# ---- multicycle_control ----
Figure 1. Wires at chosen ports, followed through buffers (multicycle_control).
The bar under the picture is 20 um long.
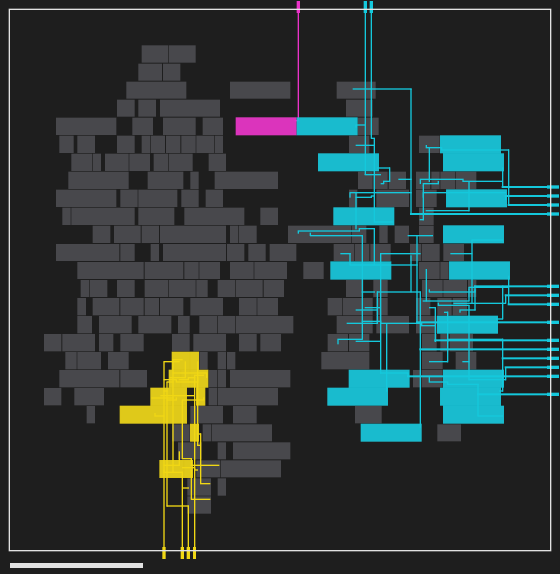

### config.mk
export PLATFORM = sky130hd
export DESIGN_NAME = multicycle_control
export DESIGN_NICKNAME = d
export VERILOG_FILES = /design/src/rtl/multicycle_control.sv
export SDC_FILE = /design/constraint.sdc
export NUM_CORES = 1
export LEC_CHECK = 0
export ABC_CLOCK_PERIOD_IN_PS = 2100
export CAP_MARGIN = 25
export CORE_MARGIN = 5
export CORE_UTILIZATION = 35
export DETAILED_ROUTE_END_ITERATION = 7
export DONT_BUFFER_PORTS = 1
export HOLD_SLACK_MARGIN = 0.02
export SETUP_SLACK_MARGIN = 0.4
export SYNTH_ARGS = -nofsm -noshare
export SYNTH_HDL_FRONTEND = slang
export SYNTH_SLANG_ARGS = --single-unit
### constraint.sdc
create_clock -name Clock -period 2.1 [get_ports Clock]
set_clock_uncertainty 0.05 [all_clocks]
set_input_delay 0.21 -clock Clock [delete_from_list [all_inputs] [get_ports Clock]]
set_output_delay 0.21 -clock Clock [all_outputs]
set_load 0.02 [all_outputs]
### src/rtl/multicycle_control.sv
// Control FSM for a multicycle datapath: steps each instruction through fetch, decode,
// execute, memory and writeback, and traps unknown opcodes until reset.
module multicycle_control #(
  parameter int OPCODE_W = 4,
  parameter int ALUOP_W  = 2,
  parameter int CNT_W    = 16,
  parameter logic [OPCODE_W-1:0] OP_R   = OPCODE_W'(6),
  parameter logic [OPCODE_W-1:0] OP_I   = OPCODE_W'(1),
  parameter logic [OPCODE_W-1:0] OP_LW  = OPCODE_W'(2),
  parameter logic [OPCODE_W-1:0] OP_SW  = OPCODE_W'(3),
  parameter logic [OPCODE_W-1:0] OP_BEQ = OPCODE_W'(4)
) (
  input  logic                Clock,
  input  logic                Reset,
  input  logic                Run,
  input  logic [OPCODE_W-1:0] OPCODE,
  input  logic                MemReady,
  input  logic                Zero,
  output logic                RegDst,
  output logic                ALUSrc,
  output logic                MemToReg,
  output logic                RegWrite,
  output logic                MemRead,
  output logic                MemWrite,
  output logic                Branch,
  output logic [ALUOP_W-1:0]  ALUOp,
  output logic                PCWrite,
  output logic                IRWrite,
  output logic                Illegal,
  output logic [CNT_W-1:0]    InstrCount
);

  localparam logic [ALUOP_W-1:0] ALU_ADD  = ALUOP_W'(0);
  localparam logic [ALUOP_W-1:0] ALU_SUB  = ALUOP_W'(1);
  localparam logic [ALUOP_W-1:0] ALU_FUNC = ALUOP_W'(2);

  typedef enum logic [3:0] {
    IDLE, FETCH, DECODE, EXEC, RWB, ADDR, MEMRD, LWB, MEMWR, BRANCH, TRAP
  } state_t;

  state_t               state, nxt;
  logic [OPCODE_W-1:0]  op_q, op_eff;
  logic                 retire;
  logic                 n_regdst, n_alusrc, n_memtoreg, n_regwrite;
  logic                 n_memread, n_memwrite, n_branch, n_illegal;
  logic [ALUOP_W-1:0]   n_aluop;

  // The opcode is live on the bus only during DECODE; afterwards the latched copy rules.
  always_comb begin
    op_eff = (state == DECODE) ? OPCODE : op_q;
    nxt    = state;
    retire = 1'b0;
    case (state)
      IDLE:   if (Run) nxt = FETCH;
      FETCH:  if (MemReady) nxt = DECODE;
      DECODE: begin
        if (op_eff == OP_R || op_eff == OP_I)        nxt = EXEC;
        else if (op_eff == OP_LW || op_eff == OP_SW) nxt = ADDR;
        else if (op_eff == OP_BEQ)                   nxt = BRANCH;
        else                                         nxt = TRAP;
      end
      EXEC:   nxt = RWB;
      RWB:    begin nxt = FETCH; retire = 1'b1; end
      ADDR:   nxt = (op_eff == OP_LW) ? MEMRD : MEMWR;
      MEMRD:  if (MemReady) nxt = LWB;
      LWB:    begin nxt = FETCH; retire = 1'b1; end
      MEMWR:  if (MemReady) begin nxt = FETCH; retire = 1'b1; end
      BRANCH: begin nxt = FETCH; retire = 1'b1; end
      TRAP:   nxt = TRAP;
      default: nxt = IDLE;
    endcase
  end

  // State-decoded controls are computed for the state being entered so they register cleanly.
  always_comb begin
    n_regdst   = 1'b0;
    n_alusrc   = 1'b0;
    n_memtoreg = 1'b0;
    n_regwrite = 1'b0;
    n_memread  = 1'b0;
    n_memwrite = 1'b0;
    n_branch   = 1'b0;
    n_illegal  = 1'b0;
    n_aluop    = ALU_ADD;
    case (nxt)
      FETCH:  n_memread = 1'b1;
      EXEC:   begin
        n_alusrc = (op_eff != OP_R);
        n_aluop  = (op_eff == OP_R) ? ALU_FUNC : ALU_ADD;
      end
      RWB:    begin
        n_regwrite = 1'b1;
        n_regdst   = (op_eff == OP_R);
        n_alusrc   = (op_eff != OP_R);
        n_aluop    = (op_eff == OP_R) ? ALU_FUNC : ALU_ADD;
      end
      ADDR:   n_alusrc = 1'b1;
      MEMRD:  begin n_memread = 1'b1; n_alusrc = 1'b1; end
      LWB:    begin n_regwrite = 1'b1; n_memtoreg = 1'b1; end
      MEMWR:  begin n_memwrite = 1'b1; n_alusrc = 1'b1; end
      BRANCH: begin n_branch = 1'b1; n_aluop = ALU_SUB; end
      TRAP:   n_illegal = 1'b1;
      default: ;
    endcase
  end

  always_ff @(posedge Clock or negedge Reset) begin
    if (!Reset) begin
      state      <= IDLE;
      op_q       <= '0;
      InstrCount <= '0;
      RegDst     <= 1'b0;
      ALUSrc     <= 1'b0;
      MemToReg   <= 1'b0;
      RegWrite   <= 1'b0;
      MemRead    <= 1'b0;
      MemWrite   <= 1'b0;
      Branch     <= 1'b0;
      Illegal    <= 1'b0;
      ALUOp      <= ALU_ADD;
    end else begin
      state <= nxt;
      if (state == DECODE) op_q <= OPCODE;
      if (retire) InstrCount <= InstrCount + CNT_W'(1);
      RegDst   <= n_regdst;
      ALUSrc   <= n_alusrc;
      MemToReg <= n_memtoreg;
      RegWrite <= n_regwrite;
      MemRead  <= n_memread;
      MemWrite <= n_memwrite;
      Branch   <= n_branch;
      Illegal  <= n_illegal;
      ALUOp    <= n_aluop;
    end
  end

  // Load enables follow the handshake / zero flag within the same cycle.
  assign IRWrite = (state == FETCH) && MemReady;
  assign PCWrite = ((state == FETCH) && MemReady) || ((state == BRANCH) && Zero);

endmodule

# ---- limit_manager ----
==> src/rtl/limit_pkg.sv <==
// Shared types for the limit manager: requested-mode encodings, FSM states
// and the slot-index width helper used to size the slot ports.
package limit_pkg;

    typedef enum logic [1:0] {
        MODE_SINGLE = 2'd0,
        MODE_CARRY  = 2'd1,
        MODE_MAX    = 2'd2,
        MODE_HOLD   = 2'd3
    } mode_e;

    typedef enum logic [1:0] {
        ST_SINGLE = 2'd0,
        ST_CARRY  = 2'd1,
        ST_MAX    = 2'd2
    } state_e;

    // A one-slot bank still needs a one-bit index port.
    function automatic int slotWidth(input int slots);
        return (slots > 1) ? $clog2(slots) : 1;
    endfunction

endpackage

==> src/rtl/limit_bank.sv <==
// Limit slot storage with BCD clamping on write, the active-slot register and
// a look-ahead read of the active limit as it will be after the coming edge.
module limit_bank
    import limit_pkg::*;
#(
    parameter int DIGITS = 6,
    parameter int SLOTS  = 4,
    localparam int SW    = slotWidth(SLOTS),
    localparam int W     = 4 * DIGITS
) (
    input  logic          clk_i,
    input  logic          reset_i,
    input  logic [W-1:0]  cnt_i,
    input  logic          store_i,
    input  logic [SW-1:0] wrSel_i,
    input  logic          actLoad_i,
    input  logic [SW-1:0] actSel_i,
    output logic [SW-1:0] activeSlot_o,
    output logic [W-1:0]  nextLimit_o,
    output logic          idxErr_o
);

    logic [W-1:0]  slots_q [SLOTS];
    logic [SW-1:0] activeSlot_q;
    logic [SW-1:0] activeSlot_d;
    logic [W-1:0]  cntClamped;
    logic          wrValid;
    logic          actValid;
    logic          doStore;

    function automatic logic [W-1:0] clampBcd(input logic [W-1:0] value);
        logic [W-1:0] result;
        result = '0;
        for (int i = 0; i < DIGITS; i++) begin
            result[4*i +: 4] = (value[4*i +: 4] > 4'd9) ? 4'd9 : value[4*i +: 4];
        end
        return result;
    endfunction

    always_comb begin
        wrValid      = int'(wrSel_i) < SLOTS;
        actValid     = int'(actSel_i) < SLOTS;
        doStore      = store_i && wrValid;
        cntClamped   = clampBcd(cnt_i);
        activeSlot_d = (actLoad_i && actValid) ? actSel_i : activeSlot_q;
        idxErr_o     = (store_i && !wrValid) || (actLoad_i && !actValid);
        // Forward a same-edge store so the FSM sees the post-edge limit.
        if (doStore && (wrSel_i == activeSlot_d)) begin
            nextLimit_o = cntClamped;
        end else begin
            nextLimit_o = slots_q[activeSlot_d];
        end
    end

    always_ff @(posedge clk_i) begin
        if (reset_i) begin
            for (int s = 0; s < SLOTS; s++) begin
                slots_q[s] <= '0;
            end
            activeSlot_q <= '0;
        end else begin
            if (doStore) begin
                slots_q[wrSel_i] <= cntClamped;
            end
            activeSlot_q <= activeSlot_d;
        end
    end

    assign activeSlot_o = activeSlot_q;

endmodule

==> src/rtl/limit_manager.sv <==
// Limit manager top: slot bank plus the SINGLE/CARRY/MAX mode FSM, with every
// output taken straight from a register.
module limit_manager
    import limit_pkg::*;
#(
    parameter int DIGITS = 6,
    parameter int SLOTS  = 4,
    localparam int SW    = slotWidth(SLOTS),
    localparam int W     = 4 * DIGITS
) (
    input  logic          clk,
    input  logic          reset,
    input  logic [W-1:0]  cnt_in,
    input  logic [1:0]    mode_req,
    input  logic          store,
    input  logic [SW-1:0] wr_sel,
    input  logic          act_load,
    input  logic [SW-1:0] act_sel,
    output logic [W-1:0]  max_out,
    output logic          carry_en,
    output logic          max_en,
    output logic [SW-1:0] active_slot,
    output logic          limit_err
);

    state_e       state_q, state_d;
    logic [W-1:0] maxOut_q, maxOut_d;
    logic         carryEn_q, carryEn_d;
    logic         maxEn_q, maxEn_d;
    logic         limitErr_q, limitErr_d;
    logic [W-1:0] nextLimit;
    logic         idxErr;
    logic         limitZero;
    logic         fsmErr;

    limit_bank #(
        .DIGITS (DIGITS),
        .SLOTS  (SLOTS)
    ) u_bank (
        .clk_i        (clk),
        .reset_i      (reset),
        .cnt_i        (cnt_in),
        .store_i      (store),
        .wrSel_i      (wr_sel),
        .actLoad_i    (act_load),
        .actSel_i     (act_sel),
        .activeSlot_o (active_slot),
        .nextLimit_o  (nextLimit),
        .idxErr_o     (idxErr)
    );

    always_ff @(posedge clk) begin
        if (reset) begin
            state_q    <= ST_SINGLE;
            maxOut_q   <= '0;
            carryEn_q  <= 1'b0;
            maxEn_q    <= 1'b0;
            limitErr_q <= 1'b0;
        end else begin
            state_q    <= state_d;
            maxOut_q   <= maxOut_d;
            carryEn_q  <= carryEn_d;
            maxEn_q    <= maxEn_d;
            limitErr_q <= limitErr_d;
        end
    end

    // MAX is only ever entered or held with a non-zero post-edge limit.
    always_comb begin
        state_d   = state_q;
        fsmErr    = 1'b0;
        limitZero = (nextLimit == '0);
        case (mode_e'(mode_req))
            MODE_SINGLE: state_d = ST_SINGLE;
            MODE_CARRY:  state_d = ST_CARRY;
            MODE_MAX: begin
                if (limitZero) begin
                    fsmErr  = 1'b1;
                    state_d = (state_q == ST_MAX) ? ST_SINGLE : state_q;
                end else begin
                    state_d = ST_MAX;
                end
            end
            default: begin
                if ((state_q == ST_MAX) && limitZero) begin
                    fsmErr  = 1'b1;
                    state_d = ST_SINGLE;
                end
            end
        endcase
    end

    always_comb begin
        maxOut_d   = '0;
        carryEn_d  = 1'b0;
        maxEn_d    = 1'b0;
        limitErr_d = fsmErr || idxErr;
        case (state_d)
            ST_MAX: begin
                maxEn_d  = 1'b1;
                maxOut_d = nextLimit;
            end
            ST_CARRY: begin
                carryEn_d = 1'b1;
                for (int i = 0; i < DIGITS; i++) begin
                    maxOut_d[4*i] = (nextLimit[4*i +: 4] != 4'd0);
                end
            end
            default: maxOut_d = '0;
        endcase
    end

    assign max_out  = maxOut_q;
    assign carry_en = carryEn_q;
    assign max_en   = maxEn_q;
    assign limit_err = limitErr_q;

endmodule

==> config.mk <==
export PLATFORM = sky130hd
export DESIGN_NAME = limit_manager
export DESIGN_NICKNAME = d
export VERILOG_FILES = /design/src/rtl/limit_pkg.sv /design/src/rtl/limit_bank.sv /design/src/rtl/limit_manager.sv
export SDC_FILE = /design/constraint.sdc
export NUM_CORES = 1
export LEC_CHECK = 0
export CAP_MARGIN = 40
export CORE_ASPECT_RATIO = 0.6
export CORE_MARGIN = 2
export CORE_UTILIZATION = 43
export DETAILED_ROUTE_END_ITERATION = 8
export HOLD_SLACK_MARGIN = 0.02
export SYNTH_ARGS = -nofsm -noshare
export SYNTH_HDL_FRONTEND = slang
export SYNTH_HIERARCHICAL = 1
export SYNTH_SLANG_ARGS = --single-unit
export TNS_END_PERCENT = 50
==> constraint.sdc <==
create_clock -name clk -period 4.86 [get_ports clk]
set_input_delay 0.486 -clock clk [delete_from_list [all_inputs] [get_ports clk]]
set_output_delay 0.486 -clock clk [all_outputs]
set_load 0.02 [all_outputs]
# ---- turn_sequencer ----
## src/rtl/turn_pkg.sv

```systemverilog
// Shared types and constants for the turn manoeuvre sequencer.
package turn_pkg;

  typedef enum logic [2:0] {
    IDLE       = 3'd0,
    SEND       = 3'd1,
    TURN       = 3'd2,
    TURN_GAP   = 3'd3,
    FOLLOW     = 3'd4,
    FOLLOW_GAP = 3'd5,
    DONE       = 3'd6,
    FAIL       = 3'd7
  } state_t;

  typedef enum logic [1:0] {
    DIR_LEFT     = 2'b00,
    DIR_RIGHT    = 2'b01,
    DIR_UTURN    = 2'b10,
    DIR_STRAIGHT = 2'b11
  } dir_t;

  typedef struct packed {
    logic l_reset;
    logic l_dir;
    logic r_reset;
    logic r_dir;
  } motor_cmd_t;

  // Forward is left dir 1, right dir 0 (motors are mounted mirrored).
  localparam motor_cmd_t MOTOR_OFF   = '{l_reset: 1'b1, l_dir: 1'b0, r_reset: 1'b1, r_dir: 1'b0};
  localparam motor_cmd_t FWD         = '{l_reset: 1'b0, l_dir: 1'b1, r_reset: 1'b0, r_dir: 1'b0};
  localparam motor_cmd_t SPIN_L      = '{l_reset: 1'b0, l_dir: 1'b0, r_reset: 1'b0, r_dir: 1'b0};
  localparam motor_cmd_t SPIN_R      = '{l_reset: 1'b0, l_dir: 1'b1, r_reset: 1'b0, r_dir: 1'b1};
  localparam motor_cmd_t L_OFF_R_FWD = '{l_reset: 1'b1, l_dir: 1'b0, r_reset: 1'b0, r_dir: 1'b0};
  localparam motor_cmd_t R_OFF_L_FWD = '{l_reset: 1'b0, l_dir: 1'b1, r_reset: 1'b1, r_dir: 1'b0};

  function automatic logic [7:0] tx_code(input logic [7:0] base, input dir_t d);
    return base + {6'b0, d};
  endfunction

endpackage

```

## src/rtl/follow_lut.sv

```systemverilog
// Combinational line-follow table: sensor pattern (l,m,r) to motor command.
module follow_lut
  import turn_pkg::*;
(
  input  logic       sensor_l,
  input  logic       sensor_m,
  input  logic       sensor_r,
  output motor_cmd_t cmd
);

  always_comb begin
    cmd = MOTOR_OFF;
    case ({sensor_l, sensor_m, sensor_r})
      3'b000:  cmd = FWD;
      3'b001:  cmd = L_OFF_R_FWD;
      3'b010:  cmd = FWD;
      3'b011:  cmd = SPIN_L;
      3'b100:  cmd = R_OFF_L_FWD;
      3'b101:  cmd = FWD;
      3'b110:  cmd = SPIN_R;
      default: cmd = MOTOR_OFF;
    endcase
  end

endmodule

```

## src/rtl/turn_sequencer.sv

```systemverilog
// Turn manoeuvre sequencer: UART report, blind-then-sensed spin, timed
// line-follow, then done/timeout handshake with the mission controller.
module turn_sequencer
  import turn_pkg::*;
#(
  parameter int unsigned CNT_W       = 30,
  parameter int unsigned PULSE_CYC   = 2_000_000,
  parameter int unsigned BLIND_CYC   = 55_000_000,
  parameter int unsigned FOLLOW_CYC  = 34_000_000,
  parameter int unsigned TIMEOUT_CYC = 300_000_000,
  parameter logic [7:0]  TX_BASE     = 8'd68
) (
  input  logic       clk,
  input  logic       reset,
  input  logic       start,
  input  logic [1:0] dir,
  input  logic       sensor_l,
  input  logic       sensor_m,
  input  logic       sensor_r,
  input  logic       tx_ready,
  output logic [7:0] tx_data,
  output logic       tx_valid,
  output logic       motor_l_reset,
  output logic       motor_r_reset,
  output logic       motor_l_direction,
  output logic       motor_r_direction,
  output logic       motor_brake,
  output logic       done,
  output logic       timeout
);

  localparam longint unsigned CNT_MAX = (64'd1 << CNT_W) - 64'd1;

  if (CNT_W < 2 || CNT_W > 32) begin : g_bad_cnt_w
    $fatal(1, "turn_sequencer: CNT_W must be in 2..32");
  end
  if (PULSE_CYC < 1 || BLIND_CYC < 1 || FOLLOW_CYC < 1 || TIMEOUT_CYC < 1) begin : g_bad_zero
    $fatal(1, "turn_sequencer: timing parameters must be non-zero");
  end
  if (64'(PULSE_CYC) > CNT_MAX || 64'(BLIND_CYC) * 64'd2 > CNT_MAX ||
      64'(FOLLOW_CYC) > CNT_MAX || 64'(TIMEOUT_CYC) > CNT_MAX) begin : g_bad_fit
    $fatal(1, "turn_sequencer: timing parameters do not fit in CNT_W");
  end

  localparam logic [CNT_W-1:0] ONE         = CNT_W'(1);
  localparam logic [CNT_W-1:0] PULSE_LAST  = CNT_W'(PULSE_CYC - 1);
  localparam logic [CNT_W-1:0] BLIND_LIM   = CNT_W'(BLIND_CYC);
  localparam logic [CNT_W-1:0] UTURN_LIM   = CNT_W'(64'(BLIND_CYC) * 64'd2);
  localparam logic [CNT_W-1:0] FOLLOW_LAST = CNT_W'(FOLLOW_CYC - 1);
  localparam logic [CNT_W-1:0] TMO_LAST    = CNT_W'(TIMEOUT_CYC - 1);

  function automatic logic [CNT_W-1:0] sat_inc(input logic [CNT_W-1:0] v);
    return (&v) ? v : v + ONE;
  endfunction

  state_t           state, state_n;
  dir_t             dir_q;
  logic [CNT_W-1:0] pulse_cnt, blind_cnt, tmo_cnt, follow_cnt;
  motor_cmd_t       lut_cmd, cmd;

  logic             in_turn, in_follow, next_in_turn, next_in_follow;
  logic             reacq, tmo_hit;
  logic [CNT_W-1:0] blind_lim;

  follow_lut u_follow_lut (
    .sensor_l (sensor_l),
    .sensor_m (sensor_m),
    .sensor_r (sensor_r),
    .cmd      (lut_cmd)
  );

  assign in_turn        = (state == TURN) || (state == TURN_GAP);
  assign in_follow      = (state == FOLLOW) || (state == FOLLOW_GAP);
  assign next_in_turn   = (state_n == TURN) || (state_n == TURN_GAP);
  assign next_in_follow = (state_n == FOLLOW) || (state_n == FOLLOW_GAP);

  assign blind_lim = (dir_q == DIR_UTURN) ? UTURN_LIM : BLIND_LIM;
  assign reacq     = (blind_cnt >= blind_lim) &&
                     ((dir_q == DIR_RIGHT) ? !sensor_r : !sensor_l);
  assign tmo_hit   = (tmo_cnt == TMO_LAST);

  // Priority inside the turn: timeout, then re-acquisition, then pulse gap.
  always_comb begin
    state_n = state;
    case (state)
      IDLE: if (start) state_n = SEND;
      SEND: if (tx_ready) state_n = (dir_q == DIR_STRAIGHT) ? FOLLOW : TURN;
      TURN, TURN_GAP: begin
        if (tmo_hit)                                    state_n = FAIL;
        else if (reacq)                                 state_n = FOLLOW;
        else if (state == TURN_GAP)                     state_n = TURN;
        else if (pulse_cnt == PULSE_LAST)               state_n = TURN_GAP;
      end
      FOLLOW, FOLLOW_GAP: begin
        if (follow_cnt == FOLLOW_LAST)                  state_n = DONE;
        else if (state == FOLLOW_GAP)                   state_n = FOLLOW;
        else if (pulse_cnt == PULSE_LAST)               state_n = FOLLOW_GAP;
      end
      DONE, FAIL: if (!start) state_n = IDLE;
      default: state_n = IDLE;
    endcase
  end

  always_ff @(posedge clk) begin
    if (reset) begin
      state      <= IDLE;
      dir_q      <= DIR_LEFT;
      pulse_cnt  <= '0;
      blind_cnt  <= '0;
      tmo_cnt    <= '0;
      follow_cnt <= '0;
    end else begin
      state <= state_n;
      if (state == IDLE && start) dir_q <= dir_t'(dir);
      // Each counter restarts whenever its span is entered afresh.
      pulse_cnt  <= (((state == TURN) && (state_n == TURN)) ||
                     ((state == FOLLOW) && (state_n == FOLLOW))) ? sat_inc(pulse_cnt) : '0;
      blind_cnt  <= (in_turn && next_in_turn) ? sat_inc(blind_cnt) : '0;
      tmo_cnt    <= (in_turn && next_in_turn) ? sat_inc(tmo_cnt) : '0;
      follow_cnt <= (in_follow && next_in_follow) ? sat_inc(follow_cnt) : '0;
    end
  end

  always_comb begin
    cmd         = MOTOR_OFF;
    motor_brake = 1'b0;
    done        = 1'b0;
    timeout     = 1'b0;
    tx_valid    = 1'b0;
    tx_data     = '0;
    case (state)
      SEND: begin
        tx_valid    = 1'b1;
        tx_data     = tx_code(TX_BASE, dir_q);
        motor_brake = 1'b1;
      end
      TURN:   cmd = (dir_q == DIR_RIGHT) ? SPIN_R : SPIN_L;
      FOLLOW: cmd = lut_cmd;
      DONE: begin
        motor_brake = 1'b1;
        done        = 1'b1;
      end
      FAIL: begin
        motor_brake = 1'b1;
        timeout     = 1'b1;
      end
      default: ;
    endcase
  end

  assign motor_l_reset     = cmd.l_reset;
  assign motor_l_direction = cmd.l_dir;
  assign motor_r_reset     = cmd.r_reset;
  assign motor_r_direction = cmd.r_dir;

endmodule

```

## config.mk

```make
export PLATFORM = sky130hd
export DESIGN_NAME = turn_sequencer
export DESIGN_NICKNAME = d
export VERILOG_FILES = /design/src/rtl/turn_pkg.sv /design/src/rtl/follow_lut.sv /design/src/rtl/turn_sequencer.sv
export SDC_FILE = /design/constraint.sdc
export NUM_CORES = 1
export LEC_CHECK = 0
export CAP_MARGIN = 20
export CORE_ASPECT_RATIO = 0.75
export CORE_UTILIZATION = 61
export DETAILED_ROUTE_END_ITERATION = 10
export GPL_TIMING_DRIVEN = 1
export HOLD_SLACK_MARGIN = 0.12
export PLACE_DENSITY = 0.76
export SLEW_MARGIN = 0
export SYNTH_ARGS = -nofsm -noshare
export SYNTH_HDL_FRONTEND = slang
export SYNTH_SLANG_ARGS = --single-unit
```

## constraint.sdc

```tcl
create_clock -name clk -period 3 [get_ports clk]
set_input_delay 0.3 -clock clk [delete_from_list [all_inputs] [get_ports clk]]
set_output_delay 0.3 -clock clk [all_outputs]
set_load 0.005 [all_outputs]
```

# ---- serial_adder ----
`src/rtl/serial_adder_pkg.sv`:
```
// -----------------------------------------------------------------------------
// serial_adder_pkg
// Shared definitions for the bit-serial adder:
//   - state_t : controller state encoding (IDLE / SHIFT / DONE)
//   - SERIAL_ADDER_DEFAULT_WIDTH : default operand width
//   - cnt_width() : bit counter width for a given operand width
// -----------------------------------------------------------------------------
package serial_adder_pkg;

  typedef enum logic [1:0] {
    IDLE  = 2'd0,
    SHIFT = 2'd1,
    DONE  = 2'd2
  } state_t;

  localparam int SERIAL_ADDER_DEFAULT_WIDTH = 8;

  // Counter must hold 0..w-1; never narrower than one bit.
  function automatic int cnt_width(input int w);
    return (w <= 2) ? 1 : $clog2(w);
  endfunction

endpackage : serial_adder_pkg

```
`src/rtl/half_adder.sv`:
```
// -----------------------------------------------------------------------------
// half_adder
// Single-bit half adder cell.
// Ports:
//   a, b : input bits
//   s    : sum bit   (a ^ b)
//   c    : carry bit (a & b)
// -----------------------------------------------------------------------------
module half_adder (
  input  logic a,
  input  logic b,
  output logic s,
  output logic c
);

  assign s = a ^ b;
  assign c = a & b;

endmodule : half_adder

```
`src/rtl/serial_adder_full_adder_cell.sv`:
```
// -----------------------------------------------------------------------------
// full_adder_cell
// Single-bit full adder built from two half adders; the carry-out is the OR
// of the two half-adder carries (they can never both be 1).
// Ports:
//   x, y : operand bits
//   ci   : carry in
//   s    : sum bit       (x ^ y ^ ci)
//   co   : carry out     (majority of x, y, ci)
// -----------------------------------------------------------------------------
module full_adder_cell (
  input  logic x,
  input  logic y,
  input  logic ci,
  output logic s,
  output logic co
);

  logic w_s0;
  logic w_c0;
  logic w_c1;

  half_adder u_ha0 (
    .a (x),
    .b (y),
    .s (w_s0),
    .c (w_c0)
  );

  half_adder u_ha1 (
    .a (w_s0),
    .b (ci),
    .s (s),
    .c (w_c1)
  );

  assign co = w_c0 | w_c1;

endmodule : full_adder_cell

```
`src/rtl/serial_adder.sv`:
```
// -----------------------------------------------------------------------------
// serial_adder
// Bit-serial unsigned adder. Operands are captured on an accepted start,
// then shifted LSB-first through one full_adder_cell with a registered carry.
// After WIDTH shift cycles the assembled result is copied to sum/cout and
// done pulses for one cycle. Partial results never appear on sum.
//
// Optional build macro: SERIAL_ADDER_CIN_EN
//   defined     -> extra input cin, captured at start as the initial carry
//   not defined -> initial carry is constant 0
//
// Parameters:
//   WIDTH : operand / sum width, 2..32
// Ports:
//   clk   : rising-edge clock
//   rst_n : synchronous active-low reset
//   start : request, sampled only in IDLE
//   a, b  : operands, captured on accepted start
//   cin   : carry in (only with SERIAL_ADDER_CIN_EN)
//   busy  : high while shifting
//   done  : one-cycle pulse, sum/cout valid
//   sum   : result, held until the next completion
//   cout  : carry out of the MSB, held with sum
// -----------------------------------------------------------------------------
module serial_adder
  import serial_adder_pkg::*;
#(
  parameter int WIDTH = SERIAL_ADDER_DEFAULT_WIDTH
) (
  input  logic             clk,
  input  logic             rst_n,
  input  logic             start,
  input  logic [WIDTH-1:0] a,
  input  logic [WIDTH-1:0] b,
`ifdef SERIAL_ADDER_CIN_EN
  input  logic             cin,
`endif
  output logic             busy,
  output logic             done,
  output logic [WIDTH-1:0] sum,
  output logic             cout
);

  localparam int               CNT_W    = cnt_width(WIDTH);
  localparam logic [CNT_W-1:0] LAST_CNT = CNT_W'(WIDTH - 1);

  state_t r_state;
  state_t w_state_next;

  logic [WIDTH-1:0] r_a_sr;
  logic [WIDTH-1:0] r_b_sr;
  logic [WIDTH-1:0] r_res;
  logic [WIDTH-1:0] r_sum;
  logic             r_cout;
  logic             r_carry;
  logic [CNT_W-1:0] r_cnt;

  logic             w_carry_init;
  logic             w_fa_s;
  logic             w_fa_co;
  logic [WIDTH-1:0] w_res_next;
  logic             w_last;

`ifdef SERIAL_ADDER_CIN_EN
  assign w_carry_init = cin;
`else
  assign w_carry_init = 1'b0;
`endif

  full_adder_cell u_fa (
    .x  (r_a_sr[0]),
    .y  (r_b_sr[0]),
    .ci (r_carry),
    .s  (w_fa_s),
    .co (w_fa_co)
  );

  // Result enters from the MSB side so that after WIDTH shifts bit 0 of the
  // operands has landed in bit 0 of the result.
  assign w_res_next = {w_fa_s, r_res[WIDTH-1:1]};
  assign w_last     = (r_cnt == LAST_CNT);

  // ---------------------------------------------------------------------------
  // Controller: state register
  // ---------------------------------------------------------------------------
  // NOTE: clocked state uses non-blocking assignments so every register
  // samples the pre-edge values of the others, independent of block order.
  always_ff @(posedge clk) begin
    if (!rst_n) begin
      r_state <= IDLE;
    end else begin
      r_state <= w_state_next;
    end
  end

  // ---------------------------------------------------------------------------
  // Controller: next state and decoded outputs
  // ---------------------------------------------------------------------------
  // NOTE: every output of this block gets a default first; a path that left
  // one unassigned would infer a latch.
  always_comb begin
    w_state_next = r_state;
    busy         = 1'b0;
    done         = 1'b0;
    unique case (r_state)
      IDLE: begin
        if (start) w_state_next = SHIFT;
      end
      SHIFT: begin
        busy = 1'b1;
        if (w_last) w_state_next = DONE;
      end
      DONE: begin
        done         = 1'b1;
        w_state_next = IDLE;
      end
      default: w_state_next = IDLE;
    endcase
  end

  // ---------------------------------------------------------------------------
  // Datapath
  // ---------------------------------------------------------------------------
  always_ff @(posedge clk) begin
    if (!rst_n) begin
      r_a_sr  <= '0;
      r_b_sr  <= '0;
      r_res   <= '0;
      r_sum   <= '0;
      r_cout  <= 1'b0;
      r_carry <= 1'b0;
      r_cnt   <= '0;
    end else begin
      unique case (r_state)
        IDLE: begin
          if (start) begin
            r_a_sr  <= a;
            r_b_sr  <= b;
            r_res   <= '0;
            r_carry <= w_carry_init;
            r_cnt   <= '0;
          end
        end
        SHIFT: begin
          r_a_sr  <= r_a_sr >> 1;
          r_b_sr  <= r_b_sr >> 1;
          r_res   <= w_res_next;
          r_carry <= w_fa_co;
          r_cnt   <= r_cnt + CNT_W'(1);
          // The MSB edge publishes the completed word; sum is untouched
          // on every other edge.
          if (w_last) begin
            r_sum  <= w_res_next;
            r_cout <= w_fa_co;
          end
        end
        default: ;
      endcase
    end
  end

  assign sum  = r_sum;
  assign cout = r_cout;

endmodule : serial_adder

```
`config.mk`:
```
export PLATFORM = sky130hd
export DESIGN_NAME = serial_adder
export DESIGN_NICKNAME = d
export VERILOG_FILES = /design/src/rtl/serial_adder_pkg.sv /design/src/rtl/half_adder.sv /design/src/rtl/serial_adder_full_adder_cell.sv /design/src/rtl/serial_adder.sv
export SDC_FILE = /design/constraint.sdc
export NUM_CORES = 1
export LEC_CHECK = 0
export ABC_AREA = 0
export CAP_MARGIN = 20
export CORE_MARGIN = 5
export CORE_UTILIZATION = 51
export DETAILED_ROUTE_END_ITERATION = 16
export PLACE_DENSITY = 0.78
export SETUP_SLACK_MARGIN = 0.3
export SKIP_CTS_REPAIR_TIMING = 1
export SLEW_MARGIN = 25
export SYNTH_ARGS = -nofsm -noshare
export SYNTH_HDL_FRONTEND = slang
export SYNTH_SLANG_ARGS = --single-unit
```
`constraint.sdc`:
```
create_clock -name clk -period 1.45 [get_ports clk]
set_input_delay 0.2175 -clock clk [delete_from_list [all_inputs] [get_ports clk]]
set_output_delay 0.2175 -clock clk [all_outputs]
set_load 0.05 [all_outputs]
```
Figure 2. Wires at chosen ports, followed through buffers (serial_adder).
The bar under the picture is 20 um long.
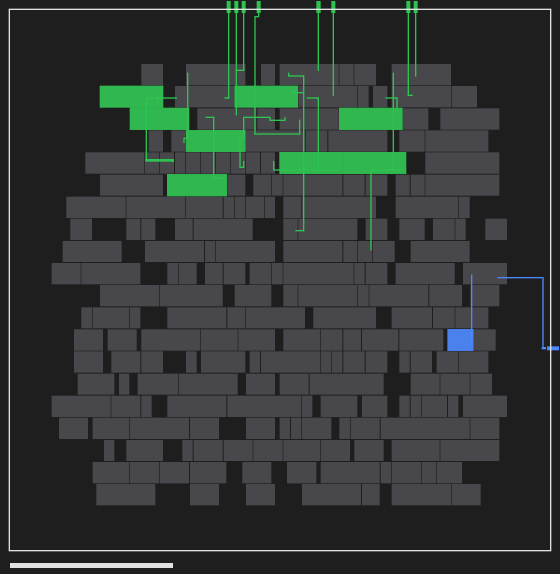
sum -> green  # bits 8, direction output, edge top, end cells 8, buffers 8, wire 209 um
done -> blue  # bits 1, direction output, edge right, end cells 1, buffers 1, wire 23.4 um

Figure 3. Routed metal, one color a layer (serial_adder).
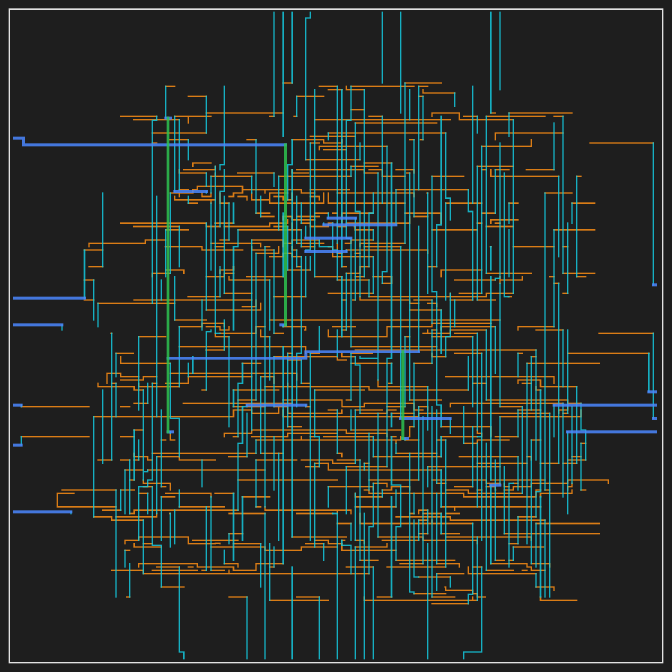
met2 -> cyan  # wire length 2260 um
met4 -> green  # wire length 59.2 um
met3 -> blue  # wire length 129 um
met1 -> orange  # wire length 1750 um

==> flow_summary.yaml, serial_adder <==
# flow metrics
final_timing:
  whs_ps: 441
synth:
  synth_area_per_cell_um2: 10.2
  synth_top_cell_by_area: "dfxtp_1"
  synthTopLogicFamily: "AND-OR/OR-AND gates"
  synth-edff-count: 0
clock_network:
  path_clk_slew_ps: 110
detailed_routing:
  dr.pass1.iters: 7
  drt-met1-wl_um: 1750
  drtAntennaViolNets: 0
  highest-signal-layer: "met4"
final_layout:
  sh_seq_area_pct: 31.7
hold_path:
  hold_class: "primary input to flip-flop"
grt:
  antenna_found_initial: 0
setup_path:
  cp_cell_sequence: "buf_6, nand2b_4, clkinvlp_4, buf_12"
  rrSetupSlack_ps: 7
power_and_ir_drop:
  finalPower_mw: 2.28
place:
  placed_cell_area_um2: 2030
run_status:
  outcome: "complete, no violations"
## serial_adder: power groups by stage
stage	clock, mW	combinational [mW]	sequential (mW)
detailed placement	0	0.288	1.14
global route	0.807	0.431	1.13
finish	0.747	0.407	1.12
floorplan	0	0.204	1.13
CTS	0.746	0.289	1.12
global placement	0	0.277	1.14
## serial_adder: sequential cells by signal (all words and copies together), names as in the netlist
signal / cells
r_carry: 1
r_a_sr: 8
r_b_sr: 8
sum: 8
r_cnt: 3
r_res: 7
cout: 1
r_state: 2
## serial_adder: worst max path at each step
stage	startpoint	end	slack (ps)	cells after the start
4_1_cts	r_state[0]$_SDFFE_PN0P_	busy	-110	4
3_3_place_gp	rst_n	r_state[0]$_SDFFE_PN0P_	50	3
5_1_grt	r_state[0]$_SDFFE_PN0P_	busy	-20	4
2_1_floorplan	r_state[1]$_SDFFE_PN0P_	r_cnt[0]$_SDFFE_PN0P_	190	6
3_5_place_dp	rst_n	r_state[0]$_SDFFE_PN0P_	-10	3
6_report	r_state[0]$_SDFFE_PN0P_	busy	7	4
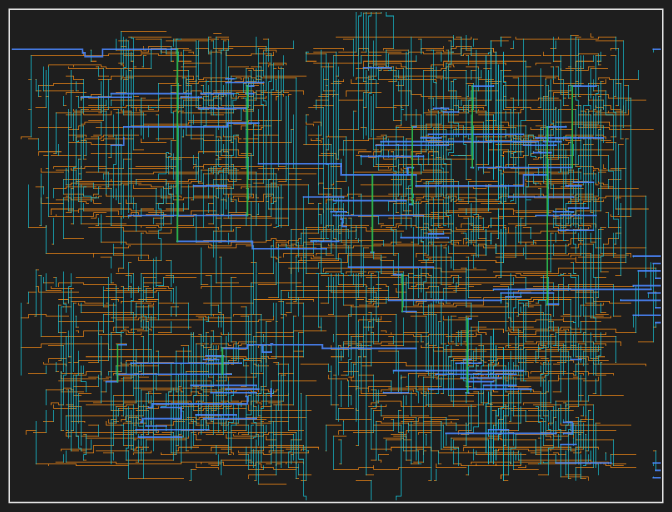
Figure 4: turn_sequencer, routed metal, one color a layer.
met2 -> cyan  # wire length 7040 um
met4 -> green  # wire length 182 um
met3 -> blue  # wire length 921 um
met1 -> orange  # wire length 6820 um
gr usage total: 29.0%
Vias: 5692
WL per Instance: 15.8 um

Figure 5. Wires at chosen ports, followed through buffers (turn_sequencer).
The bar under the picture is 20 um long.
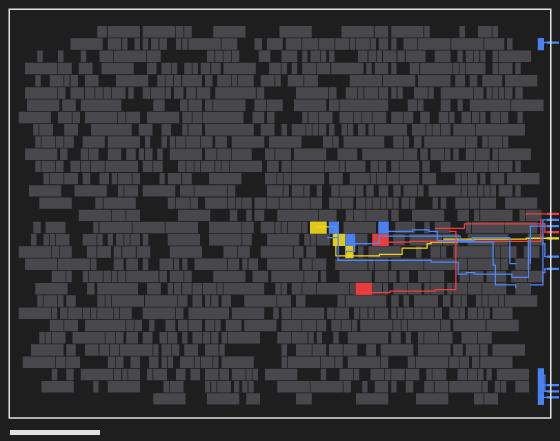
tx_data -> blue  # bits 8, direction output, edge right, end cells 7, buffers 4, wire 202 um
dir -> red  # bits 2, direction input, edge right, end cells 2, buffers 2, wire 111 um
tx_ready -> yellow  # bits 1, direction input, edge right, end cells 3, buffers 1, wire 65.0 um
io pins: 25
Port Buffers: 20

==> flow_summary.yaml, turn_sequencer <==
# flow metrics
power_and_ir_drop:
  pwr-share-clk_pct: 54.0
  p_per_area_nw_per_um2: 531
detailed_routing:
  wl_met2_um: 7040
  drt-met1-wl_um: 6820
  drt_iter0_markers: 449
synth:
  synth_flops: 125
  simple_gate_area_share_pct: 34.2
  synth_cell_type_count: 53
  ys_cells: 771
  synth_cells: 771
  synthTopLogicFamily: "simple AND/OR/NAND/NOR gates"
grt:
  grt_pass1_wl_um: 25600
  grt_use_met1_pct: 38.3
  grt_max_degree: 31
  grt_util_met2_pct: 47.4
  first_global_vias: 5334
setup_path:
  critPathLaunchType: "flip-flop"
  cpLargestDelayFamily: "simple AND/OR/NAND/NOR gates"
final_layout:
  inv_count: 16
  layout.nonclk_buf_share_pct: 4.86
  nets: 823
  layout_top_cells: "nor2_1 (140), dfxtp_1 (125), xor2_1 (59)"
  final_util_pct: 74.7
floorplanning:
  n_tap_cell: 132
  die_area_um2: 10900
final_timing:
  post-route-min-period_ps: 2840
run_status:
  outcome: "complete, no violations"
flow_run:
  warnings: 27
clock_network:
  cts_sinks: 125
  cts_hold_buffers: 0
  insertion_delay_ps: 420
  clk_path_buf_depth: 2
## turn_sequencer: worst min path at each step
stage / slack, ps / to / cells past startpoint
after global placement: 470 / follow_cnt[1]$_SDFFE_PP0N_ / 2
after detailed placement: 480 / follow_cnt[1]$_SDFFE_PP0N_ / 2
final: 480 / follow_cnt[1]$_SDFFE_PP0N_ / 2
after CTS: 490 / follow_cnt[1]$_SDFFE_PP0N_ / 2
after floorplan: 450 / dir_q[0]$_SDFFE_PP0P_ / 2
after global routing: 530 / follow_cnt[27]$_SDFFE_PP0N_ / 2
## turn_sequencer: synth_stat cells, types with 5 or more instances
library cell  instances  share of area, %
buf_4                 6              0.71
nand3_1              50               3.9
clkbuf_1             14              0.82
buf_2                 6              0.47
xor2_1               59               8.1
and4_1               16               2.2
and2_1                5              0.49
nand2b_1              6              0.59
xnor2_1              44               6.0
dfxtp_1             125                39
a21oi_1              14               1.1
ha_1                 11               2.2
nor4b_1               6              0.82
nor2b_1               7              0.69
nor4_1               17               1.7
nand4_1              42               4.1
o21ai_0               6              0.47
inv_1                15              0.88
or3_1                10              0.98
and3_1               21               2.1
nor3_1               40               3.1
mux2i_1               9               1.4
nand2_1              53               3.1
nor2_1              140               8.2
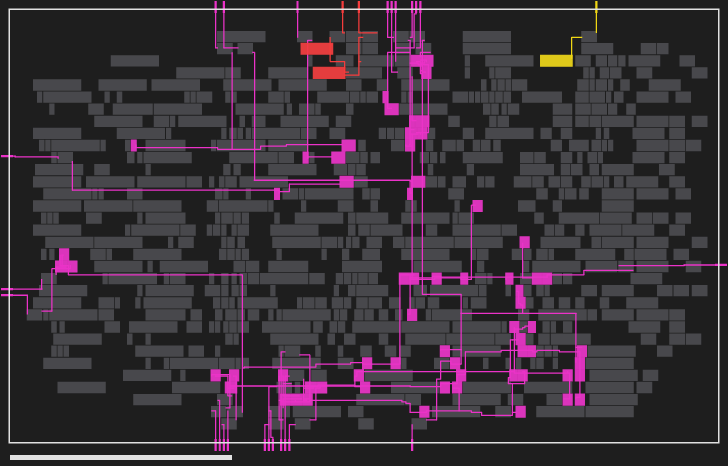
Figure 6: limit_manager, wires at chosen ports, followed through buffers.
The bar under the picture is 50 um long.
limit_err -> yellow  # bits 1, direction output, edge top, end cells 1, buffers 1, wire 12.0 um
cnt_in -> magenta  # bits 24, direction input, edge 11 bottom, 9 top, 3 left, 1 right, end cells 66, buffers 24, wire 1390 um
active_slot -> red  # bits 2, direction output, edge top, end cells 2, buffers 2, wire 40.0 um

==> flow_summary.yaml, limit_manager <==
# flow metrics
run_status:
  outcome: "complete, no violations"
synth:
  ys.flop_type: "edfxtp_1"
  synth_area_um2: 6210
  synth_flops: 127
final_layout:
  buffers: 86
  seq_area_um2: 3500
  sh_seq_area_pct: 45.2
  top_register: "u_bank/slots_q"
final_timing:
  tightest_slew_ps: 894
  slew_viol_final: 0
  setup_tns_ps: 0
  fin_skew_ps: 10.4
flow_run:
  drv_cap: 0
  warnings: 28
grt:
  grt_pass1_wl_um: 27200
  grt_overflow: 0
floorplanning:
  die_h_um: 97.1
detailed_routing:
  drtAntennaViolNets: 0
  routed_via_density: 5.70
power_and_ir_drop:
  pwr-share-clk_pct: 41.7
setup_path:
  rrSetupSlack_ps: 1070
hold_path:
  hold_class: "flip-flop to flip-flop"
limit_manager: routing by layer:
metal,up-vias,track usage [%],wire length [um]
met5,-,0,0
met4,0,9.30,439
met3,36,8.07,1730
met2,232,34.4,7530
met1,2371,32.2,7860
li1,2284,-,-
limit_manager: stage by stage:
stage	instances	setup WS, ps	util (%)	hold WS, ps	total power, mW
finish	864	647	55.8	554	2.95
floorplan	589	1040	-	508	1.54
global placement	832	398	51.7	546	1.73
detailed placement	832	300	51.7	549	1.73
global route	864	587	55.8	610	3.06
CTS	864	731	55.8	556	2.97
limit_manager: logic make-up (layout without fill, tap and decap cells):
logic type	count (synthesis)	in the layout	share of synthesized area (%)
DFF	127	127	56.4
other	1	1	0.0604
adders and majority gates	3	3	0.604
AOI/OAI and AO/OA	94	94	10.1
muxes	53	53	8.64
buffers and inverters	36	119	2.44
and+or+nand+nor	275	275	21.8
limit_manager: critical path, cell delays in order:
cell,delay [ps]
clkdlybuf4s50_1,630
mux2i_4,410
buf_4,360
mux2i_1,440
a221oi_1,150
and3_1,240
or4_1,570
nor4_4,310
a41oi_1,170
ha_1,310
or2_2,340
nor2_1,150
Figure 7. Drive-strength map (multicycle_control).
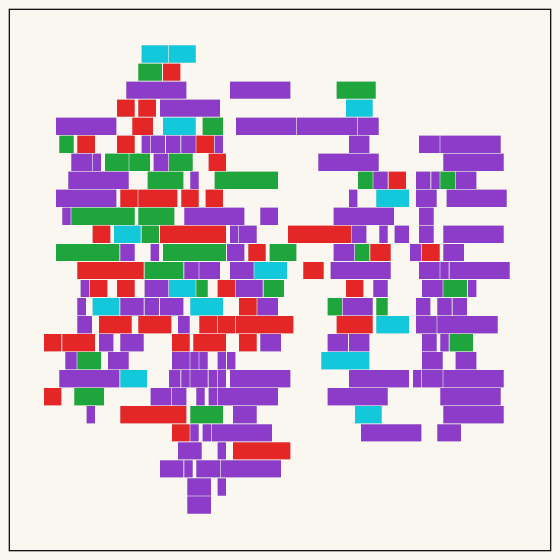
drive 3 to 4 -> red  # cells 41, most used buf_4
drive 1 or less -> purple  # cells 125, most used dfrtp_1
drive 2 -> green  # cells 28
drive 6 and up -> cyan  # cells 14, most used buf_6

Notes on Figure 1 above:
InstrCount -> cyan  # bits 16, direction output, edge 14 right, 2 top, end cells 16, buffers 1, wire 682 um
OPCODE -> yellow  # bits 4, direction input, edge bottom, end cells 12, buffers 4, wire 207 um
RegDst -> magenta  # bits 1, direction output, edge top, end cells 1, buffers 0, wire 16.9 um

==> flow_summary.yaml, multicycle_control <==
# flow metrics
run_status:
  outcome: "complete, no violations"
final_timing:
  final_hold_viol_count: 0
  post-route-min-period_ps: 1960
detailed_routing:
  drtAntennaViolNets: 0
  drt_iter0_markers: 33
  wl_met3_um: 342
floorplanning:
  n_tap_cell: 70
final_layout:
  sh_seq_area_pct: 34.2
setup_path:
  cp_cell_sequence: "or4b_4, o32ai_4, a21oi_4, buf_4, xnor2_1, nor2_1"
  rr_startpoint: "state[3]$_DFF_PN0_"
  crit_type: "flip-flop to flip-flop"
grt:
  first_global_vias: 1573
power_and_ir_drop:
  p_sw_mw: 1.30
synth:
  synth_area_per_cell_um2: 10.8
clock_network:
  cts_root_buf: "clkbuf_8"
  cts_sinks: 33
-- multicycle_control: logic make-up after synthesis --
| logic type | after synthesis | share of synthesized area (%) |
|---|---|---|
| adders and majority gates | 1 | 0.700 |
| xor gates and xnor gates | 16 | 7.84 |
| buffers and inverters | 12 | 3.57 |
| muxes | 5 | 2.87 |
| and+or+nand+nor | 80 | 26.9 |
| DFF | 33 | 46.2 |
| AOI/OAI and AO/OA | 19 | 11.9 |
-- multicycle_control: cells in the final DEF (no fill, tap or decap), drive strengths merged, types with 2 or more instances in the layout --
master,Yosys,layout
and2,2,2
nor3,5,5
mux2i,4,4
nor3b,2,2
nor4b,2,2
nor2b,4,4
nand2,21,21
xnor2,9,9
nand4,8,8
inv,3,3
and3,6,6
clkinv,1,3
clkbuf,1,6
dfrtp,33,33
o21ai,2,2
nand2b,4,4
nor4bb,3,3
xor2,7,7
a2111oi,2,2
a21boi,2,2
or3b,4,4
dlygate4sd3,0,5
nand3,3,3
a21oi,4,4
buf,7,36
nor2,10,10
or2,1,2
o32ai,3,3
nand3b,2,2
-- multicycle_control: registers in the layout (all words and copies together) (netlist names), 2 cells and up --
register / flops
ALUOp: 2
InstrCount: 16
op_q: 4
state: 4

==> screenshots <==
Cell placement.
image #1
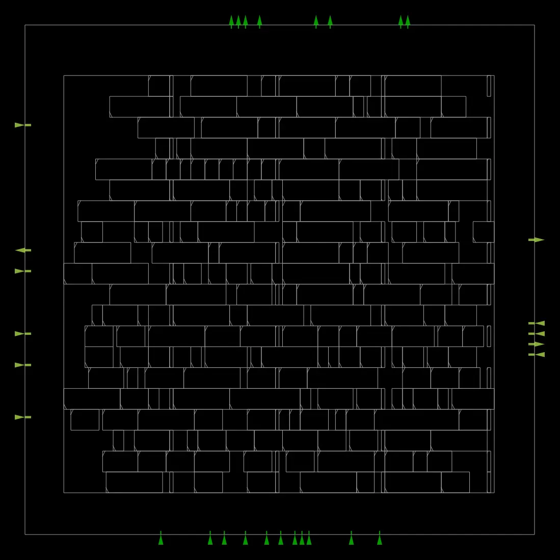
image #2
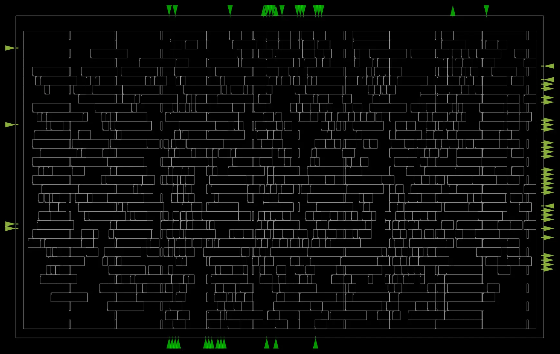
image #3
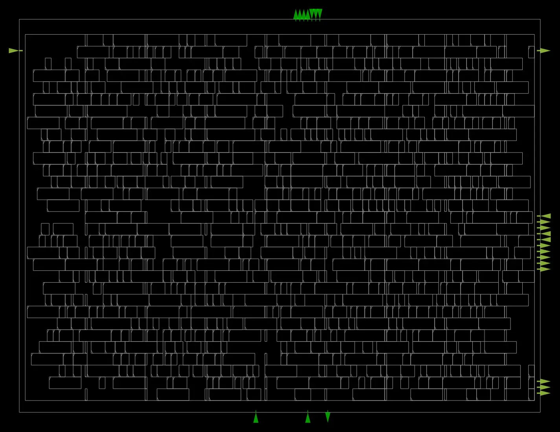
image #4
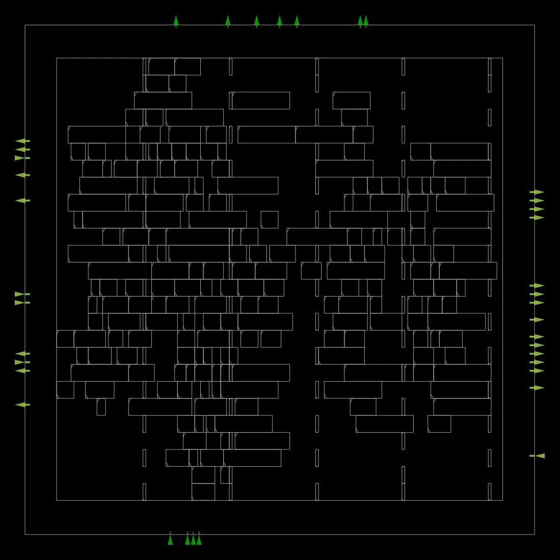
For multicycle_control, see image #4.
For turn_sequencer, see image #3.
For serial_adder, see image #1.
For limit_manager, see image #2.
The one with the lowest utilization is image #4.


# ---- pong_game_sequencer ----
[src/rtl/pong_game_sequencer.sv]
// Match-level controller for Pong: serve hold, ball step enable, scoring and match end.
// Outputs are registered from the next-state value, so they change on the edge that samples the cause.
module pong_game_sequencer #(
  parameter int unsigned SERVE_FRAMES = 60,
  parameter int unsigned POINT_FRAMES = 90,
  parameter int unsigned WIN_SCORE    = 7,
  parameter int unsigned SCORE_W      = 4,
  parameter int unsigned FCNT_W       = 8
) (
  input  logic               clk,
  input  logic               rst,
  input  logic               frame_tick,
  input  logic               start,
  input  logic               miss_left,
  input  logic               miss_right,
  output logic               ball_reset,
  output logic               ball_move_en,
  output logic               serve_dir,
  output logic [SCORE_W-1:0] score_left,
  output logic [SCORE_W-1:0] score_right,
  output logic               game_over,
  output logic               winner,
  output logic [2:0]         state
);

  localparam logic [FCNT_W-1:0]  SERVE_LD = FCNT_W'(SERVE_FRAMES);
  localparam logic [FCNT_W-1:0]  POINT_LD = FCNT_W'(POINT_FRAMES);
  localparam logic [SCORE_W-1:0] WIN_LD   = SCORE_W'(WIN_SCORE);

  typedef enum logic [2:0] {
    S_IDLE  = 3'd0,
    S_SERVE = 3'd1,
    S_PLAY  = 3'd2,
    S_POINT = 3'd3,
    S_OVER  = 3'd4
  } state_t;

  state_t             cur, nxt;
  logic [FCNT_W-1:0]  fcnt, fcnt_nxt;
  logic [SCORE_W-1:0] score_left_nxt, score_right_nxt;
  logic [SCORE_W-1:0] left_inc, right_inc;
  logic               serve_dir_nxt, winner_nxt;
  logic               start_q, start_rise;
  logic               ball_reset_nxt, ball_move_en_nxt, game_over_nxt;

  assign start_rise = start & ~start_q;
  assign left_inc   = score_left + SCORE_W'(1);
  assign right_inc  = score_right + SCORE_W'(1);
  assign state      = cur;

  // State, datapath and output registers
  always_ff @(posedge clk) begin
    if (rst) begin
      cur          <= S_IDLE;
      fcnt         <= '0;
      score_left   <= '0;
      score_right  <= '0;
      serve_dir    <= 1'b1;
      winner       <= 1'b0;
      start_q      <= 1'b1;
      ball_reset   <= 1'b1;
      ball_move_en <= 1'b0;
      game_over    <= 1'b0;
    end else begin
      cur          <= nxt;
      fcnt         <= fcnt_nxt;
      score_left   <= score_left_nxt;
      score_right  <= score_right_nxt;
      serve_dir    <= serve_dir_nxt;
      winner       <= winner_nxt;
      start_q      <= start;
      ball_reset   <= ball_reset_nxt;
      ball_move_en <= ball_move_en_nxt;
      game_over    <= game_over_nxt;
    end
  end

  // Next-state and datapath updates
  always_comb begin
    nxt             = cur;
    fcnt_nxt        = fcnt;
    score_left_nxt  = score_left;
    score_right_nxt = score_right;
    serve_dir_nxt   = serve_dir;
    winner_nxt      = winner;
    case (cur)
      S_IDLE, S_OVER: begin
        if (start_rise) begin
          nxt             = S_SERVE;
          fcnt_nxt        = SERVE_LD;
          score_left_nxt  = '0;
          score_right_nxt = '0;
          serve_dir_nxt   = 1'b1;
          winner_nxt      = 1'b0;
        end
      end
      S_SERVE, S_POINT: begin
        if (frame_tick) begin
          if (fcnt != '0) fcnt_nxt = fcnt - FCNT_W'(1);
          if (fcnt <= FCNT_W'(1)) begin
            nxt = (cur == S_SERVE) ? S_PLAY : S_SERVE;
            if (cur == S_POINT) fcnt_nxt = SERVE_LD;
          end
        end
      end
      S_PLAY: begin
        if (miss_left && miss_right) begin
          nxt      = S_SERVE;
          fcnt_nxt = SERVE_LD;
        end else if (miss_left) begin
          score_right_nxt = right_inc;
          serve_dir_nxt   = 1'b0;
          if (right_inc == WIN_LD) begin
            nxt        = S_OVER;
            winner_nxt = 1'b1;
          end else begin
            nxt      = S_POINT;
            fcnt_nxt = POINT_LD;
          end
        end else if (miss_right) begin
          score_left_nxt = left_inc;
          serve_dir_nxt  = 1'b1;
          if (left_inc == WIN_LD) begin
            nxt        = S_OVER;
            winner_nxt = 1'b0;
          end else begin
            nxt      = S_POINT;
            fcnt_nxt = POINT_LD;
          end
        end
      end
      default: nxt = S_IDLE;
    endcase
  end

  // Moore outputs decoded from the upcoming state
  always_comb begin
    ball_reset_nxt   = 1'b1;
    ball_move_en_nxt = 1'b0;
    game_over_nxt    = 1'b0;
    case (nxt)
      S_PLAY: begin
        ball_reset_nxt   = 1'b0;
        ball_move_en_nxt = 1'b1;
      end
      S_POINT: ball_reset_nxt = 1'b0;
      S_OVER:  game_over_nxt  = 1'b1;
      default: ;
    endcase
  end

endmodule

[config.mk]
export PLATFORM = sky130hd
export DESIGN_NAME = pong_game_sequencer
export DESIGN_NICKNAME = d
export VERILOG_FILES = /design/src/rtl/pong_game_sequencer.sv
export SDC_FILE = /design/constraint.sdc
export NUM_CORES = 1
export LEC_CHECK = 0
export CAP_MARGIN = 10
export CORE_MARGIN = 2
export CORE_UTILIZATION = 58
export DETAILED_ROUTE_END_ITERATION = 16
export PLACE_DENSITY = 0.83
export SLEW_MARGIN = 15
export SYNTH_ARGS = -nofsm -noshare
export SYNTH_HDL_FRONTEND = slang
export SYNTH_SLANG_ARGS = --single-unit
[constraint.sdc]
create_clock -name clk -period 3.3 [get_ports clk]
set_input_delay 0.33 -clock clk [delete_from_list [all_inputs] [get_ports clk]]
set_output_delay 0.33 -clock clk [all_outputs]
set_load 0.01 [all_outputs]
# ---- password_entry_frontend ----
[config.mk]
export PLATFORM = sky130hd
export DESIGN_NAME = password_entry_frontend
export DESIGN_NICKNAME = d
export VERILOG_FILES = /design/src/rtl/entry_pkg.sv /design/src/rtl/button_debouncer.sv /design/src/rtl/password_entry_frontend.sv
export SDC_FILE = /design/constraint.sdc
export NUM_CORES = 1
export LEC_CHECK = 0
export ABC_AREA = 1
export CAP_MARGIN = 10
export CELL_PAD_IN_SITES_DETAIL_PLACEMENT = 1
export CELL_PAD_IN_SITES_GLOBAL_PLACEMENT = 1
export CORE_ASPECT_RATIO = 1.75
export CORE_MARGIN = 1.5
export CORE_UTILIZATION = 38
export DETAILED_ROUTE_END_ITERATION = 16
export HOLD_SLACK_MARGIN = 0.06
export PLACE_DENSITY_LB_ADDON = 0.1
export SLEW_MARGIN = 20
export SYNTH_ARGS = -nofsm -noshare
export SYNTH_HDL_FRONTEND = slang
export SYNTH_HIERARCHICAL = 1
export SYNTH_SLANG_ARGS = --single-unit
[constraint.sdc]
create_clock -name CLK -period 2.41 [get_ports CLK]
set_input_delay 0.482 -clock CLK [delete_from_list [all_inputs] [get_ports CLK]]
set_output_delay 0.482 -clock CLK [all_outputs]
set_load 0.01 [all_outputs]
[src/rtl/entry_pkg.sv]
// rtl/entry_pkg.sv - shared types and sizes for the password entry front end
package entry_pkg;

    localparam int DIGIT_W         = 4;
    localparam int PASSWORD_DIGITS = 4;

    typedef logic [DIGIT_W-1:0] PasswordDigit;

    typedef enum logic [0:0] {
        S_IDLE    = 1'b0,
        S_PROGRAM = 1'b1
    } EntryState;

endpackage

[src/rtl/button_debouncer.sv]
// rtl/button_debouncer.sv - 2-flop synchronizer, stability counter and press-event register
module button_debouncer #(
    parameter int DEBOUNCE_CYCLES = 16
) (
    input  logic CLK,
    input  logic RST,
    input  logic btn_in,
    output logic level,
    output logic pressEvent
);

    localparam int CNT_W = (DEBOUNCE_CYCLES > 2) ? $clog2(DEBOUNCE_CYCLES) : 1;
    localparam logic [CNT_W-1:0] LAST_CNT = CNT_W'(DEBOUNCE_CYCLES - 1);

    logic             r_sync1;
    logic             r_sync2;
    logic             r_level;
    logic             r_press;
    logic [CNT_W-1:0] r_cnt;

    always_ff @(posedge CLK) begin
        if (RST) begin
            r_sync1 <= 1'b0;
            r_sync2 <= 1'b0;
            r_level <= 1'b0;
            r_press <= 1'b0;
            r_cnt   <= '0;
        end else begin
            r_sync1 <= btn_in;
            r_sync2 <= r_sync1;
            r_press <= 1'b0;
            if (r_sync2 != r_level) begin
                // Any gap in the mismatch clears r_cnt, so only an unbroken run is accepted.
                if (r_cnt == LAST_CNT) begin
                    r_level <= r_sync2;
                    r_cnt   <= '0;
                    r_press <= r_sync2;
                end else begin
                    r_cnt <= r_cnt + CNT_W'(1);
                end
            end else begin
                r_cnt <= '0;
            end
        end
    end

    assign level      = r_level;
    assign pressEvent = r_press;

endmodule

[src/rtl/password_entry_frontend.sv]
// rtl/password_entry_frontend.sv - keypad front end: digit latch, enable strobe, programmable password store
module password_entry_frontend
    import entry_pkg::*;
#(
    parameter int          DEBOUNCE_CYCLES = 16,
    parameter logic [15:0] RESET_PASSWORD  = 16'h1234
) (
    input  logic       CLK,
    input  logic       RST,
    input  logic [3:0] switches,
    input  logic       confirmBtn,
    input  logic       setMode,
    input  logic [1:0] address,
    input  logic       unlocked,
    output logic [3:0] digit,
    output logic [3:0] data,
    output logic       enable,
    output logic       programming,
    output logic [1:0] programIndex,
    output logic       programDone
);

    localparam logic [1:0] LAST_IDX = 2'(PASSWORD_DIGITS - 1);

    logic w_btn_level;
    logic w_press_event;
    logic w_press;

    EntryState    r_state;
    PasswordDigit r_store   [PASSWORD_DIGITS];
    PasswordDigit r_staging [PASSWORD_DIGITS];
    PasswordDigit r_digit;
    logic         r_enable;
    logic         r_programming;
    logic [1:0]   r_index;
    logic         r_done;

    button_debouncer #(
        .DEBOUNCE_CYCLES(DEBOUNCE_CYCLES)
    ) u_debouncer (
        .CLK       (CLK),
        .RST       (RST),
        .btn_in    (confirmBtn),
        .level     (w_btn_level),
        .pressEvent(w_press_event)
    );

    assign w_press = w_press_event & w_btn_level;

    always_ff @(posedge CLK) begin
        if (RST) begin
            r_state       <= S_IDLE;
            r_digit       <= '0;
            r_enable      <= 1'b0;
            r_programming <= 1'b0;
            r_index       <= '0;
            r_done        <= 1'b0;
            for (int k = 0; k < PASSWORD_DIGITS; k++) begin
                r_store[k]   <= RESET_PASSWORD[DIGIT_W*k +: DIGIT_W];
                r_staging[k] <= '0;
            end
        end else begin
            r_enable <= 1'b0;
            r_done   <= 1'b0;
            case (r_state)
                S_IDLE: begin
                    if (w_press) begin
                        if (!setMode) begin
                            r_digit  <= switches;
                            r_enable <= 1'b1;
                        end else if (unlocked) begin
                            r_state       <= S_PROGRAM;
                            r_programming <= 1'b1;
                            r_index       <= '0;
                        end
                    end
                end
                S_PROGRAM: begin
                    // Dropping setMode wins over a simultaneous press; the store is untouched.
                    if (!setMode) begin
                        r_state       <= S_IDLE;
                        r_programming <= 1'b0;
                        r_index       <= '0;
                    end else if (w_press) begin
                        r_staging[r_index] <= switches;
                        if (r_index == LAST_IDX) begin
                            for (int k = 0; k < PASSWORD_DIGITS - 1; k++) begin
                                r_store[k] <= r_staging[k];
                            end
                            r_store[LAST_IDX] <= switches;
                            r_done            <= 1'b1;
                            r_index           <= '0;
                            r_state           <= S_IDLE;
                            r_programming     <= 1'b0;
                        end else begin
                            r_index <= r_index + 2'd1;
                        end
                    end
                end
                default: begin
                    r_state       <= S_IDLE;
                    r_programming <= 1'b0;
                    r_index       <= '0;
                end
            endcase
        end
    end

    assign data         = r_store[address];
    assign digit        = r_digit;
    assign enable       = r_enable;
    assign programming  = r_programming;
    assign programIndex = r_index;
    assign programDone  = r_done;

endmodule
Figure 8. Drive-strength map (pong_game_sequencer).
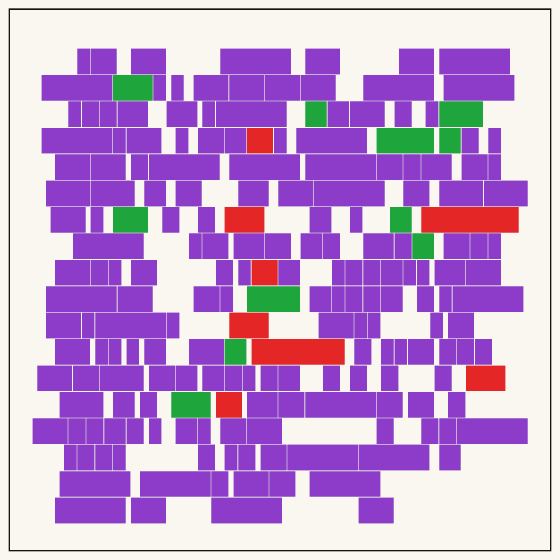
drive 2 -> green  # cells 11, most used or2_2
drive 1 or less -> purple  # cells 183, most used dfxtp_1
drive 3 to 4 -> red  # cells 8, most used clkbuf_4
Worst Slack Setup Final: 845 ps
Finished Cell Area: 1780 um^2
Area Overhead vs Synth: 15.0%

==> flow_summary.yaml, pong_game_sequencer <==
# flow metrics
run_status:
  outcome: "complete, no violations"
grt:
  grt_util_met2_pct: 40.3
setup_path:
  crit_start: "score_left[0]$_SDFFE_PP0P_"
  crit_type: "flip-flop to flip-flop"
  critPathCaptureType: "flip-flop"
synth:
  synth_flops: 25
  synth-edff-count: 0
  top_area_share_pct: 32.4
  fp_nets: 195
  yosysWarnings: 0
detailed_routing:
  wl_met3_um: 135
  vias: 1423
final_layout:
  final-clk-cell-share_pct: 1.48
  seq_cells: 25
  antenna_cells: 0
power_and_ir_drop:
  powerComb_mw: 0.166
final_timing:
  post-route-min-period_ps: 2450
## pong_game_sequencer: critical path, cell delays in order, from the launching register on
cell and delay (ps):
dfxtp_1 440, inv_1 100, ha_1 210, and3b_1 160, a31oi_1 340, or3_4 210, o311ai_4 190, or4_1 560
a21oi_1 170
## pong_game_sequencer: final timing paths
| path | to | slack (ps) |
|---|---|---|
| max | fcnt[7]$_SDFFE_PP0P_ | 850 |
| min | winner$_SDFFE_PP0P_ | 530 |
| min reg2reg | winner$_SDFFE_PP0P_ | 530 |
| max reg2reg | fcnt[7]$_SDFFE_PP0P_ | 850 |
## pong_game_sequencer: through the flow
step | total power, mW | utilization [%] | hold WS (ps) | area [um^2]
after floorplan | 0.463 | - | 434 | 1550
after global placement | 0.494 | 70.0 | 481 | 1750
after detailed placement | 0.500 | 70.0 | 501 | 1750
after CTS | 0.635 | 71.1 | 518 | 1780
after global routing | 0.664 | 71.1 | 555 | 1780
final | 0.636 | 71.1 | 533 | 1780
## pong_game_sequencer: state kept, by name, summed over array words and instances, names as in the netlist
signal / count
serve_dir: 1
winner: 1
start_q: 1
ball_reset: 1
score_right: 4
score_left: 4
ball_move_en: 1
state: 3
game_over: 1
fcnt: 8
Figure 9. Routed metal, one color a layer (password_entry_frontend).
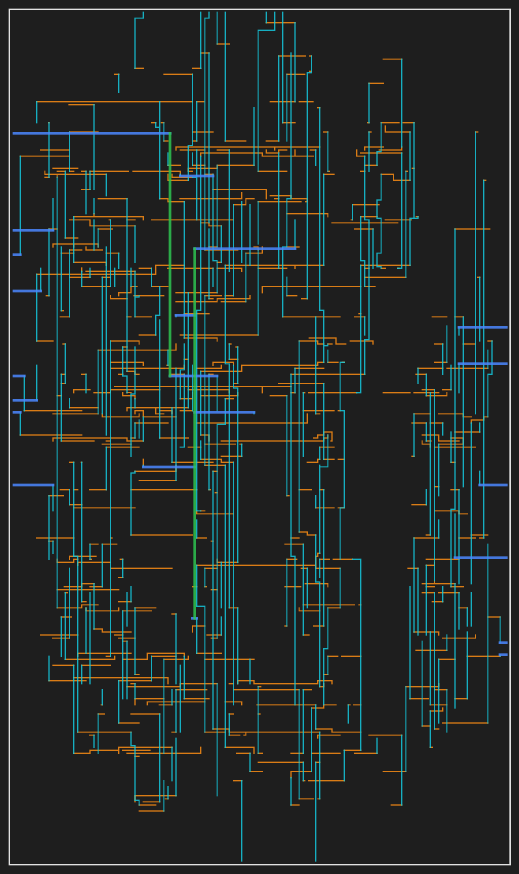
met2 -> cyan  # wire length 2280 um
met1 -> orange  # wire length 1250 um
met4 -> green  # wire length 68.7 um
met3 -> blue  # wire length 89.9 um
WL per Instance: 13.6 um
Vias: 1350
gr usage total: 15.4%
final WL: 3690 um

Figure 10. Cells colored by class (password_entry_frontend).
Fill, decap, tap and diode cells in gray.
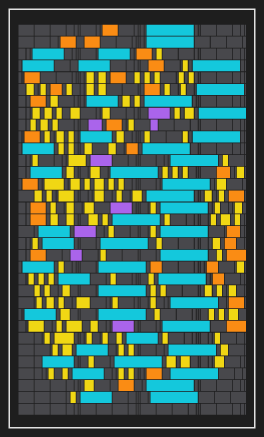
clock drivers and dummy loads -> purple  # cells 8, share of their area 4.1%
other buffers and delay cells -> orange  # cells 29, share of their area 13%
all other logic -> yellow  # cells 137, share of their area 29%
flip-flops -> cyan  # cells 46, share of their area 54%

==> flow_summary.yaml, password_entry_frontend <==
# flow metrics
power_and_ir_drop:
  finalPower_mw: 1.41
  power.group.top: "sequential cells"
place:
  gp_routability_congestion: 0.711
setup_path:
  rrSetupSlack_ps: 850
  rr_startpoint: "u_debouncer/level$_SDFFE_PP0P_"
  r2r-end: "r_staging[0][3]$_SDFFCE_PN0P_"
  critPathCaptureType: "output pin"
  r2r_cells: 6
synth:
  synth_area_um2: 1870
  ys_sh_adder_pct: 1.34
  ys_cells: 186
grt:
  grt_pass1_wl_um: 6380
final_timing:
  slew_headroom_pct: 76.0
run_status:
  outcome: "complete, no violations"
floorplanning:
  die_w_um: 56.0
clock_network:
  insertion_delay_ps: 300
  cts_tree: "done"
final_layout:
  seq_area_um2: 1200
  buffers: 29
-- password_entry_frontend: cell usage in the layout (no fill, tap or decap), types with 6 or more instances in the layout --
master and n:
nor2_1 36, inv_1 25, nand2_1 18, edfxtp_1 28
o21ai_0 13, a21oi_1 8, dfxtp_1 18, buf_4 6
clkdlybuf4s50_1 19, nand3_1 7
-- password_entry_frontend: state kept, by name, indices dropped and copies added, names as in the netlist, 2 cells and up --
| name | cells |
|---|---|
| digit | 4 |
| r_store | 16 |
| r_staging | 12 |
| u_debouncer/r_cnt | 4 |
| programIndex | 2 |
-- password_entry_frontend: worst register-to-register path: cells and delay by family (launching register included) --
| family | cells | cell delay, ps |
|---|---|---|
| flip-flops | 1 | 450 |
| AND/OR/NAND/NOR | 6 | 820 |
-- password_entry_frontend: per-stage QoR --
step,setup WS (ps),util [%]
CTS,43.7,48.2
floorplan,60.3,-
global route,20.4,48.5
global placement,-1.34,46.3
finish,100,48.5
detailed placement,-32.5,46.3
-- password_entry_frontend: timing repair --
item                                    CTS  global route
endpoints found under the setup margin    4             2
pin swaps                                 0             0
setup buffers                             0             1
cloned                                    0             0
gates resized                             3             3

==> screenshots <==
Wires at chosen ports, followed through buffers.
The bar under the picture is 20 um long.
panel A
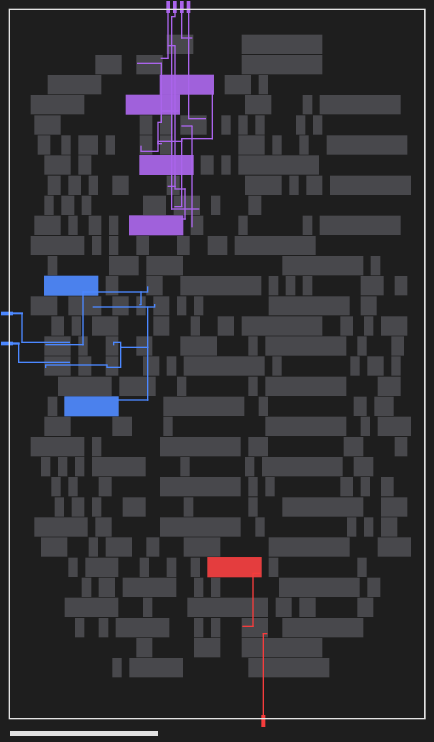
panel B
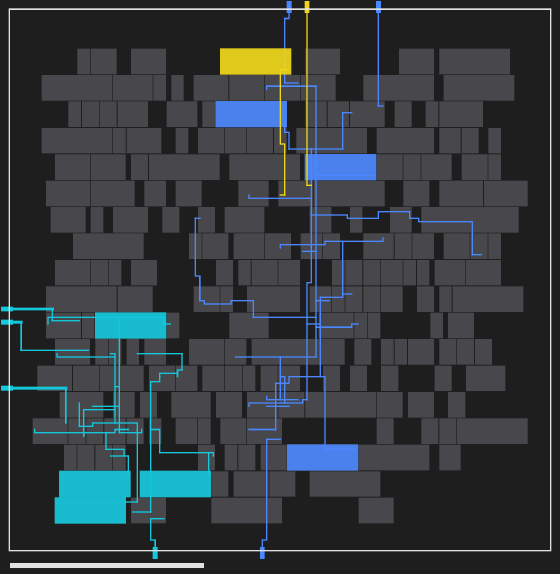
| picture | from |
|---|---|
| panel A | password_entry_frontend |
| panel B | pong_game_sequencer |
The one with the most cells is panel A.
The one with the largest die is panel A.

Key to panel A:
digit -> purple  # bits 4, direction output, edge top, end cells 4, buffers 4, wire 148 um
programIndex -> blue  # bits 2, direction output, edge left, end cells 2, buffers 2, wire 89.6 um
programDone -> red  # bits 1, direction output, edge bottom, end cells 1, buffers 1, wire 20.9 um


# ---- m_mux_onehot_pipe ----
**src/rtl/m_mux_onehot_pipe.sv**
```systemverilog
// m_mux_onehot_pipe: one-hot output-port multiplexer for the router crossbar.
// Selects one of P_NUM_IN channels by a one-hot select. It holds that channel
// from the head flit to the tail flit of a packet. Accepted flits go out
// through a registered 2-entry valid/ready buffer.
//
// Ports:
//   clk        clock, all state on rising edge
//   rst        synchronous active-high reset
//   select     one-hot channel select, sampled only in IDLE
//   data_in    flattened channel data, channel i at [i*P_DATA_WIDTH +: P_DATA_WIDTH]
//   in_valid   upstream flit valid
//   in_tail    flit is the last of its packet
//   in_ready   block can accept a flit
//   data_out   head-of-buffer flit
//   out_valid  data_out valid
//   out_ready  downstream accepts
//   busy       packet lock held
//   sel_error  sticky flag: multi-hot select seen in IDLE with in_valid
module m_mux_onehot_pipe #(
    parameter int unsigned P_DATA_WIDTH    = 8,
    parameter int unsigned P_NUM_IN        = 6,
    parameter int unsigned P_ZERO_SEL_LAST = 1
) (
    input  logic                             clk,
    input  logic                             rst,
    input  logic [P_NUM_IN-1:0]              select,
    input  logic [P_NUM_IN*P_DATA_WIDTH-1:0] data_in,
    input  logic                             in_valid,
    input  logic                             in_tail,
    output logic                             in_ready,
    output logic [P_DATA_WIDTH-1:0]          data_out,
    output logic                             out_valid,
    input  logic                             out_ready,
    output logic                             busy,
    output logic                             sel_error
);

    typedef enum logic [0:0] {StIdle, StLocked} state_e;

    localparam logic [P_NUM_IN-1:0] ZeroSelRoute = {1'b1, {(P_NUM_IN-1){1'b0}}};

    state_e                    state_q, state_d;
    logic [P_NUM_IN-1:0]       lock_sel_q, lock_sel_d;
    logic                      sel_error_q, sel_error_d;
    logic [P_DATA_WIDTH-1:0]   mem_q [2];
    logic [P_DATA_WIDTH-1:0]   mem_d [2];
    logic                      wr_ptr_q, wr_ptr_d;
    logic                      rd_ptr_q, rd_ptr_d;
    logic [1:0]                count_q, count_d;

    logic                      accept;
    logic                      pop;
    logic                      push;
    logic                      sel_zero;
    logic                      sel_onehot;
    logic [P_NUM_IN-1:0]       eff_sel;
    logic                      eff_valid;
    logic [P_DATA_WIDTH-1:0]   mux_data;

    assign in_ready  = (count_q != 2'd2) && !rst;
    assign out_valid = (count_q != 2'd0);
    assign data_out  = mem_q[rd_ptr_q];
    assign busy      = (state_q == StLocked);
    assign sel_error = sel_error_q;

    assign accept     = in_valid && in_ready;
    assign pop        = out_valid && out_ready;
    assign sel_zero   = (select == '0);
    assign sel_onehot = ($countones(select) == 1);

    // Effective select: lock in LOCKED; in IDLE a zero select either maps to the
    // last channel (idle-port convention) or is dropped.
    always_comb begin
        eff_sel   = select;
        eff_valid = sel_onehot;
        if (state_q == StLocked) begin
            eff_sel   = lock_sel_q;
            eff_valid = 1'b1;
        end else if (sel_zero && (P_ZERO_SEL_LAST != 0)) begin
            eff_sel   = ZeroSelRoute;
            eff_valid = 1'b1;
        end
    end

    // AND-OR mux; eff_sel is one-hot whenever the result is used.
    always_comb begin
        mux_data = '0;
        for (int i = 0; i < int'(P_NUM_IN); i++) begin
            if (eff_sel[i]) begin
                mux_data = mux_data | data_in[i*P_DATA_WIDTH +: P_DATA_WIDTH];
            end
        end
    end

    assign push = accept && eff_valid;

    // Packet lock FSM and sticky error.
    always_comb begin
        state_d     = state_q;
        lock_sel_d  = lock_sel_q;
        sel_error_d = sel_error_q;
        unique case (state_q)
            StIdle: begin
                if (accept) begin
                    if (eff_valid) begin
                        if (!in_tail) begin
                            lock_sel_d = eff_sel;
                            state_d    = StLocked;
                        end
                    end else if (!sel_zero) begin
                        // Multi-hot: flit dropped, later flits treated as new heads.
                        sel_error_d = 1'b1;
                    end
                end
            end
            StLocked: begin
                if (accept && in_tail) begin
                    state_d = StIdle;
                end
            end
            default: state_d = StIdle;
        endcase
    end

    // Output buffer next state.
    always_comb begin
        mem_d    = mem_q;
        wr_ptr_d = wr_ptr_q;
        rd_ptr_d = rd_ptr_q;
        count_d  = count_q;
        if (push) begin
            mem_d[wr_ptr_q] = mux_data;
            wr_ptr_d        = !wr_ptr_q;
        end
        if (pop) begin
            rd_ptr_d = !rd_ptr_q;
        end
        if (push && !pop) begin
            count_d = count_q + 2'd1;
        end else if (!push && pop) begin
            count_d = count_q - 2'd1;
        end
    end

    always_ff @(posedge clk) begin
        if (rst) begin
            state_q     <= StIdle;
            lock_sel_q  <= '0;
            sel_error_q <= 1'b0;
            mem_q[0]    <= '0;
            mem_q[1]    <= '0;
            wr_ptr_q    <= 1'b0;
            rd_ptr_q    <= 1'b0;
            count_q     <= 2'd0;
        end else begin
            state_q     <= state_d;
            lock_sel_q  <= lock_sel_d;
            sel_error_q <= sel_error_d;
            mem_q       <= mem_d;
            wr_ptr_q    <= wr_ptr_d;
            rd_ptr_q    <= rd_ptr_d;
            count_q     <= count_d;
        end
    end

endmodule

```
**config.mk**
```make
export PLATFORM = sky130hd
export DESIGN_NAME = m_mux_onehot_pipe
export DESIGN_NICKNAME = d
export VERILOG_FILES = /design/src/rtl/m_mux_onehot_pipe.sv
export SDC_FILE = /design/constraint.sdc
export NUM_CORES = 1
export LEC_CHECK = 0
export CORE_MARGIN = 3
export CORE_UTILIZATION = 46
export CTS_BUF_LIST = sky130_fd_sc_hd__clkbuf_4 sky130_fd_sc_hd__clkbuf_8 sky130_fd_sc_hd__clkbuf_16
export DETAILED_ROUTE_END_ITERATION = 10
export GPL_TIMING_DRIVEN = 0
export PLACE_DENSITY = 0.85
export SETUP_SLACK_MARGIN = 0.4
export SLEW_MARGIN = 20
export SYNTH_ARGS = -nofsm -noshare
export SYNTH_HDL_FRONTEND = slang
export SYNTH_SLANG_ARGS = --single-unit
```
**constraint.sdc**
```tcl
create_clock -name clk -period 8.8 [get_ports clk]
set_clock_uncertainty 0.2 [all_clocks]
set_input_delay 1.76 -clock clk [delete_from_list [all_inputs] [get_ports clk]]
set_output_delay 1.76 -clock clk [all_outputs]
set_load 0.01 [all_outputs]
```
# ---- ahb_apb_bridge_mp ----
[src/rtl/ahb_apb_bridge_mp.sv]
// ahb_apb_bridge_mp: AHB-Lite to APB4 bridge with per-slave decode, APB timeout and sleep handshake
module ahb_apb_bridge_mp #(
  parameter int DATA_WIDTH = 32,
  parameter int ADDR_WIDTH = 32,
  parameter int N_SLV      = 4,
  parameter int SLV_AW     = 12,
  parameter int TIMEOUT    = 255
) (
  input  logic                        i_clk,
  input  logic                        i_rst,
  input  logic                        i_sleep_req,
  output logic                        o_sleep_ack,
  input  logic                        i_hselx,
  input  logic                        i_hready,
  input  logic [1:0]                  i_htrans,
  input  logic [2:0]                  i_hsize,
  input  logic                        i_hwrite,
  input  logic [ADDR_WIDTH-1:0]       i_haddr,
  input  logic [DATA_WIDTH-1:0]       i_hwdata,
  output logic                        o_hreadyout,
  output logic                        o_hresp,
  output logic [DATA_WIDTH-1:0]       o_hrdata,
  input  logic [N_SLV*DATA_WIDTH-1:0] i_prdata,
  input  logic [N_SLV-1:0]            i_pready,
  input  logic [N_SLV-1:0]            i_pslverr,
  output logic [N_SLV-1:0]            o_psel,
  output logic                        o_penable,
  output logic                        o_pwrite,
  output logic [ADDR_WIDTH-1:0]       o_paddr,
  output logic [DATA_WIDTH-1:0]       o_pwdata,
  output logic [DATA_WIDTH/8-1:0]     o_pstrb
);
  localparam int IW = N_SLV > 1 ? $clog2(N_SLV) : 1;
  localparam int SW = DATA_WIDTH / 8;
  localparam int OW = $clog2(SW);
  localparam int CW = TIMEOUT > 1 ? $clog2(TIMEOUT) : 1;

  typedef enum logic [2:0] {IDLE, CAPT, SETUP, ACCESS, ERR1, ERR2, SLEEP} state_t;

  state_t state, nxt;
  logic [2:0] size;
  logic [IW-1:0] idx;
  logic [CW-1:0] cnt;
  logic [OW-1:0] off;
  logic flag, accept, bad, rdy, err, tmo;
  logic [DATA_WIDTH-1:0] rd_a [N_SLV];
  logic unused_htrans;

  for (genvar k = 0; k < N_SLV; k++) begin : g_rd
    assign rd_a[k] = i_prdata[k*DATA_WIDTH +: DATA_WIDTH];
  end

  assign unused_htrans = i_htrans[0];
  assign accept = i_hselx & i_hready & i_htrans[1] & (state == IDLE | state == SLEEP);
  assign bad = (int'(idx) >= N_SLV) | (int'(size) > OW);
  assign rdy = i_pready[idx];
  assign err = i_pslverr[idx];
  assign tmo = TIMEOUT != 0 && int'(cnt) == TIMEOUT - 1;

  // State register
  always_ff @(posedge i_clk or posedge i_rst) begin
    if (i_rst) state <= IDLE;
    else state <= nxt;
  end

  // Next-state: accepts win over sleep entry; sleeping accepts go straight to an error
  always_comb begin
    nxt = state;
    unique case (state)
      IDLE:    nxt = accept ? CAPT : i_sleep_req ? SLEEP : IDLE;
      CAPT:    nxt = bad ? ERR1 : SETUP;
      SETUP:   nxt = ACCESS;
      ACCESS:  nxt = rdy ? (err ? ERR1 : IDLE) : tmo ? ERR1 : ACCESS;
      ERR1:    nxt = ERR2;
      ERR2:    nxt = flag ? SLEEP : IDLE;
      SLEEP:   nxt = accept ? ERR1 : i_sleep_req ? SLEEP : IDLE;
      default: nxt = IDLE;
    endcase
  end

  // Outputs decoded from state; ack stays up through an error taken while asleep
  always_comb begin
    o_hreadyout = !(state inside {CAPT, SETUP, ACCESS, ERR1});
    o_hresp = state inside {ERR1, ERR2};
    o_psel = (state == SETUP || state == ACCESS) ? N_SLV'(1) << idx : '0;
    o_penable = state == ACCESS;
    o_sleep_ack = state == SLEEP || flag;
  end

  // Byte lanes of a write, with the offset aligned down to the transfer size
  always_comb begin
    off = o_paddr[OW-1:0] & ~OW'((1 << size) - 1);
    o_pstrb = o_pwrite ? SW'(((1 << (1 << size)) - 1) << off) : '0;
  end

  // Address-phase capture, write data, read data, wait counter and sleep flag
  always_ff @(posedge i_clk or posedge i_rst) begin
    if (i_rst) begin
      o_paddr <= '0;
      o_pwrite <= 1'b0;
      size <= '0;
      idx <= '0;
      o_pwdata <= '0;
      o_hrdata <= '0;
      cnt <= '0;
      flag <= 1'b0;
    end else begin
      if (accept) begin
        o_paddr <= i_haddr;
        o_pwrite <= i_hwrite;
        size <= i_hsize;
        idx <= i_haddr[SLV_AW +: IW];
      end
      if (state == CAPT) o_pwdata <= i_hwdata;
      if (state == ACCESS && rdy && !err && !o_pwrite) o_hrdata <= rd_a[idx];
      cnt <= state == SETUP ? '0 : (state == ACCESS && !rdy) ? cnt + CW'(1) : cnt;
      flag <= (state == SLEEP && accept) ? 1'b1 : state == ERR2 ? 1'b0 : flag;
    end
  end
endmodule

[config.mk]
export PLATFORM = sky130hd
export DESIGN_NAME = ahb_apb_bridge_mp
export DESIGN_NICKNAME = d
export VERILOG_FILES = /design/src/rtl/ahb_apb_bridge_mp.sv
export SDC_FILE = /design/constraint.sdc
export NUM_CORES = 1
export LEC_CHECK = 0
export ABC_AREA = 1
export CAP_MARGIN = 20
export CORE_AREA = 3 3 135 124
export CTS_BUF_LIST = sky130_fd_sc_hd__clkbuf_16
export DETAILED_ROUTE_END_ITERATION = 8
export DIE_AREA = 0 0 138 127
export GPL_ROUTABILITY_DRIVEN = 0
export PLACE_DENSITY_LB_ADDON = 0.1
export SLEW_MARGIN = 20
export SYNTH_ARGS = -nofsm -noshare
export SYNTH_HDL_FRONTEND = slang
export SYNTH_SLANG_ARGS = --single-unit
export TNS_END_PERCENT = 100
[constraint.sdc]
create_clock -name i_clk -period 10.3 [get_ports i_clk]
set_input_delay 1.545 -clock i_clk [delete_from_list [all_inputs] [get_ports i_clk]]
set_output_delay 1.545 -clock i_clk [all_outputs]
set_load 0.05 [all_outputs]
# ---- dmem_ctrl ----
===== src/rtl/dmem_ctrl.sv =====
// -----------------------------------------------------------------------------
// dmem_ctrl
//
// Data-memory controller between the processor DMEM port and a word-wide,
// variable-latency SRAM with a req/ack handshake. Byte, half-word and word
// loads/stores become word-addressed accesses with byte enables. Load data is
// pulled from the addressed lane and zero- or sign-extended. The processor is
// stalled until the access finishes. A watchdog aborts unacknowledged accesses.
//
// Bit numbering: the interface is described MSB-first (bit 0 = MSB, bit 31 =
// LSB). Buses here are declared [N-1:0], so description bit i is index N-1-i.
// The numeric values are identical. For example, description addr[30:31] is
// addr_from_proc[1:0] here. Description mem_be bit 0 (lane [0:7], the MSB byte)
// is mem_be[3] here. So a byte at lane 3 still reads as mem_be = 4'b0001.
//
// Parameters
//   TIMEOUT_CYCLES  ACCESS cycles without ack before abort (0 = no watchdog),
//                   0..255, 8-bit counter.
//
// Optional feature (compile-time macro)
//   DMEM_MISALIGN_TRAP_EN  trap misaligned half/word accesses instead of
//                          silently aligning them; drives the misaligned pulse.
//
// Ports
//   clock, reset            clock; synchronous active-high reset
//   req_from_proc           access request
//   addr_from_proc          byte address
//   data_from_proc          store data, right-justified
//   write_enable_from_proc  1 = store, 0 = load
//   byte_from_proc          byte access (wins over half_word_from_proc)
//   half_word_from_proc     half-word access
//   sign_extend_from_proc   sign-extend sub-word loads
//   data_to_proc            registered load result
//   stall_to_proc           processor must hold PC and request
//   done_to_proc            one-cycle completion pulse
//   bus_error               one-cycle pulse (with done) on watchdog abort
//   misaligned              one-cycle pulse (with done) on misaligned trap
//   mem_addr                word address (byte address >> 2)
//   mem_wdata               lane-replicated store data
//   mem_be                  byte enables
//   mem_we                  write strobe (only while mem_req)
//   mem_req                 SRAM request
//   mem_rdata, mem_ack      SRAM read data and completion
// -----------------------------------------------------------------------------
module dmem_ctrl #(
  parameter int unsigned TIMEOUT_CYCLES = 255
) (
  input  logic        clock,
  input  logic        reset,
  input  logic        req_from_proc,
  input  logic [31:0] addr_from_proc,
  input  logic [31:0] data_from_proc,
  input  logic        write_enable_from_proc,
  input  logic        byte_from_proc,
  input  logic        half_word_from_proc,
  input  logic        sign_extend_from_proc,
  output logic [31:0] data_to_proc,
  output logic        stall_to_proc,
  output logic        done_to_proc,
  output logic        bus_error,
  output logic        misaligned,
  output logic [29:0] mem_addr,
  output logic [31:0] mem_wdata,
  output logic [3:0]  mem_be,
  output logic        mem_we,
  output logic        mem_req,
  input  logic [31:0] mem_rdata,
  input  logic        mem_ack
);

  localparam logic [7:0] TIMEOUT_LIM = 8'(TIMEOUT_CYCLES);

  typedef enum logic [1:0] {ST_IDLE, ST_ACCESS, ST_DONE} state_t;

  state_t      state_reg, state_next;
  logic [29:0] addr_reg, addr_next;
  logic [1:0]  lane_reg, lane_next;
  logic [3:0]  be_reg, be_next;
  logic [31:0] wdata_reg, wdata_next;
  logic        we_reg, we_next;
  logic        byte_reg, byte_next;
  logic        half_reg, half_next;
  logic        sext_reg, sext_next;
  logic [7:0]  cnt_reg, cnt_next;
  logic [31:0] dout_reg, dout_next;
  logic        berr_reg, berr_next;
`ifdef DMEM_MISALIGN_TRAP_EN
  logic        mis_reg, mis_next;
`endif

  // Request-side formatting of the incoming access.
  logic [3:0]  req_be;
  logic [31:0] req_wdata;
  logic        req_misaligned;

  always_comb begin
    req_be    = 4'b1111;
    req_wdata = data_from_proc;
    if (byte_from_proc) begin
      req_be    = 4'b1000 >> addr_from_proc[1:0];
      req_wdata = {4{data_from_proc[7:0]}};
    end else if (half_word_from_proc) begin
      req_be    = addr_from_proc[1] ? 4'b0011 : 4'b1100;
      req_wdata = {2{data_from_proc[15:0]}};
    end
  end

`ifdef DMEM_MISALIGN_TRAP_EN
  assign req_misaligned = !byte_from_proc &&
                          (half_word_from_proc ? addr_from_proc[0]
                                               : (addr_from_proc[1:0] != 2'b00));
`else
  assign req_misaligned = 1'b0;
`endif

  // Read data split into big-endian lanes: lane 0 is the most significant byte.
  logic [7:0] rdata_lane [4];

  genvar gi;
  generate
    for (gi = 0; gi < 4; gi++) begin : g_lane
      assign rdata_lane[gi] = mem_rdata[31-8*gi -: 8];
    end
  endgenerate

  logic [7:0]  byte_val;
  logic [15:0] half_val;
  logic [31:0] load_fmt;

  always_comb begin
    byte_val = rdata_lane[lane_reg];
    half_val = lane_reg[1] ? {rdata_lane[2], rdata_lane[3]}
                           : {rdata_lane[0], rdata_lane[1]};
    if (byte_reg)
      load_fmt = {{24{sext_reg & byte_val[7]}}, byte_val};
    else if (half_reg)
      load_fmt = {{16{sext_reg & half_val[15]}}, half_val};
    else
      load_fmt = mem_rdata;
  end

  // Counter value including the current ACCESS cycle, saturating at 255.
  logic [7:0] cnt_inc;
  assign cnt_inc = (cnt_reg == 8'hFF) ? cnt_reg : cnt_reg + 8'd1;

  always_comb begin
    state_next    = state_reg;
    addr_next     = addr_reg;
    lane_next     = lane_reg;
    be_next       = be_reg;
    wdata_next    = wdata_reg;
    we_next       = we_reg;
    byte_next     = byte_reg;
    half_next     = half_reg;
    sext_next     = sext_reg;
    cnt_next      = cnt_reg;
    dout_next     = dout_reg;
    berr_next     = 1'b0;
`ifdef DMEM_MISALIGN_TRAP_EN
    mis_next      = 1'b0;
`endif
    stall_to_proc = 1'b0;

    case (state_reg)
      ST_IDLE: begin
        stall_to_proc = req_from_proc;
        if (req_from_proc) begin
          addr_next  = addr_from_proc[31:2];
          lane_next  = addr_from_proc[1:0];
          be_next    = req_be;
          wdata_next = req_wdata;
          we_next    = write_enable_from_proc;
          byte_next  = byte_from_proc;
          half_next  = half_word_from_proc;
          sext_next  = sign_extend_from_proc;
          cnt_next   = 8'd0;
          if (req_misaligned) begin
            // Trapped access never reaches the SRAM.
            dout_next  = 32'd0;
            state_next = ST_DONE;
`ifdef DMEM_MISALIGN_TRAP_EN
            mis_next   = 1'b1;
`endif
          end else begin
            state_next = ST_ACCESS;
          end
        end
      end
      ST_ACCESS: begin
        stall_to_proc = 1'b1;
        if (mem_ack) begin
          dout_next  = we_reg ? 32'd0 : load_fmt;
          state_next = ST_DONE;
        end else if ((TIMEOUT_LIM != 8'd0) && (cnt_inc == TIMEOUT_LIM)) begin
          dout_next  = 32'd0;
          berr_next  = 1'b1;
          state_next = ST_DONE;
        end else begin
          cnt_next = cnt_inc;
        end
      end
      ST_DONE: begin
        // The request still held here belongs to the finished access.
        state_next = ST_IDLE;
      end
      default: state_next = ST_IDLE;
    endcase
  end

  always_ff @(posedge clock) begin
    if (reset) begin
      state_reg <= ST_IDLE;
      addr_reg  <= '0;
      lane_reg  <= '0;
      be_reg    <= '0;
      wdata_reg <= '0;
      we_reg    <= 1'b0;
      byte_reg  <= 1'b0;
      half_reg  <= 1'b0;
      sext_reg  <= 1'b0;
      cnt_reg   <= '0;
      dout_reg  <= '0;
      berr_reg  <= 1'b0;
`ifdef DMEM_MISALIGN_TRAP_EN
      mis_reg   <= 1'b0;
`endif
    end else begin
      state_reg <= state_next;
      addr_reg  <= addr_next;
      lane_reg  <= lane_next;
      be_reg    <= be_next;
      wdata_reg <= wdata_next;
      we_reg    <= we_next;
      byte_reg  <= byte_next;
      half_reg  <= half_next;
      sext_reg  <= sext_next;
      cnt_reg   <= cnt_next;
      dout_reg  <= dout_next;
      berr_reg  <= berr_next;
`ifdef DMEM_MISALIGN_TRAP_EN
      mis_reg   <= mis_next;
`endif
    end
  end

  assign mem_req      = (state_reg == ST_ACCESS);
  assign mem_we       = we_reg && (state_reg == ST_ACCESS);
  assign mem_addr     = addr_reg;
  assign mem_be       = be_reg;
  assign mem_wdata    = wdata_reg;
  assign data_to_proc = dout_reg;
  assign done_to_proc = (state_reg == ST_DONE);
  assign bus_error    = berr_reg;
`ifdef DMEM_MISALIGN_TRAP_EN
  assign misaligned   = mis_reg;
`else
  assign misaligned   = 1'b0;
`endif

endmodule


===== config.mk =====
export PLATFORM = sky130hd
export DESIGN_NAME = dmem_ctrl
export DESIGN_NICKNAME = d
export VERILOG_FILES = /design/src/rtl/dmem_ctrl.sv
export SDC_FILE = /design/constraint.sdc
export NUM_CORES = 1
export LEC_CHECK = 0
export ABC_AREA = 1
export CORE_UTILIZATION = 40
export CTS_BUF_LIST = sky130_fd_sc_hd__clkbuf_16
export DETAILED_ROUTE_END_ITERATION = 6
export GPL_TIMING_DRIVEN = 0
export PLACE_DENSITY = 0.75
export SLEW_MARGIN = 25
export SYNTH_ARGS = -nofsm -noshare
export SYNTH_HDL_FRONTEND = slang
export SYNTH_SLANG_ARGS = --single-unit

===== constraint.sdc =====
create_clock -name clock -period 2.06 [get_ports clock]
set_clock_uncertainty 0.15 [all_clocks]
set_input_delay 0.206 -clock clock [delete_from_list [all_inputs] [get_ports clock]]
set_output_delay 0.206 -clock clock [all_outputs]
set_load 0.01 [all_outputs]

# ---- alu_multicycle_flat ----
--- src/rtl/alu_multicycle_pkg.sv ---
// Shared definitions for the multi-cycle ALU: opcode encodings, FSM states, iteration ops.
// ALU_MUL is only executed when ALU_MUL_EN is defined; otherwise it decodes as unknown.
package alu_multicycle_pkg;

  localparam int unsigned FUNC_W = 5;

  localparam logic [FUNC_W-1:0] ALU_ADD    = 5'd0;
  localparam logic [FUNC_W-1:0] ALU_SUB    = 5'd1;
  localparam logic [FUNC_W-1:0] ALU_AND    = 5'd2;
  localparam logic [FUNC_W-1:0] ALU_OR     = 5'd3;
  localparam logic [FUNC_W-1:0] ALU_XOR    = 5'd4;
  localparam logic [FUNC_W-1:0] ALU_LUI    = 5'd5;
  localparam logic [FUNC_W-1:0] ALU_LOAD   = 5'd6;
  localparam logic [FUNC_W-1:0] ALU_STORE  = 5'd7;
  localparam logic [FUNC_W-1:0] ALU_ADDI   = 5'd8;
  localparam logic [FUNC_W-1:0] ALU_BRANCH = 5'd9;
  localparam logic [FUNC_W-1:0] ALU_JUMP   = 5'd10;
  localparam logic [FUNC_W-1:0] ALU_BEQ    = 5'd11;
  localparam logic [FUNC_W-1:0] ALU_BNE    = 5'd12;
  localparam logic [FUNC_W-1:0] ALU_BGE    = 5'd13;
  localparam logic [FUNC_W-1:0] ALU_BLT    = 5'd14;
  localparam logic [FUNC_W-1:0] ALU_SLL    = 5'd15;
  localparam logic [FUNC_W-1:0] ALU_SRL    = 5'd16;
  localparam logic [FUNC_W-1:0] ALU_SRA    = 5'd17;
  localparam logic [FUNC_W-1:0] ALU_MUL    = 5'd18;

  typedef enum logic [1:0] {
    ST_IDLE = 2'd0,
    ST_EXEC = 2'd1,
    ST_DONE = 2'd2
  } state_e;

  typedef enum logic [1:0] {
    ITER_SLL = 2'd0,
    ITER_SRL = 2'd1,
    ITER_SRA = 2'd2,
    ITER_MUL = 2'd3
  } iter_op_e;

endpackage

--- src/rtl/alu_multicycle_if.sv ---
// Request/response bundle between register-read, the multi-cycle ALU and writeback.
interface alu_multicycle_if
  import alu_multicycle_pkg::*;
#(
  parameter int unsigned WIDTH = 32
) ();

  logic              flush;
  logic              in_valid;
  logic              in_ready;
  logic [FUNC_W-1:0] func;
  logic [WIDTH-1:0]  a;
  logic [WIDTH-1:0]  b;
  logic [WIDTH-1:0]  imm;
  logic              out_valid;
  logic              out_ready;
  logic [WIDTH-1:0]  result;
  logic              branch_taken;
  logic              busy;

  modport master (
    output flush, in_valid, func, a, b, imm, out_ready,
    input  in_ready, out_valid, result, branch_taken, busy
  );

  modport slave (
    input  flush, in_valid, func, a, b, imm, out_ready,
    output in_ready, out_valid, result, branch_taken, busy
  );

endinterface

--- src/rtl/alu_multicycle_iter_unit.sv ---
// Iterative datapath: one shift bit per step, or one shift-add multiplier bit per step.
// Multiplier registers exist only when ALU_MUL_EN is defined.
module alu_iter_unit
  import alu_multicycle_pkg::*;
#(
  parameter int unsigned WIDTH = 32,
  localparam int unsigned SHW  = $clog2(WIDTH),
  localparam int unsigned CW   = SHW + 1
) (
  input  logic             clk,
  input  logic             rst,
  input  logic             start,
  input  logic             step,
  input  iter_op_e         op,
  input  logic [WIDTH-1:0] a,
  input  logic [WIDTH-1:0] b,
  input  logic [CW-1:0]    count,
  output logic             done_c,
  output logic [WIDTH-1:0] result_c
);

  iter_op_e         op_q;
  logic [WIDTH-1:0] acc_q;
  logic [WIDTH-1:0] acc_d;
  logic [CW-1:0]    cnt_q;

`ifdef ALU_MUL_EN
  logic [WIDTH-1:0] mcand_q;
  logic [WIDTH-1:0] mplier_q;
`else
  logic unused_b;
  assign unused_b = ^b;
`endif

  // Value of the accumulator after the current step
  always_comb begin
    acc_d = acc_q;
    case (op_q)
      ITER_SLL: acc_d = acc_q << 1;
      ITER_SRL: acc_d = acc_q >> 1;
      ITER_SRA: acc_d = {acc_q[WIDTH-1], acc_q[WIDTH-1:1]};
      ITER_MUL: begin
`ifdef ALU_MUL_EN
        acc_d = mplier_q[0] ? (acc_q + mcand_q) : acc_q;
`else
        acc_d = acc_q;
`endif
      end
    endcase
  end

  always_ff @(posedge clk or posedge rst) begin
    if (rst) begin
      op_q     <= ITER_SLL;
      acc_q    <= '0;
      cnt_q    <= '0;
`ifdef ALU_MUL_EN
      mcand_q  <= '0;
      mplier_q <= '0;
`endif
    end else if (start) begin
      op_q     <= op;
      acc_q    <= (op == ITER_MUL) ? '0 : a;
      cnt_q    <= count;
`ifdef ALU_MUL_EN
      mcand_q  <= a;
      mplier_q <= b;
`endif
    end else if (step && (cnt_q != '0)) begin
      acc_q    <= acc_d;
      cnt_q    <= cnt_q - CW'(1);
`ifdef ALU_MUL_EN
      mcand_q  <= mcand_q << 1;
      mplier_q <= mplier_q >> 1;
`endif
    end
  end

  // Final step happens in the cycle the counter sits at one
  assign done_c   = step && (cnt_q == CW'(1));
  assign result_c = acc_d;

endmodule

--- src/rtl/alu_multicycle.sv ---
// Multi-cycle ALU with valid/ready handshake: single-cycle ops resolve on accept,
// shifts (and MUL when ALU_MUL_EN is defined) iterate in alu_iter_unit.
module alu_multicycle
  import alu_multicycle_pkg::*;
#(
  parameter int unsigned WIDTH     = 32,
  parameter bit          BR_SIGNED = 1'b0
) (
  input  logic             clk,
  input  logic             rst,
  alu_multicycle_if.slave  bus
);

  localparam int unsigned SHW = $clog2(WIDTH);
  localparam int unsigned CW  = SHW + 1;

  state_e           state_q, state_d;
  logic             in_ready_q, out_valid_q, busy_q;
  logic             taken_q, taken_d;
  logic [WIDTH-1:0] result_q, result_d;

  logic             accept;
  logic             lt_c;
  logic [SHW-1:0]   shamt;
  logic [WIDTH-1:0] sc_result;
  logic             sc_taken;
  logic             is_iter;
  iter_op_e         iter_op_c;
  logic [CW-1:0]    iter_cnt_c;
  logic             start_c;
  logic             iter_done_c;
  logic [WIDTH-1:0] iter_result_c;

  assign accept = bus.in_valid && in_ready_q && !bus.flush;
  assign shamt  = bus.b[SHW-1:0];
  assign lt_c   = BR_SIGNED ? ($signed(bus.a) < $signed(bus.b)) : (bus.a < bus.b);

  // Decode: single-cycle results and iteration setup
  always_comb begin
    sc_result  = '0;
    sc_taken   = 1'b0;
    is_iter    = 1'b0;
    iter_op_c  = ITER_SLL;
    iter_cnt_c = CW'(shamt);
    case (bus.func)
      ALU_ADD, ALU_LOAD:   sc_result = bus.a + bus.b;
      ALU_ADDI, ALU_STORE: sc_result = bus.a + bus.imm;
      ALU_SUB:             sc_result = bus.a - bus.b;
      ALU_AND:             sc_result = bus.a & bus.b;
      ALU_OR:              sc_result = bus.a | bus.b;
      ALU_XOR:             sc_result = bus.a ^ bus.b;
      ALU_LUI:             sc_result = bus.imm;
      ALU_BRANCH, ALU_JUMP: sc_taken = 1'b1;
      ALU_BEQ:             sc_taken = (bus.a == bus.b);
      ALU_BNE:             sc_taken = (bus.a != bus.b);
      ALU_BGE:             sc_taken = !lt_c;
      ALU_BLT:             sc_taken = lt_c;
      ALU_SLL: begin
        iter_op_c = ITER_SLL;
        is_iter   = (shamt != '0);
        sc_result = bus.a;
      end
      ALU_SRL: begin
        iter_op_c = ITER_SRL;
        is_iter   = (shamt != '0);
        sc_result = bus.a;
      end
      ALU_SRA: begin
        iter_op_c = ITER_SRA;
        is_iter   = (shamt != '0);
        sc_result = bus.a;
      end
`ifdef ALU_MUL_EN
      ALU_MUL: begin
        iter_op_c  = ITER_MUL;
        iter_cnt_c = CW'(WIDTH);
        is_iter    = 1'b1;
      end
`endif
      default: ;
    endcase
  end

  // Next state and next output values; flush overrides everything
  always_comb begin
    state_d  = state_q;
    result_d = result_q;
    taken_d  = taken_q;
    start_c  = 1'b0;
    case (state_q)
      ST_IDLE: begin
        if (accept) begin
          start_c = is_iter;
          if (is_iter) begin
            state_d = ST_EXEC;
          end else begin
            state_d  = ST_DONE;
            result_d = sc_result;
            taken_d  = sc_taken;
          end
        end
      end
      ST_EXEC: begin
        if (iter_done_c) begin
          state_d  = ST_DONE;
          result_d = iter_result_c;
          taken_d  = 1'b0;
        end
      end
      ST_DONE: begin
        if (bus.out_ready) state_d = ST_IDLE;
      end
      default: state_d = ST_IDLE;
    endcase
    if (bus.flush) begin
      state_d  = ST_IDLE;
      result_d = result_q;
      taken_d  = taken_q;
      start_c  = 1'b0;
    end
  end

  always_ff @(posedge clk or posedge rst) begin
    if (rst) begin
      state_q     <= ST_IDLE;
      in_ready_q  <= 1'b1;
      out_valid_q <= 1'b0;
      busy_q      <= 1'b0;
      result_q    <= '0;
      taken_q     <= 1'b0;
    end else begin
      state_q     <= state_d;
      in_ready_q  <= (state_d == ST_IDLE);
      out_valid_q <= (state_d == ST_DONE);
      busy_q      <= (state_d == ST_EXEC);
      result_q    <= result_d;
      taken_q     <= taken_d;
    end
  end

  alu_iter_unit #(.WIDTH(WIDTH)) u_iter (
    .clk      (clk),
    .rst      (rst),
    .start    (start_c),
    .step     (state_q == ST_EXEC),
    .op       (iter_op_c),
    .a        (bus.a),
    .b        (bus.b),
    .count    (iter_cnt_c),
    .done_c   (iter_done_c),
    .result_c (iter_result_c)
  );

  assign bus.in_ready     = in_ready_q;
  assign bus.out_valid    = out_valid_q;
  assign bus.busy         = busy_q;
  assign bus.result       = result_q;
  assign bus.branch_taken = taken_q;

endmodule
--- src/flat_wrapper.sv ---
// flat-port wrapper written by rule: the top's interface ports become plain ports
module alu_multicycle_flat import alu_multicycle_pkg::*;
#(
  parameter int unsigned WIDTH     = 32,
  parameter bit          BR_SIGNED = 1'b0
)
  (clk, rst, bus_flush, bus_in_valid, bus_func, bus_a, bus_b, bus_imm, bus_out_ready, bus_in_ready, bus_out_valid, bus_result, bus_branch_taken, bus_busy);
  alu_multicycle_if #(.WIDTH(WIDTH)) bus_i ();
  input  logic clk;
  input  logic rst;
  input wire logic [$bits(bus_i.flush)-1:0] bus_flush;
  input wire logic [$bits(bus_i.in_valid)-1:0] bus_in_valid;
  input wire logic [$bits(bus_i.func)-1:0] bus_func;
  input wire logic [$bits(bus_i.a)-1:0] bus_a;
  input wire logic [$bits(bus_i.b)-1:0] bus_b;
  input wire logic [$bits(bus_i.imm)-1:0] bus_imm;
  input wire logic [$bits(bus_i.out_ready)-1:0] bus_out_ready;
  output wire logic [$bits(bus_i.in_ready)-1:0] bus_in_ready;
  output wire logic [$bits(bus_i.out_valid)-1:0] bus_out_valid;
  output wire logic [$bits(bus_i.result)-1:0] bus_result;
  output wire logic [$bits(bus_i.branch_taken)-1:0] bus_branch_taken;
  output wire logic [$bits(bus_i.busy)-1:0] bus_busy;
  assign bus_i.flush = bus_flush;
  assign bus_i.in_valid = bus_in_valid;
  assign bus_i.func = bus_func;
  assign bus_i.a = bus_a;
  assign bus_i.b = bus_b;
  assign bus_i.imm = bus_imm;
  assign bus_i.out_ready = bus_out_ready;
  assign bus_in_ready = bus_i.in_ready;
  assign bus_out_valid = bus_i.out_valid;
  assign bus_result = bus_i.result;
  assign bus_branch_taken = bus_i.branch_taken;
  assign bus_busy = bus_i.busy;
  alu_multicycle #(.WIDTH(WIDTH), .BR_SIGNED(BR_SIGNED)) u_core (.clk(clk), .rst(rst), .bus(bus_i));
endmodule
--- config.mk ---
export PLATFORM = sky130hd
export DESIGN_NAME = alu_multicycle_flat
export DESIGN_NICKNAME = d
export VERILOG_FILES = /design/src/rtl/alu_multicycle_pkg.sv /design/src/rtl/alu_multicycle_if.sv /design/src/rtl/alu_multicycle_iter_unit.sv /design/src/rtl/alu_multicycle.sv /design/src/flat_wrapper.sv
export SDC_FILE = /design/constraint.sdc
export NUM_CORES = 1
export LEC_CHECK = 0
export CAP_MARGIN = 5
export CORE_ASPECT_RATIO = 1.25
export CORE_MARGIN = 1.5
export CORE_UTILIZATION = 42
export CTS_BUF_LIST = sky130_fd_sc_hd__clkbuf_8 sky130_fd_sc_hd__clkbuf_16
export CTS_CLUSTER_SIZE = 40
export DETAILED_ROUTE_END_ITERATION = 16
export PLACE_DENSITY = 0.7
export SYNTH_ARGS = -nofsm -noshare
export SYNTH_HDL_FRONTEND = slang
export SYNTH_SLANG_ARGS = --single-unit
--- constraint.sdc ---
create_clock -name clk -period 4 [get_ports clk]
set_input_delay 0.4 -clock clk [delete_from_list [all_inputs] [get_ports clk]]
set_output_delay 0.4 -clock clk [all_outputs]
set_load 0.02 [all_outputs]
Figure 11. Drive-strength map (dmem_ctrl).
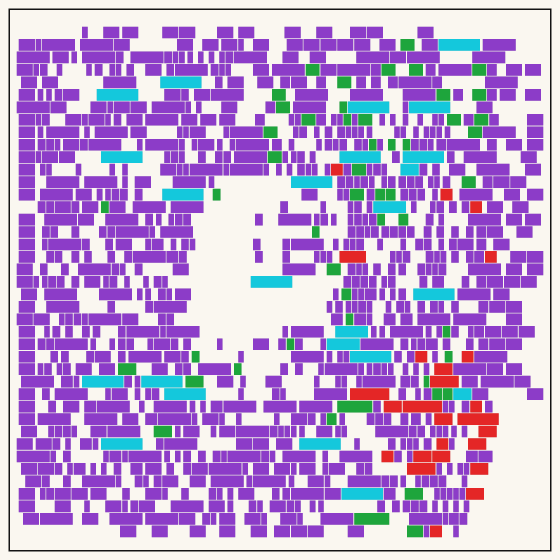
drive 3 to 4 -> red  # cells 25, most used buf_4
drive 2 -> green  # cells 51, most used o21ai_2
drive 6 and up -> cyan  # cells 24, most used clkbuf_16
drive 1 or less -> purple  # cells 892, most used clkdlybuf4s50_1
Area Overhead vs Synth: 55.9%
Finished Cell Area: 8360 um^2
Non-clk bufs: 270
Worst Slack Setup Final: 57.4 ps

==> flow_summary.yaml, dmem_ctrl <==
# flow metrics
final_layout:
  fill_cells: 1162
  final-clk-cell-share_pct: 5.78
  mi_logic_area_um2: 2770
  final_util_pct: 65.2
  layout_top_cells: "clkdlybuf4s50_1 (205), o21ai_0 (146), nor2_1 (111), dfxtp_1 (111), nand2_1 (95)"
  seq_area_um2: 2310
floorplanning:
  die_w_um: 118
  fp_util_pct: 41.8
  die_area_um2: 13900
clock_network:
  cts_hold_buffers: 0
  htree_levels: 4
  cts_tree: "done"
setup_path:
  critPathCapture: "data_to_proc[29]$_SDFFE_PP0P_"
  critPathCaptureType: "flip-flop"
  cp_common_cell: "nand2_4"
  r2r-end: "data_to_proc[29]$_SDFFE_PP0P_"
  critPathRequiredTime_ps: 2250
  arrival_ps: 2200
final_timing:
  tightest_slew_ps: 666
  whs_ps: 225
  setup_tns_ps: 0
  slew_viol_final: 0
  final_hold_viol_count: 0
  grt_setup_unrepaired: "yes"
  post-route-min-period_ps: 2000
synth:
  ys_chip_area_um2: 5360
  fp_nets: 853
  synth_area_per_cell_um2: 7.17
  ys_cells: 748
  ys.flop_type: "dfxtp_1"
  synth-edff-count: 0
  synth-xor-area-share_pct: 0.163
  synthTopLogicFamily: "AND-OR/OR-AND gates"
detailed_routing:
  highest-signal-layer: "met4"
  routed_via_density: 5.33
  dr.pass1.iters: 5
grt:
  grt_util_met2_pct: 43.9
  grt_pass1_wl_um: 28900
  grtUsageTotal_pct: 26.5
  use_met3_pct: 8.77
  first_global_vias: 5759
place:
  dp_hpwl_um: 13600
power_and_ir_drop:
  p_per_area_nw_per_um2: 740
run_status:
  outcome: "complete, no violations"
-- dmem_ctrl: synthesized netlist by cell type, types with 2 or more instances --
library cell    n  area (um^2)
nand4_1        29          181
nor3_1          9         45.0
inv_1          36          135
nand2_4         3         33.8
o221a_2         3         33.8
o21ai_0       149          746
o21bai_1        2         15.0
clkinv_1        2         7.51
nand3_2         2         20.0
or2_2           3         18.8
o21ai_2        19          166
nor2_4          2         22.5
buf_1           5         18.8
nor2_2          2         12.5
nand2_2         3         18.8
o211ai_1        5         37.5
o21a_1          2         15.0
nand3_1        26          130
buf_2           2         10.0
nor2_1        112          420
a211oi_1       10         75.1
dfxtp_1       115         2300
nand2_1        98          368
clkbuf_1       44          165
buf_6           3         33.8
a21oi_1        53          265
-- dmem_ctrl: where the power goes --
part / switching (mW) / leakage (nW) / total, mW / internal, mW
Clock: 0.974 / 0.253 / 2.44 / 1.47
Sequential: 0.0771 / 0.947 / 2.45 / 2.38
Combinational: 0.675 / 2.08 / 1.29 / 0.616
-- dmem_ctrl: timing repair --
item	4_1_cts	5_1_grt
hold endpoints to repair	0	0
buffers inserted	5	2
resized	14	38
cloned	0	2
endpoints found under the setup margin	38	91
pin swaps	4	4
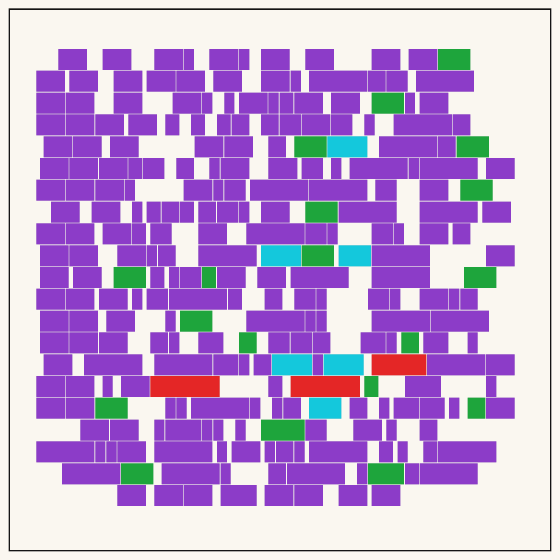
Figure 12: m_mux_onehot_pipe, drive-strength map.
drive 3 to 4 -> red  # cells 3, most used nor4b_4
drive 6 and up -> cyan  # cells 6, most used clkbuf_8
drive 2 -> green  # cells 19, most used mux2_2
drive 1 or less -> purple  # cells 236, most used clkdlybuf4s50_1
Area Overhead vs Synth: 46.9%
Finished Cell Area: 2550 um^2
Worst Slack Setup Final: 3120 ps

==> flow_summary.yaml, m_mux_onehot_pipe <==
# flow metrics
run_status:
  outcome: "complete, no violations"
synth:
  top_cells_by_count: "dfxtp_1 (28), nor2_1 (20), inv_1 (18)"
  ys_async_sr_fraction_pct: 0
  synth_flops: 28
final_layout:
  inv_count: 18
  mostFrequentLayoutCell: "clkdlybuf4s50_1"
  drive_above_1_share_pct: 10.6
  seq_area_um2: 561
  nets: 330
  mi_logic_area_um2: 1060
grt:
  first_global_vias: 1657
place:
  placed_cell_area_um2: 2490
  dp_hpwl_um: 3560
  portBuffers: 70
setup_path:
  rr_startpoint: "busy$_SDFF_PP0_"
  crit_start: "select[0]"
  critPathCaptureType: "flip-flop"
  critPathRequiredTime_ps: 8810
power_and_ir_drop:
  finalPower_mw: 0.388
  p_leak_nw: 1.01
final_timing:
  slew_headroom_pct: 40.4
  final_hold_viol_count: 0
  whs_ps: 278
  finalSetupViolations: 0
  post-route-min-period_ps: 5680
  fin_crit_sh_pct: 64.5
  setup_tns_ps: 0
floorplanning:
  core_um2: 3470
  rows: 21
  die_area_um2: 4540
hold_path:
  hold_class: "flip-flop to flip-flop"
  hold_end: "mem_q[0]$_SDFFE_PP0P_"
  holdPathStages: 2
detailed_routing:
  wl_met3_um: 214
  highest-signal-layer: "met4"
  drt_iter0_markers: 78
flow_run:
  warnings: 27
clock_network:
  cts_resized: 0
  clk_path_buf_depth: 2
  postCtsSetupRepairBufs: 0
m_mux_onehot_pipe: state kept, by name, summed over array words and instances (netlist names):
name / flops
busy: 1
sel_error: 1
mem_q: 16
rd_ptr_q: 1
count_q: 2
lock_sel_q: 6
wr_ptr_q: 1
m_mux_onehot_pipe: logic make-up after synthesis:
group / share of synthesized area (%)
mux: 14.7
buf+inv: 6.64
simple gates: 16.4
fa+ha+maj: 5.63
compound gates: 22.2
xor+xnor: 2.02
flops: 32.3
m_mux_onehot_pipe: routing by layer:
layer | vias up | track usage (%)
li1 | 847 | -
met1 | 784 | 27.1
met2 | 62 | 35.3
met3 | 4 | 1.83
met4 | 0 | 6.33
met5 | - | 0
m_mux_onehot_pipe: power breakdown:
part / total [mW] / internal, mW / leakage (nW) / switching, mW
combinational: 0.159 / 0.0866 / 0.753 / 0.0722
clock: 0.0790 / 0.0400 / 0.0288 / 0.0389
sequential: 0.150 / 0.140 / 0.227 / 0.0104
m_mux_onehot_pipe: worst register-to-register path: stages (launching register included):
cell,delay (ps)
dfxtp_1,390
buf_6,180
o31ai_1,760
o21ai_0,190
a211oi_1,440
a211oi_1,130
Figure 13. Routed metal, one color a layer (ahb_apb_bridge_mp).
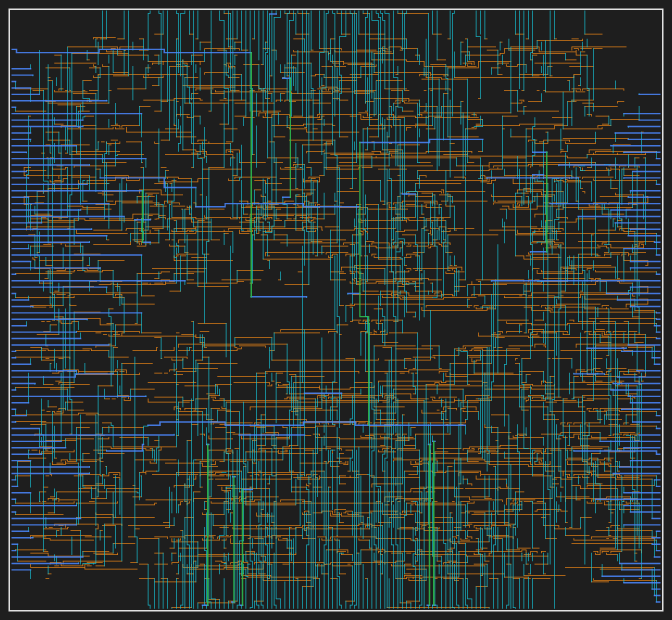
met1 -> orange  # wire length 8550 um
met2 -> cyan  # wire length 9890 um
met3 -> blue  # wire length 1650 um
met4 -> green  # wire length 324 um

==> flow_summary.yaml, ahb_apb_bridge_mp <==
# flow metrics
run_status:
  outcome: "complete, no violations"
setup_path:
  crit_path_top_delay_cell: "inv_2"
grt:
  first_global_vias: 6447
  grt_use_met1_pct: 28.7
  grt_pass1_wl_um: 33500
synth:
  synth-xor-area-share_pct: 0.429
  synth_area_um2: 6130
  ys.flop_type: "dfrtp_1"
  ys_sh_adder_pct: 0.408
clock_network:
  cts-buffers-inserted: 9
final_layout:
  fill_cells: 1430
  stdcell_count: 1408
final_timing:
  setup_tns_ps: 0
  worst_slack_ps: 5580
  grt_setup_unrepaired: "no"
detailed_routing:
  wl_met3_um: 1650
## ahb_apb_bridge_mp: worst min-delay path, delay by kind of cell, from the launching register on
family / cells / cell delay, ps
flip-flops: 1 / 340
AND/OR/NAND/NOR: 2 / 100
## ahb_apb_bridge_mp: metrics by stage
stage          power, mW  cell area [um^2]  util [%]
5_1_grt             3.22              9710      63.1
3_5_place_dp        2.66              9390      61.0
6_report            3.01              9710      63.1
2_1_floorplan       2.00              6130         -
4_1_cts             3.05              9710      63.1
3_3_place_gp        2.64              9390      61.0
## ahb_apb_bridge_mp: cell type report
type                            count  area (um^2)  area share, %
Inverter                           62          235           2.42
Clock inverter                      7         93.8          0.967
Timing Repair Buffer              327         3250           33.5
Tap cell                          202          253           2.60
Multi-Input combinational cell    689         2840           29.3
Sequential cell                   112         2800           28.9
Clock buffer                        9          225           2.32
## ahb_apb_bridge_mp: power by group through the flow
stage | sequential, mW | clock (mW) | combinational (mW)
after floorplan | 1.32 | 0 | 0.687
after global placement | 0.765 | 0 | 1.87
after detailed placement | 0.770 | 0 | 1.89
after CTS | 0.767 | 0.387 | 1.89
after global routing | 0.792 | 0.404 | 2.02
final | 0.764 | 0.376 | 1.87
Figure 14. Wires at chosen ports, followed through buffers (alu_multicycle_flat).
The bar under the picture is 50 um long.
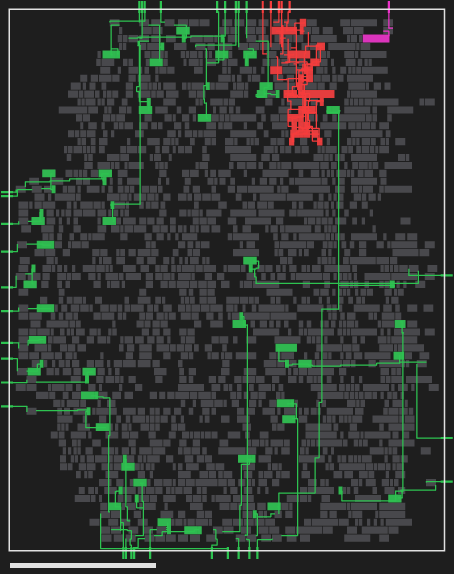
bus_func -> red  # bits 5, direction input, edge top, end cells 29, buffers 12, wire 433 um
bus_b -> green  # bits 32, direction input, edge 10 bottom, 10 left, 9 top, 3 right, end cells 72, buffers 34, wire 1510 um
bus_out_valid -> magenta  # bits 1, direction output, edge top, end cells 1, buffers 1, wire 10.9 um

==> flow_summary.yaml, alu_multicycle_flat <==
# flow metrics
power_and_ir_drop:
  pwr-share-comb_pct: 53.7
final_timing:
  fmax_mhz: 260
  tightest_slew_ps: 1010
  fin_crit_sh_pct: 96.3
grt:
  first_global_vias: 12200
final_layout:
  fill_cells: 2521
  final-clk-cell-share_pct: 2.42
  clock_buffers: 11
  nets: 2014
  drive_above_1_share_pct: 15.3
  final_util_pct: 55.5
  sh_seq_area_pct: 13.5
  seq_area_um2: 1960
  syn2layout_area_growth_pct: 29.9
setup_path:
  critPathRequiredTime_ps: 4220
  worst-path-buf-inv: 3
floorplanning:
  die_h_um: 185
  core_um2: 26100
  ios: 142
  rows: 66
  fp_util_pct: 42.8
synth:
  synthTopLogicFamily: "AND-OR/OR-AND gates"
  yosysSeqAreaShare_pct: 17.5
  ys_cells: 1521
  synth-edff-count: 0
  yosys-mux-area-fraction_pct: 2.01
detailed_routing:
  routed_via_density: 6.05
  drtAntennaViolNets: 0
  drt-wirelength-per-cell_um: 21.4
  finalWirelength_um: 45200
place:
  gp_routability_congestion: 0.980
  portBuffers: 141
clock_network:
  cts_hold_buffers: 0
  insertion_delay_ps: 350
  htree_levels: 3
  cts-buffers-inserted: 9
  cts_resized: 0
run_status:
  outcome: "complete, no violations"
==> alu_multicycle_flat: stage by stage <==
stage / power (mW) / setup WS (ps) / cells / cell area [um^2]
global placement: 3.76 / -54.0 / 2096 / 14000
global route: 5.15 / -9.05 / 2115 / 14500
floorplan: 2.82 / 67.9 / 1521 / 11200
finish: 4.85 / 150 / 2115 / 14500
detailed placement: 3.81 / -170 / 2096 / 14000
CTS: 4.78 / 162 / 2112 / 14400
==> alu_multicycle_flat: layer usage <==
metal | up-vias | global-route usage [%] | wire [um]
met5 | - | 0 | 0
met4 | 0 | 16.1 | 2290
met3 | 106 | 3.57 | 3470
met2 | 632 | 51.2 | 20400
met1 | 6054 | 43.3 | 19000
li1 | 6006 | - | -
==> alu_multicycle_flat: registers in the layout, summed over array words and instances, names as in the netlist <==
signal and cells:
u_core.bus.branch_taken 1, u_core.u_iter.op_q 2, u_core.u_iter.cnt_q 6, u_core.bus.in_ready 1
u_core.state_q 2, u_core.bus.result 32, u_core.bus.busy 1, u_core.u_iter.acc_q 32
u_core.bus.out_valid 1

# ---- sync_recover ----
Figure 15. Routed metal, one color a layer (sync_recover).
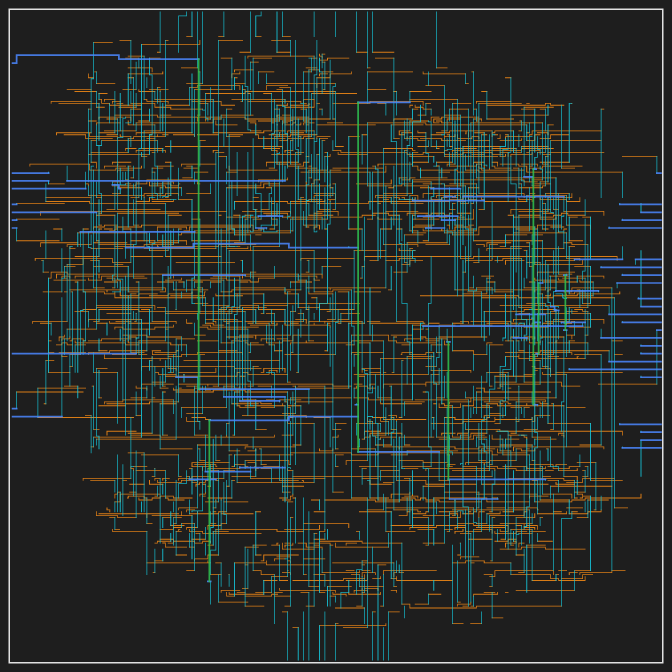

`src/rtl/sync_recover_pkg.sv`:
```
// Shared definitions for the sync recovery block: state encoding, coordinate
// width and the default 640x480 timing constants shared with the generator.
package sync_recover_pkg;

  localparam int CW = 12;

  typedef logic [CW-1:0] coord_t;

  localparam coord_t CMAX = 12'hFFF;

  // Receiver state encoding
  localparam logic [1:0] HUNT    = 2'd0;
  localparam logic [1:0] HSTABLE = 2'd1;
  localparam logic [1:0] LOCKED  = 2'd2;

  // Default 640x480 timing as produced by the generator
  localparam int DEF_XRES       = 640;
  localparam int DEF_YRES       = 480;
  localparam int DEF_HS_OFFSET  = 658;
  localparam int DEF_VS_OFFSET  = 490;
  localparam int DEF_LOCK_LINES = 4;

  // Increment that sticks at the all-ones value instead of wrapping
  function automatic coord_t sat_inc(input coord_t v);
    return (v == CMAX) ? CMAX : v + 12'd1;
  endfunction

endpackage

```
`src/rtl/sync_edge.sv`:
```
// Two-flop input pipe on an active-high sync line with rising-edge detect.
module sync_edge (
  input  logic clk_i,
  input  logic rst_i,
  input  logic sync_i,
  output logic rise_o
);

  logic s_q;
  logic s_q2;

  // Register the sync input twice; the edge is seen between the two stages
  always_ff @(posedge clk_i) begin
    if (rst_i) begin
      s_q  <= 1'b0;
      s_q2 <= 1'b0;
    end else begin
      s_q  <= sync_i;
      s_q2 <= s_q;
    end
  end

  assign rise_o = s_q & ~s_q2;

endmodule

```
`src/rtl/sync_recover.sv`:
```
// Receive side of the VGA timing interface: rebuilds x/y/border from hs/vs,
// measures line and frame periods, and tracks lock with a loss counter.
module sync_recover
  import sync_recover_pkg::*;
#(
  parameter int XRES       = DEF_XRES,
  parameter int YRES       = DEF_YRES,
  parameter int HS_OFFSET  = DEF_HS_OFFSET,
  parameter int VS_OFFSET  = DEF_VS_OFFSET,
  parameter int LOCK_LINES = DEF_LOCK_LINES
) (
  input  logic          pixclk,
  input  logic          rst,
  input  logic          hs_in,
  input  logic          vs_in,
  output logic [CW-1:0] x,
  output logic [CW-1:0] y,
  output logic          border,
  output logic          locked,
  output logic [CW-1:0] line_len,
  output logic [CW-1:0] frame_lines,
  output logic [7:0]    lost_cnt
);

  localparam coord_t     XRES_C = coord_t'(XRES);
  localparam coord_t     YRES_C = coord_t'(YRES);
  localparam coord_t     HS_C   = coord_t'(HS_OFFSET);
  localparam coord_t     VS_C   = coord_t'(VS_OFFSET);
  localparam logic [7:0] LOCK_C = 8'(LOCK_LINES);

  logic hs_rise;
  logic vs_rise;

  coord_t     hcnt_q, hcnt_d;
  coord_t     vcnt_q, vcnt_d;
  coord_t     x_q, x_d;
  coord_t     y_q, y_d;
  coord_t     line_len_q, line_len_d;
  coord_t     frame_lines_q, frame_lines_d;
  logic       border_q, border_d;
  logic       locked_q, locked_d;
  logic [1:0] state_q, state_d;
  logic [7:0] match_q, match_d;
  logic [7:0] lost_q, lost_d;
  logic       x_wrap;
  logic       h_bad;
  logic       v_bad;

  sync_edge u_hs_edge (
    .clk_i  (pixclk),
    .rst_i  (rst),
    .sync_i (hs_in),
    .rise_o (hs_rise)
  );

  sync_edge u_vs_edge (
    .clk_i  (pixclk),
    .rst_i  (rst),
    .sync_i (vs_in),
    .rise_o (vs_rise)
  );

  // Next-state for counters, coordinates, measurements and the lock FSM
  always_comb begin
    hcnt_d        = hcnt_q;
    vcnt_d        = vcnt_q;
    x_d           = x_q;
    y_d           = y_q;
    line_len_d    = line_len_q;
    frame_lines_d = frame_lines_q;
    state_d       = state_q;
    match_d       = match_q;
    lost_d        = lost_q;
    x_wrap        = 1'b0;

    // Line period: cycles since the previous detected hs edge
    if (hs_rise) begin
      hcnt_d     = 12'd1;
      line_len_d = hcnt_q;
    end else begin
      hcnt_d = sat_inc(hcnt_q);
    end

    // Frame period: hs edges since the previous vs edge; a coincident hs is not counted
    if (vs_rise) begin
      vcnt_d        = 12'd0;
      frame_lines_d = vcnt_q;
    end else if (hs_rise) begin
      vcnt_d = sat_inc(vcnt_q);
    end else begin
      vcnt_d = vcnt_q;
    end

    // Column: re-anchored on every hs edge, wraps at the measured line length
    if (hs_rise) begin
      x_d = HS_C;
    end else if ((line_len_q != 12'd0) && (x_q == line_len_q - 12'd1)) begin
      x_d    = 12'd0;
      x_wrap = 1'b1;
    end else begin
      x_d = sat_inc(x_q);
    end

    // Row: re-anchored on vs edge, otherwise advances when the column wraps
    if (vs_rise) begin
      y_d = VS_C;
    end else if (x_wrap) begin
      y_d = (y_q == frame_lines_q - 12'd1) ? 12'd0 : sat_inc(y_q);
    end else begin
      y_d = y_q;
    end

    h_bad = hs_rise & (hcnt_q != line_len_q);
    v_bad = vs_rise & (vcnt_q != frame_lines_q);

    case (state_q)
      HUNT: begin
        if (match_q == LOCK_C) begin
          state_d = HSTABLE;
        end else if (hs_rise) begin
          match_d = h_bad ? 8'd0 : match_q + 8'd1;
        end else begin
          match_d = match_q;
        end
      end
      HSTABLE: begin
        if (h_bad) begin
          state_d = HUNT;
          match_d = 8'd0;
        end else if (vs_rise && !v_bad && (vcnt_q != 12'd0)) begin
          state_d = LOCKED;
        end else begin
          state_d = HSTABLE;
        end
      end
      LOCKED: begin
        if (h_bad || v_bad || (hcnt_q == CMAX)) begin
          state_d = HUNT;
          match_d = 8'd0;
          lost_d  = (lost_q == 8'hFF) ? lost_q : lost_q + 8'd1;
        end else begin
          state_d = LOCKED;
        end
      end
      default: begin
        state_d = HUNT;
        match_d = 8'd0;
      end
    endcase

    locked_d = (state_d == LOCKED);
    border_d = ~locked_d | (x_d >= XRES_C) | (y_d >= YRES_C);
  end

  // State and output registers with synchronous reset
  always_ff @(posedge pixclk) begin
    if (rst) begin
      hcnt_q        <= 12'd0;
      vcnt_q        <= 12'd0;
      x_q           <= 12'd0;
      y_q           <= 12'd0;
      line_len_q    <= 12'd0;
      frame_lines_q <= 12'd0;
      border_q      <= 1'b0;
      locked_q      <= 1'b0;
      state_q       <= HUNT;
      match_q       <= 8'd0;
      lost_q        <= 8'd0;
    end else begin
      hcnt_q        <= hcnt_d;
      vcnt_q        <= vcnt_d;
      x_q           <= x_d;
      y_q           <= y_d;
      line_len_q    <= line_len_d;
      frame_lines_q <= frame_lines_d;
      border_q      <= border_d;
      locked_q      <= locked_d;
      state_q       <= state_d;
      match_q       <= match_d;
      lost_q        <= lost_d;
    end
  end

  assign x           = x_q;
  assign y           = y_q;
  assign border      = border_q;
  assign locked      = locked_q;
  assign line_len    = line_len_q;
  assign frame_lines = frame_lines_q;
  assign lost_cnt    = lost_q;

endmodule

```
`config.mk`:
```
export PLATFORM = sky130hd
export DESIGN_NAME = sync_recover
export DESIGN_NICKNAME = d
export VERILOG_FILES = /design/src/rtl/sync_recover_pkg.sv /design/src/rtl/sync_edge.sv /design/src/rtl/sync_recover.sv
export SDC_FILE = /design/constraint.sdc
export NUM_CORES = 1
export LEC_CHECK = 0
export ABC_CLOCK_PERIOD_IN_PS = 5600
export CORE_MARGIN = 3
export CORE_UTILIZATION = 48
export CTS_CLUSTER_SIZE = 30
export DETAILED_ROUTE_END_ITERATION = 6
export PLACE_DENSITY = 0.71
export SLEW_MARGIN = 10
export SYNTH_ARGS = -nofsm -noshare
export SYNTH_HDL_FRONTEND = slang
export SYNTH_SLANG_ARGS = --single-unit
```
`constraint.sdc`:
```
create_clock -name pixclk -period 5.6 [get_ports pixclk]
set_input_delay 1.68 -clock pixclk [delete_from_list [all_inputs] [get_ports pixclk]]
set_output_delay 1.68 -clock pixclk [all_outputs]
set_load 0.005 [all_outputs]
```
# ---- uart_rx_cfg ----
==> src/rtl/uart_rx_cfg.sv <==
// Configurable UART receiver: synchronised and majority-filtered line, mid-bit voting,
// parity/framing/break detection and a valid/ready output register with overrun pulse.
module uart_rx_cfg #(
    parameter int OVERSAMPLE_RATE = 16,
    parameter int DATA_BITS       = 8,
    parameter int PARITY_MODE     = 2,
    parameter int STOP_BITS       = 1
) (
    input  logic                 clk_i,
    input  logic                 rst_i,
    input  logic                 tick_i,
    input  logic                 rxd_i,
    output logic [DATA_BITS-1:0] data_o,
    output logic                 valid_o,
    input  logic                 ready_i,
    output logic                 parity_err_o,
    output logic                 frame_err_o,
    output logic                 break_o,
    output logic                 overrun_o,
    output logic                 busy_o,
    output logic [2:0]           fsm_state_o
);

    localparam int TW = $clog2(OVERSAMPLE_RATE);
    localparam int IW = $clog2(DATA_BITS);

    localparam logic [TW-1:0] TICK_MID   = TW'(OVERSAMPLE_RATE / 2);
    localparam logic [TW-1:0] TICK_VOTE  = TW'(OVERSAMPLE_RATE / 2 + 1);
    localparam logic [TW-1:0] TICK_LAST  = TW'(OVERSAMPLE_RATE - 1);
    localparam logic [IW-1:0] BIT_LAST   = IW'(DATA_BITS - 1);
    localparam logic          STOP_LAST  = (STOP_BITS == 2);
    localparam logic          HAS_PARITY = (PARITY_MODE != 0);

    typedef enum logic [2:0] {
        ST_IDLE      = 3'd0,
        ST_START     = 3'd1,
        ST_DATA      = 3'd2,
        ST_PARITY    = 3'd3,
        ST_STOP      = 3'd4,
        ST_DONE      = 3'd5,
        ST_WAIT_HIGH = 3'd6
    } state_t;

    function automatic logic maj3(input logic a, input logic b, input logic c);
        return (a & b) | (a & c) | (b & c);
    endfunction

    state_t               state, state_n;
    logic [1:0]           sync_q;
    logic [2:0]           filt_q;
    logic                 line_s;
    logic [TW-1:0]        tcnt;
    logic [IW-1:0]        bit_idx;
    logic [DATA_BITS-1:0] shreg;
    logic [1:0]           samp;
    logic                 par_bit;
    logic                 stop_idx;
    logic                 stop_err;
    logic                 stop_all0;
    logic                 stop_last;

    logic                 at_mid;
    logic                 at_vote;
    logic                 at_wrap;
    logic                 bit_val;
    logic                 exp_par;
    logic                 par_err;
    logic                 brk;

    // Line conditioning: 2-FF synchroniser, then a 3-deep majority filter; idle level is 1.
    always_ff @(posedge clk_i) begin
        if (rst_i) begin
            sync_q <= 2'b11;
            filt_q <= 3'b111;
            line_s <= 1'b1;
        end else begin
            // NOTE: non-blocking assignments let every flop sample the pre-edge value of its neighbour.
            sync_q <= {sync_q[0], rxd_i};
            filt_q <= {filt_q[1:0], sync_q[1]};
            line_s <= maj3(filt_q[0], filt_q[1], filt_q[2]);
        end
    end

    assign at_mid  = tick_i && (tcnt == TICK_MID);
    assign at_vote = tick_i && (tcnt == TICK_VOTE);
    assign at_wrap = tick_i && (tcnt == TICK_LAST);
    // samp holds the line at ticks S-1 and S; the current line_s is tick S+1.
    assign bit_val = maj3(samp[1], samp[0], line_s);

    always_ff @(posedge clk_i) begin
        if (rst_i) state <= ST_IDLE;
        else       state <= state_n;
    end

    always_comb begin
        // NOTE: default first so every path assigns state_n and no latch is inferred.
        state_n = state;
        case (state)
            ST_IDLE:
                if (tick_i && !line_s) state_n = ST_START;
            ST_START:
                if (at_mid && line_s) state_n = ST_IDLE;
                else if (at_wrap)     state_n = ST_DATA;
            ST_DATA:
                if (at_wrap && bit_idx == BIT_LAST)
                    state_n = HAS_PARITY ? ST_PARITY : ST_STOP;
            ST_PARITY:
                if (at_wrap) state_n = ST_STOP;
            ST_STOP:
                if (at_vote && stop_idx == STOP_LAST) state_n = ST_DONE;
            ST_DONE:
                state_n = stop_last ? ST_IDLE : ST_WAIT_HIGH;
            ST_WAIT_HIGH:
                if (tick_i && line_s) state_n = ST_IDLE;
            default:
                state_n = ST_IDLE;
        endcase
    end

    // Bit timing, voting and per-frame accumulation; ticks are ignored while in DONE.
    always_ff @(posedge clk_i) begin
        if (rst_i) begin
            tcnt      <= '0;
            bit_idx   <= '0;
            shreg     <= '0;
            samp      <= '0;
            par_bit   <= 1'b0;
            stop_idx  <= 1'b0;
            stop_err  <= 1'b0;
            stop_all0 <= 1'b0;
            stop_last <= 1'b0;
        end else begin
            if (tick_i && state != ST_DONE) samp <= {samp[0], line_s};

            case (state)
                ST_IDLE: begin
                    tcnt      <= (tick_i && !line_s) ? TW'(1) : '0;
                    bit_idx   <= '0;
                    stop_idx  <= 1'b0;
                    stop_err  <= 1'b0;
                    stop_all0 <= 1'b1;
                end
                ST_DONE, ST_WAIT_HIGH: begin
                    tcnt <= '0;
                end
                default: begin
                    if (tick_i) tcnt <= tcnt + TW'(1);
                end
            endcase

            if (state == ST_DATA && at_vote) shreg <= {bit_val, shreg[DATA_BITS-1:1]};
            if (state == ST_DATA && at_wrap) bit_idx <= bit_idx + IW'(1);
            if (state == ST_PARITY && at_vote) par_bit <= bit_val;

            if (state == ST_STOP && at_vote) begin
                stop_err  <= stop_err | ~bit_val;
                stop_all0 <= stop_all0 & ~bit_val;
                stop_last <= bit_val;
            end
            // Only a first-of-two stop bit reaches its wrap; the last one exits at its vote tick.
            if (state == ST_STOP && at_wrap) stop_idx <= 1'b1;
        end
    end

    always_comb begin
        exp_par = 1'b0;
        case (PARITY_MODE)
            1:       exp_par = ^shreg;
            2:       exp_par = ~(^shreg);
            3:       exp_par = 1'b1;
            default: exp_par = 1'b0;
        endcase
    end

    assign par_err = HAS_PARITY && (par_bit != exp_par);
    assign brk     = (shreg == '0) && (!HAS_PARITY || !par_bit) && stop_all0;

    // Output register: a held, unaccepted frame is never overwritten.
    always_ff @(posedge clk_i) begin
        if (rst_i) begin
            data_o       <= '0;
            valid_o      <= 1'b0;
            parity_err_o <= 1'b0;
            frame_err_o  <= 1'b0;
            break_o      <= 1'b0;
            overrun_o    <= 1'b0;
        end else begin
            overrun_o <= 1'b0;
            if (state == ST_DONE) begin
                if (!valid_o || ready_i) begin
                    data_o       <= shreg;
                    valid_o      <= 1'b1;
                    parity_err_o <= par_err;
                    frame_err_o  <= stop_err;
                    break_o      <= brk;
                end else begin
                    overrun_o <= 1'b1;
                end
            end else if (valid_o && ready_i) begin
                valid_o <= 1'b0;
            end
        end
    end

    assign busy_o      = (state != ST_IDLE);
    assign fsm_state_o = state;

endmodule

==> config.mk <==
export PLATFORM = sky130hd
export DESIGN_NAME = uart_rx_cfg
export DESIGN_NICKNAME = d
export VERILOG_FILES = /design/src/rtl/uart_rx_cfg.sv
export SDC_FILE = /design/constraint.sdc
export NUM_CORES = 1
export LEC_CHECK = 0
export CAP_MARGIN = 15
export CORE_MARGIN = 5
export CORE_UTILIZATION = 55
export DETAILED_ROUTE_END_ITERATION = 10
export GPL_TIMING_DRIVEN = 0
export PLACE_DENSITY = 0.82
export RECOVER_POWER = 25
export SETUP_SLACK_MARGIN = 0.1
export SYNTH_ARGS = -nofsm -noshare
export SYNTH_HDL_FRONTEND = slang
export SYNTH_SLANG_ARGS = --single-unit
==> constraint.sdc <==
create_clock -name clk_i -period 2 [get_ports clk_i]
set_input_delay 0.2 -clock clk_i [delete_from_list [all_inputs] [get_ports clk_i]]
set_output_delay 0.2 -clock clk_i [all_outputs]
set_load 0.01 [all_outputs]
# ---- uart_tx_arbiter ----
===== src/rtl/uart_tx_arbiter.sv =====
// Round-robin arbiter that shares one UART transmitter among NUM_REQ byte streams,
// locking the transmitter to one requester until the last byte of its packet.
module uart_tx_arbiter #(
    parameter int NUM_REQ       = 4,
    parameter int IDX_W         = 2,
    parameter int START_TIMEOUT = 16,
    parameter int LOCK_TIMEOUT  = 1024
) (
    input  logic                 clk,
    input  logic                 rst,
    // Requester i offers a byte with req_valid[i] and must hold req_byte/req_last
    // until the single-cycle req_ack[i]; the next byte may appear the cycle after.
    input  logic [NUM_REQ-1:0]   req_valid,
    input  logic [8*NUM_REQ-1:0] req_byte,
    input  logic [NUM_REQ-1:0]   req_last,
    output logic [NUM_REQ-1:0]   req_ack,
    output logic [NUM_REQ-1:0]   grant,
    output logic                 uart_tx_start,
    output logic [7:0]           uart_tx_byte,
    input  logic                 uart_tx_ready,
    input  logic                 uart_tx_sending,
    output logic                 busy,
    output logic                 err_timeout,
    output logic [15:0]          bytes_sent,
    output logic [1:0]           dbg_state
);

    localparam int ST_W = $clog2(START_TIMEOUT + 1);
    localparam int LT_W = $clog2(LOCK_TIMEOUT + 1);
    localparam int unsigned N_U = NUM_REQ;

    typedef enum logic [1:0] {
        IDLE      = 2'd0,
        CAPTURE   = 2'd1,
        START     = 2'd2,
        WAIT_DONE = 2'd3
    } state_t;

    state_t state, next_state;

    logic [IDX_W-1:0] rr_ptr;
    logic [IDX_W-1:0] owner;
    logic [IDX_W-1:0] sel_idx;
    logic             found;
    logic             lock;
    logic [ST_W-1:0]  start_timer;
    logic [LT_W-1:0]  idle_timer;

    logic take_arb;
    logic lock_expire;
    logic idle_tick;
    logic start_tick;
    logic start_fail;
    logic frame_done;

    function automatic logic [IDX_W-1:0] wrap_add(input logic [IDX_W-1:0] base,
                                                  input int unsigned       off);
        int unsigned sum;
        sum = 32'(base) + off;
        if (sum >= N_U) sum = sum - N_U;
        return sum[IDX_W-1:0];
    endfunction

    // First valid requester scanning from rr_ptr upward, wrapping.
    always_comb begin
        found   = 1'b0;
        sel_idx = '0;
        for (int unsigned i = 0; i < N_U; i++) begin
            if (!found && req_valid[wrap_add(rr_ptr, i)]) begin
                found   = 1'b1;
                sel_idx = wrap_add(rr_ptr, i);
            end
        end
    end

    always_ff @(posedge clk or posedge rst) begin
        if (rst) state <= IDLE;
        else     state <= next_state;
    end

    always_comb begin
        next_state    = state;
        take_arb      = 1'b0;
        lock_expire   = 1'b0;
        idle_tick     = 1'b0;
        start_tick    = 1'b0;
        start_fail    = 1'b0;
        frame_done    = 1'b0;
        uart_tx_start = 1'b0;
        req_ack       = '0;
        busy          = (state != IDLE);
        case (state)
            IDLE: begin
                if (lock) begin
                    if (req_valid[owner] && uart_tx_ready) next_state = CAPTURE;
                    else if (idle_timer == LT_W'(LOCK_TIMEOUT - 1)) lock_expire = 1'b1;
                    else idle_tick = 1'b1;
                end else if (found && uart_tx_ready) begin
                    take_arb   = 1'b1;
                    next_state = CAPTURE;
                end
            end
            CAPTURE: begin
                req_ack    = grant;
                next_state = START;
            end
            START: begin
                uart_tx_start = 1'b1;
                if (uart_tx_sending) begin
                    next_state = WAIT_DONE;
                end else if (start_timer == ST_W'(START_TIMEOUT - 1)) begin
                    start_fail = 1'b1;
                    next_state = IDLE;
                end else begin
                    start_tick = 1'b1;
                end
            end
            WAIT_DONE: begin
                if (!uart_tx_sending && uart_tx_ready) begin
                    frame_done = 1'b1;
                    next_state = IDLE;
                end
            end
            default: next_state = IDLE;
        endcase
    end

    always_ff @(posedge clk or posedge rst) begin
        if (rst) begin
            rr_ptr       <= '0;
            owner        <= '0;
            grant        <= '0;
            lock         <= 1'b0;
            start_timer  <= '0;
            idle_timer   <= '0;
            uart_tx_byte <= 8'h00;
            err_timeout  <= 1'b0;
            bytes_sent   <= 16'h0000;
        end else begin
            if (take_arb) begin
                owner <= sel_idx;
                grant <= {{(NUM_REQ-1){1'b0}}, 1'b1} << sel_idx;
            end
            if (state == CAPTURE) begin
                uart_tx_byte <= req_byte[{owner, 3'b000} +: 8];
                lock         <= ~req_last[owner];
                start_timer  <= '0;
                idle_timer   <= '0;
            end
            if (idle_tick)  idle_timer  <= idle_timer + LT_W'(1);
            if (start_tick) start_timer <= start_timer + ST_W'(1);
            // A stalled owner or an unanswered start both give up the transmitter;
            // the failed byte was already acked and is not retried.
            if (lock_expire || start_fail) begin
                lock       <= 1'b0;
                grant      <= '0;
                rr_ptr     <= wrap_add(owner, 1);
                idle_timer <= '0;
            end
            if (start_fail) err_timeout <= 1'b1;
            if (frame_done) begin
                bytes_sent <= bytes_sent + 16'd1;
                if (!lock) begin
                    grant  <= '0;
                    rr_ptr <= wrap_add(owner, 1);
                end
            end
        end
    end

    assign dbg_state = state;

endmodule


===== config.mk =====
export PLATFORM = sky130hd
export DESIGN_NAME = uart_tx_arbiter
export DESIGN_NICKNAME = d
export VERILOG_FILES = /design/src/rtl/uart_tx_arbiter.sv
export SDC_FILE = /design/constraint.sdc
export NUM_CORES = 1
export LEC_CHECK = 0
export CORE_MARGIN = 8
export CORE_UTILIZATION = 45
export CTS_CLUSTER_DIAMETER = 120
export DETAILED_ROUTE_END_ITERATION = 7
export GPL_TIMING_DRIVEN = 0
export PLACE_DENSITY = 0.84
export SKIP_CTS_REPAIR_TIMING = 1
export SLEW_MARGIN = 25
export SYNTH_ARGS = -nofsm -noshare
export SYNTH_HDL_FRONTEND = slang
export SYNTH_SLANG_ARGS = --single-unit

===== constraint.sdc =====
create_clock -name clk -period 3.1 [get_ports clk]
set_clock_uncertainty 0.2 [all_clocks]
set_input_delay 0.31 -clock clk [delete_from_list [all_inputs] [get_ports clk]]
set_output_delay 0.31 -clock clk [all_outputs]
set_load 0.05 [all_outputs]

# ---- irq_ctrl ----
[src/rtl/irq_ctrl.sv]
// irq_ctrl: NSRC-channel interrupt controller with per-channel enable, edge/level mode,
// fixed priority (index 0 highest), in-service tracking and optional nesting.
module irq_ctrl #(
  parameter int NSRC = 8,
  parameter int SYNC = 2,
  parameter int NEST = 1,
  parameter logic [NSRC-1:0] MODE_RST = '1
) (
  input  logic        clk,
  input  logic        rst,
  input  logic [NSRC-1:0] src,
  input  logic [2:0]  ioadr,
  input  logic        wr,
  input  logic        rd,
  input  logic [31:0] wdata,
  output logic [31:0] rdata,
  output logic        irq,
  output logic [4:0]  vec,
  input  logic        ack,
  input  logic        rti
);

  localparam logic [NSRC-1:0] ONE = NSRC'(1'b1);

  function automatic logic [4:0] first_set(input logic [NSRC-1:0] v);
    logic [4:0] idx;
    idx = 5'd0;
    for (int i = NSRC - 1; i >= 0; i--) begin
      if (v[i]) idx = 5'(i);
    end
    return idx;
  endfunction

  function automatic logic [31:0] widen(input logic [NSRC-1:0] v);
    logic [31:0] r;
    r = 32'd0;
    r[NSRC-1:0] = v;
    return r;
  endfunction

  logic [NSRC-1:0] sync_r [SYNC];
  logic [NSRC-1:0] s_prev_r, pend_r, enb_r, mode_r, insvc_r;
  logic            irq_r;
  logic [4:0]      vec_r;

  logic [NSRC-1:0] s_s, edge_s, pend_s, insvc_low_s, ceil_s, elig_s;
  logic [NSRC-1:0] ack_mask_s, w1c_s, rti_mask_s, pend_next_s, insvc_next_s;
  logic            ack_hit_s;
  logic            wdata_unused_s;

  assign wdata_unused_s = ^wdata;

  // Source synchroniser chain and edge history
  always_ff @(posedge clk or posedge rst) begin
    if (rst) begin
      for (int i = 0; i < SYNC; i++) sync_r[i] <= '0;
      s_prev_r <= '0;
    end else begin
      sync_r[0] <= src;
      for (int i = 1; i < SYNC; i++) sync_r[i] <= sync_r[i-1];
      s_prev_r <= s_s;
    end
  end

  assign s_s    = sync_r[SYNC-1];
  assign edge_s = s_s & ~s_prev_r;

  // Level channels expose the synchronised input directly; edge channels use the latch
  always_comb begin
    pend_s      = (mode_r & pend_r) | (~mode_r & s_s);
    insvc_low_s = insvc_r & (~insvc_r + ONE);
    if (insvc_r == '0) begin
      ceil_s = '1;
    end else if (NEST != 0) begin
      ceil_s = insvc_low_s - ONE;
    end else begin
      ceil_s = '0;
    end
    elig_s = pend_s & enb_r & ceil_s;
  end

  // Acknowledge, write-1-clear and return-from-interrupt masks, next-state for latches
  always_comb begin
    ack_hit_s = ack & irq_r;
    if (ack_hit_s) begin
      ack_mask_s = ONE << vec_r;
    end else begin
      ack_mask_s = '0;
    end
    if (wr && (ioadr == 3'd0)) begin
      w1c_s = wdata[NSRC-1:0];
    end else begin
      w1c_s = '0;
    end
    if (rti) begin
      rti_mask_s = insvc_low_s;
    end else begin
      rti_mask_s = '0;
    end
    // a fresh edge beats any clear arriving in the same cycle
    pend_next_s  = mode_r & (edge_s | (pend_r & ~(ack_mask_s | w1c_s)));
    insvc_next_s = (insvc_r & ~rti_mask_s) | ack_mask_s;
  end

  // Channel state and configuration registers
  always_ff @(posedge clk or posedge rst) begin
    if (rst) begin
      pend_r  <= '0;
      insvc_r <= '0;
      enb_r   <= '0;
      mode_r  <= MODE_RST;
    end else begin
      pend_r  <= pend_next_s;
      insvc_r <= insvc_next_s;
      if (wr && (ioadr == 3'd1)) enb_r <= wdata[NSRC-1:0];
      if (wr && (ioadr == 3'd2)) mode_r <= wdata[NSRC-1:0];
    end
  end

  // Registered request and vector towards the CPU; vector holds when nothing is eligible
  always_ff @(posedge clk or posedge rst) begin
    if (rst) begin
      irq_r <= 1'b0;
      vec_r <= 5'd0;
    end else begin
      irq_r <= |elig_s;
      if (elig_s != '0) vec_r <= first_set(elig_s);
    end
  end

  assign irq = irq_r;
  assign vec = vec_r;

  // Register read mux
  always_comb begin
    rdata = 32'd0;
    if (rd) begin
      case (ioadr)
        3'd0:    rdata = widen(pend_s);
        3'd1:    rdata = widen(enb_r);
        3'd2:    rdata = widen(mode_r);
        3'd3:    rdata = widen(insvc_r);
        3'd4:    rdata = {27'd0, vec_r};
        default: rdata = 32'd0;
      endcase
    end else begin
      rdata = 32'd0;
    end
  end

endmodule

[config.mk]
export PLATFORM = sky130hd
export DESIGN_NAME = irq_ctrl
export DESIGN_NICKNAME = d
export VERILOG_FILES = /design/src/rtl/irq_ctrl.sv
export SDC_FILE = /design/constraint.sdc
export NUM_CORES = 1
export LEC_CHECK = 0
export CORE_MARGIN = 1.5
export CORE_UTILIZATION = 31
export CTS_CLUSTER_DIAMETER = 80
export DETAILED_ROUTE_END_ITERATION = 7
export PLACE_DENSITY_LB_ADDON = 0.3
export SLEW_MARGIN = 40
export SYNTH_ARGS = -nofsm -noshare
export SYNTH_HDL_FRONTEND = slang
export SYNTH_SLANG_ARGS = --single-unit
export TNS_END_PERCENT = 30
[constraint.sdc]
create_clock -name clk -period 3.1 [get_ports clk]
set_clock_uncertainty 0.1 [all_clocks]
set_input_delay 0.31 -clock clk [delete_from_list [all_inputs] [get_ports clk]]
set_output_delay 0.31 -clock clk [all_outputs]
set_load 0.01 [all_outputs]

## Gallery

Cells colored by class.
Fill, decap, tap and diode cells in gray.
Plate I
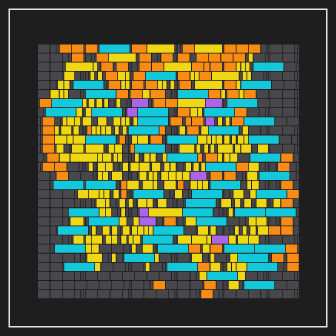
Plate II
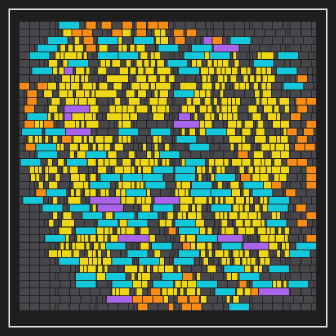
Plate III
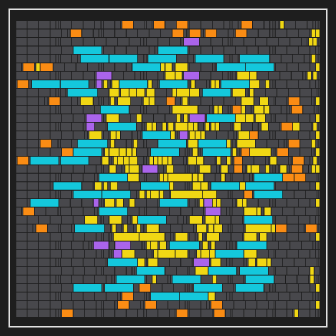
Plate IV
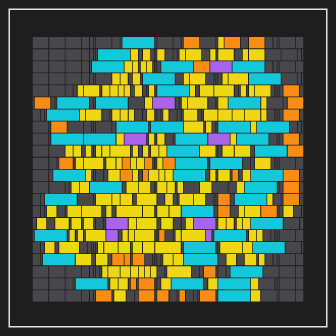
Plate I comes from uart_tx_arbiter.
Plate IV comes from uart_rx_cfg.
Plate III comes from irq_ctrl.
Plate II comes from sync_recover.

Figure 16. Routed metal, one color a layer (uart_tx_arbiter).
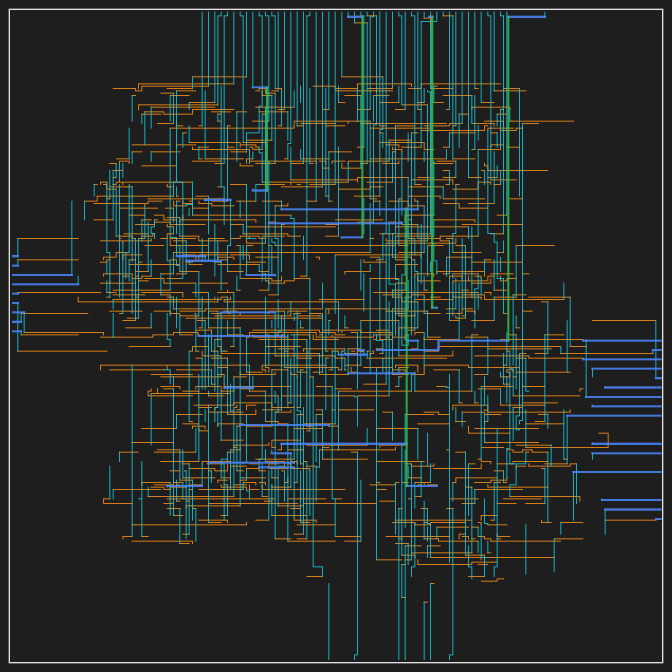
met1 -> orange  # wire length 3050 um
met4 -> green  # wire length 176 um
met2 -> cyan  # wire length 3740 um
met3 -> blue  # wire length 344 um

==> flow_summary.yaml, uart_tx_arbiter <==
# flow metrics
final_layout:
  syn2layout_area_growth_pct: 35.9
  top_register: "bytes_sent"
  seq_area_um2: 1300
final_timing:
  post-route-min-period_ps: 2890
flow_run:
  drv_cap: 0
synth:
  synth_top_cell_by_area: "dfrtp_1"
  synthTopLogicFamily: "simple AND/OR/NAND/NOR gates"
  ys_chip_area_um2: 2770
  yosys-mux-area-fraction_pct: 9.21
  top_area_share_pct: 46.9
run_status:
  outcome: "complete, no violations"
clock_network:
  cts_tree: "done"
  path_clk_slew_ps: 100
  htree_levels: 2
detailed_routing:
  drt-wirelength-per-cell_um: 16.4
  wl_met2_um: 3740
  drt-met1-wl_um: 3050
  wl_met3_um: 344
power_and_ir_drop:
  pwr-share-clk_pct: 13.4
  pwr-share-comb_pct: 52.1
hold_path:
  hold_class: "primary input to asynchronous set/reset pin"
grt:
  grt_max_degree: 53
==> uart_tx_arbiter: stage by stage <==
step                std cells  power, mW  setup slack, ps  util [%]
floorplan                 281       2.07              715         -
global placement          436       2.54              275      61.6
detailed placement        436       2.58              239      61.6
CTS                       444       2.98             -159      63.2
global route              444       3.14              143      63.3
finish                    444       2.97              210      63.3
==> uart_tx_arbiter: area by class of cell <==
| cell class | instances | area share (%) |
|---|---|---|
| plain buffers | 10 | 1.23 |
| clock buffers | 5 | 1.83 |
| clock inverters | 3 | 0.631 |
| inverters | 9 | 0.963 |
| multi-input cells | 210 | 37.0 |
| flip-flops and latches | 52 | 34.5 |
| well taps | 75 | 2.49 |
| repair buffers | 80 | 21.4 |
==> uart_tx_arbiter: cell usage in the layout (no fill, tap or decap), types with 3 or more instances in the layout <==
cell type,count
mux4_2,9
clkbuf_8,5
inv_1,8
nand3_1,14
buf_2,6
nand4_1,5
o21ai_0,15
nand2b_1,8
or3_1,7
nor2_1,15
xor2_1,6
mux2i_1,3
xnor2_1,13
nand2_1,55
a21oi_1,16
clkdlybuf4s50_1,78
dfrtp_1,52
and3_1,3
and2_1,4
ha_1,4
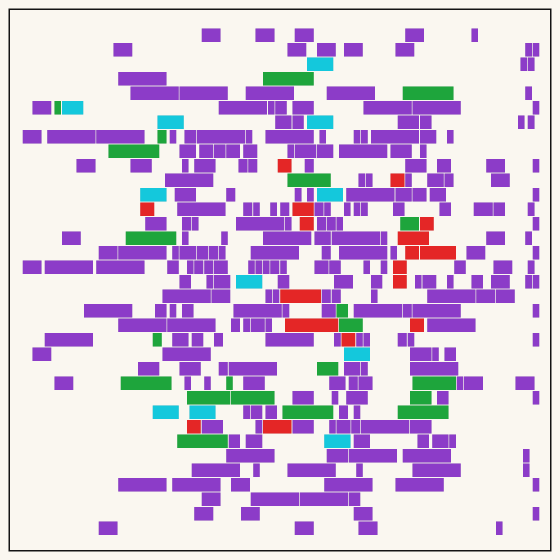
Figure 17: irq_ctrl, drive-strength map.
drive 2 -> green  # cells 21, most used dfstp_2
drive 6 and up -> cyan  # cells 11, most used clkbuf_8
drive 3 to 4 -> red  # cells 17, most used buf_4
drive 1 or less -> purple  # cells 279, most used dfrtp_1
Finished Cell Area: 3630 um^2
Worst Slack Setup Final: 294 ps
Area Overhead vs Synth: 21.1%

==> flow_summary.yaml, irq_ctrl <==
# flow metrics
setup_path:
  crit_type: "primary input to output pin"
  crit_path_max_fanout: 13
clock_network:
  clk_path_buf_depth: 2
  cts_sinks: 60
  path_clk_slew_ps: 60
final_layout:
  nets: 372
  drive_above_1_share_pct: 14.9
place:
  place_inst: 441
  dp_hpwl_um: 4770
synth:
  synth_area_um2: 3000
  synth_top_cell_by_area: "dfrtp_1"
  top_area_share_pct: 43.4
final_timing:
  whs_ps: 249
  fmax_mhz: 356
  post-route-min-period_ps: 2810
  final_hold_viol_count: 0
flow_run:
  warnings: 50
run_status:
  outcome: "complete, no violations"
detailed_routing:
  drt-wirelength-per-cell_um: 14.0
  finalWirelength_um: 6400
power_and_ir_drop:
  powerComb_mw: 0.736
  p_per_area_nw_per_um2: 682
  pwr-share-comb_pct: 29.8
  pwr-share-clk_pct: 24.7
floorplanning:
  ios: 87
hold_path:
  min_from: "sync_r[11]$_DFF_PP0_"
[irq_ctrl: metal layers]
metal  vias up  part of all wire [%]  GRT usage [%]
met2        68                    46           20.4
met1      1018                    47           18.0
li1       1000                     -              -
met5         -                     0              0
met3         7                   6.2           4.55
met4         0                   1.3           5.77
[irq_ctrl: critical path: stages]
cell             delay [ps]
clkdlybuf4s50_1         570
buf_4                   270
mux4_2                  520
a31oi_1                 150
nor2_1                   70
clkdlybuf4s50_1         500
[irq_ctrl: cell type report]
cell class	count	area [um^2]	share of cell area (%)
Multi-Input combinational cell	192	1290	35.7
Clock buffer	10	138	3.79
Inverter	16	60.1	1.66
Clock inverter	6	40.0	1.10
Sequential cell	60	1510	41.7
Tap cell	129	161	4.45
Timing Repair Buffer	44	424	11.7
[irq_ctrl: kinds of logic (layout without fill, tap and decap cells)]
logic type / count (synthesis) / after routing / synth area share (%)
compound gates: 49 / 49 / 12.1
simple gates: 92 / 92 / 16.9
flops: 60 / 60 / 50.5
mux: 25 / 25 / 11.0
other cells: 1 / 26 / 0.125
buf+inv: 48 / 76 / 9.48
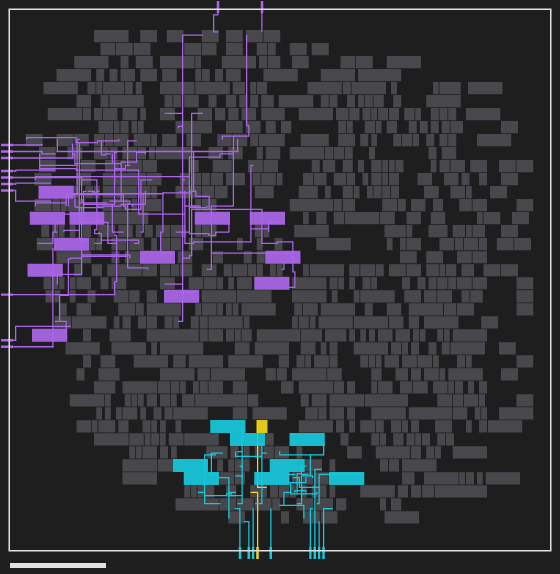
Figure 18: sync_recover, wires at chosen ports, followed through buffers.
The bar under the picture is 20 um long.
lost_cnt -> cyan  # bits 8, direction output, edge bottom, end cells 8, buffers 8, wire 253 um
hs_in -> yellow  # bits 1, direction input, edge bottom, end cells 1, buffers 1, wire 27.9 um
line_len -> purple  # bits 12, direction output, edge 10 left, 2 top, end cells 12, buffers 12, wire 1050 um

## Picture notes: Figure 15
met2 -> cyan  # wire length 5960 um
met4 -> green  # wire length 232 um
met1 -> orange  # wire length 6200 um
met3 -> blue  # wire length 621 um

==> flow_summary.yaml, sync_recover <==
# flow metrics
grt:
  grt_pass1_wl_um: 22400
  grt_util_met2_pct: 32.9
place:
  dp_hpwl_um: 9360
  pre_cts_slack_ps: 2030
hold_path:
  min_from: "u_vs_edge.s_q$_SDFF_PP0_"
setup_path:
  critPathCapture: "border$_SDFF_PP0_"
  crit_path_max_fanout: 13
  r2r-end: "border$_SDFF_PP0_"
  critPathRequiredTime_ps: 5870
synth:
  yosysWarnings: 0
  area_leaders: "dfxtp_1 (35%), xnor2_1 (9.6%), a21oi_1 (6.9%)"
final_layout:
  mi_logic_area_um2: 3260
  sh_comb_area_pct: 50.9
  syn2layout_area_growth_pct: 16.7
  logic_gates: 518
final_timing:
  fin_crit_sh_pct: 64.8
run_status:
  outcome: "complete, no violations"
floorplanning:
  die_area_um2: 12700
clock_network:
  insertion_delay_ps: 350
detailed_routing:
  finalWirelength_um: 13000
## sync_recover: power by group through the flow
stage | combinational [mW] | clock, mW | sequential, mW
finish | 0.107 | 0.720 | 0.716
global route | 0.120 | 0.765 | 0.718
CTS | 0.108 | 0.735 | 0.715
detailed placement | 0.107 | 0 | 0.731
global placement | 0.105 | 0 | 0.731
floorplan | 0.0813 | 0 | 0.723
## sync_recover: critical path, cell delays in order, from the launching register on
cell,delay [ps]
dfxtp_1,490
inv_1,130
ha_1,300
o21ba_2,240
a221oi_1,290
a41oi_1,110
nor4_4,350
or4b_4,610
nor3_2,200
o22ai_1,110
or4_1,560
a41oi_2,170
## sync_recover: placed cells by master (no fill, tap or decap), types with 6 or more instances in the layout
cell,instances
o21ai_0,13
clkbuf_16,9
nand3_1,30
nor4_1,6
a21oi_1,76
xnor2_1,60
nor3_1,20
and3_1,12
or4_1,6
nand4_1,14
nor2b_1,8
a31oi_1,12
ha_1,11
inv_1,15
xor2_1,32
clkdlybuf4s50_1,60
dfxtp_1,96
nand2_1,74
nor2_1,58
nand2b_1,7
Figure 19. Drive-strength map (uart_rx_cfg).
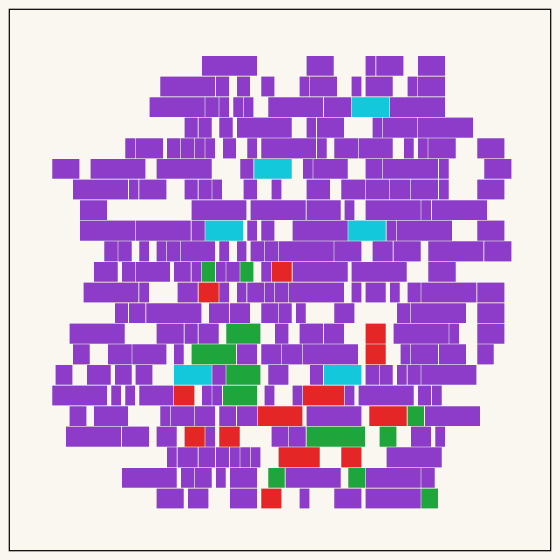
drive 3 to 4 -> red  # cells 13, most used buf_4
drive 6 and up -> cyan  # cells 6, most used clkbuf_8
drive 1 or less -> purple  # cells 229, most used dfxtp_1
drive 2 -> green  # cells 12, most used or2_2
Non-clk bufs: 36
Area Overhead vs Synth: 17.9%

==> flow_summary.yaml, uart_rx_cfg <==
# flow metrics
clock_network:
  htree_levels: 2
  cts_sinks: 44
setup_path:
  crit_type: "flip-flop to flip-flop"
grt:
  grt.busiest_layer: "met2"
  grt_util_met2_pct: 24.4
synth:
  top_cell: "dfxtp_1"
  yosys-mux-area-fraction_pct: 7.26
  synth_top_cell_by_area: "dfxtp_1"
  ys_cells: 230
  ys_sh_adder_pct: 5.93
  ys_async_sr_fraction_pct: 0
detailed_routing:
  drc: 0
  wl_met3_um: 210
  wl_met2_um: 1750
final_timing:
  whs_ps: 364
  slew_viol_final: 0
  final_hold_viol_count: 0
flow_run:
  warnings: 28
run_status:
  outcome: "complete, no violations"
uart_rx_cfg: final timing paths:
check / cells after the start / slack (ps) / endpoint / startpoint
hold / removal: 3 / 360 / fsm_state_o[2]$_SDFFE_PP0P_ / rst_i
setup reg to reg: 5 / 180 / fsm_state_o[2]$_SDFFE_PP0P_ / tcnt[0]$_SDFFE_PP0P_
setup / recovery: 5 / 180 / fsm_state_o[2]$_SDFFE_PP0P_ / tcnt[0]$_SDFFE_PP0P_
hold reg to reg: 1 / 410 / sync_q[1]$_SDFF_PP1_ / sync_q[0]$_SDFF_PP1_
uart_rx_cfg: flip-flops by register name, indices dropped and copies added, names as in the netlist, 2 cells and up:
register     cells
data_o           8
shreg            8
tcnt             4
bit_idx          3
filt_q           3
fsm_state_o      3
samp             2
sync_q           2
uart_rx_cfg: area by class of cell:
type                       instances  area, um^2  area share (%)
buffer                            14        77.6            3.18
clock buffer                       7        86.3            3.54
clock inverter                     1        7.51           0.308
inverter                          13        48.8            2.00
multi-input combinational        159        1060            43.5
sequential                        44         882            36.2
tap                               48        60.1            2.47
timing repair buffer              22         214            8.78
uart_rx_cfg: tightest hold or removal path, cell delays in order:
cell and delay [ps]:
clkbuf_1 150, nor2b_1 140, mux2_4 140

# ---- imem_loader_arb_flat ----
Figure 20. Wires at chosen ports, followed through buffers (imem_loader_arb_flat).
The bar under the picture is 20 um long.
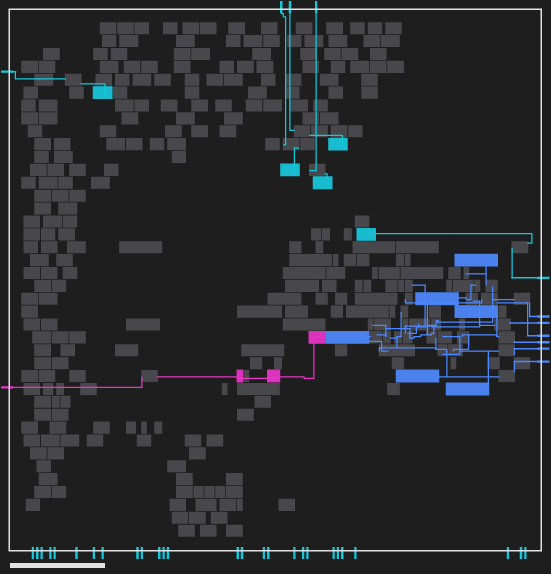

==> config.mk <==
export PLATFORM = sky130hd
export DESIGN_NAME = imem_loader_arb_flat
export DESIGN_NICKNAME = d
export VERILOG_FILES = /design/src/rtl/imem_loader_arb_if.sv /design/src/rtl/imem_loader_arb.sv /design/src/flat_wrapper.sv
export SDC_FILE = /design/constraint.sdc
export NUM_CORES = 1
export LEC_CHECK = 0
export CAP_MARGIN = 20
export CORE_AREA = 2 2 110 112
export DETAILED_ROUTE_END_ITERATION = 12
export DIE_AREA = 0 0 112 114
export HOLD_SLACK_MARGIN = 0.15
export MAX_ROUTING_LAYER = met4
export PLACE_DENSITY = 0.55
export REMOVE_ABC_BUFFERS = 1
export SYNTH_ARGS = -nofsm -noshare
export SYNTH_HDL_FRONTEND = slang
export SYNTH_SLANG_ARGS = --single-unit
==> constraint.sdc <==
create_clock -name clk -period 1.9 [get_ports clk]
set_input_delay 0.285 -clock clk [delete_from_list [all_inputs] [get_ports clk]]
set_output_delay 0.285 -clock clk [all_outputs]
set_load 0.01 [all_outputs]
==> src/rtl/imem_loader_arb_if.sv <==
// Bundle of loader stream, core access and RAM port signals for imem_loader_arb.
// The slave modport is the arbiter's view; the master modport is the loader/core side.
interface imem_loader_arb_if #(
    parameter int DATA_WIDTH = 32,
    parameter int INS_AW     = 5,
    parameter int DATA_AW    = 5
);
    logic [DATA_WIDTH-1:0] ins_i;
    logic                  ins_vld;
    logic                  ins_last;
    logic                  ins_rdy;

    logic [DATA_WIDTH-1:0] data_i;
    logic [31:0]           data_addr_i;
    logic                  data_vld;
    logic                  data_rdy;

    logic                  reload;

    logic [31:0]           core_ins_addr;
    logic [31:0]           core_data_addr;
    logic [DATA_WIDTH-1:0] core_data_wr;
    logic                  core_data_wr_en;

    logic                  ins_mem_wr_en;
    logic [DATA_WIDTH-1:0] ins_mem_din;
    logic [INS_AW-1:0]     ins_mem_addr;
    logic                  data_mem_wr_en;
    logic [DATA_WIDTH-1:0] data_mem_din;
    logic [DATA_AW-1:0]    data_mem_addr;

    logic                  core_rst_n;
    logic                  programing;
    logic [INS_AW:0]       ins_count;
    logic                  load_err;

    modport slave (
        input  ins_i, ins_vld, ins_last,
        output ins_rdy,
        input  data_i, data_addr_i, data_vld,
        output data_rdy,
        input  reload,
        input  core_ins_addr, core_data_addr, core_data_wr, core_data_wr_en,
        output ins_mem_wr_en, ins_mem_din, ins_mem_addr,
        output data_mem_wr_en, data_mem_din, data_mem_addr,
        output core_rst_n, programing, ins_count, load_err
    );

    modport master (
        output ins_i, ins_vld, ins_last,
        input  ins_rdy,
        output data_i, data_addr_i, data_vld,
        input  data_rdy,
        output reload,
        output core_ins_addr, core_data_addr, core_data_wr, core_data_wr_en,
        input  ins_mem_wr_en, ins_mem_din, ins_mem_addr,
        input  data_mem_wr_en, data_mem_din, data_mem_addr,
        input  core_rst_n, programing, ins_count, load_err
    );
endinterface

==> src/rtl/imem_loader_arb.sv <==
// Program loader and RAM port arbiter: streams code/data into the RAMs while the core is held in reset.
// Optional macro IMEM_ZERO_FILL_EN adds a FILL state that zeroes the unloaded instruction words.
module imem_loader_arb #(
    parameter int DATA_WIDTH = 32,
    parameter int INS_AW     = 5,
    parameter int DATA_AW    = 5
) (
    input  logic              clk,
    input  logic              rst_n,
    imem_loader_arb_if.slave  bus
);

    localparam logic [1:0] ST_LOAD = 2'd0;
    localparam logic [1:0] ST_FILL = 2'd1;
    localparam logic [1:0] ST_RUN  = 2'd2;

    localparam logic [INS_AW:0] DEPTH = {1'b1, {INS_AW{1'b0}}};

    logic [1:0]      state_q,   state_d;
    logic [INS_AW:0] ptr_q,     ptr_d;
    logic [INS_AW:0] cnt_q,     cnt_d;
    logic            err_q,     err_d;
    logic            coreRst_q, coreRst_d;

    logic insAcc;
    logic insFull;
    logic dataAcc;
    logic dataInRange;
    logic loadPhase;

    assign loadPhase   = (state_q == ST_LOAD);
    assign insAcc      = bus.ins_vld  & loadPhase;
    assign dataAcc     = bus.data_vld & loadPhase;
    assign insFull     = (cnt_q == DEPTH);
    assign dataInRange = (bus.data_addr_i[31:DATA_AW+2] == '0);

    // Next-state, pointer, count and sticky error update
    always_comb begin
        state_d = state_q;
        ptr_d   = ptr_q;
        cnt_d   = cnt_q;
        err_d   = err_q;
        case (state_q)
            ST_LOAD: begin
                if (insAcc) begin
                    if (insFull) begin
                        err_d = 1'b1;
                    end else begin
                        ptr_d = ptr_q + 1'b1;
                        cnt_d = cnt_q + 1'b1;
                    end
                    if (bus.ins_last) begin
`ifdef IMEM_ZERO_FILL_EN
                        state_d = (ptr_d == DEPTH) ? ST_RUN : ST_FILL;
`else
                        state_d = ST_RUN;
`endif
                    end
                end
                if (dataAcc && !dataInRange) begin
                    err_d = 1'b1;
                end
            end
`ifdef IMEM_ZERO_FILL_EN
            ST_FILL: begin
                ptr_d = ptr_q + 1'b1;
                if (ptr_q == DEPTH - 1'b1) begin
                    state_d = ST_RUN;
                end
            end
`endif
            ST_RUN: begin
                if (bus.reload) begin
                    state_d = ST_LOAD;
                    ptr_d   = '0;
                    cnt_d   = '0;
                    err_d   = 1'b0;
                end
            end
            default: begin
                state_d = ST_LOAD;
            end
        endcase
    end

    // Core leaves reset one cycle after RUN is entered, but drops on the same edge as reload
    assign coreRst_d = (state_q == ST_RUN) && !bus.reload;

    always_ff @(posedge clk or negedge rst_n) begin
        if (!rst_n) begin
            state_q   <= ST_LOAD;
            ptr_q     <= '0;
            cnt_q     <= '0;
            err_q     <= 1'b0;
            coreRst_q <= 1'b0;
        end else begin
            state_q   <= state_d;
            ptr_q     <= ptr_d;
            cnt_q     <= cnt_d;
            err_q     <= err_d;
            coreRst_q <= coreRst_d;
        end
    end

    // RAM port mux: loader owns the ports until RUN, then the core drives them directly
    always_comb begin
        bus.ins_mem_wr_en  = 1'b0;
        bus.ins_mem_din    = bus.ins_i;
        bus.ins_mem_addr   = ptr_q[INS_AW-1:0];
        bus.data_mem_wr_en = 1'b0;
        bus.data_mem_din   = bus.data_i;
        bus.data_mem_addr  = bus.data_addr_i[DATA_AW+1:2];
        case (state_q)
            ST_LOAD: begin
                bus.ins_mem_wr_en  = insAcc & ~insFull;
                bus.data_mem_wr_en = dataAcc & dataInRange;
            end
`ifdef IMEM_ZERO_FILL_EN
            ST_FILL: begin
                bus.ins_mem_wr_en = 1'b1;
                bus.ins_mem_din   = '0;
            end
`endif
            ST_RUN: begin
                bus.ins_mem_addr   = bus.core_ins_addr[INS_AW+1:2];
                bus.data_mem_addr  = bus.core_data_addr[DATA_AW+1:2];
                bus.data_mem_din   = bus.core_data_wr;
                bus.data_mem_wr_en = bus.core_data_wr_en;
            end
            default: begin
                bus.ins_mem_wr_en  = 1'b0;
                bus.data_mem_wr_en = 1'b0;
            end
        endcase
    end

    assign bus.ins_rdy    = loadPhase;
    assign bus.data_rdy   = loadPhase;
    assign bus.programing = (state_q != ST_RUN);
    assign bus.core_rst_n = coreRst_q;
    assign bus.ins_count  = cnt_q;
    assign bus.load_err   = err_q;

endmodule

==> src/flat_wrapper.sv <==
// flat-port wrapper written by rule: the top's interface ports become plain ports
module imem_loader_arb_flat 
#(
    parameter int DATA_WIDTH = 32,
    parameter int INS_AW     = 5,
    parameter int DATA_AW    = 5
)
  (clk, rst_n, bus_ins_i, bus_ins_vld, bus_ins_last, bus_ins_rdy, bus_data_i, bus_data_addr_i, bus_data_vld, bus_data_rdy, bus_reload, bus_core_ins_addr, bus_core_data_addr, bus_core_data_wr, bus_core_data_wr_en, bus_ins_mem_wr_en, bus_ins_mem_din, bus_ins_mem_addr, bus_data_mem_wr_en, bus_data_mem_din, bus_data_mem_addr, bus_core_rst_n, bus_programing, bus_ins_count, bus_load_err);
  imem_loader_arb_if #(.DATA_WIDTH(DATA_WIDTH), .INS_AW(INS_AW), .DATA_AW(DATA_AW)) bus_i ();
  input  logic clk;
  input  logic rst_n;
  input wire logic [$bits(bus_i.ins_i)-1:0] bus_ins_i;
  input wire logic [$bits(bus_i.ins_vld)-1:0] bus_ins_vld;
  input wire logic [$bits(bus_i.ins_last)-1:0] bus_ins_last;
  output wire logic [$bits(bus_i.ins_rdy)-1:0] bus_ins_rdy;
  input wire logic [$bits(bus_i.data_i)-1:0] bus_data_i;
  input wire logic [$bits(bus_i.data_addr_i)-1:0] bus_data_addr_i;
  input wire logic [$bits(bus_i.data_vld)-1:0] bus_data_vld;
  output wire logic [$bits(bus_i.data_rdy)-1:0] bus_data_rdy;
  input wire logic [$bits(bus_i.reload)-1:0] bus_reload;
  input wire logic [$bits(bus_i.core_ins_addr)-1:0] bus_core_ins_addr;
  input wire logic [$bits(bus_i.core_data_addr)-1:0] bus_core_data_addr;
  input wire logic [$bits(bus_i.core_data_wr)-1:0] bus_core_data_wr;
  input wire logic [$bits(bus_i.core_data_wr_en)-1:0] bus_core_data_wr_en;
  output wire logic [$bits(bus_i.ins_mem_wr_en)-1:0] bus_ins_mem_wr_en;
  output wire logic [$bits(bus_i.ins_mem_din)-1:0] bus_ins_mem_din;
  output wire logic [$bits(bus_i.ins_mem_addr)-1:0] bus_ins_mem_addr;
  output wire logic [$bits(bus_i.data_mem_wr_en)-1:0] bus_data_mem_wr_en;
  output wire logic [$bits(bus_i.data_mem_din)-1:0] bus_data_mem_din;
  output wire logic [$bits(bus_i.data_mem_addr)-1:0] bus_data_mem_addr;
  output wire logic [$bits(bus_i.core_rst_n)-1:0] bus_core_rst_n;
  output wire logic [$bits(bus_i.programing)-1:0] bus_programing;
  output wire logic [$bits(bus_i.ins_count)-1:0] bus_ins_count;
  output wire logic [$bits(bus_i.load_err)-1:0] bus_load_err;
  assign bus_i.ins_i = bus_ins_i;
  assign bus_i.ins_vld = bus_ins_vld;
  assign bus_i.ins_last = bus_ins_last;
  assign bus_ins_rdy = bus_i.ins_rdy;
  assign bus_i.data_i = bus_data_i;
  assign bus_i.data_addr_i = bus_data_addr_i;
  assign bus_i.data_vld = bus_data_vld;
  assign bus_data_rdy = bus_i.data_rdy;
  assign bus_i.reload = bus_reload;
  assign bus_i.core_ins_addr = bus_core_ins_addr;
  assign bus_i.core_data_addr = bus_core_data_addr;
  assign bus_i.core_data_wr = bus_core_data_wr;
  assign bus_i.core_data_wr_en = bus_core_data_wr_en;
  assign bus_ins_mem_wr_en = bus_i.ins_mem_wr_en;
  assign bus_ins_mem_din = bus_i.ins_mem_din;
  assign bus_ins_mem_addr = bus_i.ins_mem_addr;
  assign bus_data_mem_wr_en = bus_i.data_mem_wr_en;
  assign bus_data_mem_din = bus_i.data_mem_din;
  assign bus_data_mem_addr = bus_i.data_mem_addr;
  assign bus_core_rst_n = bus_i.core_rst_n;
  assign bus_programing = bus_i.programing;
  assign bus_ins_count = bus_i.ins_count;
  assign bus_load_err = bus_i.load_err;
  imem_loader_arb #(.DATA_WIDTH(DATA_WIDTH), .INS_AW(INS_AW), .DATA_AW(DATA_AW)) u_core (.clk(clk), .rst_n(rst_n), .bus(bus_i));
endmodule
# ---- imem_dmem_arbiter ----
===== src/rtl/rv32_pkg.sv =====
// Shared types and constants for the rv32 memory-side blocks.
package rv32_pkg;

    typedef enum logic [1:0] {
        RESP_NONE,
        RESP_IF,
        RESP_LSU
    } rv32_resp_owner_t;

    localparam int unsigned RV32_ARB_STARVE_DEFAULT = 4;

endpackage


===== src/rtl/arb_starve_counter.sv =====
// Counts consecutive refused fetch cycles; boost tells the arbiter to let
// the waiting fetch win over the LSU.
module arb_starve_counter
    import rv32_pkg::*;
#(
    parameter int unsigned STARVE_LIMIT = RV32_ARB_STARVE_DEFAULT
) (
    input  logic clk,
    input  logic reset,
    input  logic if_req,
    input  logic if_gnt,
    input  logic if_flush,
    output logic boost
);

    localparam logic [3:0] LIMIT = 4'(STARVE_LIMIT);

    logic [3:0] cnt;

    always_ff @(posedge clk or posedge reset) begin
        if (reset) begin
            cnt <= '0;
        end else if (if_gnt || !if_req || if_flush) begin
            cnt <= '0;
        end else if (cnt != LIMIT) begin
            cnt <= cnt + 4'd1;
        end
    end

    assign boost = (cnt == LIMIT);

endmodule


===== src/rtl/imem_dmem_arbiter.sv =====
// Shares one synchronous memory between instruction fetch and the LSU,
// issuing at most one access per cycle and routing read data to its owner.
module imem_dmem_arbiter
    import rv32_pkg::*;
#(
    parameter int unsigned STARVE_LIMIT = RV32_ARB_STARVE_DEFAULT,
    parameter int unsigned ADDR_W       = 32,
    parameter int unsigned DATA_W       = 32
) (
    input  logic              clk,
    input  logic              reset,
    input  logic              if_req,
    input  logic [ADDR_W-1:0] if_addr,
    input  logic              if_flush,
    output logic              if_gnt,
    output logic              if_rvalid,
    output logic [DATA_W-1:0] if_rdata,
    input  logic              lsu_req,
    input  logic              lsu_we,
    input  logic [ADDR_W-1:0] lsu_addr,
    input  logic [DATA_W-1:0] lsu_wdata,
    output logic              lsu_gnt,
    output logic              lsu_rvalid,
    output logic [DATA_W-1:0] lsu_rdata,
    output logic              mem_read_enable,
    output logic              mem_write_enable,
    output logic [ADDR_W-3:0] mem_read_addr,
    output logic [ADDR_W-3:0] mem_write_addr,
    output logic [DATA_W-1:0] mem_write_data,
    input  logic [DATA_W-1:0] mem_read_data
);

    rv32_resp_owner_t state, state_next;
    logic             boost;
    logic             unused_byte_offset;

    assign unused_byte_offset = ^{if_addr[1:0], lsu_addr[1:0]};

    arb_starve_counter #(
        .STARVE_LIMIT(STARVE_LIMIT)
    ) u_starve (
        .clk     (clk),
        .reset   (reset),
        .if_req  (if_req),
        .if_gnt  (if_gnt),
        .if_flush(if_flush),
        .boost   (boost)
    );

    // Flush outranks boost so a redirect never issues a stale fetch.
    always_comb begin
        if_gnt  = 1'b0;
        lsu_gnt = 1'b0;
        if (!reset) begin
            if (if_flush) begin
                lsu_gnt = lsu_req;
            end else if (boost && if_req) begin
                if_gnt = 1'b1;
            end else if (lsu_req) begin
                lsu_gnt = 1'b1;
            end else begin
                if_gnt = if_req;
            end
        end
    end

    always_comb begin
        mem_read_enable  = 1'b0;
        mem_write_enable = 1'b0;
        mem_read_addr    = '0;
        mem_write_addr   = '0;
        mem_write_data   = '0;
        if (if_gnt) begin
            mem_read_enable = 1'b1;
            mem_read_addr   = if_addr[ADDR_W-1:2];
        end else if (lsu_gnt && !lsu_we) begin
            mem_read_enable = 1'b1;
            mem_read_addr   = lsu_addr[ADDR_W-1:2];
        end else if (lsu_gnt && lsu_we) begin
            mem_write_enable = 1'b1;
            mem_write_addr   = lsu_addr[ADDR_W-1:2];
            mem_write_data   = lsu_wdata;
        end
    end

    always_ff @(posedge clk or posedge reset) begin
        if (reset) begin
            state <= RESP_NONE;
        end else begin
            state <= state_next;
        end
    end

    always_comb begin
        state_next = RESP_NONE;
        if (if_gnt) begin
            state_next = RESP_IF;
        end else if (lsu_gnt && !lsu_we) begin
            state_next = RESP_LSU;
        end
    end

    always_comb begin
        if_rvalid  = 1'b0;
        lsu_rvalid = 1'b0;
        case (state)
            RESP_IF:  if_rvalid  = !if_flush;
            RESP_LSU: lsu_rvalid = 1'b1;
            default:  ;
        endcase
    end

    assign if_rdata  = mem_read_data;
    assign lsu_rdata = mem_read_data;

endmodule


===== config.mk =====
export PLATFORM = sky130hd
export DESIGN_NAME = imem_dmem_arbiter
export DESIGN_NICKNAME = d
export VERILOG_FILES = /design/src/rtl/rv32_pkg.sv /design/src/rtl/arb_starve_counter.sv /design/src/rtl/imem_dmem_arbiter.sv
export SDC_FILE = /design/constraint.sdc
export NUM_CORES = 1
export LEC_CHECK = 0
export ABC_AREA = 1
export CORE_AREA = 2 2 115 117
export CTS_CLUSTER_DIAMETER = 80
export DETAILED_ROUTE_END_ITERATION = 8
export DIE_AREA = 0 0 117 119
export PLACE_DENSITY_LB_ADDON = 0.08
export SLEW_MARGIN = 10
export SYNTH_ARGS = -nofsm -noshare
export SYNTH_HDL_FRONTEND = slang
export SYNTH_SLANG_ARGS = --single-unit

===== constraint.sdc =====
create_clock -name clk -period 2.13 [get_ports clk]
set_input_delay 0.3195 -clock clk [delete_from_list [all_inputs] [get_ports clk]]
set_output_delay 0.3195 -clock clk [all_outputs]
set_load 0.02 [all_outputs]

# ---- lcplc_frame_sequencer_flat ----
File: config.mk
export PLATFORM = sky130hd
export DESIGN_NAME = lcplc_frame_sequencer_flat
export DESIGN_NICKNAME = d
export VERILOG_FILES = /design/src/rtl/lcplc_frame_sequencer_if.sv /design/src/rtl/lcplc_frame_sequencer.sv /design/src/flat_wrapper.sv
export SDC_FILE = /design/constraint.sdc
export NUM_CORES = 1
export LEC_CHECK = 0
export CAP_MARGIN = 20
export CORE_ASPECT_RATIO = 0.75
export CORE_MARGIN = 4
export CORE_UTILIZATION = 51
export DETAILED_ROUTE_END_ITERATION = 8
export GPL_TIMING_DRIVEN = 0
export PLACE_DENSITY = 0.86
export REMOVE_ABC_BUFFERS = 1
export SLEW_MARGIN = 40
export SYNTH_ARGS = -nofsm -noshare
export SYNTH_HDL_FRONTEND = slang
export SYNTH_SLANG_ARGS = --single-unit
File: constraint.sdc
create_clock -name clk -period 2.5 [get_ports clk]
set_input_delay 0.75 -clock clk [delete_from_list [all_inputs] [get_ports clk]]
set_output_delay 0.75 -clock clk [all_outputs]
set_load 0.005 [all_outputs]
File: src/rtl/lcplc_frame_sequencer_if.sv
// Stream bundle for the frame sequencer: raw samples in (s_*) and
// coder-ordered samples with framing flags out (x_*).
interface lcplc_frame_sequencer_if #(
  parameter int DATA_WIDTH = 16
);
  logic                  s_valid;
  logic                  s_ready;
  logic [DATA_WIDTH-1:0] s_data;
  logic                  s_last;
  logic                  x_valid;
  logic                  x_ready;
  logic [DATA_WIDTH-1:0] x_data;
  logic                  x_last_r;
  logic                  x_last_s;
  logic                  x_last_b;
  logic                  x_last_i;

  modport master (
    output s_valid, s_data, s_last, x_ready,
    input  s_ready, x_valid, x_data, x_last_r, x_last_s, x_last_b, x_last_i
  );

  modport slave (
    input  s_valid, s_data, s_last, x_ready,
    output s_ready, x_valid, x_data, x_last_r, x_last_s, x_last_b, x_last_i
  );
endinterface

File: src/rtl/lcplc_frame_sequencer.sv
// Band-sequential frame sequencer: tags each sample with row/slice/block/image-last
// flags through a one-deep output register. LCPLC_SEQ_LAST_CHECK_EN enables s_last checking.
module lcplc_frame_sequencer #(
  parameter int DATA_WIDTH      = 16,
  parameter int BLOCK_SIZE_LOG  = 4,
  parameter int BAND_WIDTH      = 10,
  parameter int BLOCK_CNT_WIDTH = 12
) (
  input  logic                       clk,
  input  logic                       rst,
  input  logic                       cfg_start,
  input  logic [BLOCK_SIZE_LOG-1:0]  cfg_width_m1,
  input  logic [BLOCK_SIZE_LOG-1:0]  cfg_height_m1,
  input  logic [BAND_WIDTH-1:0]      cfg_bands_m1,
  input  logic [BLOCK_CNT_WIDTH-1:0] cfg_blocks_m1,
  lcplc_frame_sequencer_if.slave     io,
  output logic                       busy,
  output logic                       done,
  output logic                       err
);
  typedef enum logic [1:0] {IDLE, RUN, FLUSH} state_t;

  state_t                     state, state_nxt;
  logic [BLOCK_SIZE_LOG-1:0]  w_m1, h_m1, col, row;
  logic [BAND_WIDTH-1:0]      bands_m1, band;
  logic [BLOCK_CNT_WIDTH-1:0] blocks_m1, block;
  logic [DATA_WIDTH-1:0]      x_data_q;
  logic                       x_vld, lr_q, ls_q, lb_q, li_q;
  logic                       col_end, row_end, band_end, img_last;
  logic                       s_hs, x_hs, cfg_go, done_nxt;

  assign col_end  = (col == w_m1);
  assign row_end  = col_end && (row == h_m1);
  assign band_end = row_end && (band == bands_m1);
  assign img_last = band_end && (block == blocks_m1);

  // Handshakes are masked while reset is low so nothing moves during reset.
  assign io.s_ready = rst && (state == RUN) && (!x_vld || io.x_ready);
  assign io.x_valid = rst && x_vld;
  assign io.x_data   = x_data_q;
  assign io.x_last_r = lr_q;
  assign io.x_last_s = ls_q;
  assign io.x_last_b = lb_q;
  assign io.x_last_i = li_q;

  assign s_hs   = io.s_valid && io.s_ready;
  assign x_hs   = io.x_valid && io.x_ready;
  assign cfg_go = (state == IDLE) && cfg_start;
  assign busy   = (state != IDLE);

  always_comb begin
    state_nxt = state;
    done_nxt  = 1'b0;
    case (state)
      IDLE:  if (cfg_start) state_nxt = RUN;
      RUN:   if (s_hs && img_last) state_nxt = FLUSH;
      FLUSH: if (x_hs && li_q) begin
        state_nxt = IDLE;
        done_nxt  = 1'b1;
      end
      default: state_nxt = IDLE;
    endcase
  end

  always_ff @(posedge clk) begin
    if (!rst) begin
      state     <= IDLE;
      done      <= 1'b0;
      w_m1      <= '0;
      h_m1      <= '0;
      bands_m1  <= '0;
      blocks_m1 <= '0;
      col       <= '0;
      row       <= '0;
      band      <= '0;
      block     <= '0;
      x_vld     <= 1'b0;
      x_data_q  <= '0;
      lr_q      <= 1'b0;
      ls_q      <= 1'b0;
      lb_q      <= 1'b0;
      li_q      <= 1'b0;
    end else begin
      state <= state_nxt;
      done  <= done_nxt;
      if (cfg_go) begin
        w_m1      <= cfg_width_m1;
        h_m1      <= cfg_height_m1;
        bands_m1  <= cfg_bands_m1;
        blocks_m1 <= cfg_blocks_m1;
        col       <= '0;
        row       <= '0;
        band      <= '0;
        block     <= '0;
      end else if (s_hs) begin
        // col fastest, then row, then band, then block
        if (!col_end)            col   <= col + BLOCK_SIZE_LOG'(1);
        else begin
          col <= '0;
          if (!row_end)          row   <= row + BLOCK_SIZE_LOG'(1);
          else begin
            row <= '0;
            if (!band_end)       band  <= band + BAND_WIDTH'(1);
            else begin
              band  <= '0;
              block <= img_last ? '0 : block + BLOCK_CNT_WIDTH'(1);
            end
          end
        end
      end
      // Load wins over drain so an accept and drain in one cycle keeps the new sample.
      if (s_hs) begin
        x_vld    <= 1'b1;
        x_data_q <= io.s_data;
        lr_q     <= col_end;
        ls_q     <= row_end;
        lb_q     <= band_end;
        li_q     <= img_last;
      end else if (x_hs) begin
        x_vld <= 1'b0;
      end
    end
  end

`ifdef LCPLC_SEQ_LAST_CHECK_EN
  always_ff @(posedge clk) begin
    if (!rst)                               err <= 1'b0;
    else if (cfg_go)                        err <= 1'b0;
    else if (s_hs && (io.s_last != img_last)) err <= 1'b1;
  end
`else
  logic unused_s_last;
  assign unused_s_last = io.s_last;
  assign err = 1'b0;
`endif
endmodule

File: src/flat_wrapper.sv
// flat-port wrapper written by rule: the top's interface ports become plain ports
module lcplc_frame_sequencer_flat 
#(
  parameter int DATA_WIDTH      = 16,
  parameter int BLOCK_SIZE_LOG  = 4,
  parameter int BAND_WIDTH      = 10,
  parameter int BLOCK_CNT_WIDTH = 12
)
  (clk, rst, cfg_start, cfg_width_m1, cfg_height_m1, cfg_bands_m1, cfg_blocks_m1, busy, done, err, io_s_valid, io_s_data, io_s_last, io_x_ready, io_s_ready, io_x_valid, io_x_data, io_x_last_r, io_x_last_s, io_x_last_b, io_x_last_i);
  lcplc_frame_sequencer_if #(.DATA_WIDTH(DATA_WIDTH)) io_i ();
  input  logic clk;
  input  logic rst;
  input  logic cfg_start;
  input  logic [BLOCK_SIZE_LOG-1:0] cfg_width_m1;
  input  logic [BLOCK_SIZE_LOG-1:0] cfg_height_m1;
  input  logic [BAND_WIDTH-1:0] cfg_bands_m1;
  input  logic [BLOCK_CNT_WIDTH-1:0] cfg_blocks_m1;
  output logic busy;
  output logic done;
  output logic err;
  input wire logic [$bits(io_i.s_valid)-1:0] io_s_valid;
  input wire logic [$bits(io_i.s_data)-1:0] io_s_data;
  input wire logic [$bits(io_i.s_last)-1:0] io_s_last;
  input wire logic [$bits(io_i.x_ready)-1:0] io_x_ready;
  output wire logic [$bits(io_i.s_ready)-1:0] io_s_ready;
  output wire logic [$bits(io_i.x_valid)-1:0] io_x_valid;
  output wire logic [$bits(io_i.x_data)-1:0] io_x_data;
  output wire logic [$bits(io_i.x_last_r)-1:0] io_x_last_r;
  output wire logic [$bits(io_i.x_last_s)-1:0] io_x_last_s;
  output wire logic [$bits(io_i.x_last_b)-1:0] io_x_last_b;
  output wire logic [$bits(io_i.x_last_i)-1:0] io_x_last_i;
  assign io_i.s_valid = io_s_valid;
  assign io_i.s_data = io_s_data;
  assign io_i.s_last = io_s_last;
  assign io_i.x_ready = io_x_ready;
  assign io_s_ready = io_i.s_ready;
  assign io_x_valid = io_i.x_valid;
  assign io_x_data = io_i.x_data;
  assign io_x_last_r = io_i.x_last_r;
  assign io_x_last_s = io_i.x_last_s;
  assign io_x_last_b = io_i.x_last_b;
  assign io_x_last_i = io_i.x_last_i;
  lcplc_frame_sequencer #(.DATA_WIDTH(DATA_WIDTH), .BLOCK_SIZE_LOG(BLOCK_SIZE_LOG), .BAND_WIDTH(BAND_WIDTH), .BLOCK_CNT_WIDTH(BLOCK_CNT_WIDTH)) u_core (.clk(clk), .rst(rst), .cfg_start(cfg_start), .cfg_width_m1(cfg_width_m1), .cfg_height_m1(cfg_height_m1), .cfg_bands_m1(cfg_bands_m1), .cfg_blocks_m1(cfg_blocks_m1), .io(io_i), .busy(busy), .done(done), .err(err));
endmodule

## Gallery

Drive-strength map.
(a)
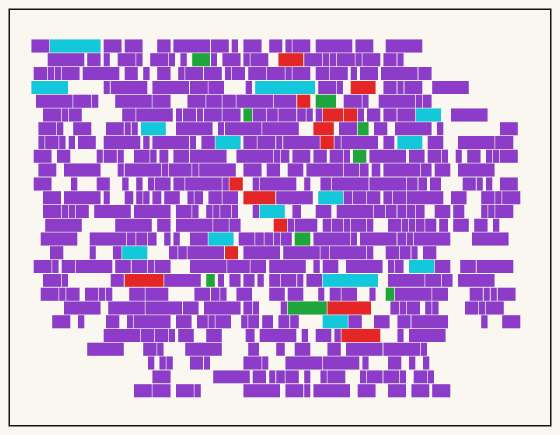
(b)
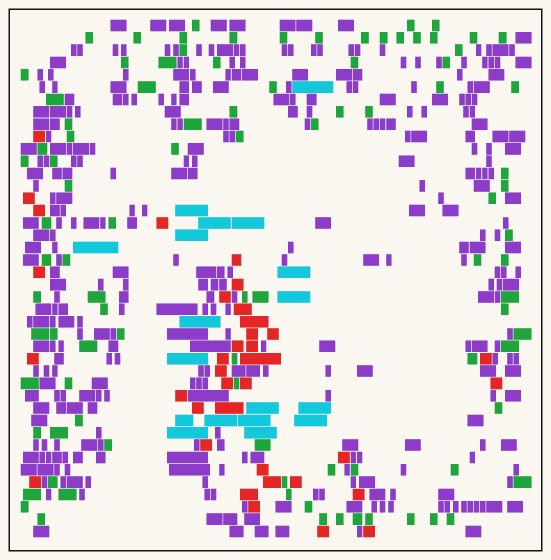
(c)
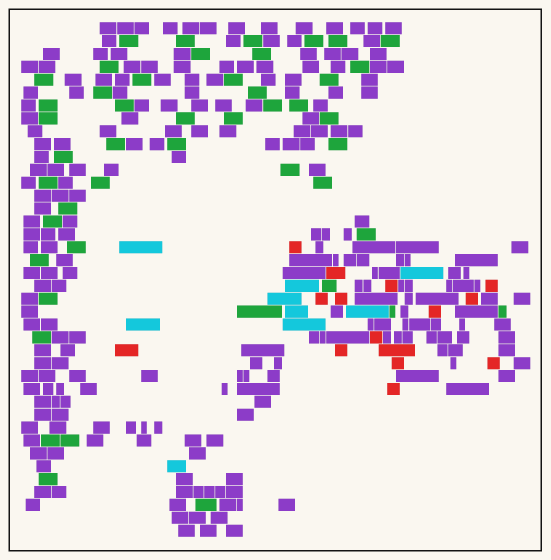
- fewest cells: (c)
imem_dmem_arbiter is (b).
imem_loader_arb_flat is (c).
lcplc_frame_sequencer_flat is (a).

Key to (c):
drive 3 to 4 -> red  # cells 15, most used buf_4
drive 6 and up -> cyan  # cells 9, most used clkbuf_16
drive 1 or less -> purple  # cells 234, most used clkdlybuf4s50_1
drive 2 -> green  # cells 47, most used mux2_2

Figure 21. Wires at chosen ports, followed through buffers (imem_dmem_arbiter).
The bar under the picture is 20 um long.
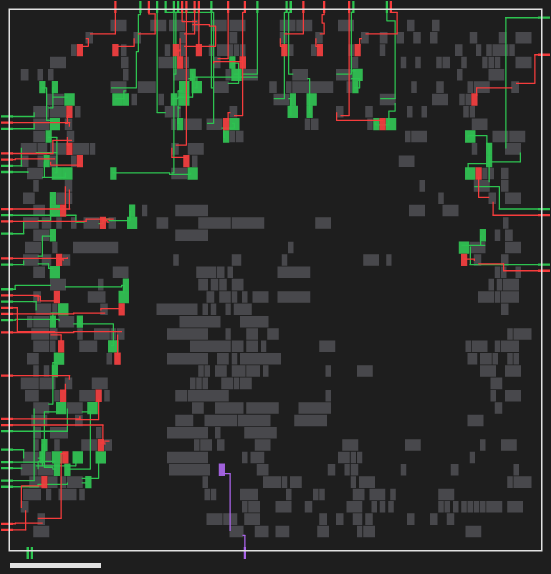
mem_read_addr -> red  # bits 30, direction output, edge 15 left, 12 top, 3 right, end cells 30, buffers 30, wire 593 um
lsu_gnt -> purple  # bits 1, direction output, edge bottom, end cells 1, buffers 1, wire 17.5 um
lsu_addr -> green  # bits 32, direction input, edge 16 left, 11 top, 3 right, 2 bottom, end cells 60, buffers 30, wire 785 um
Port Buffers: 195
io pins: 296

==> flow_summary.yaml, imem_dmem_arbiter <==
# flow metrics
synth:
  synth_area_um2: 1900
  synth_cell_type_count: 19
  synth_top_cell_by_area: "buf_4"
  area_leaders: "buf_4 (25%), inv_1 (15%), nand2_1 (14%)"
  synth_cells: 348
final_timing:
  fin_skew_ps: 0.104
  slew_headroom_pct: 83.1
  whs_ps: 367
  post-route-min-period_ps: 2050
  finalSetupViolations: 0
  grt_setup_unrepaired: "no"
setup_path:
  worst-path-buf-inv: 5
  rrSetupSlack_ps: 670
  rr_startpoint: "u_starve.cnt[1]$_DFFE_PP0P_"
  crit_type: "primary input to output pin"
  critPathLaunchType: "primary input"
  critPathCapture: "if_gnt"
  crit_path_max_fanout: 14
detailed_routing:
  drc: 0
  drt-wirelength-per-cell_um: 13.3
  drt_iter0_markers: 109
  finalWirelength_um: 8940
  vias: 2543
grt:
  grt_use_met1_pct: 13.2
  grt_pass1_wl_um: 13000
  antenna_found_initial: 0
final_layout:
  drive_above_1_share_pct: 30.0
  syn2layout_area_growth_pct: 93.1
  mostFrequentLayoutCell: "clkdlybuf4s50_1"
  top_register: "u_starve.cnt"
  largest_registers: "u_starve.cnt (4), state (2)"
  layout_top_cells: "clkdlybuf4s50_1 (96), nand2_1 (70), inv_1 (69)"
  stdcell_count: 673
  final_util_pct: 28.5
place:
  place_inst: 662
  placed_cell_area_um2: 3770
  dp_hpwl_um: 7120
power_and_ir_drop:
  p_leak_nw: 2.09
clock_network:
  postCtsSetupRepairBufs: 4
  cts_resized: 357
  cts-buffers-inserted: 3
  cts_sinks: 6
flow_run:
  warnings: 32
run_status:
  outcome: "complete, no violations"
floorplanning:
  rows: 42
imem_dmem_arbiter: cells in the mapped netlist:
cell,number
inv_1,74
nand2_1,70
nor2_1,69
buf_4,64
nand4_1,31
buf_6,9
buf_2,6
dfrtp_1,6
buf_1,3
nand3_1,3
ha_1,2
nand3_2,2
o2111ai_1,2
o21ai_0,2
inv_2,1
nand3_4,1
nor2_2,1
nor2_4,1
nor3_1,1
imem_dmem_arbiter: final cells by class:
class	instances	area (um^2)	share of cell area (%)
inverter	75	284	7.75
multi-input combinational	185	896	24.4
clock buffer	3	75.1	2.05
timing repair buffer	228	2040	55.7
tap	176	220	6.01
sequential	6	150	4.10
imem_dmem_arbiter: logic make-up after synthesis:
group                      after synthesis  share of synthesized area (%)
adders and majority gates                2                           1.32
and+or+nand+nor                        179                           41.7
buffers and inverters                  157                           47.7
DFF                                      6                           7.91
AOI/OAI and AO/OA                        4                           1.45
imem_dmem_arbiter: report_power, final:
part	total [mW]	internal, mW	switching, mW
logic	0.534	0.289	0.245
clock network	0.298	0.240	0.0573
registers	0.119	0.118	0.00143
Figure 22. Routed metal, one color a layer (lcplc_frame_sequencer_flat).
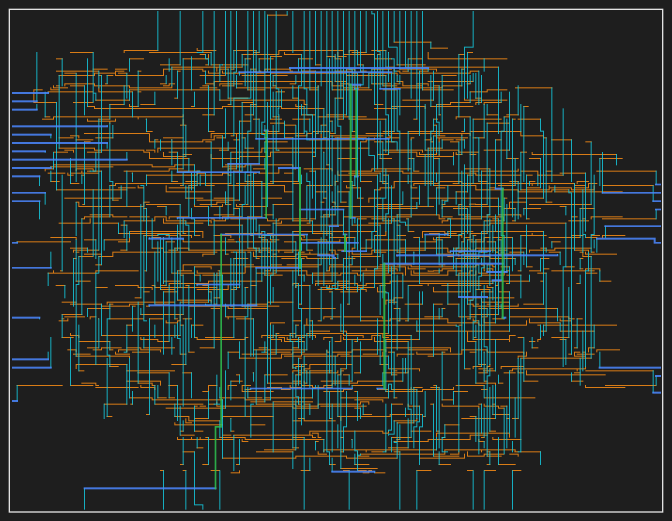
met3 -> blue  # wire length 462 um
met4 -> green  # wire length 153 um
met2 -> cyan  # wire length 4460 um
met1 -> orange  # wire length 4070 um

==> flow_summary.yaml, lcplc_frame_sequencer_flat <==
# flow metrics
run_status:
  outcome: "complete, no violations"
power_and_ir_drop:
  pwr-share-comb_pct: 12.3
  seq_cell_power_mw: 1.41
  switching_share_pct: 24.2
place:
  dp_hpwl_um: 5950
  pre_cts_slack_ps: -1290
  placed_cell_area_um2: 4510
  gp_routability_congestion: 0.780
  portBuffers: 74
  place_inst: 587
setup_path:
  rrSetupSlack_ps: 140
  critPathCapture: "io_s_ready"
  crit_type: "primary input to output pin"
detailed_routing:
  drt-wirelength-per-cell_um: 15.0
  vias: 3265
  dr.pass1.iters: 5
  routed_via_density: 5.36
  wl_met2_um: 4460
floorplanning:
  die_area_um2: 8730
  die_h_um: 81.9
final_layout:
  largest_reg_flops: 16
synth:
  synth_flops: 84
  area_leaders: "dfxtp_1 (45%), nand2_1 (12%), a21boi_0 (11%)"
  ys.flop_type: "dfxtp_1"
  yosysWarnings: 0
  synth_cells: 435
  top_cell: "nand2_1"
final_timing:
  fmax_mhz: 414
  fin_skew_ps: 6.74
  grt_setup_unrepaired: "no"
  slew_viol_final: 0
  whs_ps: 463
clock_network:
  cts_hold_buffers: 0
  cts_root_buf: "clkbuf_8"
  insertion_delay_ps: 360
hold_path:
  min_from: "u_core.io.x_data[9]$_SDFFE_PN0N_"
  holdPathStages: 2
  hold_end: "u_core.io.x_data[9]$_SDFFE_PN0N_"
grt:
  grt_max_degree: 35
  grt.busiest_layer: "met2"
==> lcplc_frame_sequencer_flat: final cells by class <==
| class | instances | share of cell area (%) |
|---|---|---|
| clock buffers | 10 | 2.85 |
| well taps | 98 | 2.54 |
| flip-flops and latches | 84 | 34.8 |
| multi-input cells | 329 | 41.0 |
| clock inverters | 5 | 1.09 |
| repair buffers | 81 | 17.6 |
| inverters | 2 | 0.155 |
==> lcplc_frame_sequencer_flat: cells by family (layout without fill, tap and decap cells) <==
| logic type | after synthesis | count (layout) | synth area share, % |
|---|---|---|---|
| adder cells (fa/ha/maj) | 4 | 4 | 1.35 |
| XOR/XNOR | 43 | 43 | 10.1 |
| other | 1 | 1 | 0.101 |
| multiplexers | 1 | 1 | 0.269 |
| buffers and inverters | 23 | 98 | 2.63 |
| AND/OR/NAND/NOR | 199 | 200 | 25.6 |
| AND-OR/OR-AND | 80 | 80 | 14.6 |
| flip-flops | 84 | 84 | 45.3 |
Figure 23. Cells colored by class (imem_loader_arb_flat).
Fill, decap, tap and diode cells in gray.
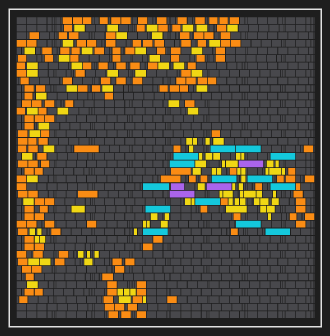
all other logic -> yellow  # cells 106, share of their area 29%
flip-flops -> cyan  # cells 14, share of their area 11%
other buffers and delay cells -> orange  # cells 181, share of their area 57%
clock drivers and dummy loads -> purple  # cells 4, share of their area 2.9%
final core occ: 28.0%
Rows: 40
sequential cell area share: 10.7%
Placeable Area: 11700 um^2
Finished Cell Area: 3280 um^2

Figure 24. Routed metal, one color a layer (imem_loader_arb_flat).
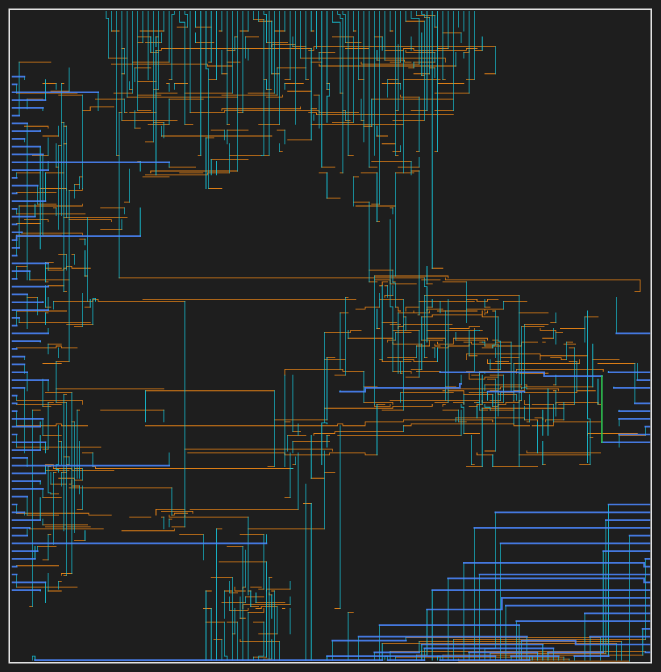
met3 -> blue  # wire length 1090 um
met4 -> green  # wire length 11.6 um
met1 -> orange  # wire length 2810 um
met2 -> cyan  # wire length 3480 um
gr usage total: 10.8%
final WL: 7390 um
WL per Instance: 16.4 um
Vias: 1748

## Picture notes: Figure 20
bus_ins_count -> blue  # bits 6, direction output, edge right, end cells 6, buffers 9, wire 283 um
bus_core_ins_addr -> cyan  # bits 32, direction input, edge 27 bottom, 3 top, 1 left, 1 right, end cells 5, buffers 5, wire 178 um
bus_reload -> magenta  # bits 1, direction input, edge left, end cells 4, buffers 1, wire 73.9 um
Port Buffers: 165
io pins: 286

==> flow_summary.yaml, imem_loader_arb_flat <==
# flow metrics
synth:
  top_area_share_pct: 31.5
  yosysSeqAreaShare_pct: 23.4
  yosysWarnings: 0
  simple_gate_area_share_pct: 13.3
floorplanning:
  die_area_um2: 12800
run_status:
  outcome: "complete, no violations"
final_layout:
  mostFrequentLayoutCell: "clkdlybuf4s50_1"
  inv_count: 5
  mi_logic_area_um2: 866
power_and_ir_drop:
  pwr-share-clk_pct: 22.5
  ir_drop_uv: 518
setup_path:
  rr_startpoint: "u_core.state_q[1]$_DFFE_PN0P_"
  critPathRequiredTime_ps: 1620
clock_network:
  cts_hold_buffers: 0
  cts_resized: 48
  postCtsSetupRepairBufs: 2
  cts-buffers-inserted: 3
  clk_path_buf_depth: 2
grt:
  grt_use_met1_pct: 12.0
final_timing:
  fmax_mhz: 541
  finalSetupViolations: 0
  final_hold_viol_count: 0
detailed_routing:
  drc: 0
  routed_via_density: 3.87
flow_run:
  warnings: 83
place:
  gp_routability_congestion: 0.701
  place_inst: 442
-- imem_loader_arb_flat: power by group through the flow --
| stage | clock network (mW) | logic (mW) | registers, mW |
|---|---|---|---|
| finish | 0.435 | 1.05 | 0.449 |
| global route | 0.470 | 1.14 | 0.465 |
| CTS | 0.452 | 1.03 | 0.453 |
| detailed placement | 0 | 1.10 | 0.450 |
| global placement | 0 | 1.10 | 0.448 |
| floorplan | 0 | 0.346 | 0.493 |
-- imem_loader_arb_flat: Yosys cell counts --
library cell and count:
nor2_1 5, inv_1 4, inv_2 1, nor4_1 5, a21o_1 1, o31ai_1 3, buf_2 5, a22o_1 1
o31ai_2 1, a21oi_1 3, mux2i_1 1, dfrtp_1 14, nand3b_1 1, buf_4 35, ha_1 3, nand2_1 8
nor2b_4 1, nor2b_1 1, or4_1 1, o21ai_0 5, o211ai_1 1, a21boi_0 1, nor3_1 2, and2_1 1
mux2_2 42, nand4_1 4, xor2_1 2, and3_1 1, nand3_1 6, or3_1 1
-- imem_loader_arb_flat: critical path, stage by stage (launching register included) --
cell           delay, ps
dfrtp_2              410
buf_4                140
clkbuf_16            150
mux2_2               330
dlygate4sd2_1        290

# ---- arb_requester_flat ----
Figure 25. Routed metal, one color a layer (arb_requester_flat).
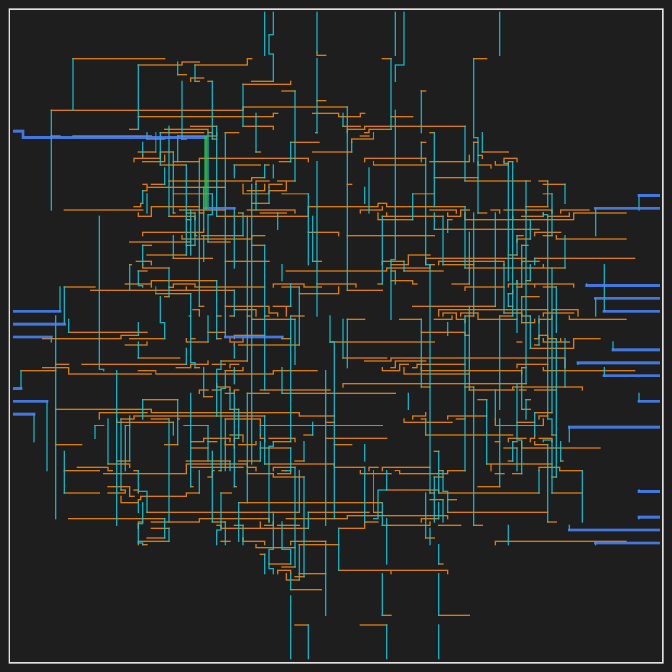

`config.mk`:
```
export PLATFORM = sky130hd
export DESIGN_NAME = arb_requester_flat
export DESIGN_NICKNAME = d
export VERILOG_FILES = /design/src/rtl/arb_requester_if.sv /design/src/rtl/arb_requester.sv /design/src/flat_wrapper.sv
export SDC_FILE = /design/constraint.sdc
export NUM_CORES = 1
export LEC_CHECK = 0
export ABC_AREA = 1
export CAP_MARGIN = 10
export CORE_UTILIZATION = 30
export DETAILED_ROUTE_END_ITERATION = 12
export PLACE_DENSITY_LB_ADDON = 0.2
export SLEW_MARGIN = 20
export SYNTH_ARGS = -nofsm -noshare
export SYNTH_HDL_FRONTEND = slang
export SYNTH_SLANG_ARGS = --single-unit
```
`constraint.sdc`:
```
create_clock -name clock -period 2.2 [get_ports clock]
set_clock_uncertainty 0.15 [all_clocks]
set_input_delay 0.44 -clock clock [delete_from_list [all_inputs] [get_ports clock]]
set_output_delay 0.44 -clock clock [all_outputs]
set_load 0.1 [all_outputs]
```
`src/rtl/arb_requester_if.sv`:
```
// rtl/arb_requester_if.sv - arbiter request/grant port plus address-beat stream of one requester
interface arb_requester_if #(
   parameter int ADDR_W = 8
);
   logic              req;
   logic              gnt;
   logic              bus_valid;
   logic [ADDR_W-1:0] bus_addr;
   logic              bus_last;
   logic              bus_ready;

   modport master (
      output req,
      input  gnt,
      output bus_valid,
      output bus_addr,
      output bus_last,
      input  bus_ready
   );

   modport slave (
      input  req,
      output gnt,
      input  bus_valid,
      input  bus_addr,
      input  bus_last,
      output bus_ready
   );
endinterface

```
`src/rtl/arb_requester.sv`:
```
// rtl/arb_requester.sv - burst requester for one port of the two-port request/grant arbiter
// Defining REQ_TIMEOUT_EN adds an abort when the grant does not arrive within TIMEOUT cycles.
module arb_requester #(
   parameter int LEN_W   = 4,
   parameter int ADDR_W  = 8,
   parameter int TIMEOUT = 16
) (
   input  logic              clock,
   input  logic              reset_n,
   input  logic              start,
   input  logic [LEN_W-1:0]  start_len,
   input  logic [ADDR_W-1:0] start_addr,
   output logic              busy,
   output logic              done,
   output logic              err,
   arb_requester_if.master   bus
);
   typedef enum logic [1:0] {IDLE, REQ, XFER, RELEASE} state_t;

   state_t           state;
   logic [LEN_W-1:0] remaining;

`ifdef REQ_TIMEOUT_EN
   localparam int WAIT_W = $clog2(TIMEOUT + 1);
   logic [WAIT_W-1:0] wait_cnt;
`endif

   if (TIMEOUT < 1) begin : g_bad_timeout
      $error("TIMEOUT must be at least 1");
   end

   always_ff @(posedge clock or negedge reset_n) begin
      if (!reset_n) begin
         state         <= IDLE;
         remaining     <= '0;
         busy          <= 1'b0;
         done          <= 1'b0;
         err           <= 1'b0;
         bus.req       <= 1'b0;
         bus.bus_valid <= 1'b0;
         bus.bus_addr  <= '0;
         bus.bus_last  <= 1'b0;
`ifdef REQ_TIMEOUT_EN
         wait_cnt      <= '0;
`endif
      end else begin
         done <= 1'b0;
         err  <= 1'b0;
         case (state)
            IDLE: begin
               if (start && start_len != '0) begin
                  remaining    <= start_len;
                  bus.bus_addr <= start_addr;
                  bus.req      <= 1'b1;
                  busy         <= 1'b1;
                  state        <= REQ;
`ifdef REQ_TIMEOUT_EN
                  wait_cnt     <= '0;
`endif
               end
            end
            REQ: begin
               if (bus.gnt) begin
                  bus.bus_valid <= 1'b1;
                  bus.bus_last  <= (remaining == LEN_W'(1));
                  state         <= XFER;
               end
`ifdef REQ_TIMEOUT_EN
               else if (wait_cnt == WAIT_W'(TIMEOUT - 1)) begin
                  err     <= 1'b1;
                  bus.req <= 1'b0;
                  state   <= RELEASE;
               end else begin
                  wait_cnt <= wait_cnt + WAIT_W'(1);
               end
`endif
            end
            XFER: begin
               // Losing the grant mid-burst discards the remaining beats.
               if (!bus.gnt) begin
                  err           <= 1'b1;
                  bus.req       <= 1'b0;
                  bus.bus_valid <= 1'b0;
                  bus.bus_last  <= 1'b0;
                  state         <= RELEASE;
               end else if (bus.bus_ready) begin
                  if (remaining == LEN_W'(1)) begin
                     done          <= 1'b1;
                     bus.req       <= 1'b0;
                     bus.bus_valid <= 1'b0;
                     bus.bus_last  <= 1'b0;
                     state         <= RELEASE;
                  end else begin
                     bus.bus_addr <= bus.bus_addr + ADDR_W'(1);
                     bus.bus_last <= (remaining == LEN_W'(2));
                  end
                  remaining <= remaining - LEN_W'(1);
               end
            end
            RELEASE: begin
               busy  <= 1'b0;
               state <= IDLE;
            end
            default: begin
               state <= IDLE;
            end
         endcase
      end
   end
endmodule

```
`src/flat_wrapper.sv`:
```
// flat-port wrapper written by rule: the top's interface ports become plain ports
module arb_requester_flat 
#(
   parameter int LEN_W   = 4,
   parameter int ADDR_W  = 8,
   parameter int TIMEOUT = 16
)
  (clock, reset_n, start, start_len, start_addr, busy, done, err, bus_req, bus_gnt, bus_bus_valid, bus_bus_addr, bus_bus_last, bus_bus_ready);
  arb_requester_if #(.ADDR_W(ADDR_W)) bus_i ();
  input  logic clock;
  input  logic reset_n;
  input  logic start;
  input  logic [LEN_W-1:0] start_len;
  input  logic [ADDR_W-1:0] start_addr;
  output logic busy;
  output logic done;
  output logic err;
  output wire logic [$bits(bus_i.req)-1:0] bus_req;
  input wire logic [$bits(bus_i.gnt)-1:0] bus_gnt;
  output wire logic [$bits(bus_i.bus_valid)-1:0] bus_bus_valid;
  output wire logic [$bits(bus_i.bus_addr)-1:0] bus_bus_addr;
  output wire logic [$bits(bus_i.bus_last)-1:0] bus_bus_last;
  input wire logic [$bits(bus_i.bus_ready)-1:0] bus_bus_ready;
  assign bus_req = bus_i.req;
  assign bus_i.gnt = bus_gnt;
  assign bus_bus_valid = bus_i.bus_valid;
  assign bus_bus_addr = bus_i.bus_addr;
  assign bus_bus_last = bus_i.bus_last;
  assign bus_i.bus_ready = bus_bus_ready;
  arb_requester #(.LEN_W(LEN_W), .ADDR_W(ADDR_W), .TIMEOUT(TIMEOUT)) u_core (.clock(clock), .reset_n(reset_n), .start(start), .start_len(start_len), .start_addr(start_addr), .busy(busy), .done(done), .err(err), .bus(bus_i));
endmodule
```
# ---- traffic_light_monitor ----
[src/rtl/traffic_light_monitor.sv]
// ----------------------------------------------------------------------------
// traffic_light_monitor
//
// Independent conflict monitor for a traffic-light controller. It samples the
// lamp outputs and the car sensor, checks the lamp encoding, the phase order
// and the phase durations, and latches the first violation as a fault code.
// While a fault is latched it requests fail-safe flashing red.
//
// Ports:
//   quartzClock  in   system clock, rising edge
//   resetN       in   synchronous reset, active low
//   green        in   green lamp from controller
//   yellow       in   yellow lamp from controller
//   red          in   red lamp from controller
//   carDetected  in   vehicle sensor (same signal the controller uses)
//   clearFault   in   single-cycle request to clear a latched fault
//   fault        out  a fault is latched
//   faultCode    out  code of the first latched fault (0 when fault=0)
//   flashRed     out  flash request, toggles every tick while faulted
//   phaseSec     out  ticks spent in the current phase, saturating at 31
// ----------------------------------------------------------------------------
module traffic_light_monitor #(
    parameter int unsigned TICK_DIV   = 256,
    parameter int unsigned GLITCH_CYC = 2,
    parameter int unsigned YELLOW_MIN = 3,
    parameter int unsigned GREEN_MAX  = 17,
    parameter int unsigned RED_MAX    = 17
) (
    input  logic       quartzClock,
    input  logic       resetN,
    input  logic       green,
    input  logic       yellow,
    input  logic       red,
    input  logic       carDetected,
    input  logic       clearFault,
    output logic       fault,
    output logic [2:0] faultCode,
    output logic       flashRed,
    output logic [4:0] phaseSec
);

    typedef enum logic [1:0] {
        PH_GREEN  = 2'd0,
        PH_YELLOW = 2'd1,
        PH_RED    = 2'd2
    } phase_e;

    localparam logic [15:0] TICK_LAST = 16'(TICK_DIV - 32'd1);
    localparam logic [4:0]  GLITCH_C  = 5'(GLITCH_CYC);
    localparam logic [4:0]  SEC_SAT   = 5'd31;

    // Registered copies of the monitored inputs
    logic   g_q, y_q, r_q, car_q;

    // State flops and their next values
    phase_e      prev_phase_q, prev_phase_d;
    logic [15:0] presc_q, presc_d;
    logic [4:0]  phase_sec_q, phase_sec_d;
    logic [3:0]  dark_cnt_q, dark_cnt_d;
    logic [3:0]  multi_cnt_q, multi_cnt_d;
    logic        fault_q, fault_d;
    logic [2:0]  code_q, code_d;
    logic        flash_q, flash_d;

    // Combinational decode and checks
    logic   tick_s;
    logic   lamp_dark_s, lamp_multi_s, lamp_single_s;
    phase_e lamp_phase_s, legal_next_s;
    logic   phase_chg_s;
    logic   dark_flt_s, multi_flt_s, seq_flt_s, yshort_flt_s;
    logic   gstuck_flt_s, rstuck_flt_s;
    logic   det_s;
    logic [2:0] det_code_s;

    // State register: all flops, synchronous active-low reset
    always_ff @(posedge quartzClock) begin
        if (!resetN) begin
            g_q          <= 1'b0;
            y_q          <= 1'b0;
            r_q          <= 1'b0;
            car_q        <= 1'b0;
            prev_phase_q <= PH_RED;
            presc_q      <= 16'd0;
            phase_sec_q  <= 5'd0;
            dark_cnt_q   <= 4'd0;
            multi_cnt_q  <= 4'd0;
            fault_q      <= 1'b0;
            code_q       <= 3'd0;
            flash_q      <= 1'b0;
        end else begin
            g_q          <= green;
            y_q          <= yellow;
            r_q          <= red;
            car_q        <= carDetected;
            prev_phase_q <= prev_phase_d;
            presc_q      <= presc_d;
            phase_sec_q  <= phase_sec_d;
            dark_cnt_q   <= dark_cnt_d;
            multi_cnt_q  <= multi_cnt_d;
            fault_q      <= fault_d;
            code_q       <= code_d;
            flash_q      <= flash_d;
        end
    end

    // Lamp decode and phase-change detection on the registered lamps
    always_comb begin
        lamp_dark_s   = ~(g_q | y_q | r_q);
        lamp_multi_s  = (g_q & y_q) | (g_q & r_q) | (y_q & r_q);
        lamp_single_s = ~lamp_dark_s & ~lamp_multi_s;
        case ({g_q, y_q, r_q})
            3'b100:  lamp_phase_s = PH_GREEN;
            3'b010:  lamp_phase_s = PH_YELLOW;
            3'b001:  lamp_phase_s = PH_RED;
            default: lamp_phase_s = prev_phase_q;
        endcase
        phase_chg_s = lamp_single_s && (lamp_phase_s != prev_phase_q);
        case (prev_phase_q)
            PH_GREEN:  legal_next_s = PH_YELLOW;
            PH_YELLOW: legal_next_s = PH_RED;
            PH_RED:    legal_next_s = PH_GREEN;
            default:   legal_next_s = PH_RED;
        endcase
    end

    // Next state for prescaler, phase tracking and glitch counters
    always_comb begin
        tick_s = (presc_q == TICK_LAST);
        if (tick_s) begin
            presc_d = 16'd0;
        end else begin
            presc_d = presc_q + 16'd1;
        end

        if (phase_chg_s) begin
            prev_phase_d = lamp_phase_s;
        end else begin
            prev_phase_d = prev_phase_q;
        end

        // A phase change clears the counter even on a tick cycle
        if (phase_chg_s) begin
            phase_sec_d = 5'd0;
        end else if (tick_s && (phase_sec_q != SEC_SAT)) begin
            phase_sec_d = phase_sec_q + 5'd1;
        end else begin
            phase_sec_d = phase_sec_q;
        end

        // Glitch counters saturate at the threshold so they cannot wrap
        if (!lamp_dark_s) begin
            dark_cnt_d = 4'd0;
        end else if ({1'b0, dark_cnt_q} >= GLITCH_C) begin
            dark_cnt_d = dark_cnt_q;
        end else begin
            dark_cnt_d = dark_cnt_q + 4'd1;
        end

        if (!lamp_multi_s) begin
            multi_cnt_d = 4'd0;
        end else if ({1'b0, multi_cnt_q} >= GLITCH_C) begin
            multi_cnt_d = multi_cnt_q;
        end else begin
            multi_cnt_d = multi_cnt_q + 4'd1;
        end
    end

    // Fault detection, priority encoding and fault latch next state
    always_comb begin
        // This cycle completes the run when count-so-far plus one reaches it
        dark_flt_s   = lamp_dark_s  && (({1'b0, dark_cnt_q}  + 5'd1) >= GLITCH_C);
        multi_flt_s  = lamp_multi_s && (({1'b0, multi_cnt_q} + 5'd1) >= GLITCH_C);
        // Any move to red is legal when no car waits: the controller forces red
        seq_flt_s    = phase_chg_s && (lamp_phase_s != legal_next_s)
                       && !((lamp_phase_s == PH_RED) && !car_q);
        yshort_flt_s = phase_chg_s && (prev_phase_q == PH_YELLOW)
                       && (lamp_phase_s == PH_RED) && car_q
                       && (32'(phase_sec_q) < YELLOW_MIN);
        // Stuck checks look at next-state values so they latch on the tick edge
        gstuck_flt_s = (prev_phase_d == PH_GREEN) && (32'(phase_sec_d) > GREEN_MAX);
        rstuck_flt_s = (prev_phase_d == PH_RED) && car_q
                       && (32'(phase_sec_d) > RED_MAX);

        if (dark_flt_s) begin
            det_code_s = 3'd1;
        end else if (multi_flt_s) begin
            det_code_s = 3'd2;
        end else if (seq_flt_s) begin
            det_code_s = 3'd3;
        end else if (yshort_flt_s) begin
            det_code_s = 3'd4;
        end else if (gstuck_flt_s) begin
            det_code_s = 3'd5;
        end else if (rstuck_flt_s) begin
            det_code_s = 3'd6;
        end else begin
            det_code_s = 3'd0;
        end
        det_s = (det_code_s != 3'd0);

        // A fresh fault (or one detected during a clear) latches with flash on
        if (det_s && (!fault_q || clearFault)) begin
            fault_d = 1'b1;
            code_d  = det_code_s;
            flash_d = 1'b1;
        end else if (fault_q && clearFault) begin
            fault_d = 1'b0;
            code_d  = 3'd0;
            flash_d = 1'b0;
        end else if (fault_q) begin
            fault_d = 1'b1;
            code_d  = code_q;
            flash_d = tick_s ? ~flash_q : flash_q;
        end else begin
            fault_d = 1'b0;
            code_d  = 3'd0;
            flash_d = 1'b0;
        end
    end

    // Outputs come straight from flops
    always_comb begin
        fault     = fault_q;
        faultCode = code_q;
        flashRed  = flash_q;
        phaseSec  = phase_sec_q;
    end

endmodule

[config.mk]
export PLATFORM = sky130hd
export DESIGN_NAME = traffic_light_monitor
export DESIGN_NICKNAME = d
export VERILOG_FILES = /design/src/rtl/traffic_light_monitor.sv
export SDC_FILE = /design/constraint.sdc
export NUM_CORES = 1
export LEC_CHECK = 0
export CAP_MARGIN = 20
export CORE_MARGIN = 4
export CORE_UTILIZATION = 54
export CTS_BUF_LIST = sky130_fd_sc_hd__clkbuf_2
export DETAILED_ROUTE_END_ITERATION = 10
export GPL_ROUTABILITY_DRIVEN = 0
export HOLD_SLACK_MARGIN = 0.08
export PLACE_DENSITY = 0.79
export SETUP_SLACK_MARGIN = 0.05
export SLEW_MARGIN = 20
export SYNTH_ARGS = -nofsm -noshare
export SYNTH_HDL_FRONTEND = slang
export SYNTH_SLANG_ARGS = --single-unit
[constraint.sdc]
create_clock -name quartzClock -period 2.4 [get_ports quartzClock]
set_input_delay 0.24 -clock quartzClock [delete_from_list [all_inputs] [get_ports quartzClock]]
set_output_delay 0.24 -clock quartzClock [all_outputs]
set_load 0.05 [all_outputs]

==> screenshots <==
Wires at chosen ports, followed through buffers.
The bar under the picture is 20 um long.
picture 1
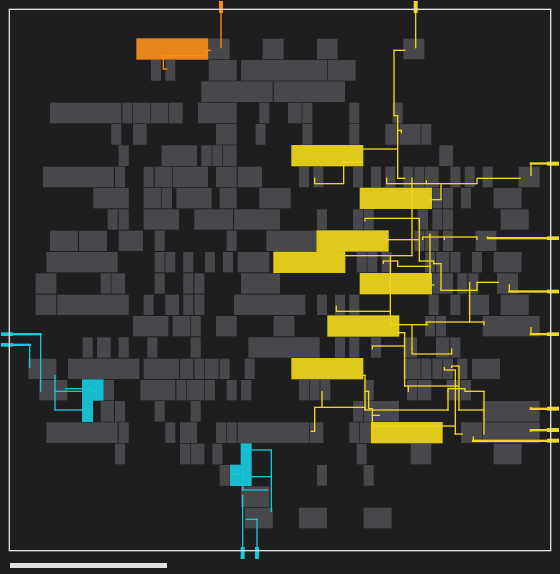
picture 2
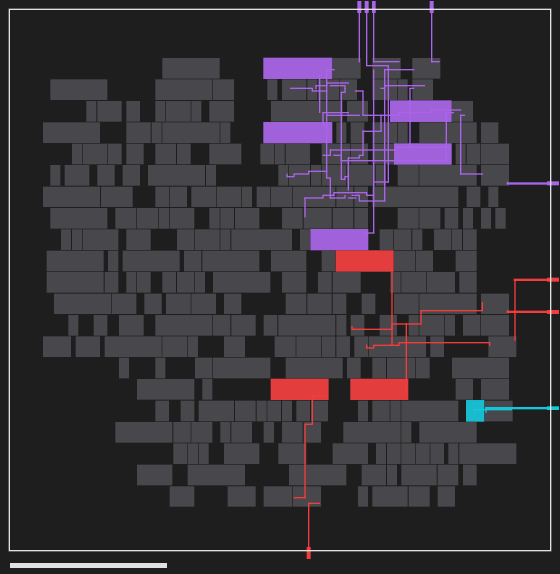
- picture 1 = arb_requester_flat
- picture 2 = traffic_light_monitor

Key to picture 2:
faultCode -> red  # bits 3, direction output, edge 2 right, 1 bottom, end cells 3, buffers 3, wire 96.9 um
phaseSec -> purple  # bits 5, direction output, edge 4 top, 1 right, end cells 5, buffers 9, wire 274 um
red -> cyan  # bits 1, direction input, edge right, end cells 1, buffers 1, wire 13.2 um

Figure 26. Cells colored by class (traffic_light_monitor).
Fill, decap, tap and diode cells in gray.
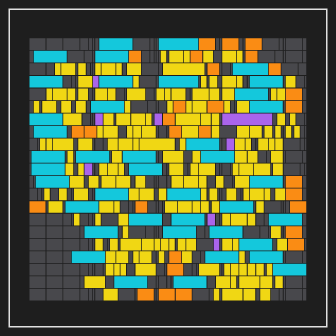
clock drivers and dummy loads -> purple  # cells 8, share of their area 2.7%
all other logic -> yellow  # cells 183, share of their area 51%
other buffers and delay cells -> orange  # cells 29, share of their area 11%
flip-flops -> cyan  # cells 40, share of their area 35%
sequential cell area share: 34.2%
Finished Cell Area: 2370 um^2
Placeable Area: 3440 um^2
final core occ: 68.8%
Rows: 21

==> flow_summary.yaml, traffic_light_monitor <==
# flow metrics
final_layout:
  syn2layout_area_growth_pct: 19.4
  seq_area_um2: 810
detailed_routing:
  drt-wirelength-per-cell_um: 12.0
  finalWirelength_um: 3670
  routed_via_density: 5.30
grt:
  grt_max_degree: 16
  antenna_found_initial: 0
  grt_pass1_wl_um: 6530
  grt.busiest_layer: "met2"
synth:
  synth_area_per_cell_um2: 8.59
  ys_sh_adder_pct: 6.18
  yosysWarnings: 0
  ys_cells: 231
  synth_cell_type_count: 46
clock_network:
  insertion_delay_ps: 390
  cts_resized: 0
  postCtsSetupRepairBufs: 0
place:
  portBuffers: 16
  dp_hpwl_um: 2730
floorplanning:
  ios: 17
  die_w_um: 68.6
setup_path:
  r2r_cells: 7
  arrival_ps: 2670
  cp_cell_sequence: "or4_4, nor4_4, mux2i_1, a211o_1, nor3b_2, and3b_1, a21boi_1"
  crit_type: "flip-flop to flip-flop"
run_status:
  outcome: "complete, no violations"
flow_run:
  warnings: 32
final_timing:
  fin_skew_ps: 21.4
  whs_ps: 410
[traffic_light_monitor: registers in the layout, summed over array words and instances (netlist names)]
name	flops
multi_cnt_q	4
faultCode	3
dark_cnt_q	4
r_q	1
fault	1
prev_phase_q	2
y_q	1
car_q	1
g_q	1
presc_q	16
flashRed	1
phaseSec	5
[traffic_light_monitor: worst max-delay path by stage]
stage,start,to
after floorplan,phaseSec[1]$_SDFF_PN0_,flashRed$_SDFFE_PN0P_
after global placement,phaseSec[1]$_SDFF_PN0_,flashRed$_SDFFE_PN0P_
after detailed placement,phaseSec[1]$_SDFF_PN0_,flashRed$_SDFFE_PN0P_
after CTS,presc_q[10]$_SDFF_PP0_,fault$_SDFF_PN0_
after global routing,phaseSec[1]$_SDFF_PN0_,fault$_SDFF_PN0_
final,presc_q[10]$_SDFF_PP0_,fault$_SDFF_PN0_
[traffic_light_monitor: metrics by stage]
step	std cells	util (%)
2_1_floorplan	231	-
4_1_cts	304	68.2
3_3_place_gp	296	66.3
6_report	306	68.8
5_1_grt	306	68.8
3_5_place_dp	296	66.3
Figure 27. Cell placement (arb_requester_flat).
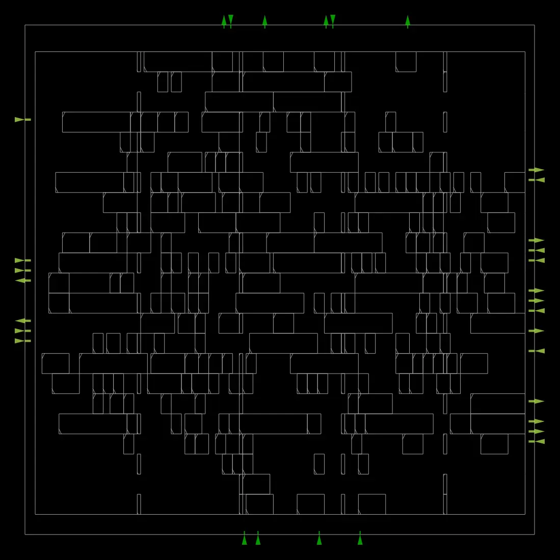
Placeable Area: 4140 um^2
Seq cells: 20
final core occ: 43.1%
# Taps: 50
Rows: 23

About Figure 25:
met1 -> orange  # wire length 1550 um
met3 -> blue  # wire length 130 um
met2 -> cyan  # wire length 1330 um
met4 -> green  # wire length 7.50 um
WL per Instance: 10.9 um
final WL: 3020 um
gr usage total: 14.5%
Vias: 1250

==> flow_summary.yaml, arb_requester_flat <==
# flow metrics
setup_path:
  critPathLaunchType: "flip-flop"
  r2r_cells: 8
  critPathCaptureType: "flip-flop"
  max_stage_delay_ps: 420
  arrival_ps: 1810
  path_depth: 8
  crit_path_top_delay_cell: "dfrtp_1"
  cp_cell_sequence: "inv_1, ha_1, inv_4, or2_4, nand2_4, nand3_4, nand2_1, nand2_1"
clock_network:
  cts_root_buf: "clkbuf_8"
  cts-buffers-inserted: 3
final_timing:
  whs_ps: 326
  slew_headroom_pct: 78.4
  worst_slack_ps: 395
grt:
  grt_overflow: 0
  antenna_found_initial: 0
  grt_max_degree: 21
floorplanning:
  die_area_um2: 4750
hold_path:
  hold_class: "flip-flop to flip-flop"
run_status:
  outcome: "complete, no violations"
synth:
  fp_nets: 217
  top_area_share_pct: 37.3
final_layout:
  final_cell_area_um2: 1790
place:
  gp_routability_congestion: 0.762
==> arb_requester_flat: cell families (layout without fill, tap and decap cells) <==
family	Yosys count	count (layout)	share of synthesized area, %
DFF	20	20	37.3
buffers and inverters	20	55	6.52
adders and majority gates	9	9	8.39
AOI/OAI and AO/OA	12	12	6.15
and+or+nand+nor	130	130	41.7
==> arb_requester_flat: layout make-up <==
class / instances / share of cell area (%)
clock inverters: 1 / 1.68
repair buffers: 34 / 18.6
inverters: 17 / 3.71
clock buffers: 3 / 2.31
multi-input cells: 151 / 42.2
well taps: 50 / 3.50
flip-flops and latches: 20 / 28.0
==> arb_requester_flat: layer usage <==
metal / up-vias / routed length, um / track usage [%]
met4: 0 / 7 / 4.59
met1: 552 / 1550 / 19.0
met3: 2 / 129 / 1.97
met5: - / 0 / 0
li1: 673 / - / -
met2: 23 / 1330 / 24.4

# ---- lms_input_frontend_flat ----
Figure 28. Drive-strength map (lms_input_frontend_flat).
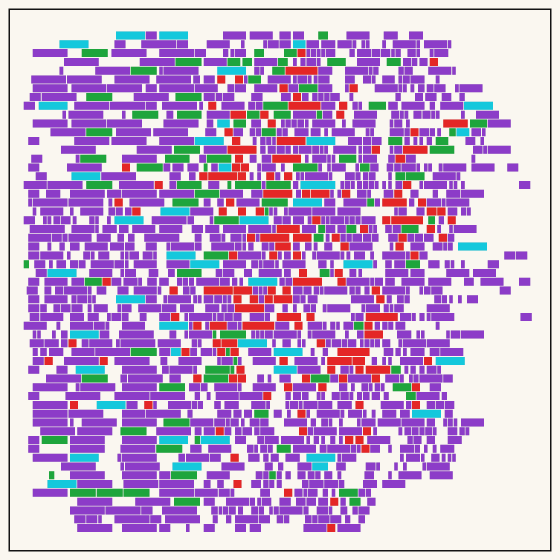

$ cat src/rtl/lms_frontend_pkg.sv
// Shared constants and helpers for the LMS input front end: default buffer depth,
// pointer-width calculation and signed saturation.
package lms_frontend_pkg;

  localparam int FIFO_DEPTH_DEFAULT = 4;

  // Ceiling log2, usable in parameter/localparam expressions.
  function automatic int clog2(input int value);
    int r;
    r = 0;
    while ((1 << r) < value) r++;
    return r;
  endfunction

  // Clamp a signed value to the range of a signed width-bit number.
  function automatic logic signed [31:0] sat(input logic signed [31:0] value, input int width);
    logic signed [31:0] hi;
    logic signed [31:0] lo;
    hi = (32'sd1 <<< (width - 1)) - 32'sd1;
    lo = -(32'sd1 <<< (width - 1));
    if (value > hi) return hi;
    if (value < lo) return lo;
    return value;
  endfunction

endpackage

$ cat src/rtl/lms_input_frontend_if.sv
// Bus between the ADC streams / LMS core and the input front end.
// Each ADC channel uses valid/ready: a sample transfers on a clock edge where both
// valid and ready are high; ready depends only on registered state, never on valid.
interface lms_input_frontend_if #(
    parameter int SIG_W = 12,
    parameter int NOS_W = 12
);
    logic [SIG_W-1:0] sig_raw;
    logic             sig_valid;
    logic             sig_ready;
    logic [NOS_W-1:0] nos_raw;
    logic             nos_valid;
    logic             nos_ready;
    logic             clr_desync;
    logic [SIG_W-1:0] signal;
    logic [NOS_W-1:0] noise;
    logic             out_valid;
    logic             desync;

    modport master (
        output sig_raw, sig_valid, nos_raw, nos_valid, clr_desync,
        input  sig_ready, nos_ready, signal, noise, out_valid, desync
    );

    modport slave (
        input  sig_raw, sig_valid, nos_raw, nos_valid, clr_desync,
        output sig_ready, nos_ready, signal, noise, out_valid, desync
    );
endinterface

$ cat src/rtl/lms_sample_fifo.sv
// Synchronous sample FIFO with wrap-bit pointers and a single-cycle flush.
// A flush empties the buffer and discards any push in the same cycle.
module lms_sample_fifo
    import lms_frontend_pkg::*;
#(
    parameter int W     = 12,
    parameter int DEPTH = FIFO_DEPTH_DEFAULT
) (
    input  logic         clk,
    input  logic         rst_n,
    input  logic         push,
    input  logic [W-1:0] din,
    input  logic         pop,
    input  logic         flush,
    output logic [W-1:0] dout,
    output logic         empty,
    output logic         full
);
    localparam int AW = clog2(DEPTH);

    logic [W-1:0] mem [DEPTH];
    logic [AW:0]  wr_ptr;
    logic [AW:0]  rd_ptr;

    assign empty = (wr_ptr == rd_ptr);
    assign full  = (wr_ptr[AW] != rd_ptr[AW]) && (wr_ptr[AW-1:0] == rd_ptr[AW-1:0]);
    assign dout  = mem[rd_ptr[AW-1:0]];

    always_ff @(posedge clk) begin
        if (push && !flush) mem[wr_ptr[AW-1:0]] <= din;
    end

    always_ff @(posedge clk) begin
        if (!rst_n) begin
            wr_ptr <= '0;
            rd_ptr <= '0;
        end else if (flush) begin
            rd_ptr <= wr_ptr;
        end else begin
            if (push) wr_ptr <= wr_ptr + 1'b1;
            if (pop)  rd_ptr <= rd_ptr + 1'b1;
        end
    end
endmodule

$ cat src/rtl/lms_input_frontend.sv
// Front end of the LMS canceller: buffers primary/reference ADC streams, pairs them,
// converts to two's complement, optionally removes DC, saturates and holds the result.
`ifndef SIG_WIDTH
`define SIG_WIDTH 12
`endif
`ifndef NOS_WIDTH
`define NOS_WIDTH 12
`endif

module lms_input_frontend
    import lms_frontend_pkg::*;
#(
    parameter int SIG_W      = `SIG_WIDTH,
    parameter int NOS_W      = `NOS_WIDTH,
    parameter int FIFO_DEPTH = FIFO_DEPTH_DEFAULT,
    parameter int OFFSET_BIN = 1,
    parameter int DC_EN      = 1,
    parameter int DC_SHIFT   = 10,
    parameter int TIMEOUT    = 64
) (
    input logic                 clk,
    input logic                 rst_n,
    lms_input_frontend_if.slave bus
);
    localparam int CW    = clog2(TIMEOUT) + 1;
    localparam int S_ACW = SIG_W + DC_SHIFT + 1;
    localparam int N_ACW = NOS_W + DC_SHIFT + 1;

    logic             s_empty, s_full, n_empty, n_full;
    logic [SIG_W-1:0] s_dout;
    logic [NOS_W-1:0] n_dout;
    logic             push_s, push_n, pop, lone, flush_hit, flush_s, flush_n;
    logic [CW-1:0]    wait_cnt;
    logic             desync_q;

    // Ready is low throughout reset and otherwise reflects only the registered fill level.
    assign bus.sig_ready = rst_n && !s_full;
    assign bus.nos_ready = rst_n && !n_full;
    assign push_s        = bus.sig_valid && bus.sig_ready;
    assign push_n        = bus.nos_valid && bus.nos_ready;
    assign pop           = !s_empty && !n_empty;
    assign lone          = (s_empty != n_empty);
    assign flush_hit     = lone && (wait_cnt == CW'(TIMEOUT - 1));
    assign flush_s       = flush_hit && !s_empty;
    assign flush_n       = flush_hit && !n_empty;

    lms_sample_fifo #(.W(SIG_W), .DEPTH(FIFO_DEPTH)) u_sig_fifo (
        .clk(clk), .rst_n(rst_n), .push(push_s), .din(bus.sig_raw), .pop(pop),
        .flush(flush_s), .dout(s_dout), .empty(s_empty), .full(s_full)
    );

    lms_sample_fifo #(.W(NOS_W), .DEPTH(FIFO_DEPTH)) u_nos_fifo (
        .clk(clk), .rst_n(rst_n), .push(push_n), .din(bus.nos_raw), .pop(pop),
        .flush(flush_n), .dout(n_dout), .empty(n_empty), .full(n_full)
    );

    always_ff @(posedge clk) begin
        if (!rst_n) begin
            wait_cnt <= '0;
            desync_q <= 1'b0;
        end else begin
            if (flush_hit || !lone) wait_cnt <= '0;
            else                    wait_cnt <= wait_cnt + 1'b1;
            if (flush_hit)           desync_q <= 1'b1;
            else if (bus.clr_desync) desync_q <= 1'b0;
        end
    end

    // Stage 1: popped pair, converted to two's complement.
    logic signed [SIG_W-1:0] xs, pipe_xs;
    logic signed [NOS_W-1:0] xn, pipe_xn;
    logic                    pipe_v;

    always_comb begin
        xs = (OFFSET_BIN != 0) ? {~s_dout[SIG_W-1], s_dout[SIG_W-2:0]} : s_dout;
        xn = (OFFSET_BIN != 0) ? {~n_dout[NOS_W-1], n_dout[NOS_W-2:0]} : n_dout;
    end

    always_ff @(posedge clk) begin
        if (!rst_n) begin
            pipe_v  <= 1'b0;
            pipe_xs <= '0;
            pipe_xn <= '0;
        end else begin
            pipe_v <= pop;
            if (pop) begin
                pipe_xs <= xs;
                pipe_xn <= xn;
            end
        end
    end

    // Stage 2: DC removal against the pre-update estimate, then saturation.
    logic signed [S_ACW-1:0] acc_s, dc_s;
    logic signed [N_ACW-1:0] acc_n, dc_n;
    logic signed [SIG_W:0]   diff_s;
    logic signed [NOS_W:0]   diff_n;
    logic signed [SIG_W-1:0] y_s, signal_q;
    logic signed [NOS_W-1:0] y_n, noise_q;
    logic                    out_valid_q;

    always_comb begin
        dc_s   = acc_s >>> DC_SHIFT;
        dc_n   = acc_n >>> DC_SHIFT;
        diff_s = {pipe_xs[SIG_W-1], pipe_xs} - dc_s[SIG_W:0];
        diff_n = {pipe_xn[NOS_W-1], pipe_xn} - dc_n[NOS_W:0];
        y_s    = (DC_EN != 0) ? SIG_W'(sat(32'(diff_s), SIG_W)) : pipe_xs;
        y_n    = (DC_EN != 0) ? NOS_W'(sat(32'(diff_n), NOS_W)) : pipe_xn;
    end

    always_ff @(posedge clk) begin
        if (!rst_n) begin
            acc_s       <= '0;
            acc_n       <= '0;
            signal_q    <= '0;
            noise_q     <= '0;
            out_valid_q <= 1'b0;
        end else begin
            out_valid_q <= pipe_v;
            if (pipe_v) begin
                acc_s    <= acc_s + S_ACW'(pipe_xs) - dc_s;
                acc_n    <= acc_n + N_ACW'(pipe_xn) - dc_n;
                signal_q <= y_s;
                noise_q  <= y_n;
            end
        end
    end

    assign bus.signal    = signal_q;
    assign bus.noise     = noise_q;
    assign bus.out_valid = out_valid_q;
    assign bus.desync    = desync_q;
endmodule

$ cat src/flat_wrapper.sv
// flat-port wrapper written by rule: the top's interface ports become plain ports
module lms_input_frontend_flat import lms_frontend_pkg::*;
#(
    parameter int SIG_W      = `SIG_WIDTH,
    parameter int NOS_W      = `NOS_WIDTH,
    parameter int FIFO_DEPTH = FIFO_DEPTH_DEFAULT,
    parameter int OFFSET_BIN = 1,
    parameter int DC_EN      = 1,
    parameter int DC_SHIFT   = 10,
    parameter int TIMEOUT    = 64
)
  (clk, rst_n, bus_sig_raw, bus_sig_valid, bus_nos_raw, bus_nos_valid, bus_clr_desync, bus_sig_ready, bus_nos_ready, bus_signal, bus_noise, bus_out_valid, bus_desync);
  lms_input_frontend_if #(.SIG_W(SIG_W), .NOS_W(NOS_W)) bus_i ();
  input logic clk;
  input logic rst_n;
  input wire logic [$bits(bus_i.sig_raw)-1:0] bus_sig_raw;
  input wire logic [$bits(bus_i.sig_valid)-1:0] bus_sig_valid;
  input wire logic [$bits(bus_i.nos_raw)-1:0] bus_nos_raw;
  input wire logic [$bits(bus_i.nos_valid)-1:0] bus_nos_valid;
  input wire logic [$bits(bus_i.clr_desync)-1:0] bus_clr_desync;
  output wire logic [$bits(bus_i.sig_ready)-1:0] bus_sig_ready;
  output wire logic [$bits(bus_i.nos_ready)-1:0] bus_nos_ready;
  output wire logic [$bits(bus_i.signal)-1:0] bus_signal;
  output wire logic [$bits(bus_i.noise)-1:0] bus_noise;
  output wire logic [$bits(bus_i.out_valid)-1:0] bus_out_valid;
  output wire logic [$bits(bus_i.desync)-1:0] bus_desync;
  assign bus_i.sig_raw = bus_sig_raw;
  assign bus_i.sig_valid = bus_sig_valid;
  assign bus_i.nos_raw = bus_nos_raw;
  assign bus_i.nos_valid = bus_nos_valid;
  assign bus_i.clr_desync = bus_clr_desync;
  assign bus_sig_ready = bus_i.sig_ready;
  assign bus_nos_ready = bus_i.nos_ready;
  assign bus_signal = bus_i.signal;
  assign bus_noise = bus_i.noise;
  assign bus_out_valid = bus_i.out_valid;
  assign bus_desync = bus_i.desync;
  lms_input_frontend #(.SIG_W(SIG_W), .NOS_W(NOS_W), .FIFO_DEPTH(FIFO_DEPTH), .OFFSET_BIN(OFFSET_BIN), .DC_EN(DC_EN), .DC_SHIFT(DC_SHIFT), .TIMEOUT(TIMEOUT)) u_core (.clk(clk), .rst_n(rst_n), .bus(bus_i));
endmodule
$ cat config.mk
export PLATFORM = sky130hd
export DESIGN_NAME = lms_input_frontend_flat
export DESIGN_NICKNAME = d
export VERILOG_FILES = /design/src/rtl/lms_frontend_pkg.sv /design/src/rtl/lms_input_frontend_if.sv /design/src/rtl/lms_sample_fifo.sv /design/src/rtl/lms_input_frontend.sv /design/src/flat_wrapper.sv
export SDC_FILE = /design/constraint.sdc
export NUM_CORES = 1
export LEC_CHECK = 0
export ABC_CLOCK_PERIOD_IN_PS = 3100
export CORE_MARGIN = 4
export CORE_UTILIZATION = 50
export CTS_CLUSTER_DIAMETER = 60
export CTS_CLUSTER_SIZE = 8
export DETAILED_ROUTE_END_ITERATION = 10
export PLACE_DENSITY = 0.71
export SETUP_SLACK_MARGIN = 0.1
export SYNTH_ARGS = -nofsm -noshare
export SYNTH_HDL_FRONTEND = slang
export SYNTH_SLANG_ARGS = --single-unit
$ cat constraint.sdc
create_clock -name clk -period 3.1 [get_ports clk]
set_input_delay 0.31 -clock clk [delete_from_list [all_inputs] [get_ports clk]]
set_output_delay 0.31 -clock clk [all_outputs]
set_load 0.01 [all_outputs]
# ---- dda_step_ctrl ----
## config.mk

```make
export PLATFORM = sky130hd
export DESIGN_NAME = dda_step_ctrl
export DESIGN_NICKNAME = d
export VERILOG_FILES = /design/src/rtl/dda_step_ctrl.sv
export SDC_FILE = /design/constraint.sdc
export NUM_CORES = 1
export LEC_CHECK = 0
export ABC_AREA = 1
export CAP_MARGIN = 15
export CORE_MARGIN = 2
export CORE_UTILIZATION = 28
export DETAILED_ROUTE_END_ITERATION = 16
export DONT_BUFFER_PORTS = 1
export PLACE_DENSITY = 0.38
export SLEW_MARGIN = 10
export SYNTH_ARGS = -nofsm -noshare
export SYNTH_HDL_FRONTEND = slang
export SYNTH_SLANG_ARGS = --single-unit
```

## constraint.sdc

```tcl
create_clock -name clk -period 17.9 [get_ports clk]
set_clock_uncertainty 0.15 [all_clocks]
set_input_delay 3.58 -clock clk [delete_from_list [all_inputs] [get_ports clk]]
set_output_delay 3.58 -clock clk [all_outputs]
set_load 0.005 [all_outputs]
```

## src/rtl/dda_step_ctrl.sv

```systemverilog
// dda_step_ctrl: run sequencer for the posit DDA spring-mass solver.
// Latches a run configuration, loads the integrators, then issues one Euler step at a
// time. After each load or step it waits SETTLE cycles for the combinational posit
// datapath, then presents the resulting (v1,v2) state on a valid/ready sample port.
// Optional feature: define DDA_CTRL_DECIM_EN to add the decim port (sample decimation).
module dda_step_ctrl #(
    parameter int unsigned N      = 16,
    parameter int unsigned ES     = 2,
    parameter int unsigned SW     = 16,
    parameter int unsigned SETTLE = 4
) (
    input  logic          clk,
    input  logic          rst,
    input  logic          start,
    input  logic          abort,
    input  logic [SW-1:0] num_steps,
    input  logic [N-1:0]  cfg_ic1,
    input  logic [N-1:0]  cfg_ic2,
    input  logic [N-1:0]  cfg_kM,
    input  logic [N-1:0]  cfg_dM,
    input  logic [N-1:0]  cfg_dt,
`ifdef DDA_CTRL_DECIM_EN
    input  logic [7:0]    decim,
`endif
    output logic          dda_en,
    output logic          dda_rst_n,
    output logic [N-1:0]  dda_ic1,
    output logic [N-1:0]  dda_ic2,
    output logic [N-1:0]  dda_vK_M,
    output logic [N-1:0]  dda_vD_M,
    output logic [N-1:0]  dda_dt,
    input  logic [N-1:0]  v1,
    input  logic [N-1:0]  v2,
    output logic          smp_valid,
    input  logic          smp_ready,
    output logic [N-1:0]  smp_v1,
    output logic [N-1:0]  smp_v2,
    output logic [SW-1:0] smp_idx,
    output logic          busy,
    output logic          done
);

    // ES only tags the posit format being driven; it does not affect the settle counter.
    localparam int unsigned CW = ((SETTLE > 1) ? $clog2(SETTLE) : 1) + (ES * 0);

    localparam logic [2:0] S_IDLE   = 3'd0;
    localparam logic [2:0] S_LOAD   = 3'd1;
    localparam logic [2:0] S_SETTLE = 3'd2;
    localparam logic [2:0] S_EMIT   = 3'd3;
    localparam logic [2:0] S_STEP   = 3'd4;

    logic [2:0]    state, state_d;
    logic [SW-1:0] num_steps_q, num_steps_d;
    logic [SW-1:0] step_cnt, step_cnt_d;
    logic [CW-1:0] settle_cnt, settle_cnt_d;
    logic          dda_en_d, dda_rst_n_d;
    logic [N-1:0]  ic1_d, ic2_d, vk_d, vd_d, dt_d;
    logic          smp_valid_d;
    logic [N-1:0]  smp_v1_d, smp_v2_d;
    logic [SW-1:0] smp_idx_d;
    logic          busy_d, done_d;
    logic          emit_ok;
`ifdef DDA_CTRL_DECIM_EN
    logic [7:0]    decim_q, decim_d;
    logic [7:0]    decim_cnt, decim_cnt_d;
`endif

    // State register and registered outputs
    always_ff @(posedge clk or posedge rst) begin
        if (rst) begin
            state       <= S_IDLE;
            num_steps_q <= '0;
            step_cnt    <= '0;
            settle_cnt  <= '0;
            dda_en      <= 1'b0;
            dda_rst_n   <= 1'b1;
            dda_ic1     <= '0;
            dda_ic2     <= '0;
            dda_vK_M    <= '0;
            dda_vD_M    <= '0;
            dda_dt      <= '0;
            smp_valid   <= 1'b0;
            smp_v1      <= '0;
            smp_v2      <= '0;
            smp_idx     <= '0;
            busy        <= 1'b0;
            done        <= 1'b0;
`ifdef DDA_CTRL_DECIM_EN
            decim_q     <= '0;
            decim_cnt   <= '0;
`endif
        end else begin
            state       <= state_d;
            num_steps_q <= num_steps_d;
            step_cnt    <= step_cnt_d;
            settle_cnt  <= settle_cnt_d;
            dda_en      <= dda_en_d;
            dda_rst_n   <= dda_rst_n_d;
            dda_ic1     <= ic1_d;
            dda_ic2     <= ic2_d;
            dda_vK_M    <= vk_d;
            dda_vD_M    <= vd_d;
            dda_dt      <= dt_d;
            smp_valid   <= smp_valid_d;
            smp_v1      <= smp_v1_d;
            smp_v2      <= smp_v2_d;
            smp_idx     <= smp_idx_d;
            busy        <= busy_d;
            done        <= done_d;
`ifdef DDA_CTRL_DECIM_EN
            decim_q     <= decim_d;
            decim_cnt   <= decim_cnt_d;
`endif
        end
    end

    // Next-state and next-output logic; outputs are derived from the next state
    always_comb begin
        state_d      = state;
        num_steps_d  = num_steps_q;
        step_cnt_d   = step_cnt;
        settle_cnt_d = settle_cnt;
        dda_en_d     = 1'b0;
        dda_rst_n_d  = 1'b1;
        ic1_d        = dda_ic1;
        ic2_d        = dda_ic2;
        vk_d         = dda_vK_M;
        vd_d         = dda_vD_M;
        dt_d         = dda_dt;
        smp_valid_d  = smp_valid;
        smp_v1_d     = smp_v1;
        smp_v2_d     = smp_v2;
        smp_idx_d    = smp_idx;
        busy_d       = 1'b0;
        done_d       = 1'b0;
`ifdef DDA_CTRL_DECIM_EN
        decim_d      = decim_q;
        decim_cnt_d  = decim_cnt;
        // decim_cnt tracks step_cnt modulo (decim+1); the final step always emits
        emit_ok      = (decim_cnt == 8'd0) || (step_cnt == num_steps_q);
`else
        emit_ok      = 1'b1;
`endif

        if (abort) begin
            state_d     = S_IDLE;
            smp_valid_d = 1'b0;
        end else begin
            case (state)
                S_IDLE: begin
                    if (start) begin
                        ic1_d       = cfg_ic1;
                        ic2_d       = cfg_ic2;
                        vk_d        = cfg_kM;
                        vd_d        = cfg_dM;
                        dt_d        = cfg_dt;
                        num_steps_d = num_steps;
                        step_cnt_d  = '0;
`ifdef DDA_CTRL_DECIM_EN
                        decim_d     = decim;
                        decim_cnt_d = 8'd0;
`endif
                        state_d     = S_LOAD;
                    end
                end
                S_LOAD: begin
                    settle_cnt_d = '0;
                    state_d      = S_SETTLE;
                end
                S_SETTLE: begin
                    if (settle_cnt == CW'(SETTLE - 1)) begin
                        settle_cnt_d = '0;
                        if (emit_ok) begin
                            smp_v1_d    = v1;
                            smp_v2_d    = v2;
                            smp_idx_d   = step_cnt;
                            smp_valid_d = 1'b1;
                            state_d     = S_EMIT;
                        end else begin
                            state_d = S_STEP;
                        end
                    end else begin
                        settle_cnt_d = settle_cnt + CW'(1);
                    end
                end
                S_EMIT: begin
                    if (smp_ready) begin
                        smp_valid_d = 1'b0;
                        if (step_cnt == num_steps_q) begin
                            done_d  = 1'b1;
                            state_d = S_IDLE;
                        end else begin
                            state_d = S_STEP;
                        end
                    end
                end
                S_STEP: begin
                    step_cnt_d   = step_cnt + SW'(1);
                    settle_cnt_d = '0;
`ifdef DDA_CTRL_DECIM_EN
                    decim_cnt_d  = (decim_cnt == decim_q) ? 8'd0 : decim_cnt + 8'd1;
`endif
                    state_d      = S_SETTLE;
                end
                default: begin
                    state_d     = S_IDLE;
                    smp_valid_d = 1'b0;
                end
            endcase
        end

        // Integrator strobes exist only while in LOAD or STEP
        dda_en_d    = (state_d == S_LOAD) || (state_d == S_STEP);
        dda_rst_n_d = (state_d != S_LOAD);
        busy_d      = (state_d != S_IDLE);
    end

endmodule
```

Figure 29. Cell placement (lms_input_frontend_flat).
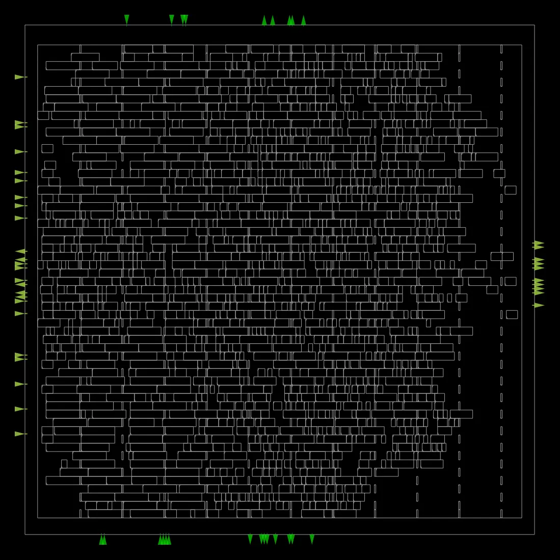
sequential cell area share: 33.4%
fin cells: 1723
# Taps: 324

## Picture notes: Figure 28
drive 2 -> green  # cells 95, most used mux4_2
drive 3 to 4 -> red  # cells 142, most used buf_4
drive 1 or less -> purple  # cells 1120, most used inv_1
drive 6 and up -> cyan  # cells 42, most used clkbuf_16
Finished Cell Area: 15900 um^2
Non-clk bufs: 167
Worst Slack Setup Final: -57.9 ps
Area Overhead vs Synth: 25.7%

==> flow_summary.yaml, lms_input_frontend_flat <==
# flow metrics
synth:
  synth_cells: 1213
  ys_chip_area_um2: 12600
  top_cells_by_count: "inv_1 (174), dfxtp_1 (120), edfxtp_1 (96)"
  ys_cells: 1213
  area_leaders: "edfxtp_1 (23%), dfxtp_1 (19%), ha_1 (7.9%)"
  yosysSeqAreaShare_pct: 41.8
  yosysWarnings: 0
  ys.flop_type: "dfxtp_1"
floorplanning:
  fp_util_pct: 51.4
  ios: 57
  die_area_um2: 27900
  die_h_um: 167
  rows: 57
final_layout:
  layout.nonclk_buf_share_pct: 8.83
  final-clk-cell-share_pct: 6.28
  layout_top_cells: "inv_1 (167), buf_4 (107), dfxtp_1 (106)"
  final_util_pct: 64.6
  seq_cells: 216
final_timing:
  worst_slack_ps: -57.9
  fmax_mhz: 317
  fin_crit_sh_pct: 102
  slew_headroom_pct: 26.7
  finalSetupViolations: 4
clock_network:
  cts_hold_buffers: 0
  postCtsSetupRepairBufs: 9
  cts_root_buf: "clkbuf_16"
grt:
  first_global_vias: 9194
  grtUsageTotal_pct: 21.0
run_status:
  violations: "negative setup slack"
  outcome: "finished, violations left"
setup_path:
  max_stage_delay_ps: 530
  critPathRequiredTime_ps: 3550
  critPathLaunchType: "flip-flop"
  crit_path_top_delay_cell: "fa_1"
hold_path:
  holdPathStages: 2
  hold_end: "u_core.bus.desync$_SDFFE_PN0P_"
-- lms_input_frontend_flat: logic make-up (layout without fill, tap and decap cells) --
logic type | Yosys count | in the layout | synth area share (%)
muxes | 63 | 63 | 7.36
adders and majority gates | 133 | 133 | 15.8
xor gates and xnor gates | 74 | 74 | 5.19
buffers and inverters | 211 | 397 | 6.26
DFF | 216 | 216 | 41.8
and+or+nand+nor | 264 | 264 | 10.6
AOI/OAI and AO/OA | 252 | 252 | 13.0
-- lms_input_frontend_flat: sequential cells by signal, summed over array words and instances (netlist names), 7 cells and up, named ones only --
signal,count
u_core.u_sig_fifo.mem,48
u_core.pipe_xs,12
u_core.u_nos_fifo.mem,48
u_core.acc_s,23
u_core.bus.noise,12
u_core.wait_cnt,7
u_core.acc_n,23
u_core.bus.signal,12
u_core.pipe_xn,12
-- lms_input_frontend_flat: layer usage --
metal  part of all wire, %  vias to the layer above
met2                    47                      221
met4                   2.0                        0
li1                      -                     4537
met1                    46                     4489
met3                   5.3                       52
met5                     0                        -
Figure 30. Routed metal, one color a layer (dda_step_ctrl).
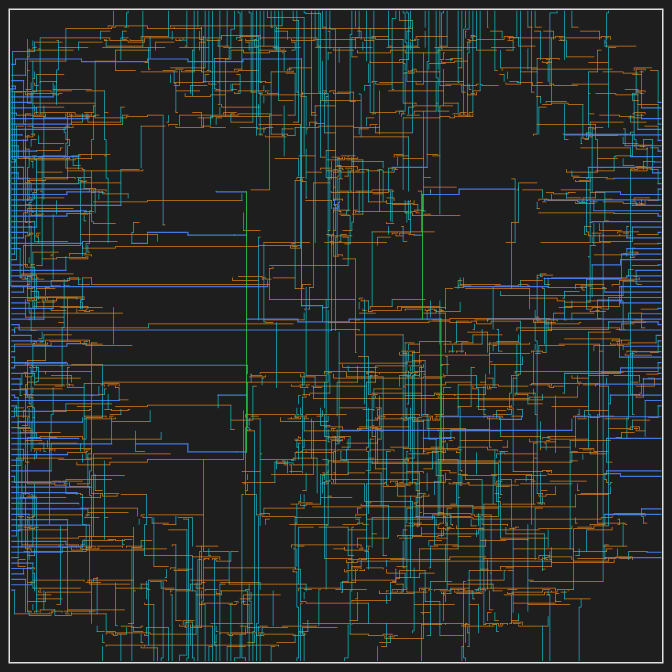
met4 -> green  # wire length 199 um
met3 -> blue  # wire length 1990 um
met1 -> orange  # wire length 8060 um
met2 -> cyan  # wire length 7980 um
final WL: 18200 um
Vias: 5092
WL per Instance: 15.3 um
gr usage total: 13.8%

==> flow_summary.yaml, dda_step_ctrl <==
# flow metrics
run_status:
  outcome: "complete, no violations"
setup_path:
  arrival_ps: 5180
  critPathCaptureType: "flip-flop"
grt:
  grt_use_met1_pct: 17.5
  antenna_found_initial: 0
synth:
  fp_nets: 992
  ys_cells: 857
  ys_chip_area_um2: 7130
  ys_async_sr_fraction_pct: 100
  synthTopLogicFamily: "simple AND/OR/NAND/NOR gates"
floorplanning:
  fp_util_pct: 28.4
final_layout:
  seq_cells: 170
  logic_gates: 573
  syn2layout_area_growth_pct: 11.2
clock_network:
  insertion_delay_ps: 430
detailed_routing:
  highest-signal-layer: "met4"
  routed_via_density: 4.28
==> dda_step_ctrl: final timing paths <==
check / start / cells after the start / to
setup / recovery: start / 6 / num_steps_q[15]$_DFFE_PP0P_
hold / removal: settle_cnt[1]$_DFFE_PP0P_ / 2 / settle_cnt[1]$_DFFE_PP0P_
setup reg to reg: state[2]$_DFF_PP0_ / 7 / num_steps_q[15]$_DFFE_PP0P_
hold reg to reg: settle_cnt[1]$_DFFE_PP0P_ / 2 / settle_cnt[1]$_DFFE_PP0P_
max in group asynchronous: rst / 2 / step_cnt[11]$_DFFE_PP0P_
min in group asynchronous: rst / 1 / smp_v1[3]$_DFFE_PP0P_
==> dda_step_ctrl: critical path, stage by stage <==
cell and delay, ps:
nand3_1 120, nor2_4 120, buf_4 410, buf_4 660
nand2_1 160, o21ai_0 110


## Gallery

Routed metal, one color a layer.
shot_01.png
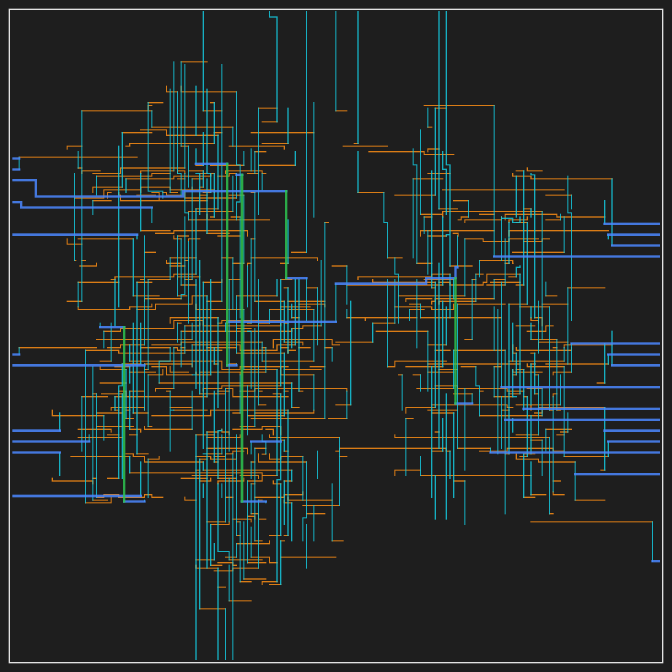
shot_02.png
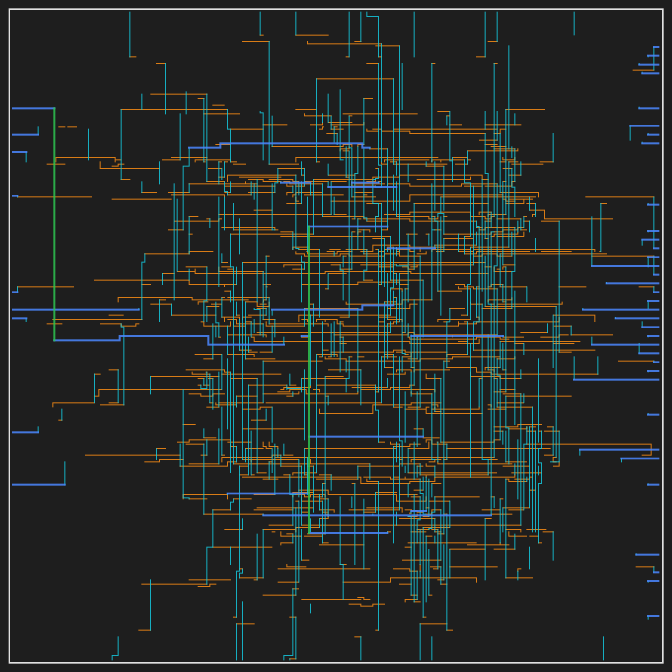
shot_03.png
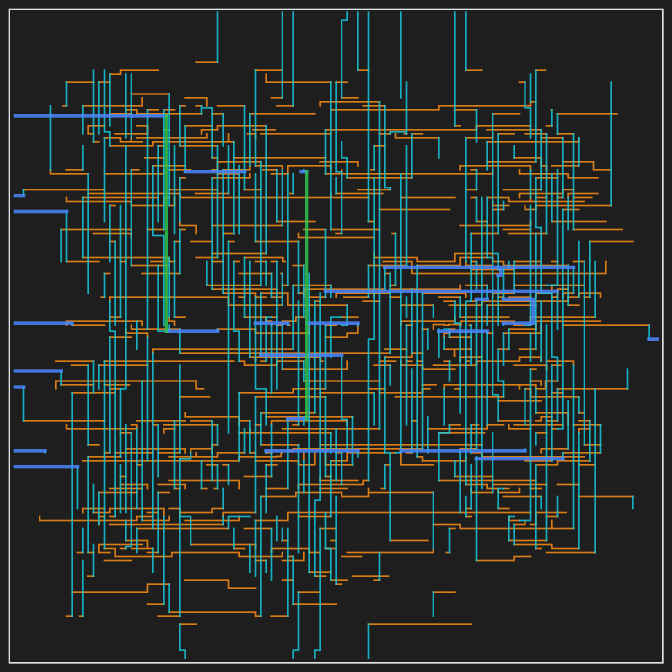
shot_04.png
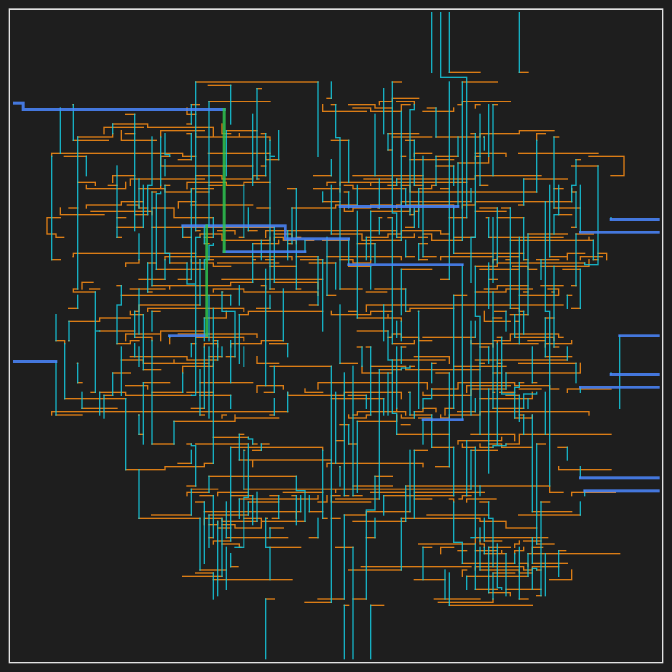
shot_05.png
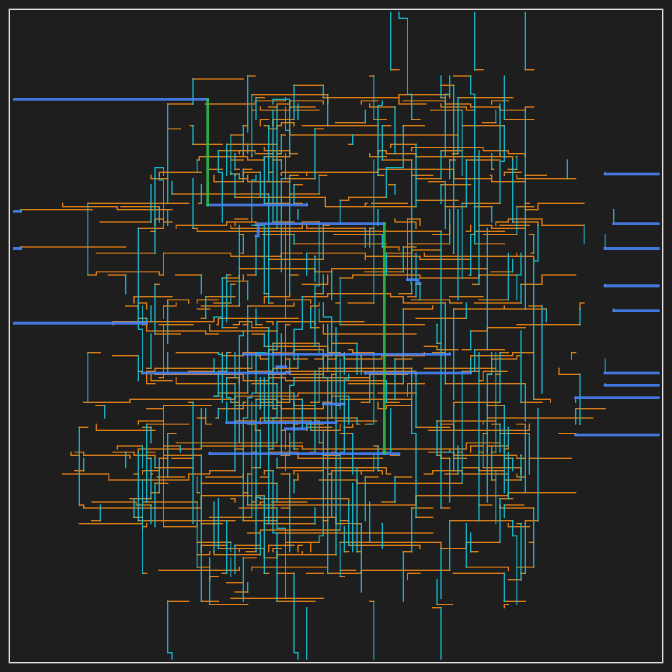
shot_06.png
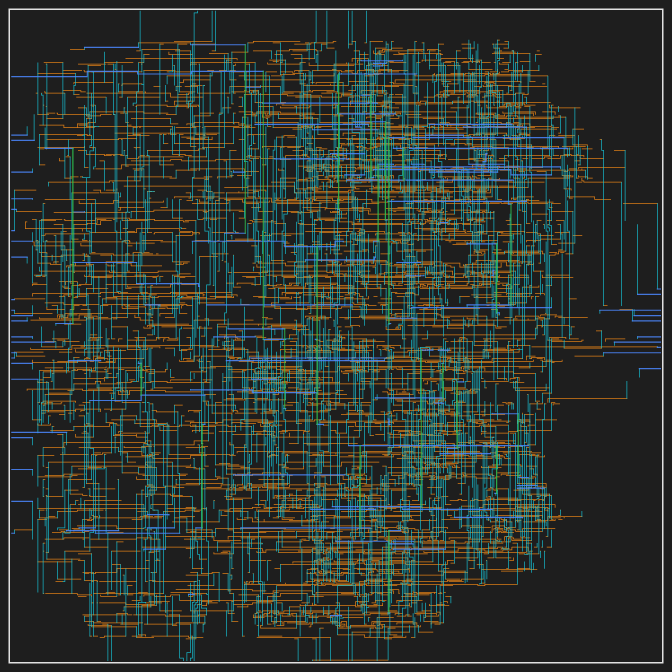
The one with the most wire is shot_06.png.
shot_05.png -> uart_rx_cfg
shot_02.png -> irq_ctrl
shot_06.png -> lms_input_frontend_flat
shot_01.png -> multicycle_control
shot_04.png -> traffic_light_monitor
shot_03.png -> pong_game_sequencer


==> gallery <==
Cells colored by class.
Fill, decap, tap and diode cells in gray.
picture 1
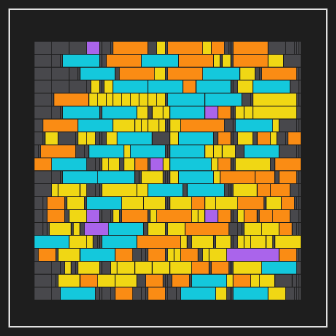
picture 2
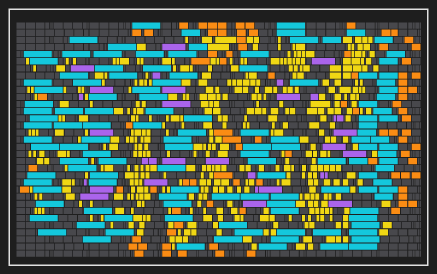
picture 3
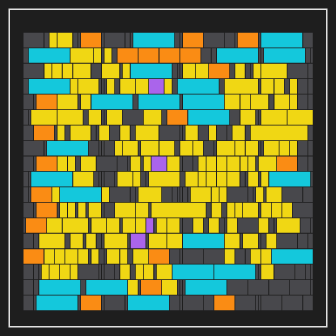
picture 4
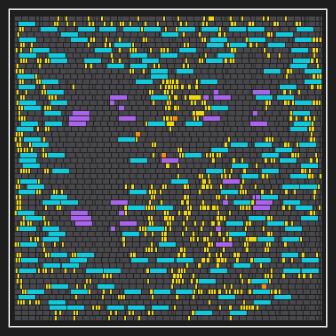
picture 5
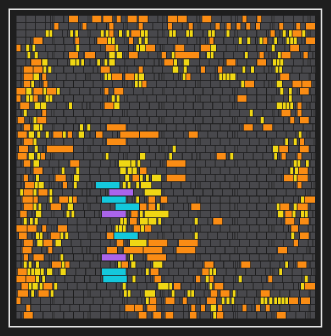
picture 6
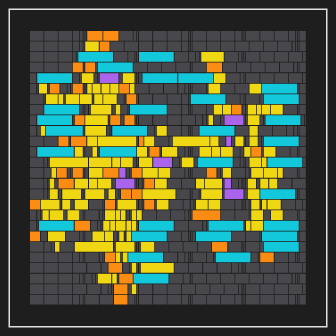
The one with the most cells is picture 4.
The one with the fewest sequential cells is picture 5.
Picture 6 comes from multicycle_control.
Picture 1 comes from serial_adder.
Picture 4 comes from dda_step_ctrl.
Picture 2 comes from limit_manager.
Picture 5 comes from imem_dmem_arbiter.
Picture 3 comes from pong_game_sequencer.

Key to picture 5:
all other logic -> yellow  # cells 260, share of their area 34%
cells driving clock nets -> purple  # cells 3, share of their area 2.2%
flip-flops -> cyan  # cells 6, share of their area 4.4%
other buffers and delay cells -> orange  # cells 228, share of their area 59%

Power figures rest on the tool's default switching activity, not on a simulated workload.
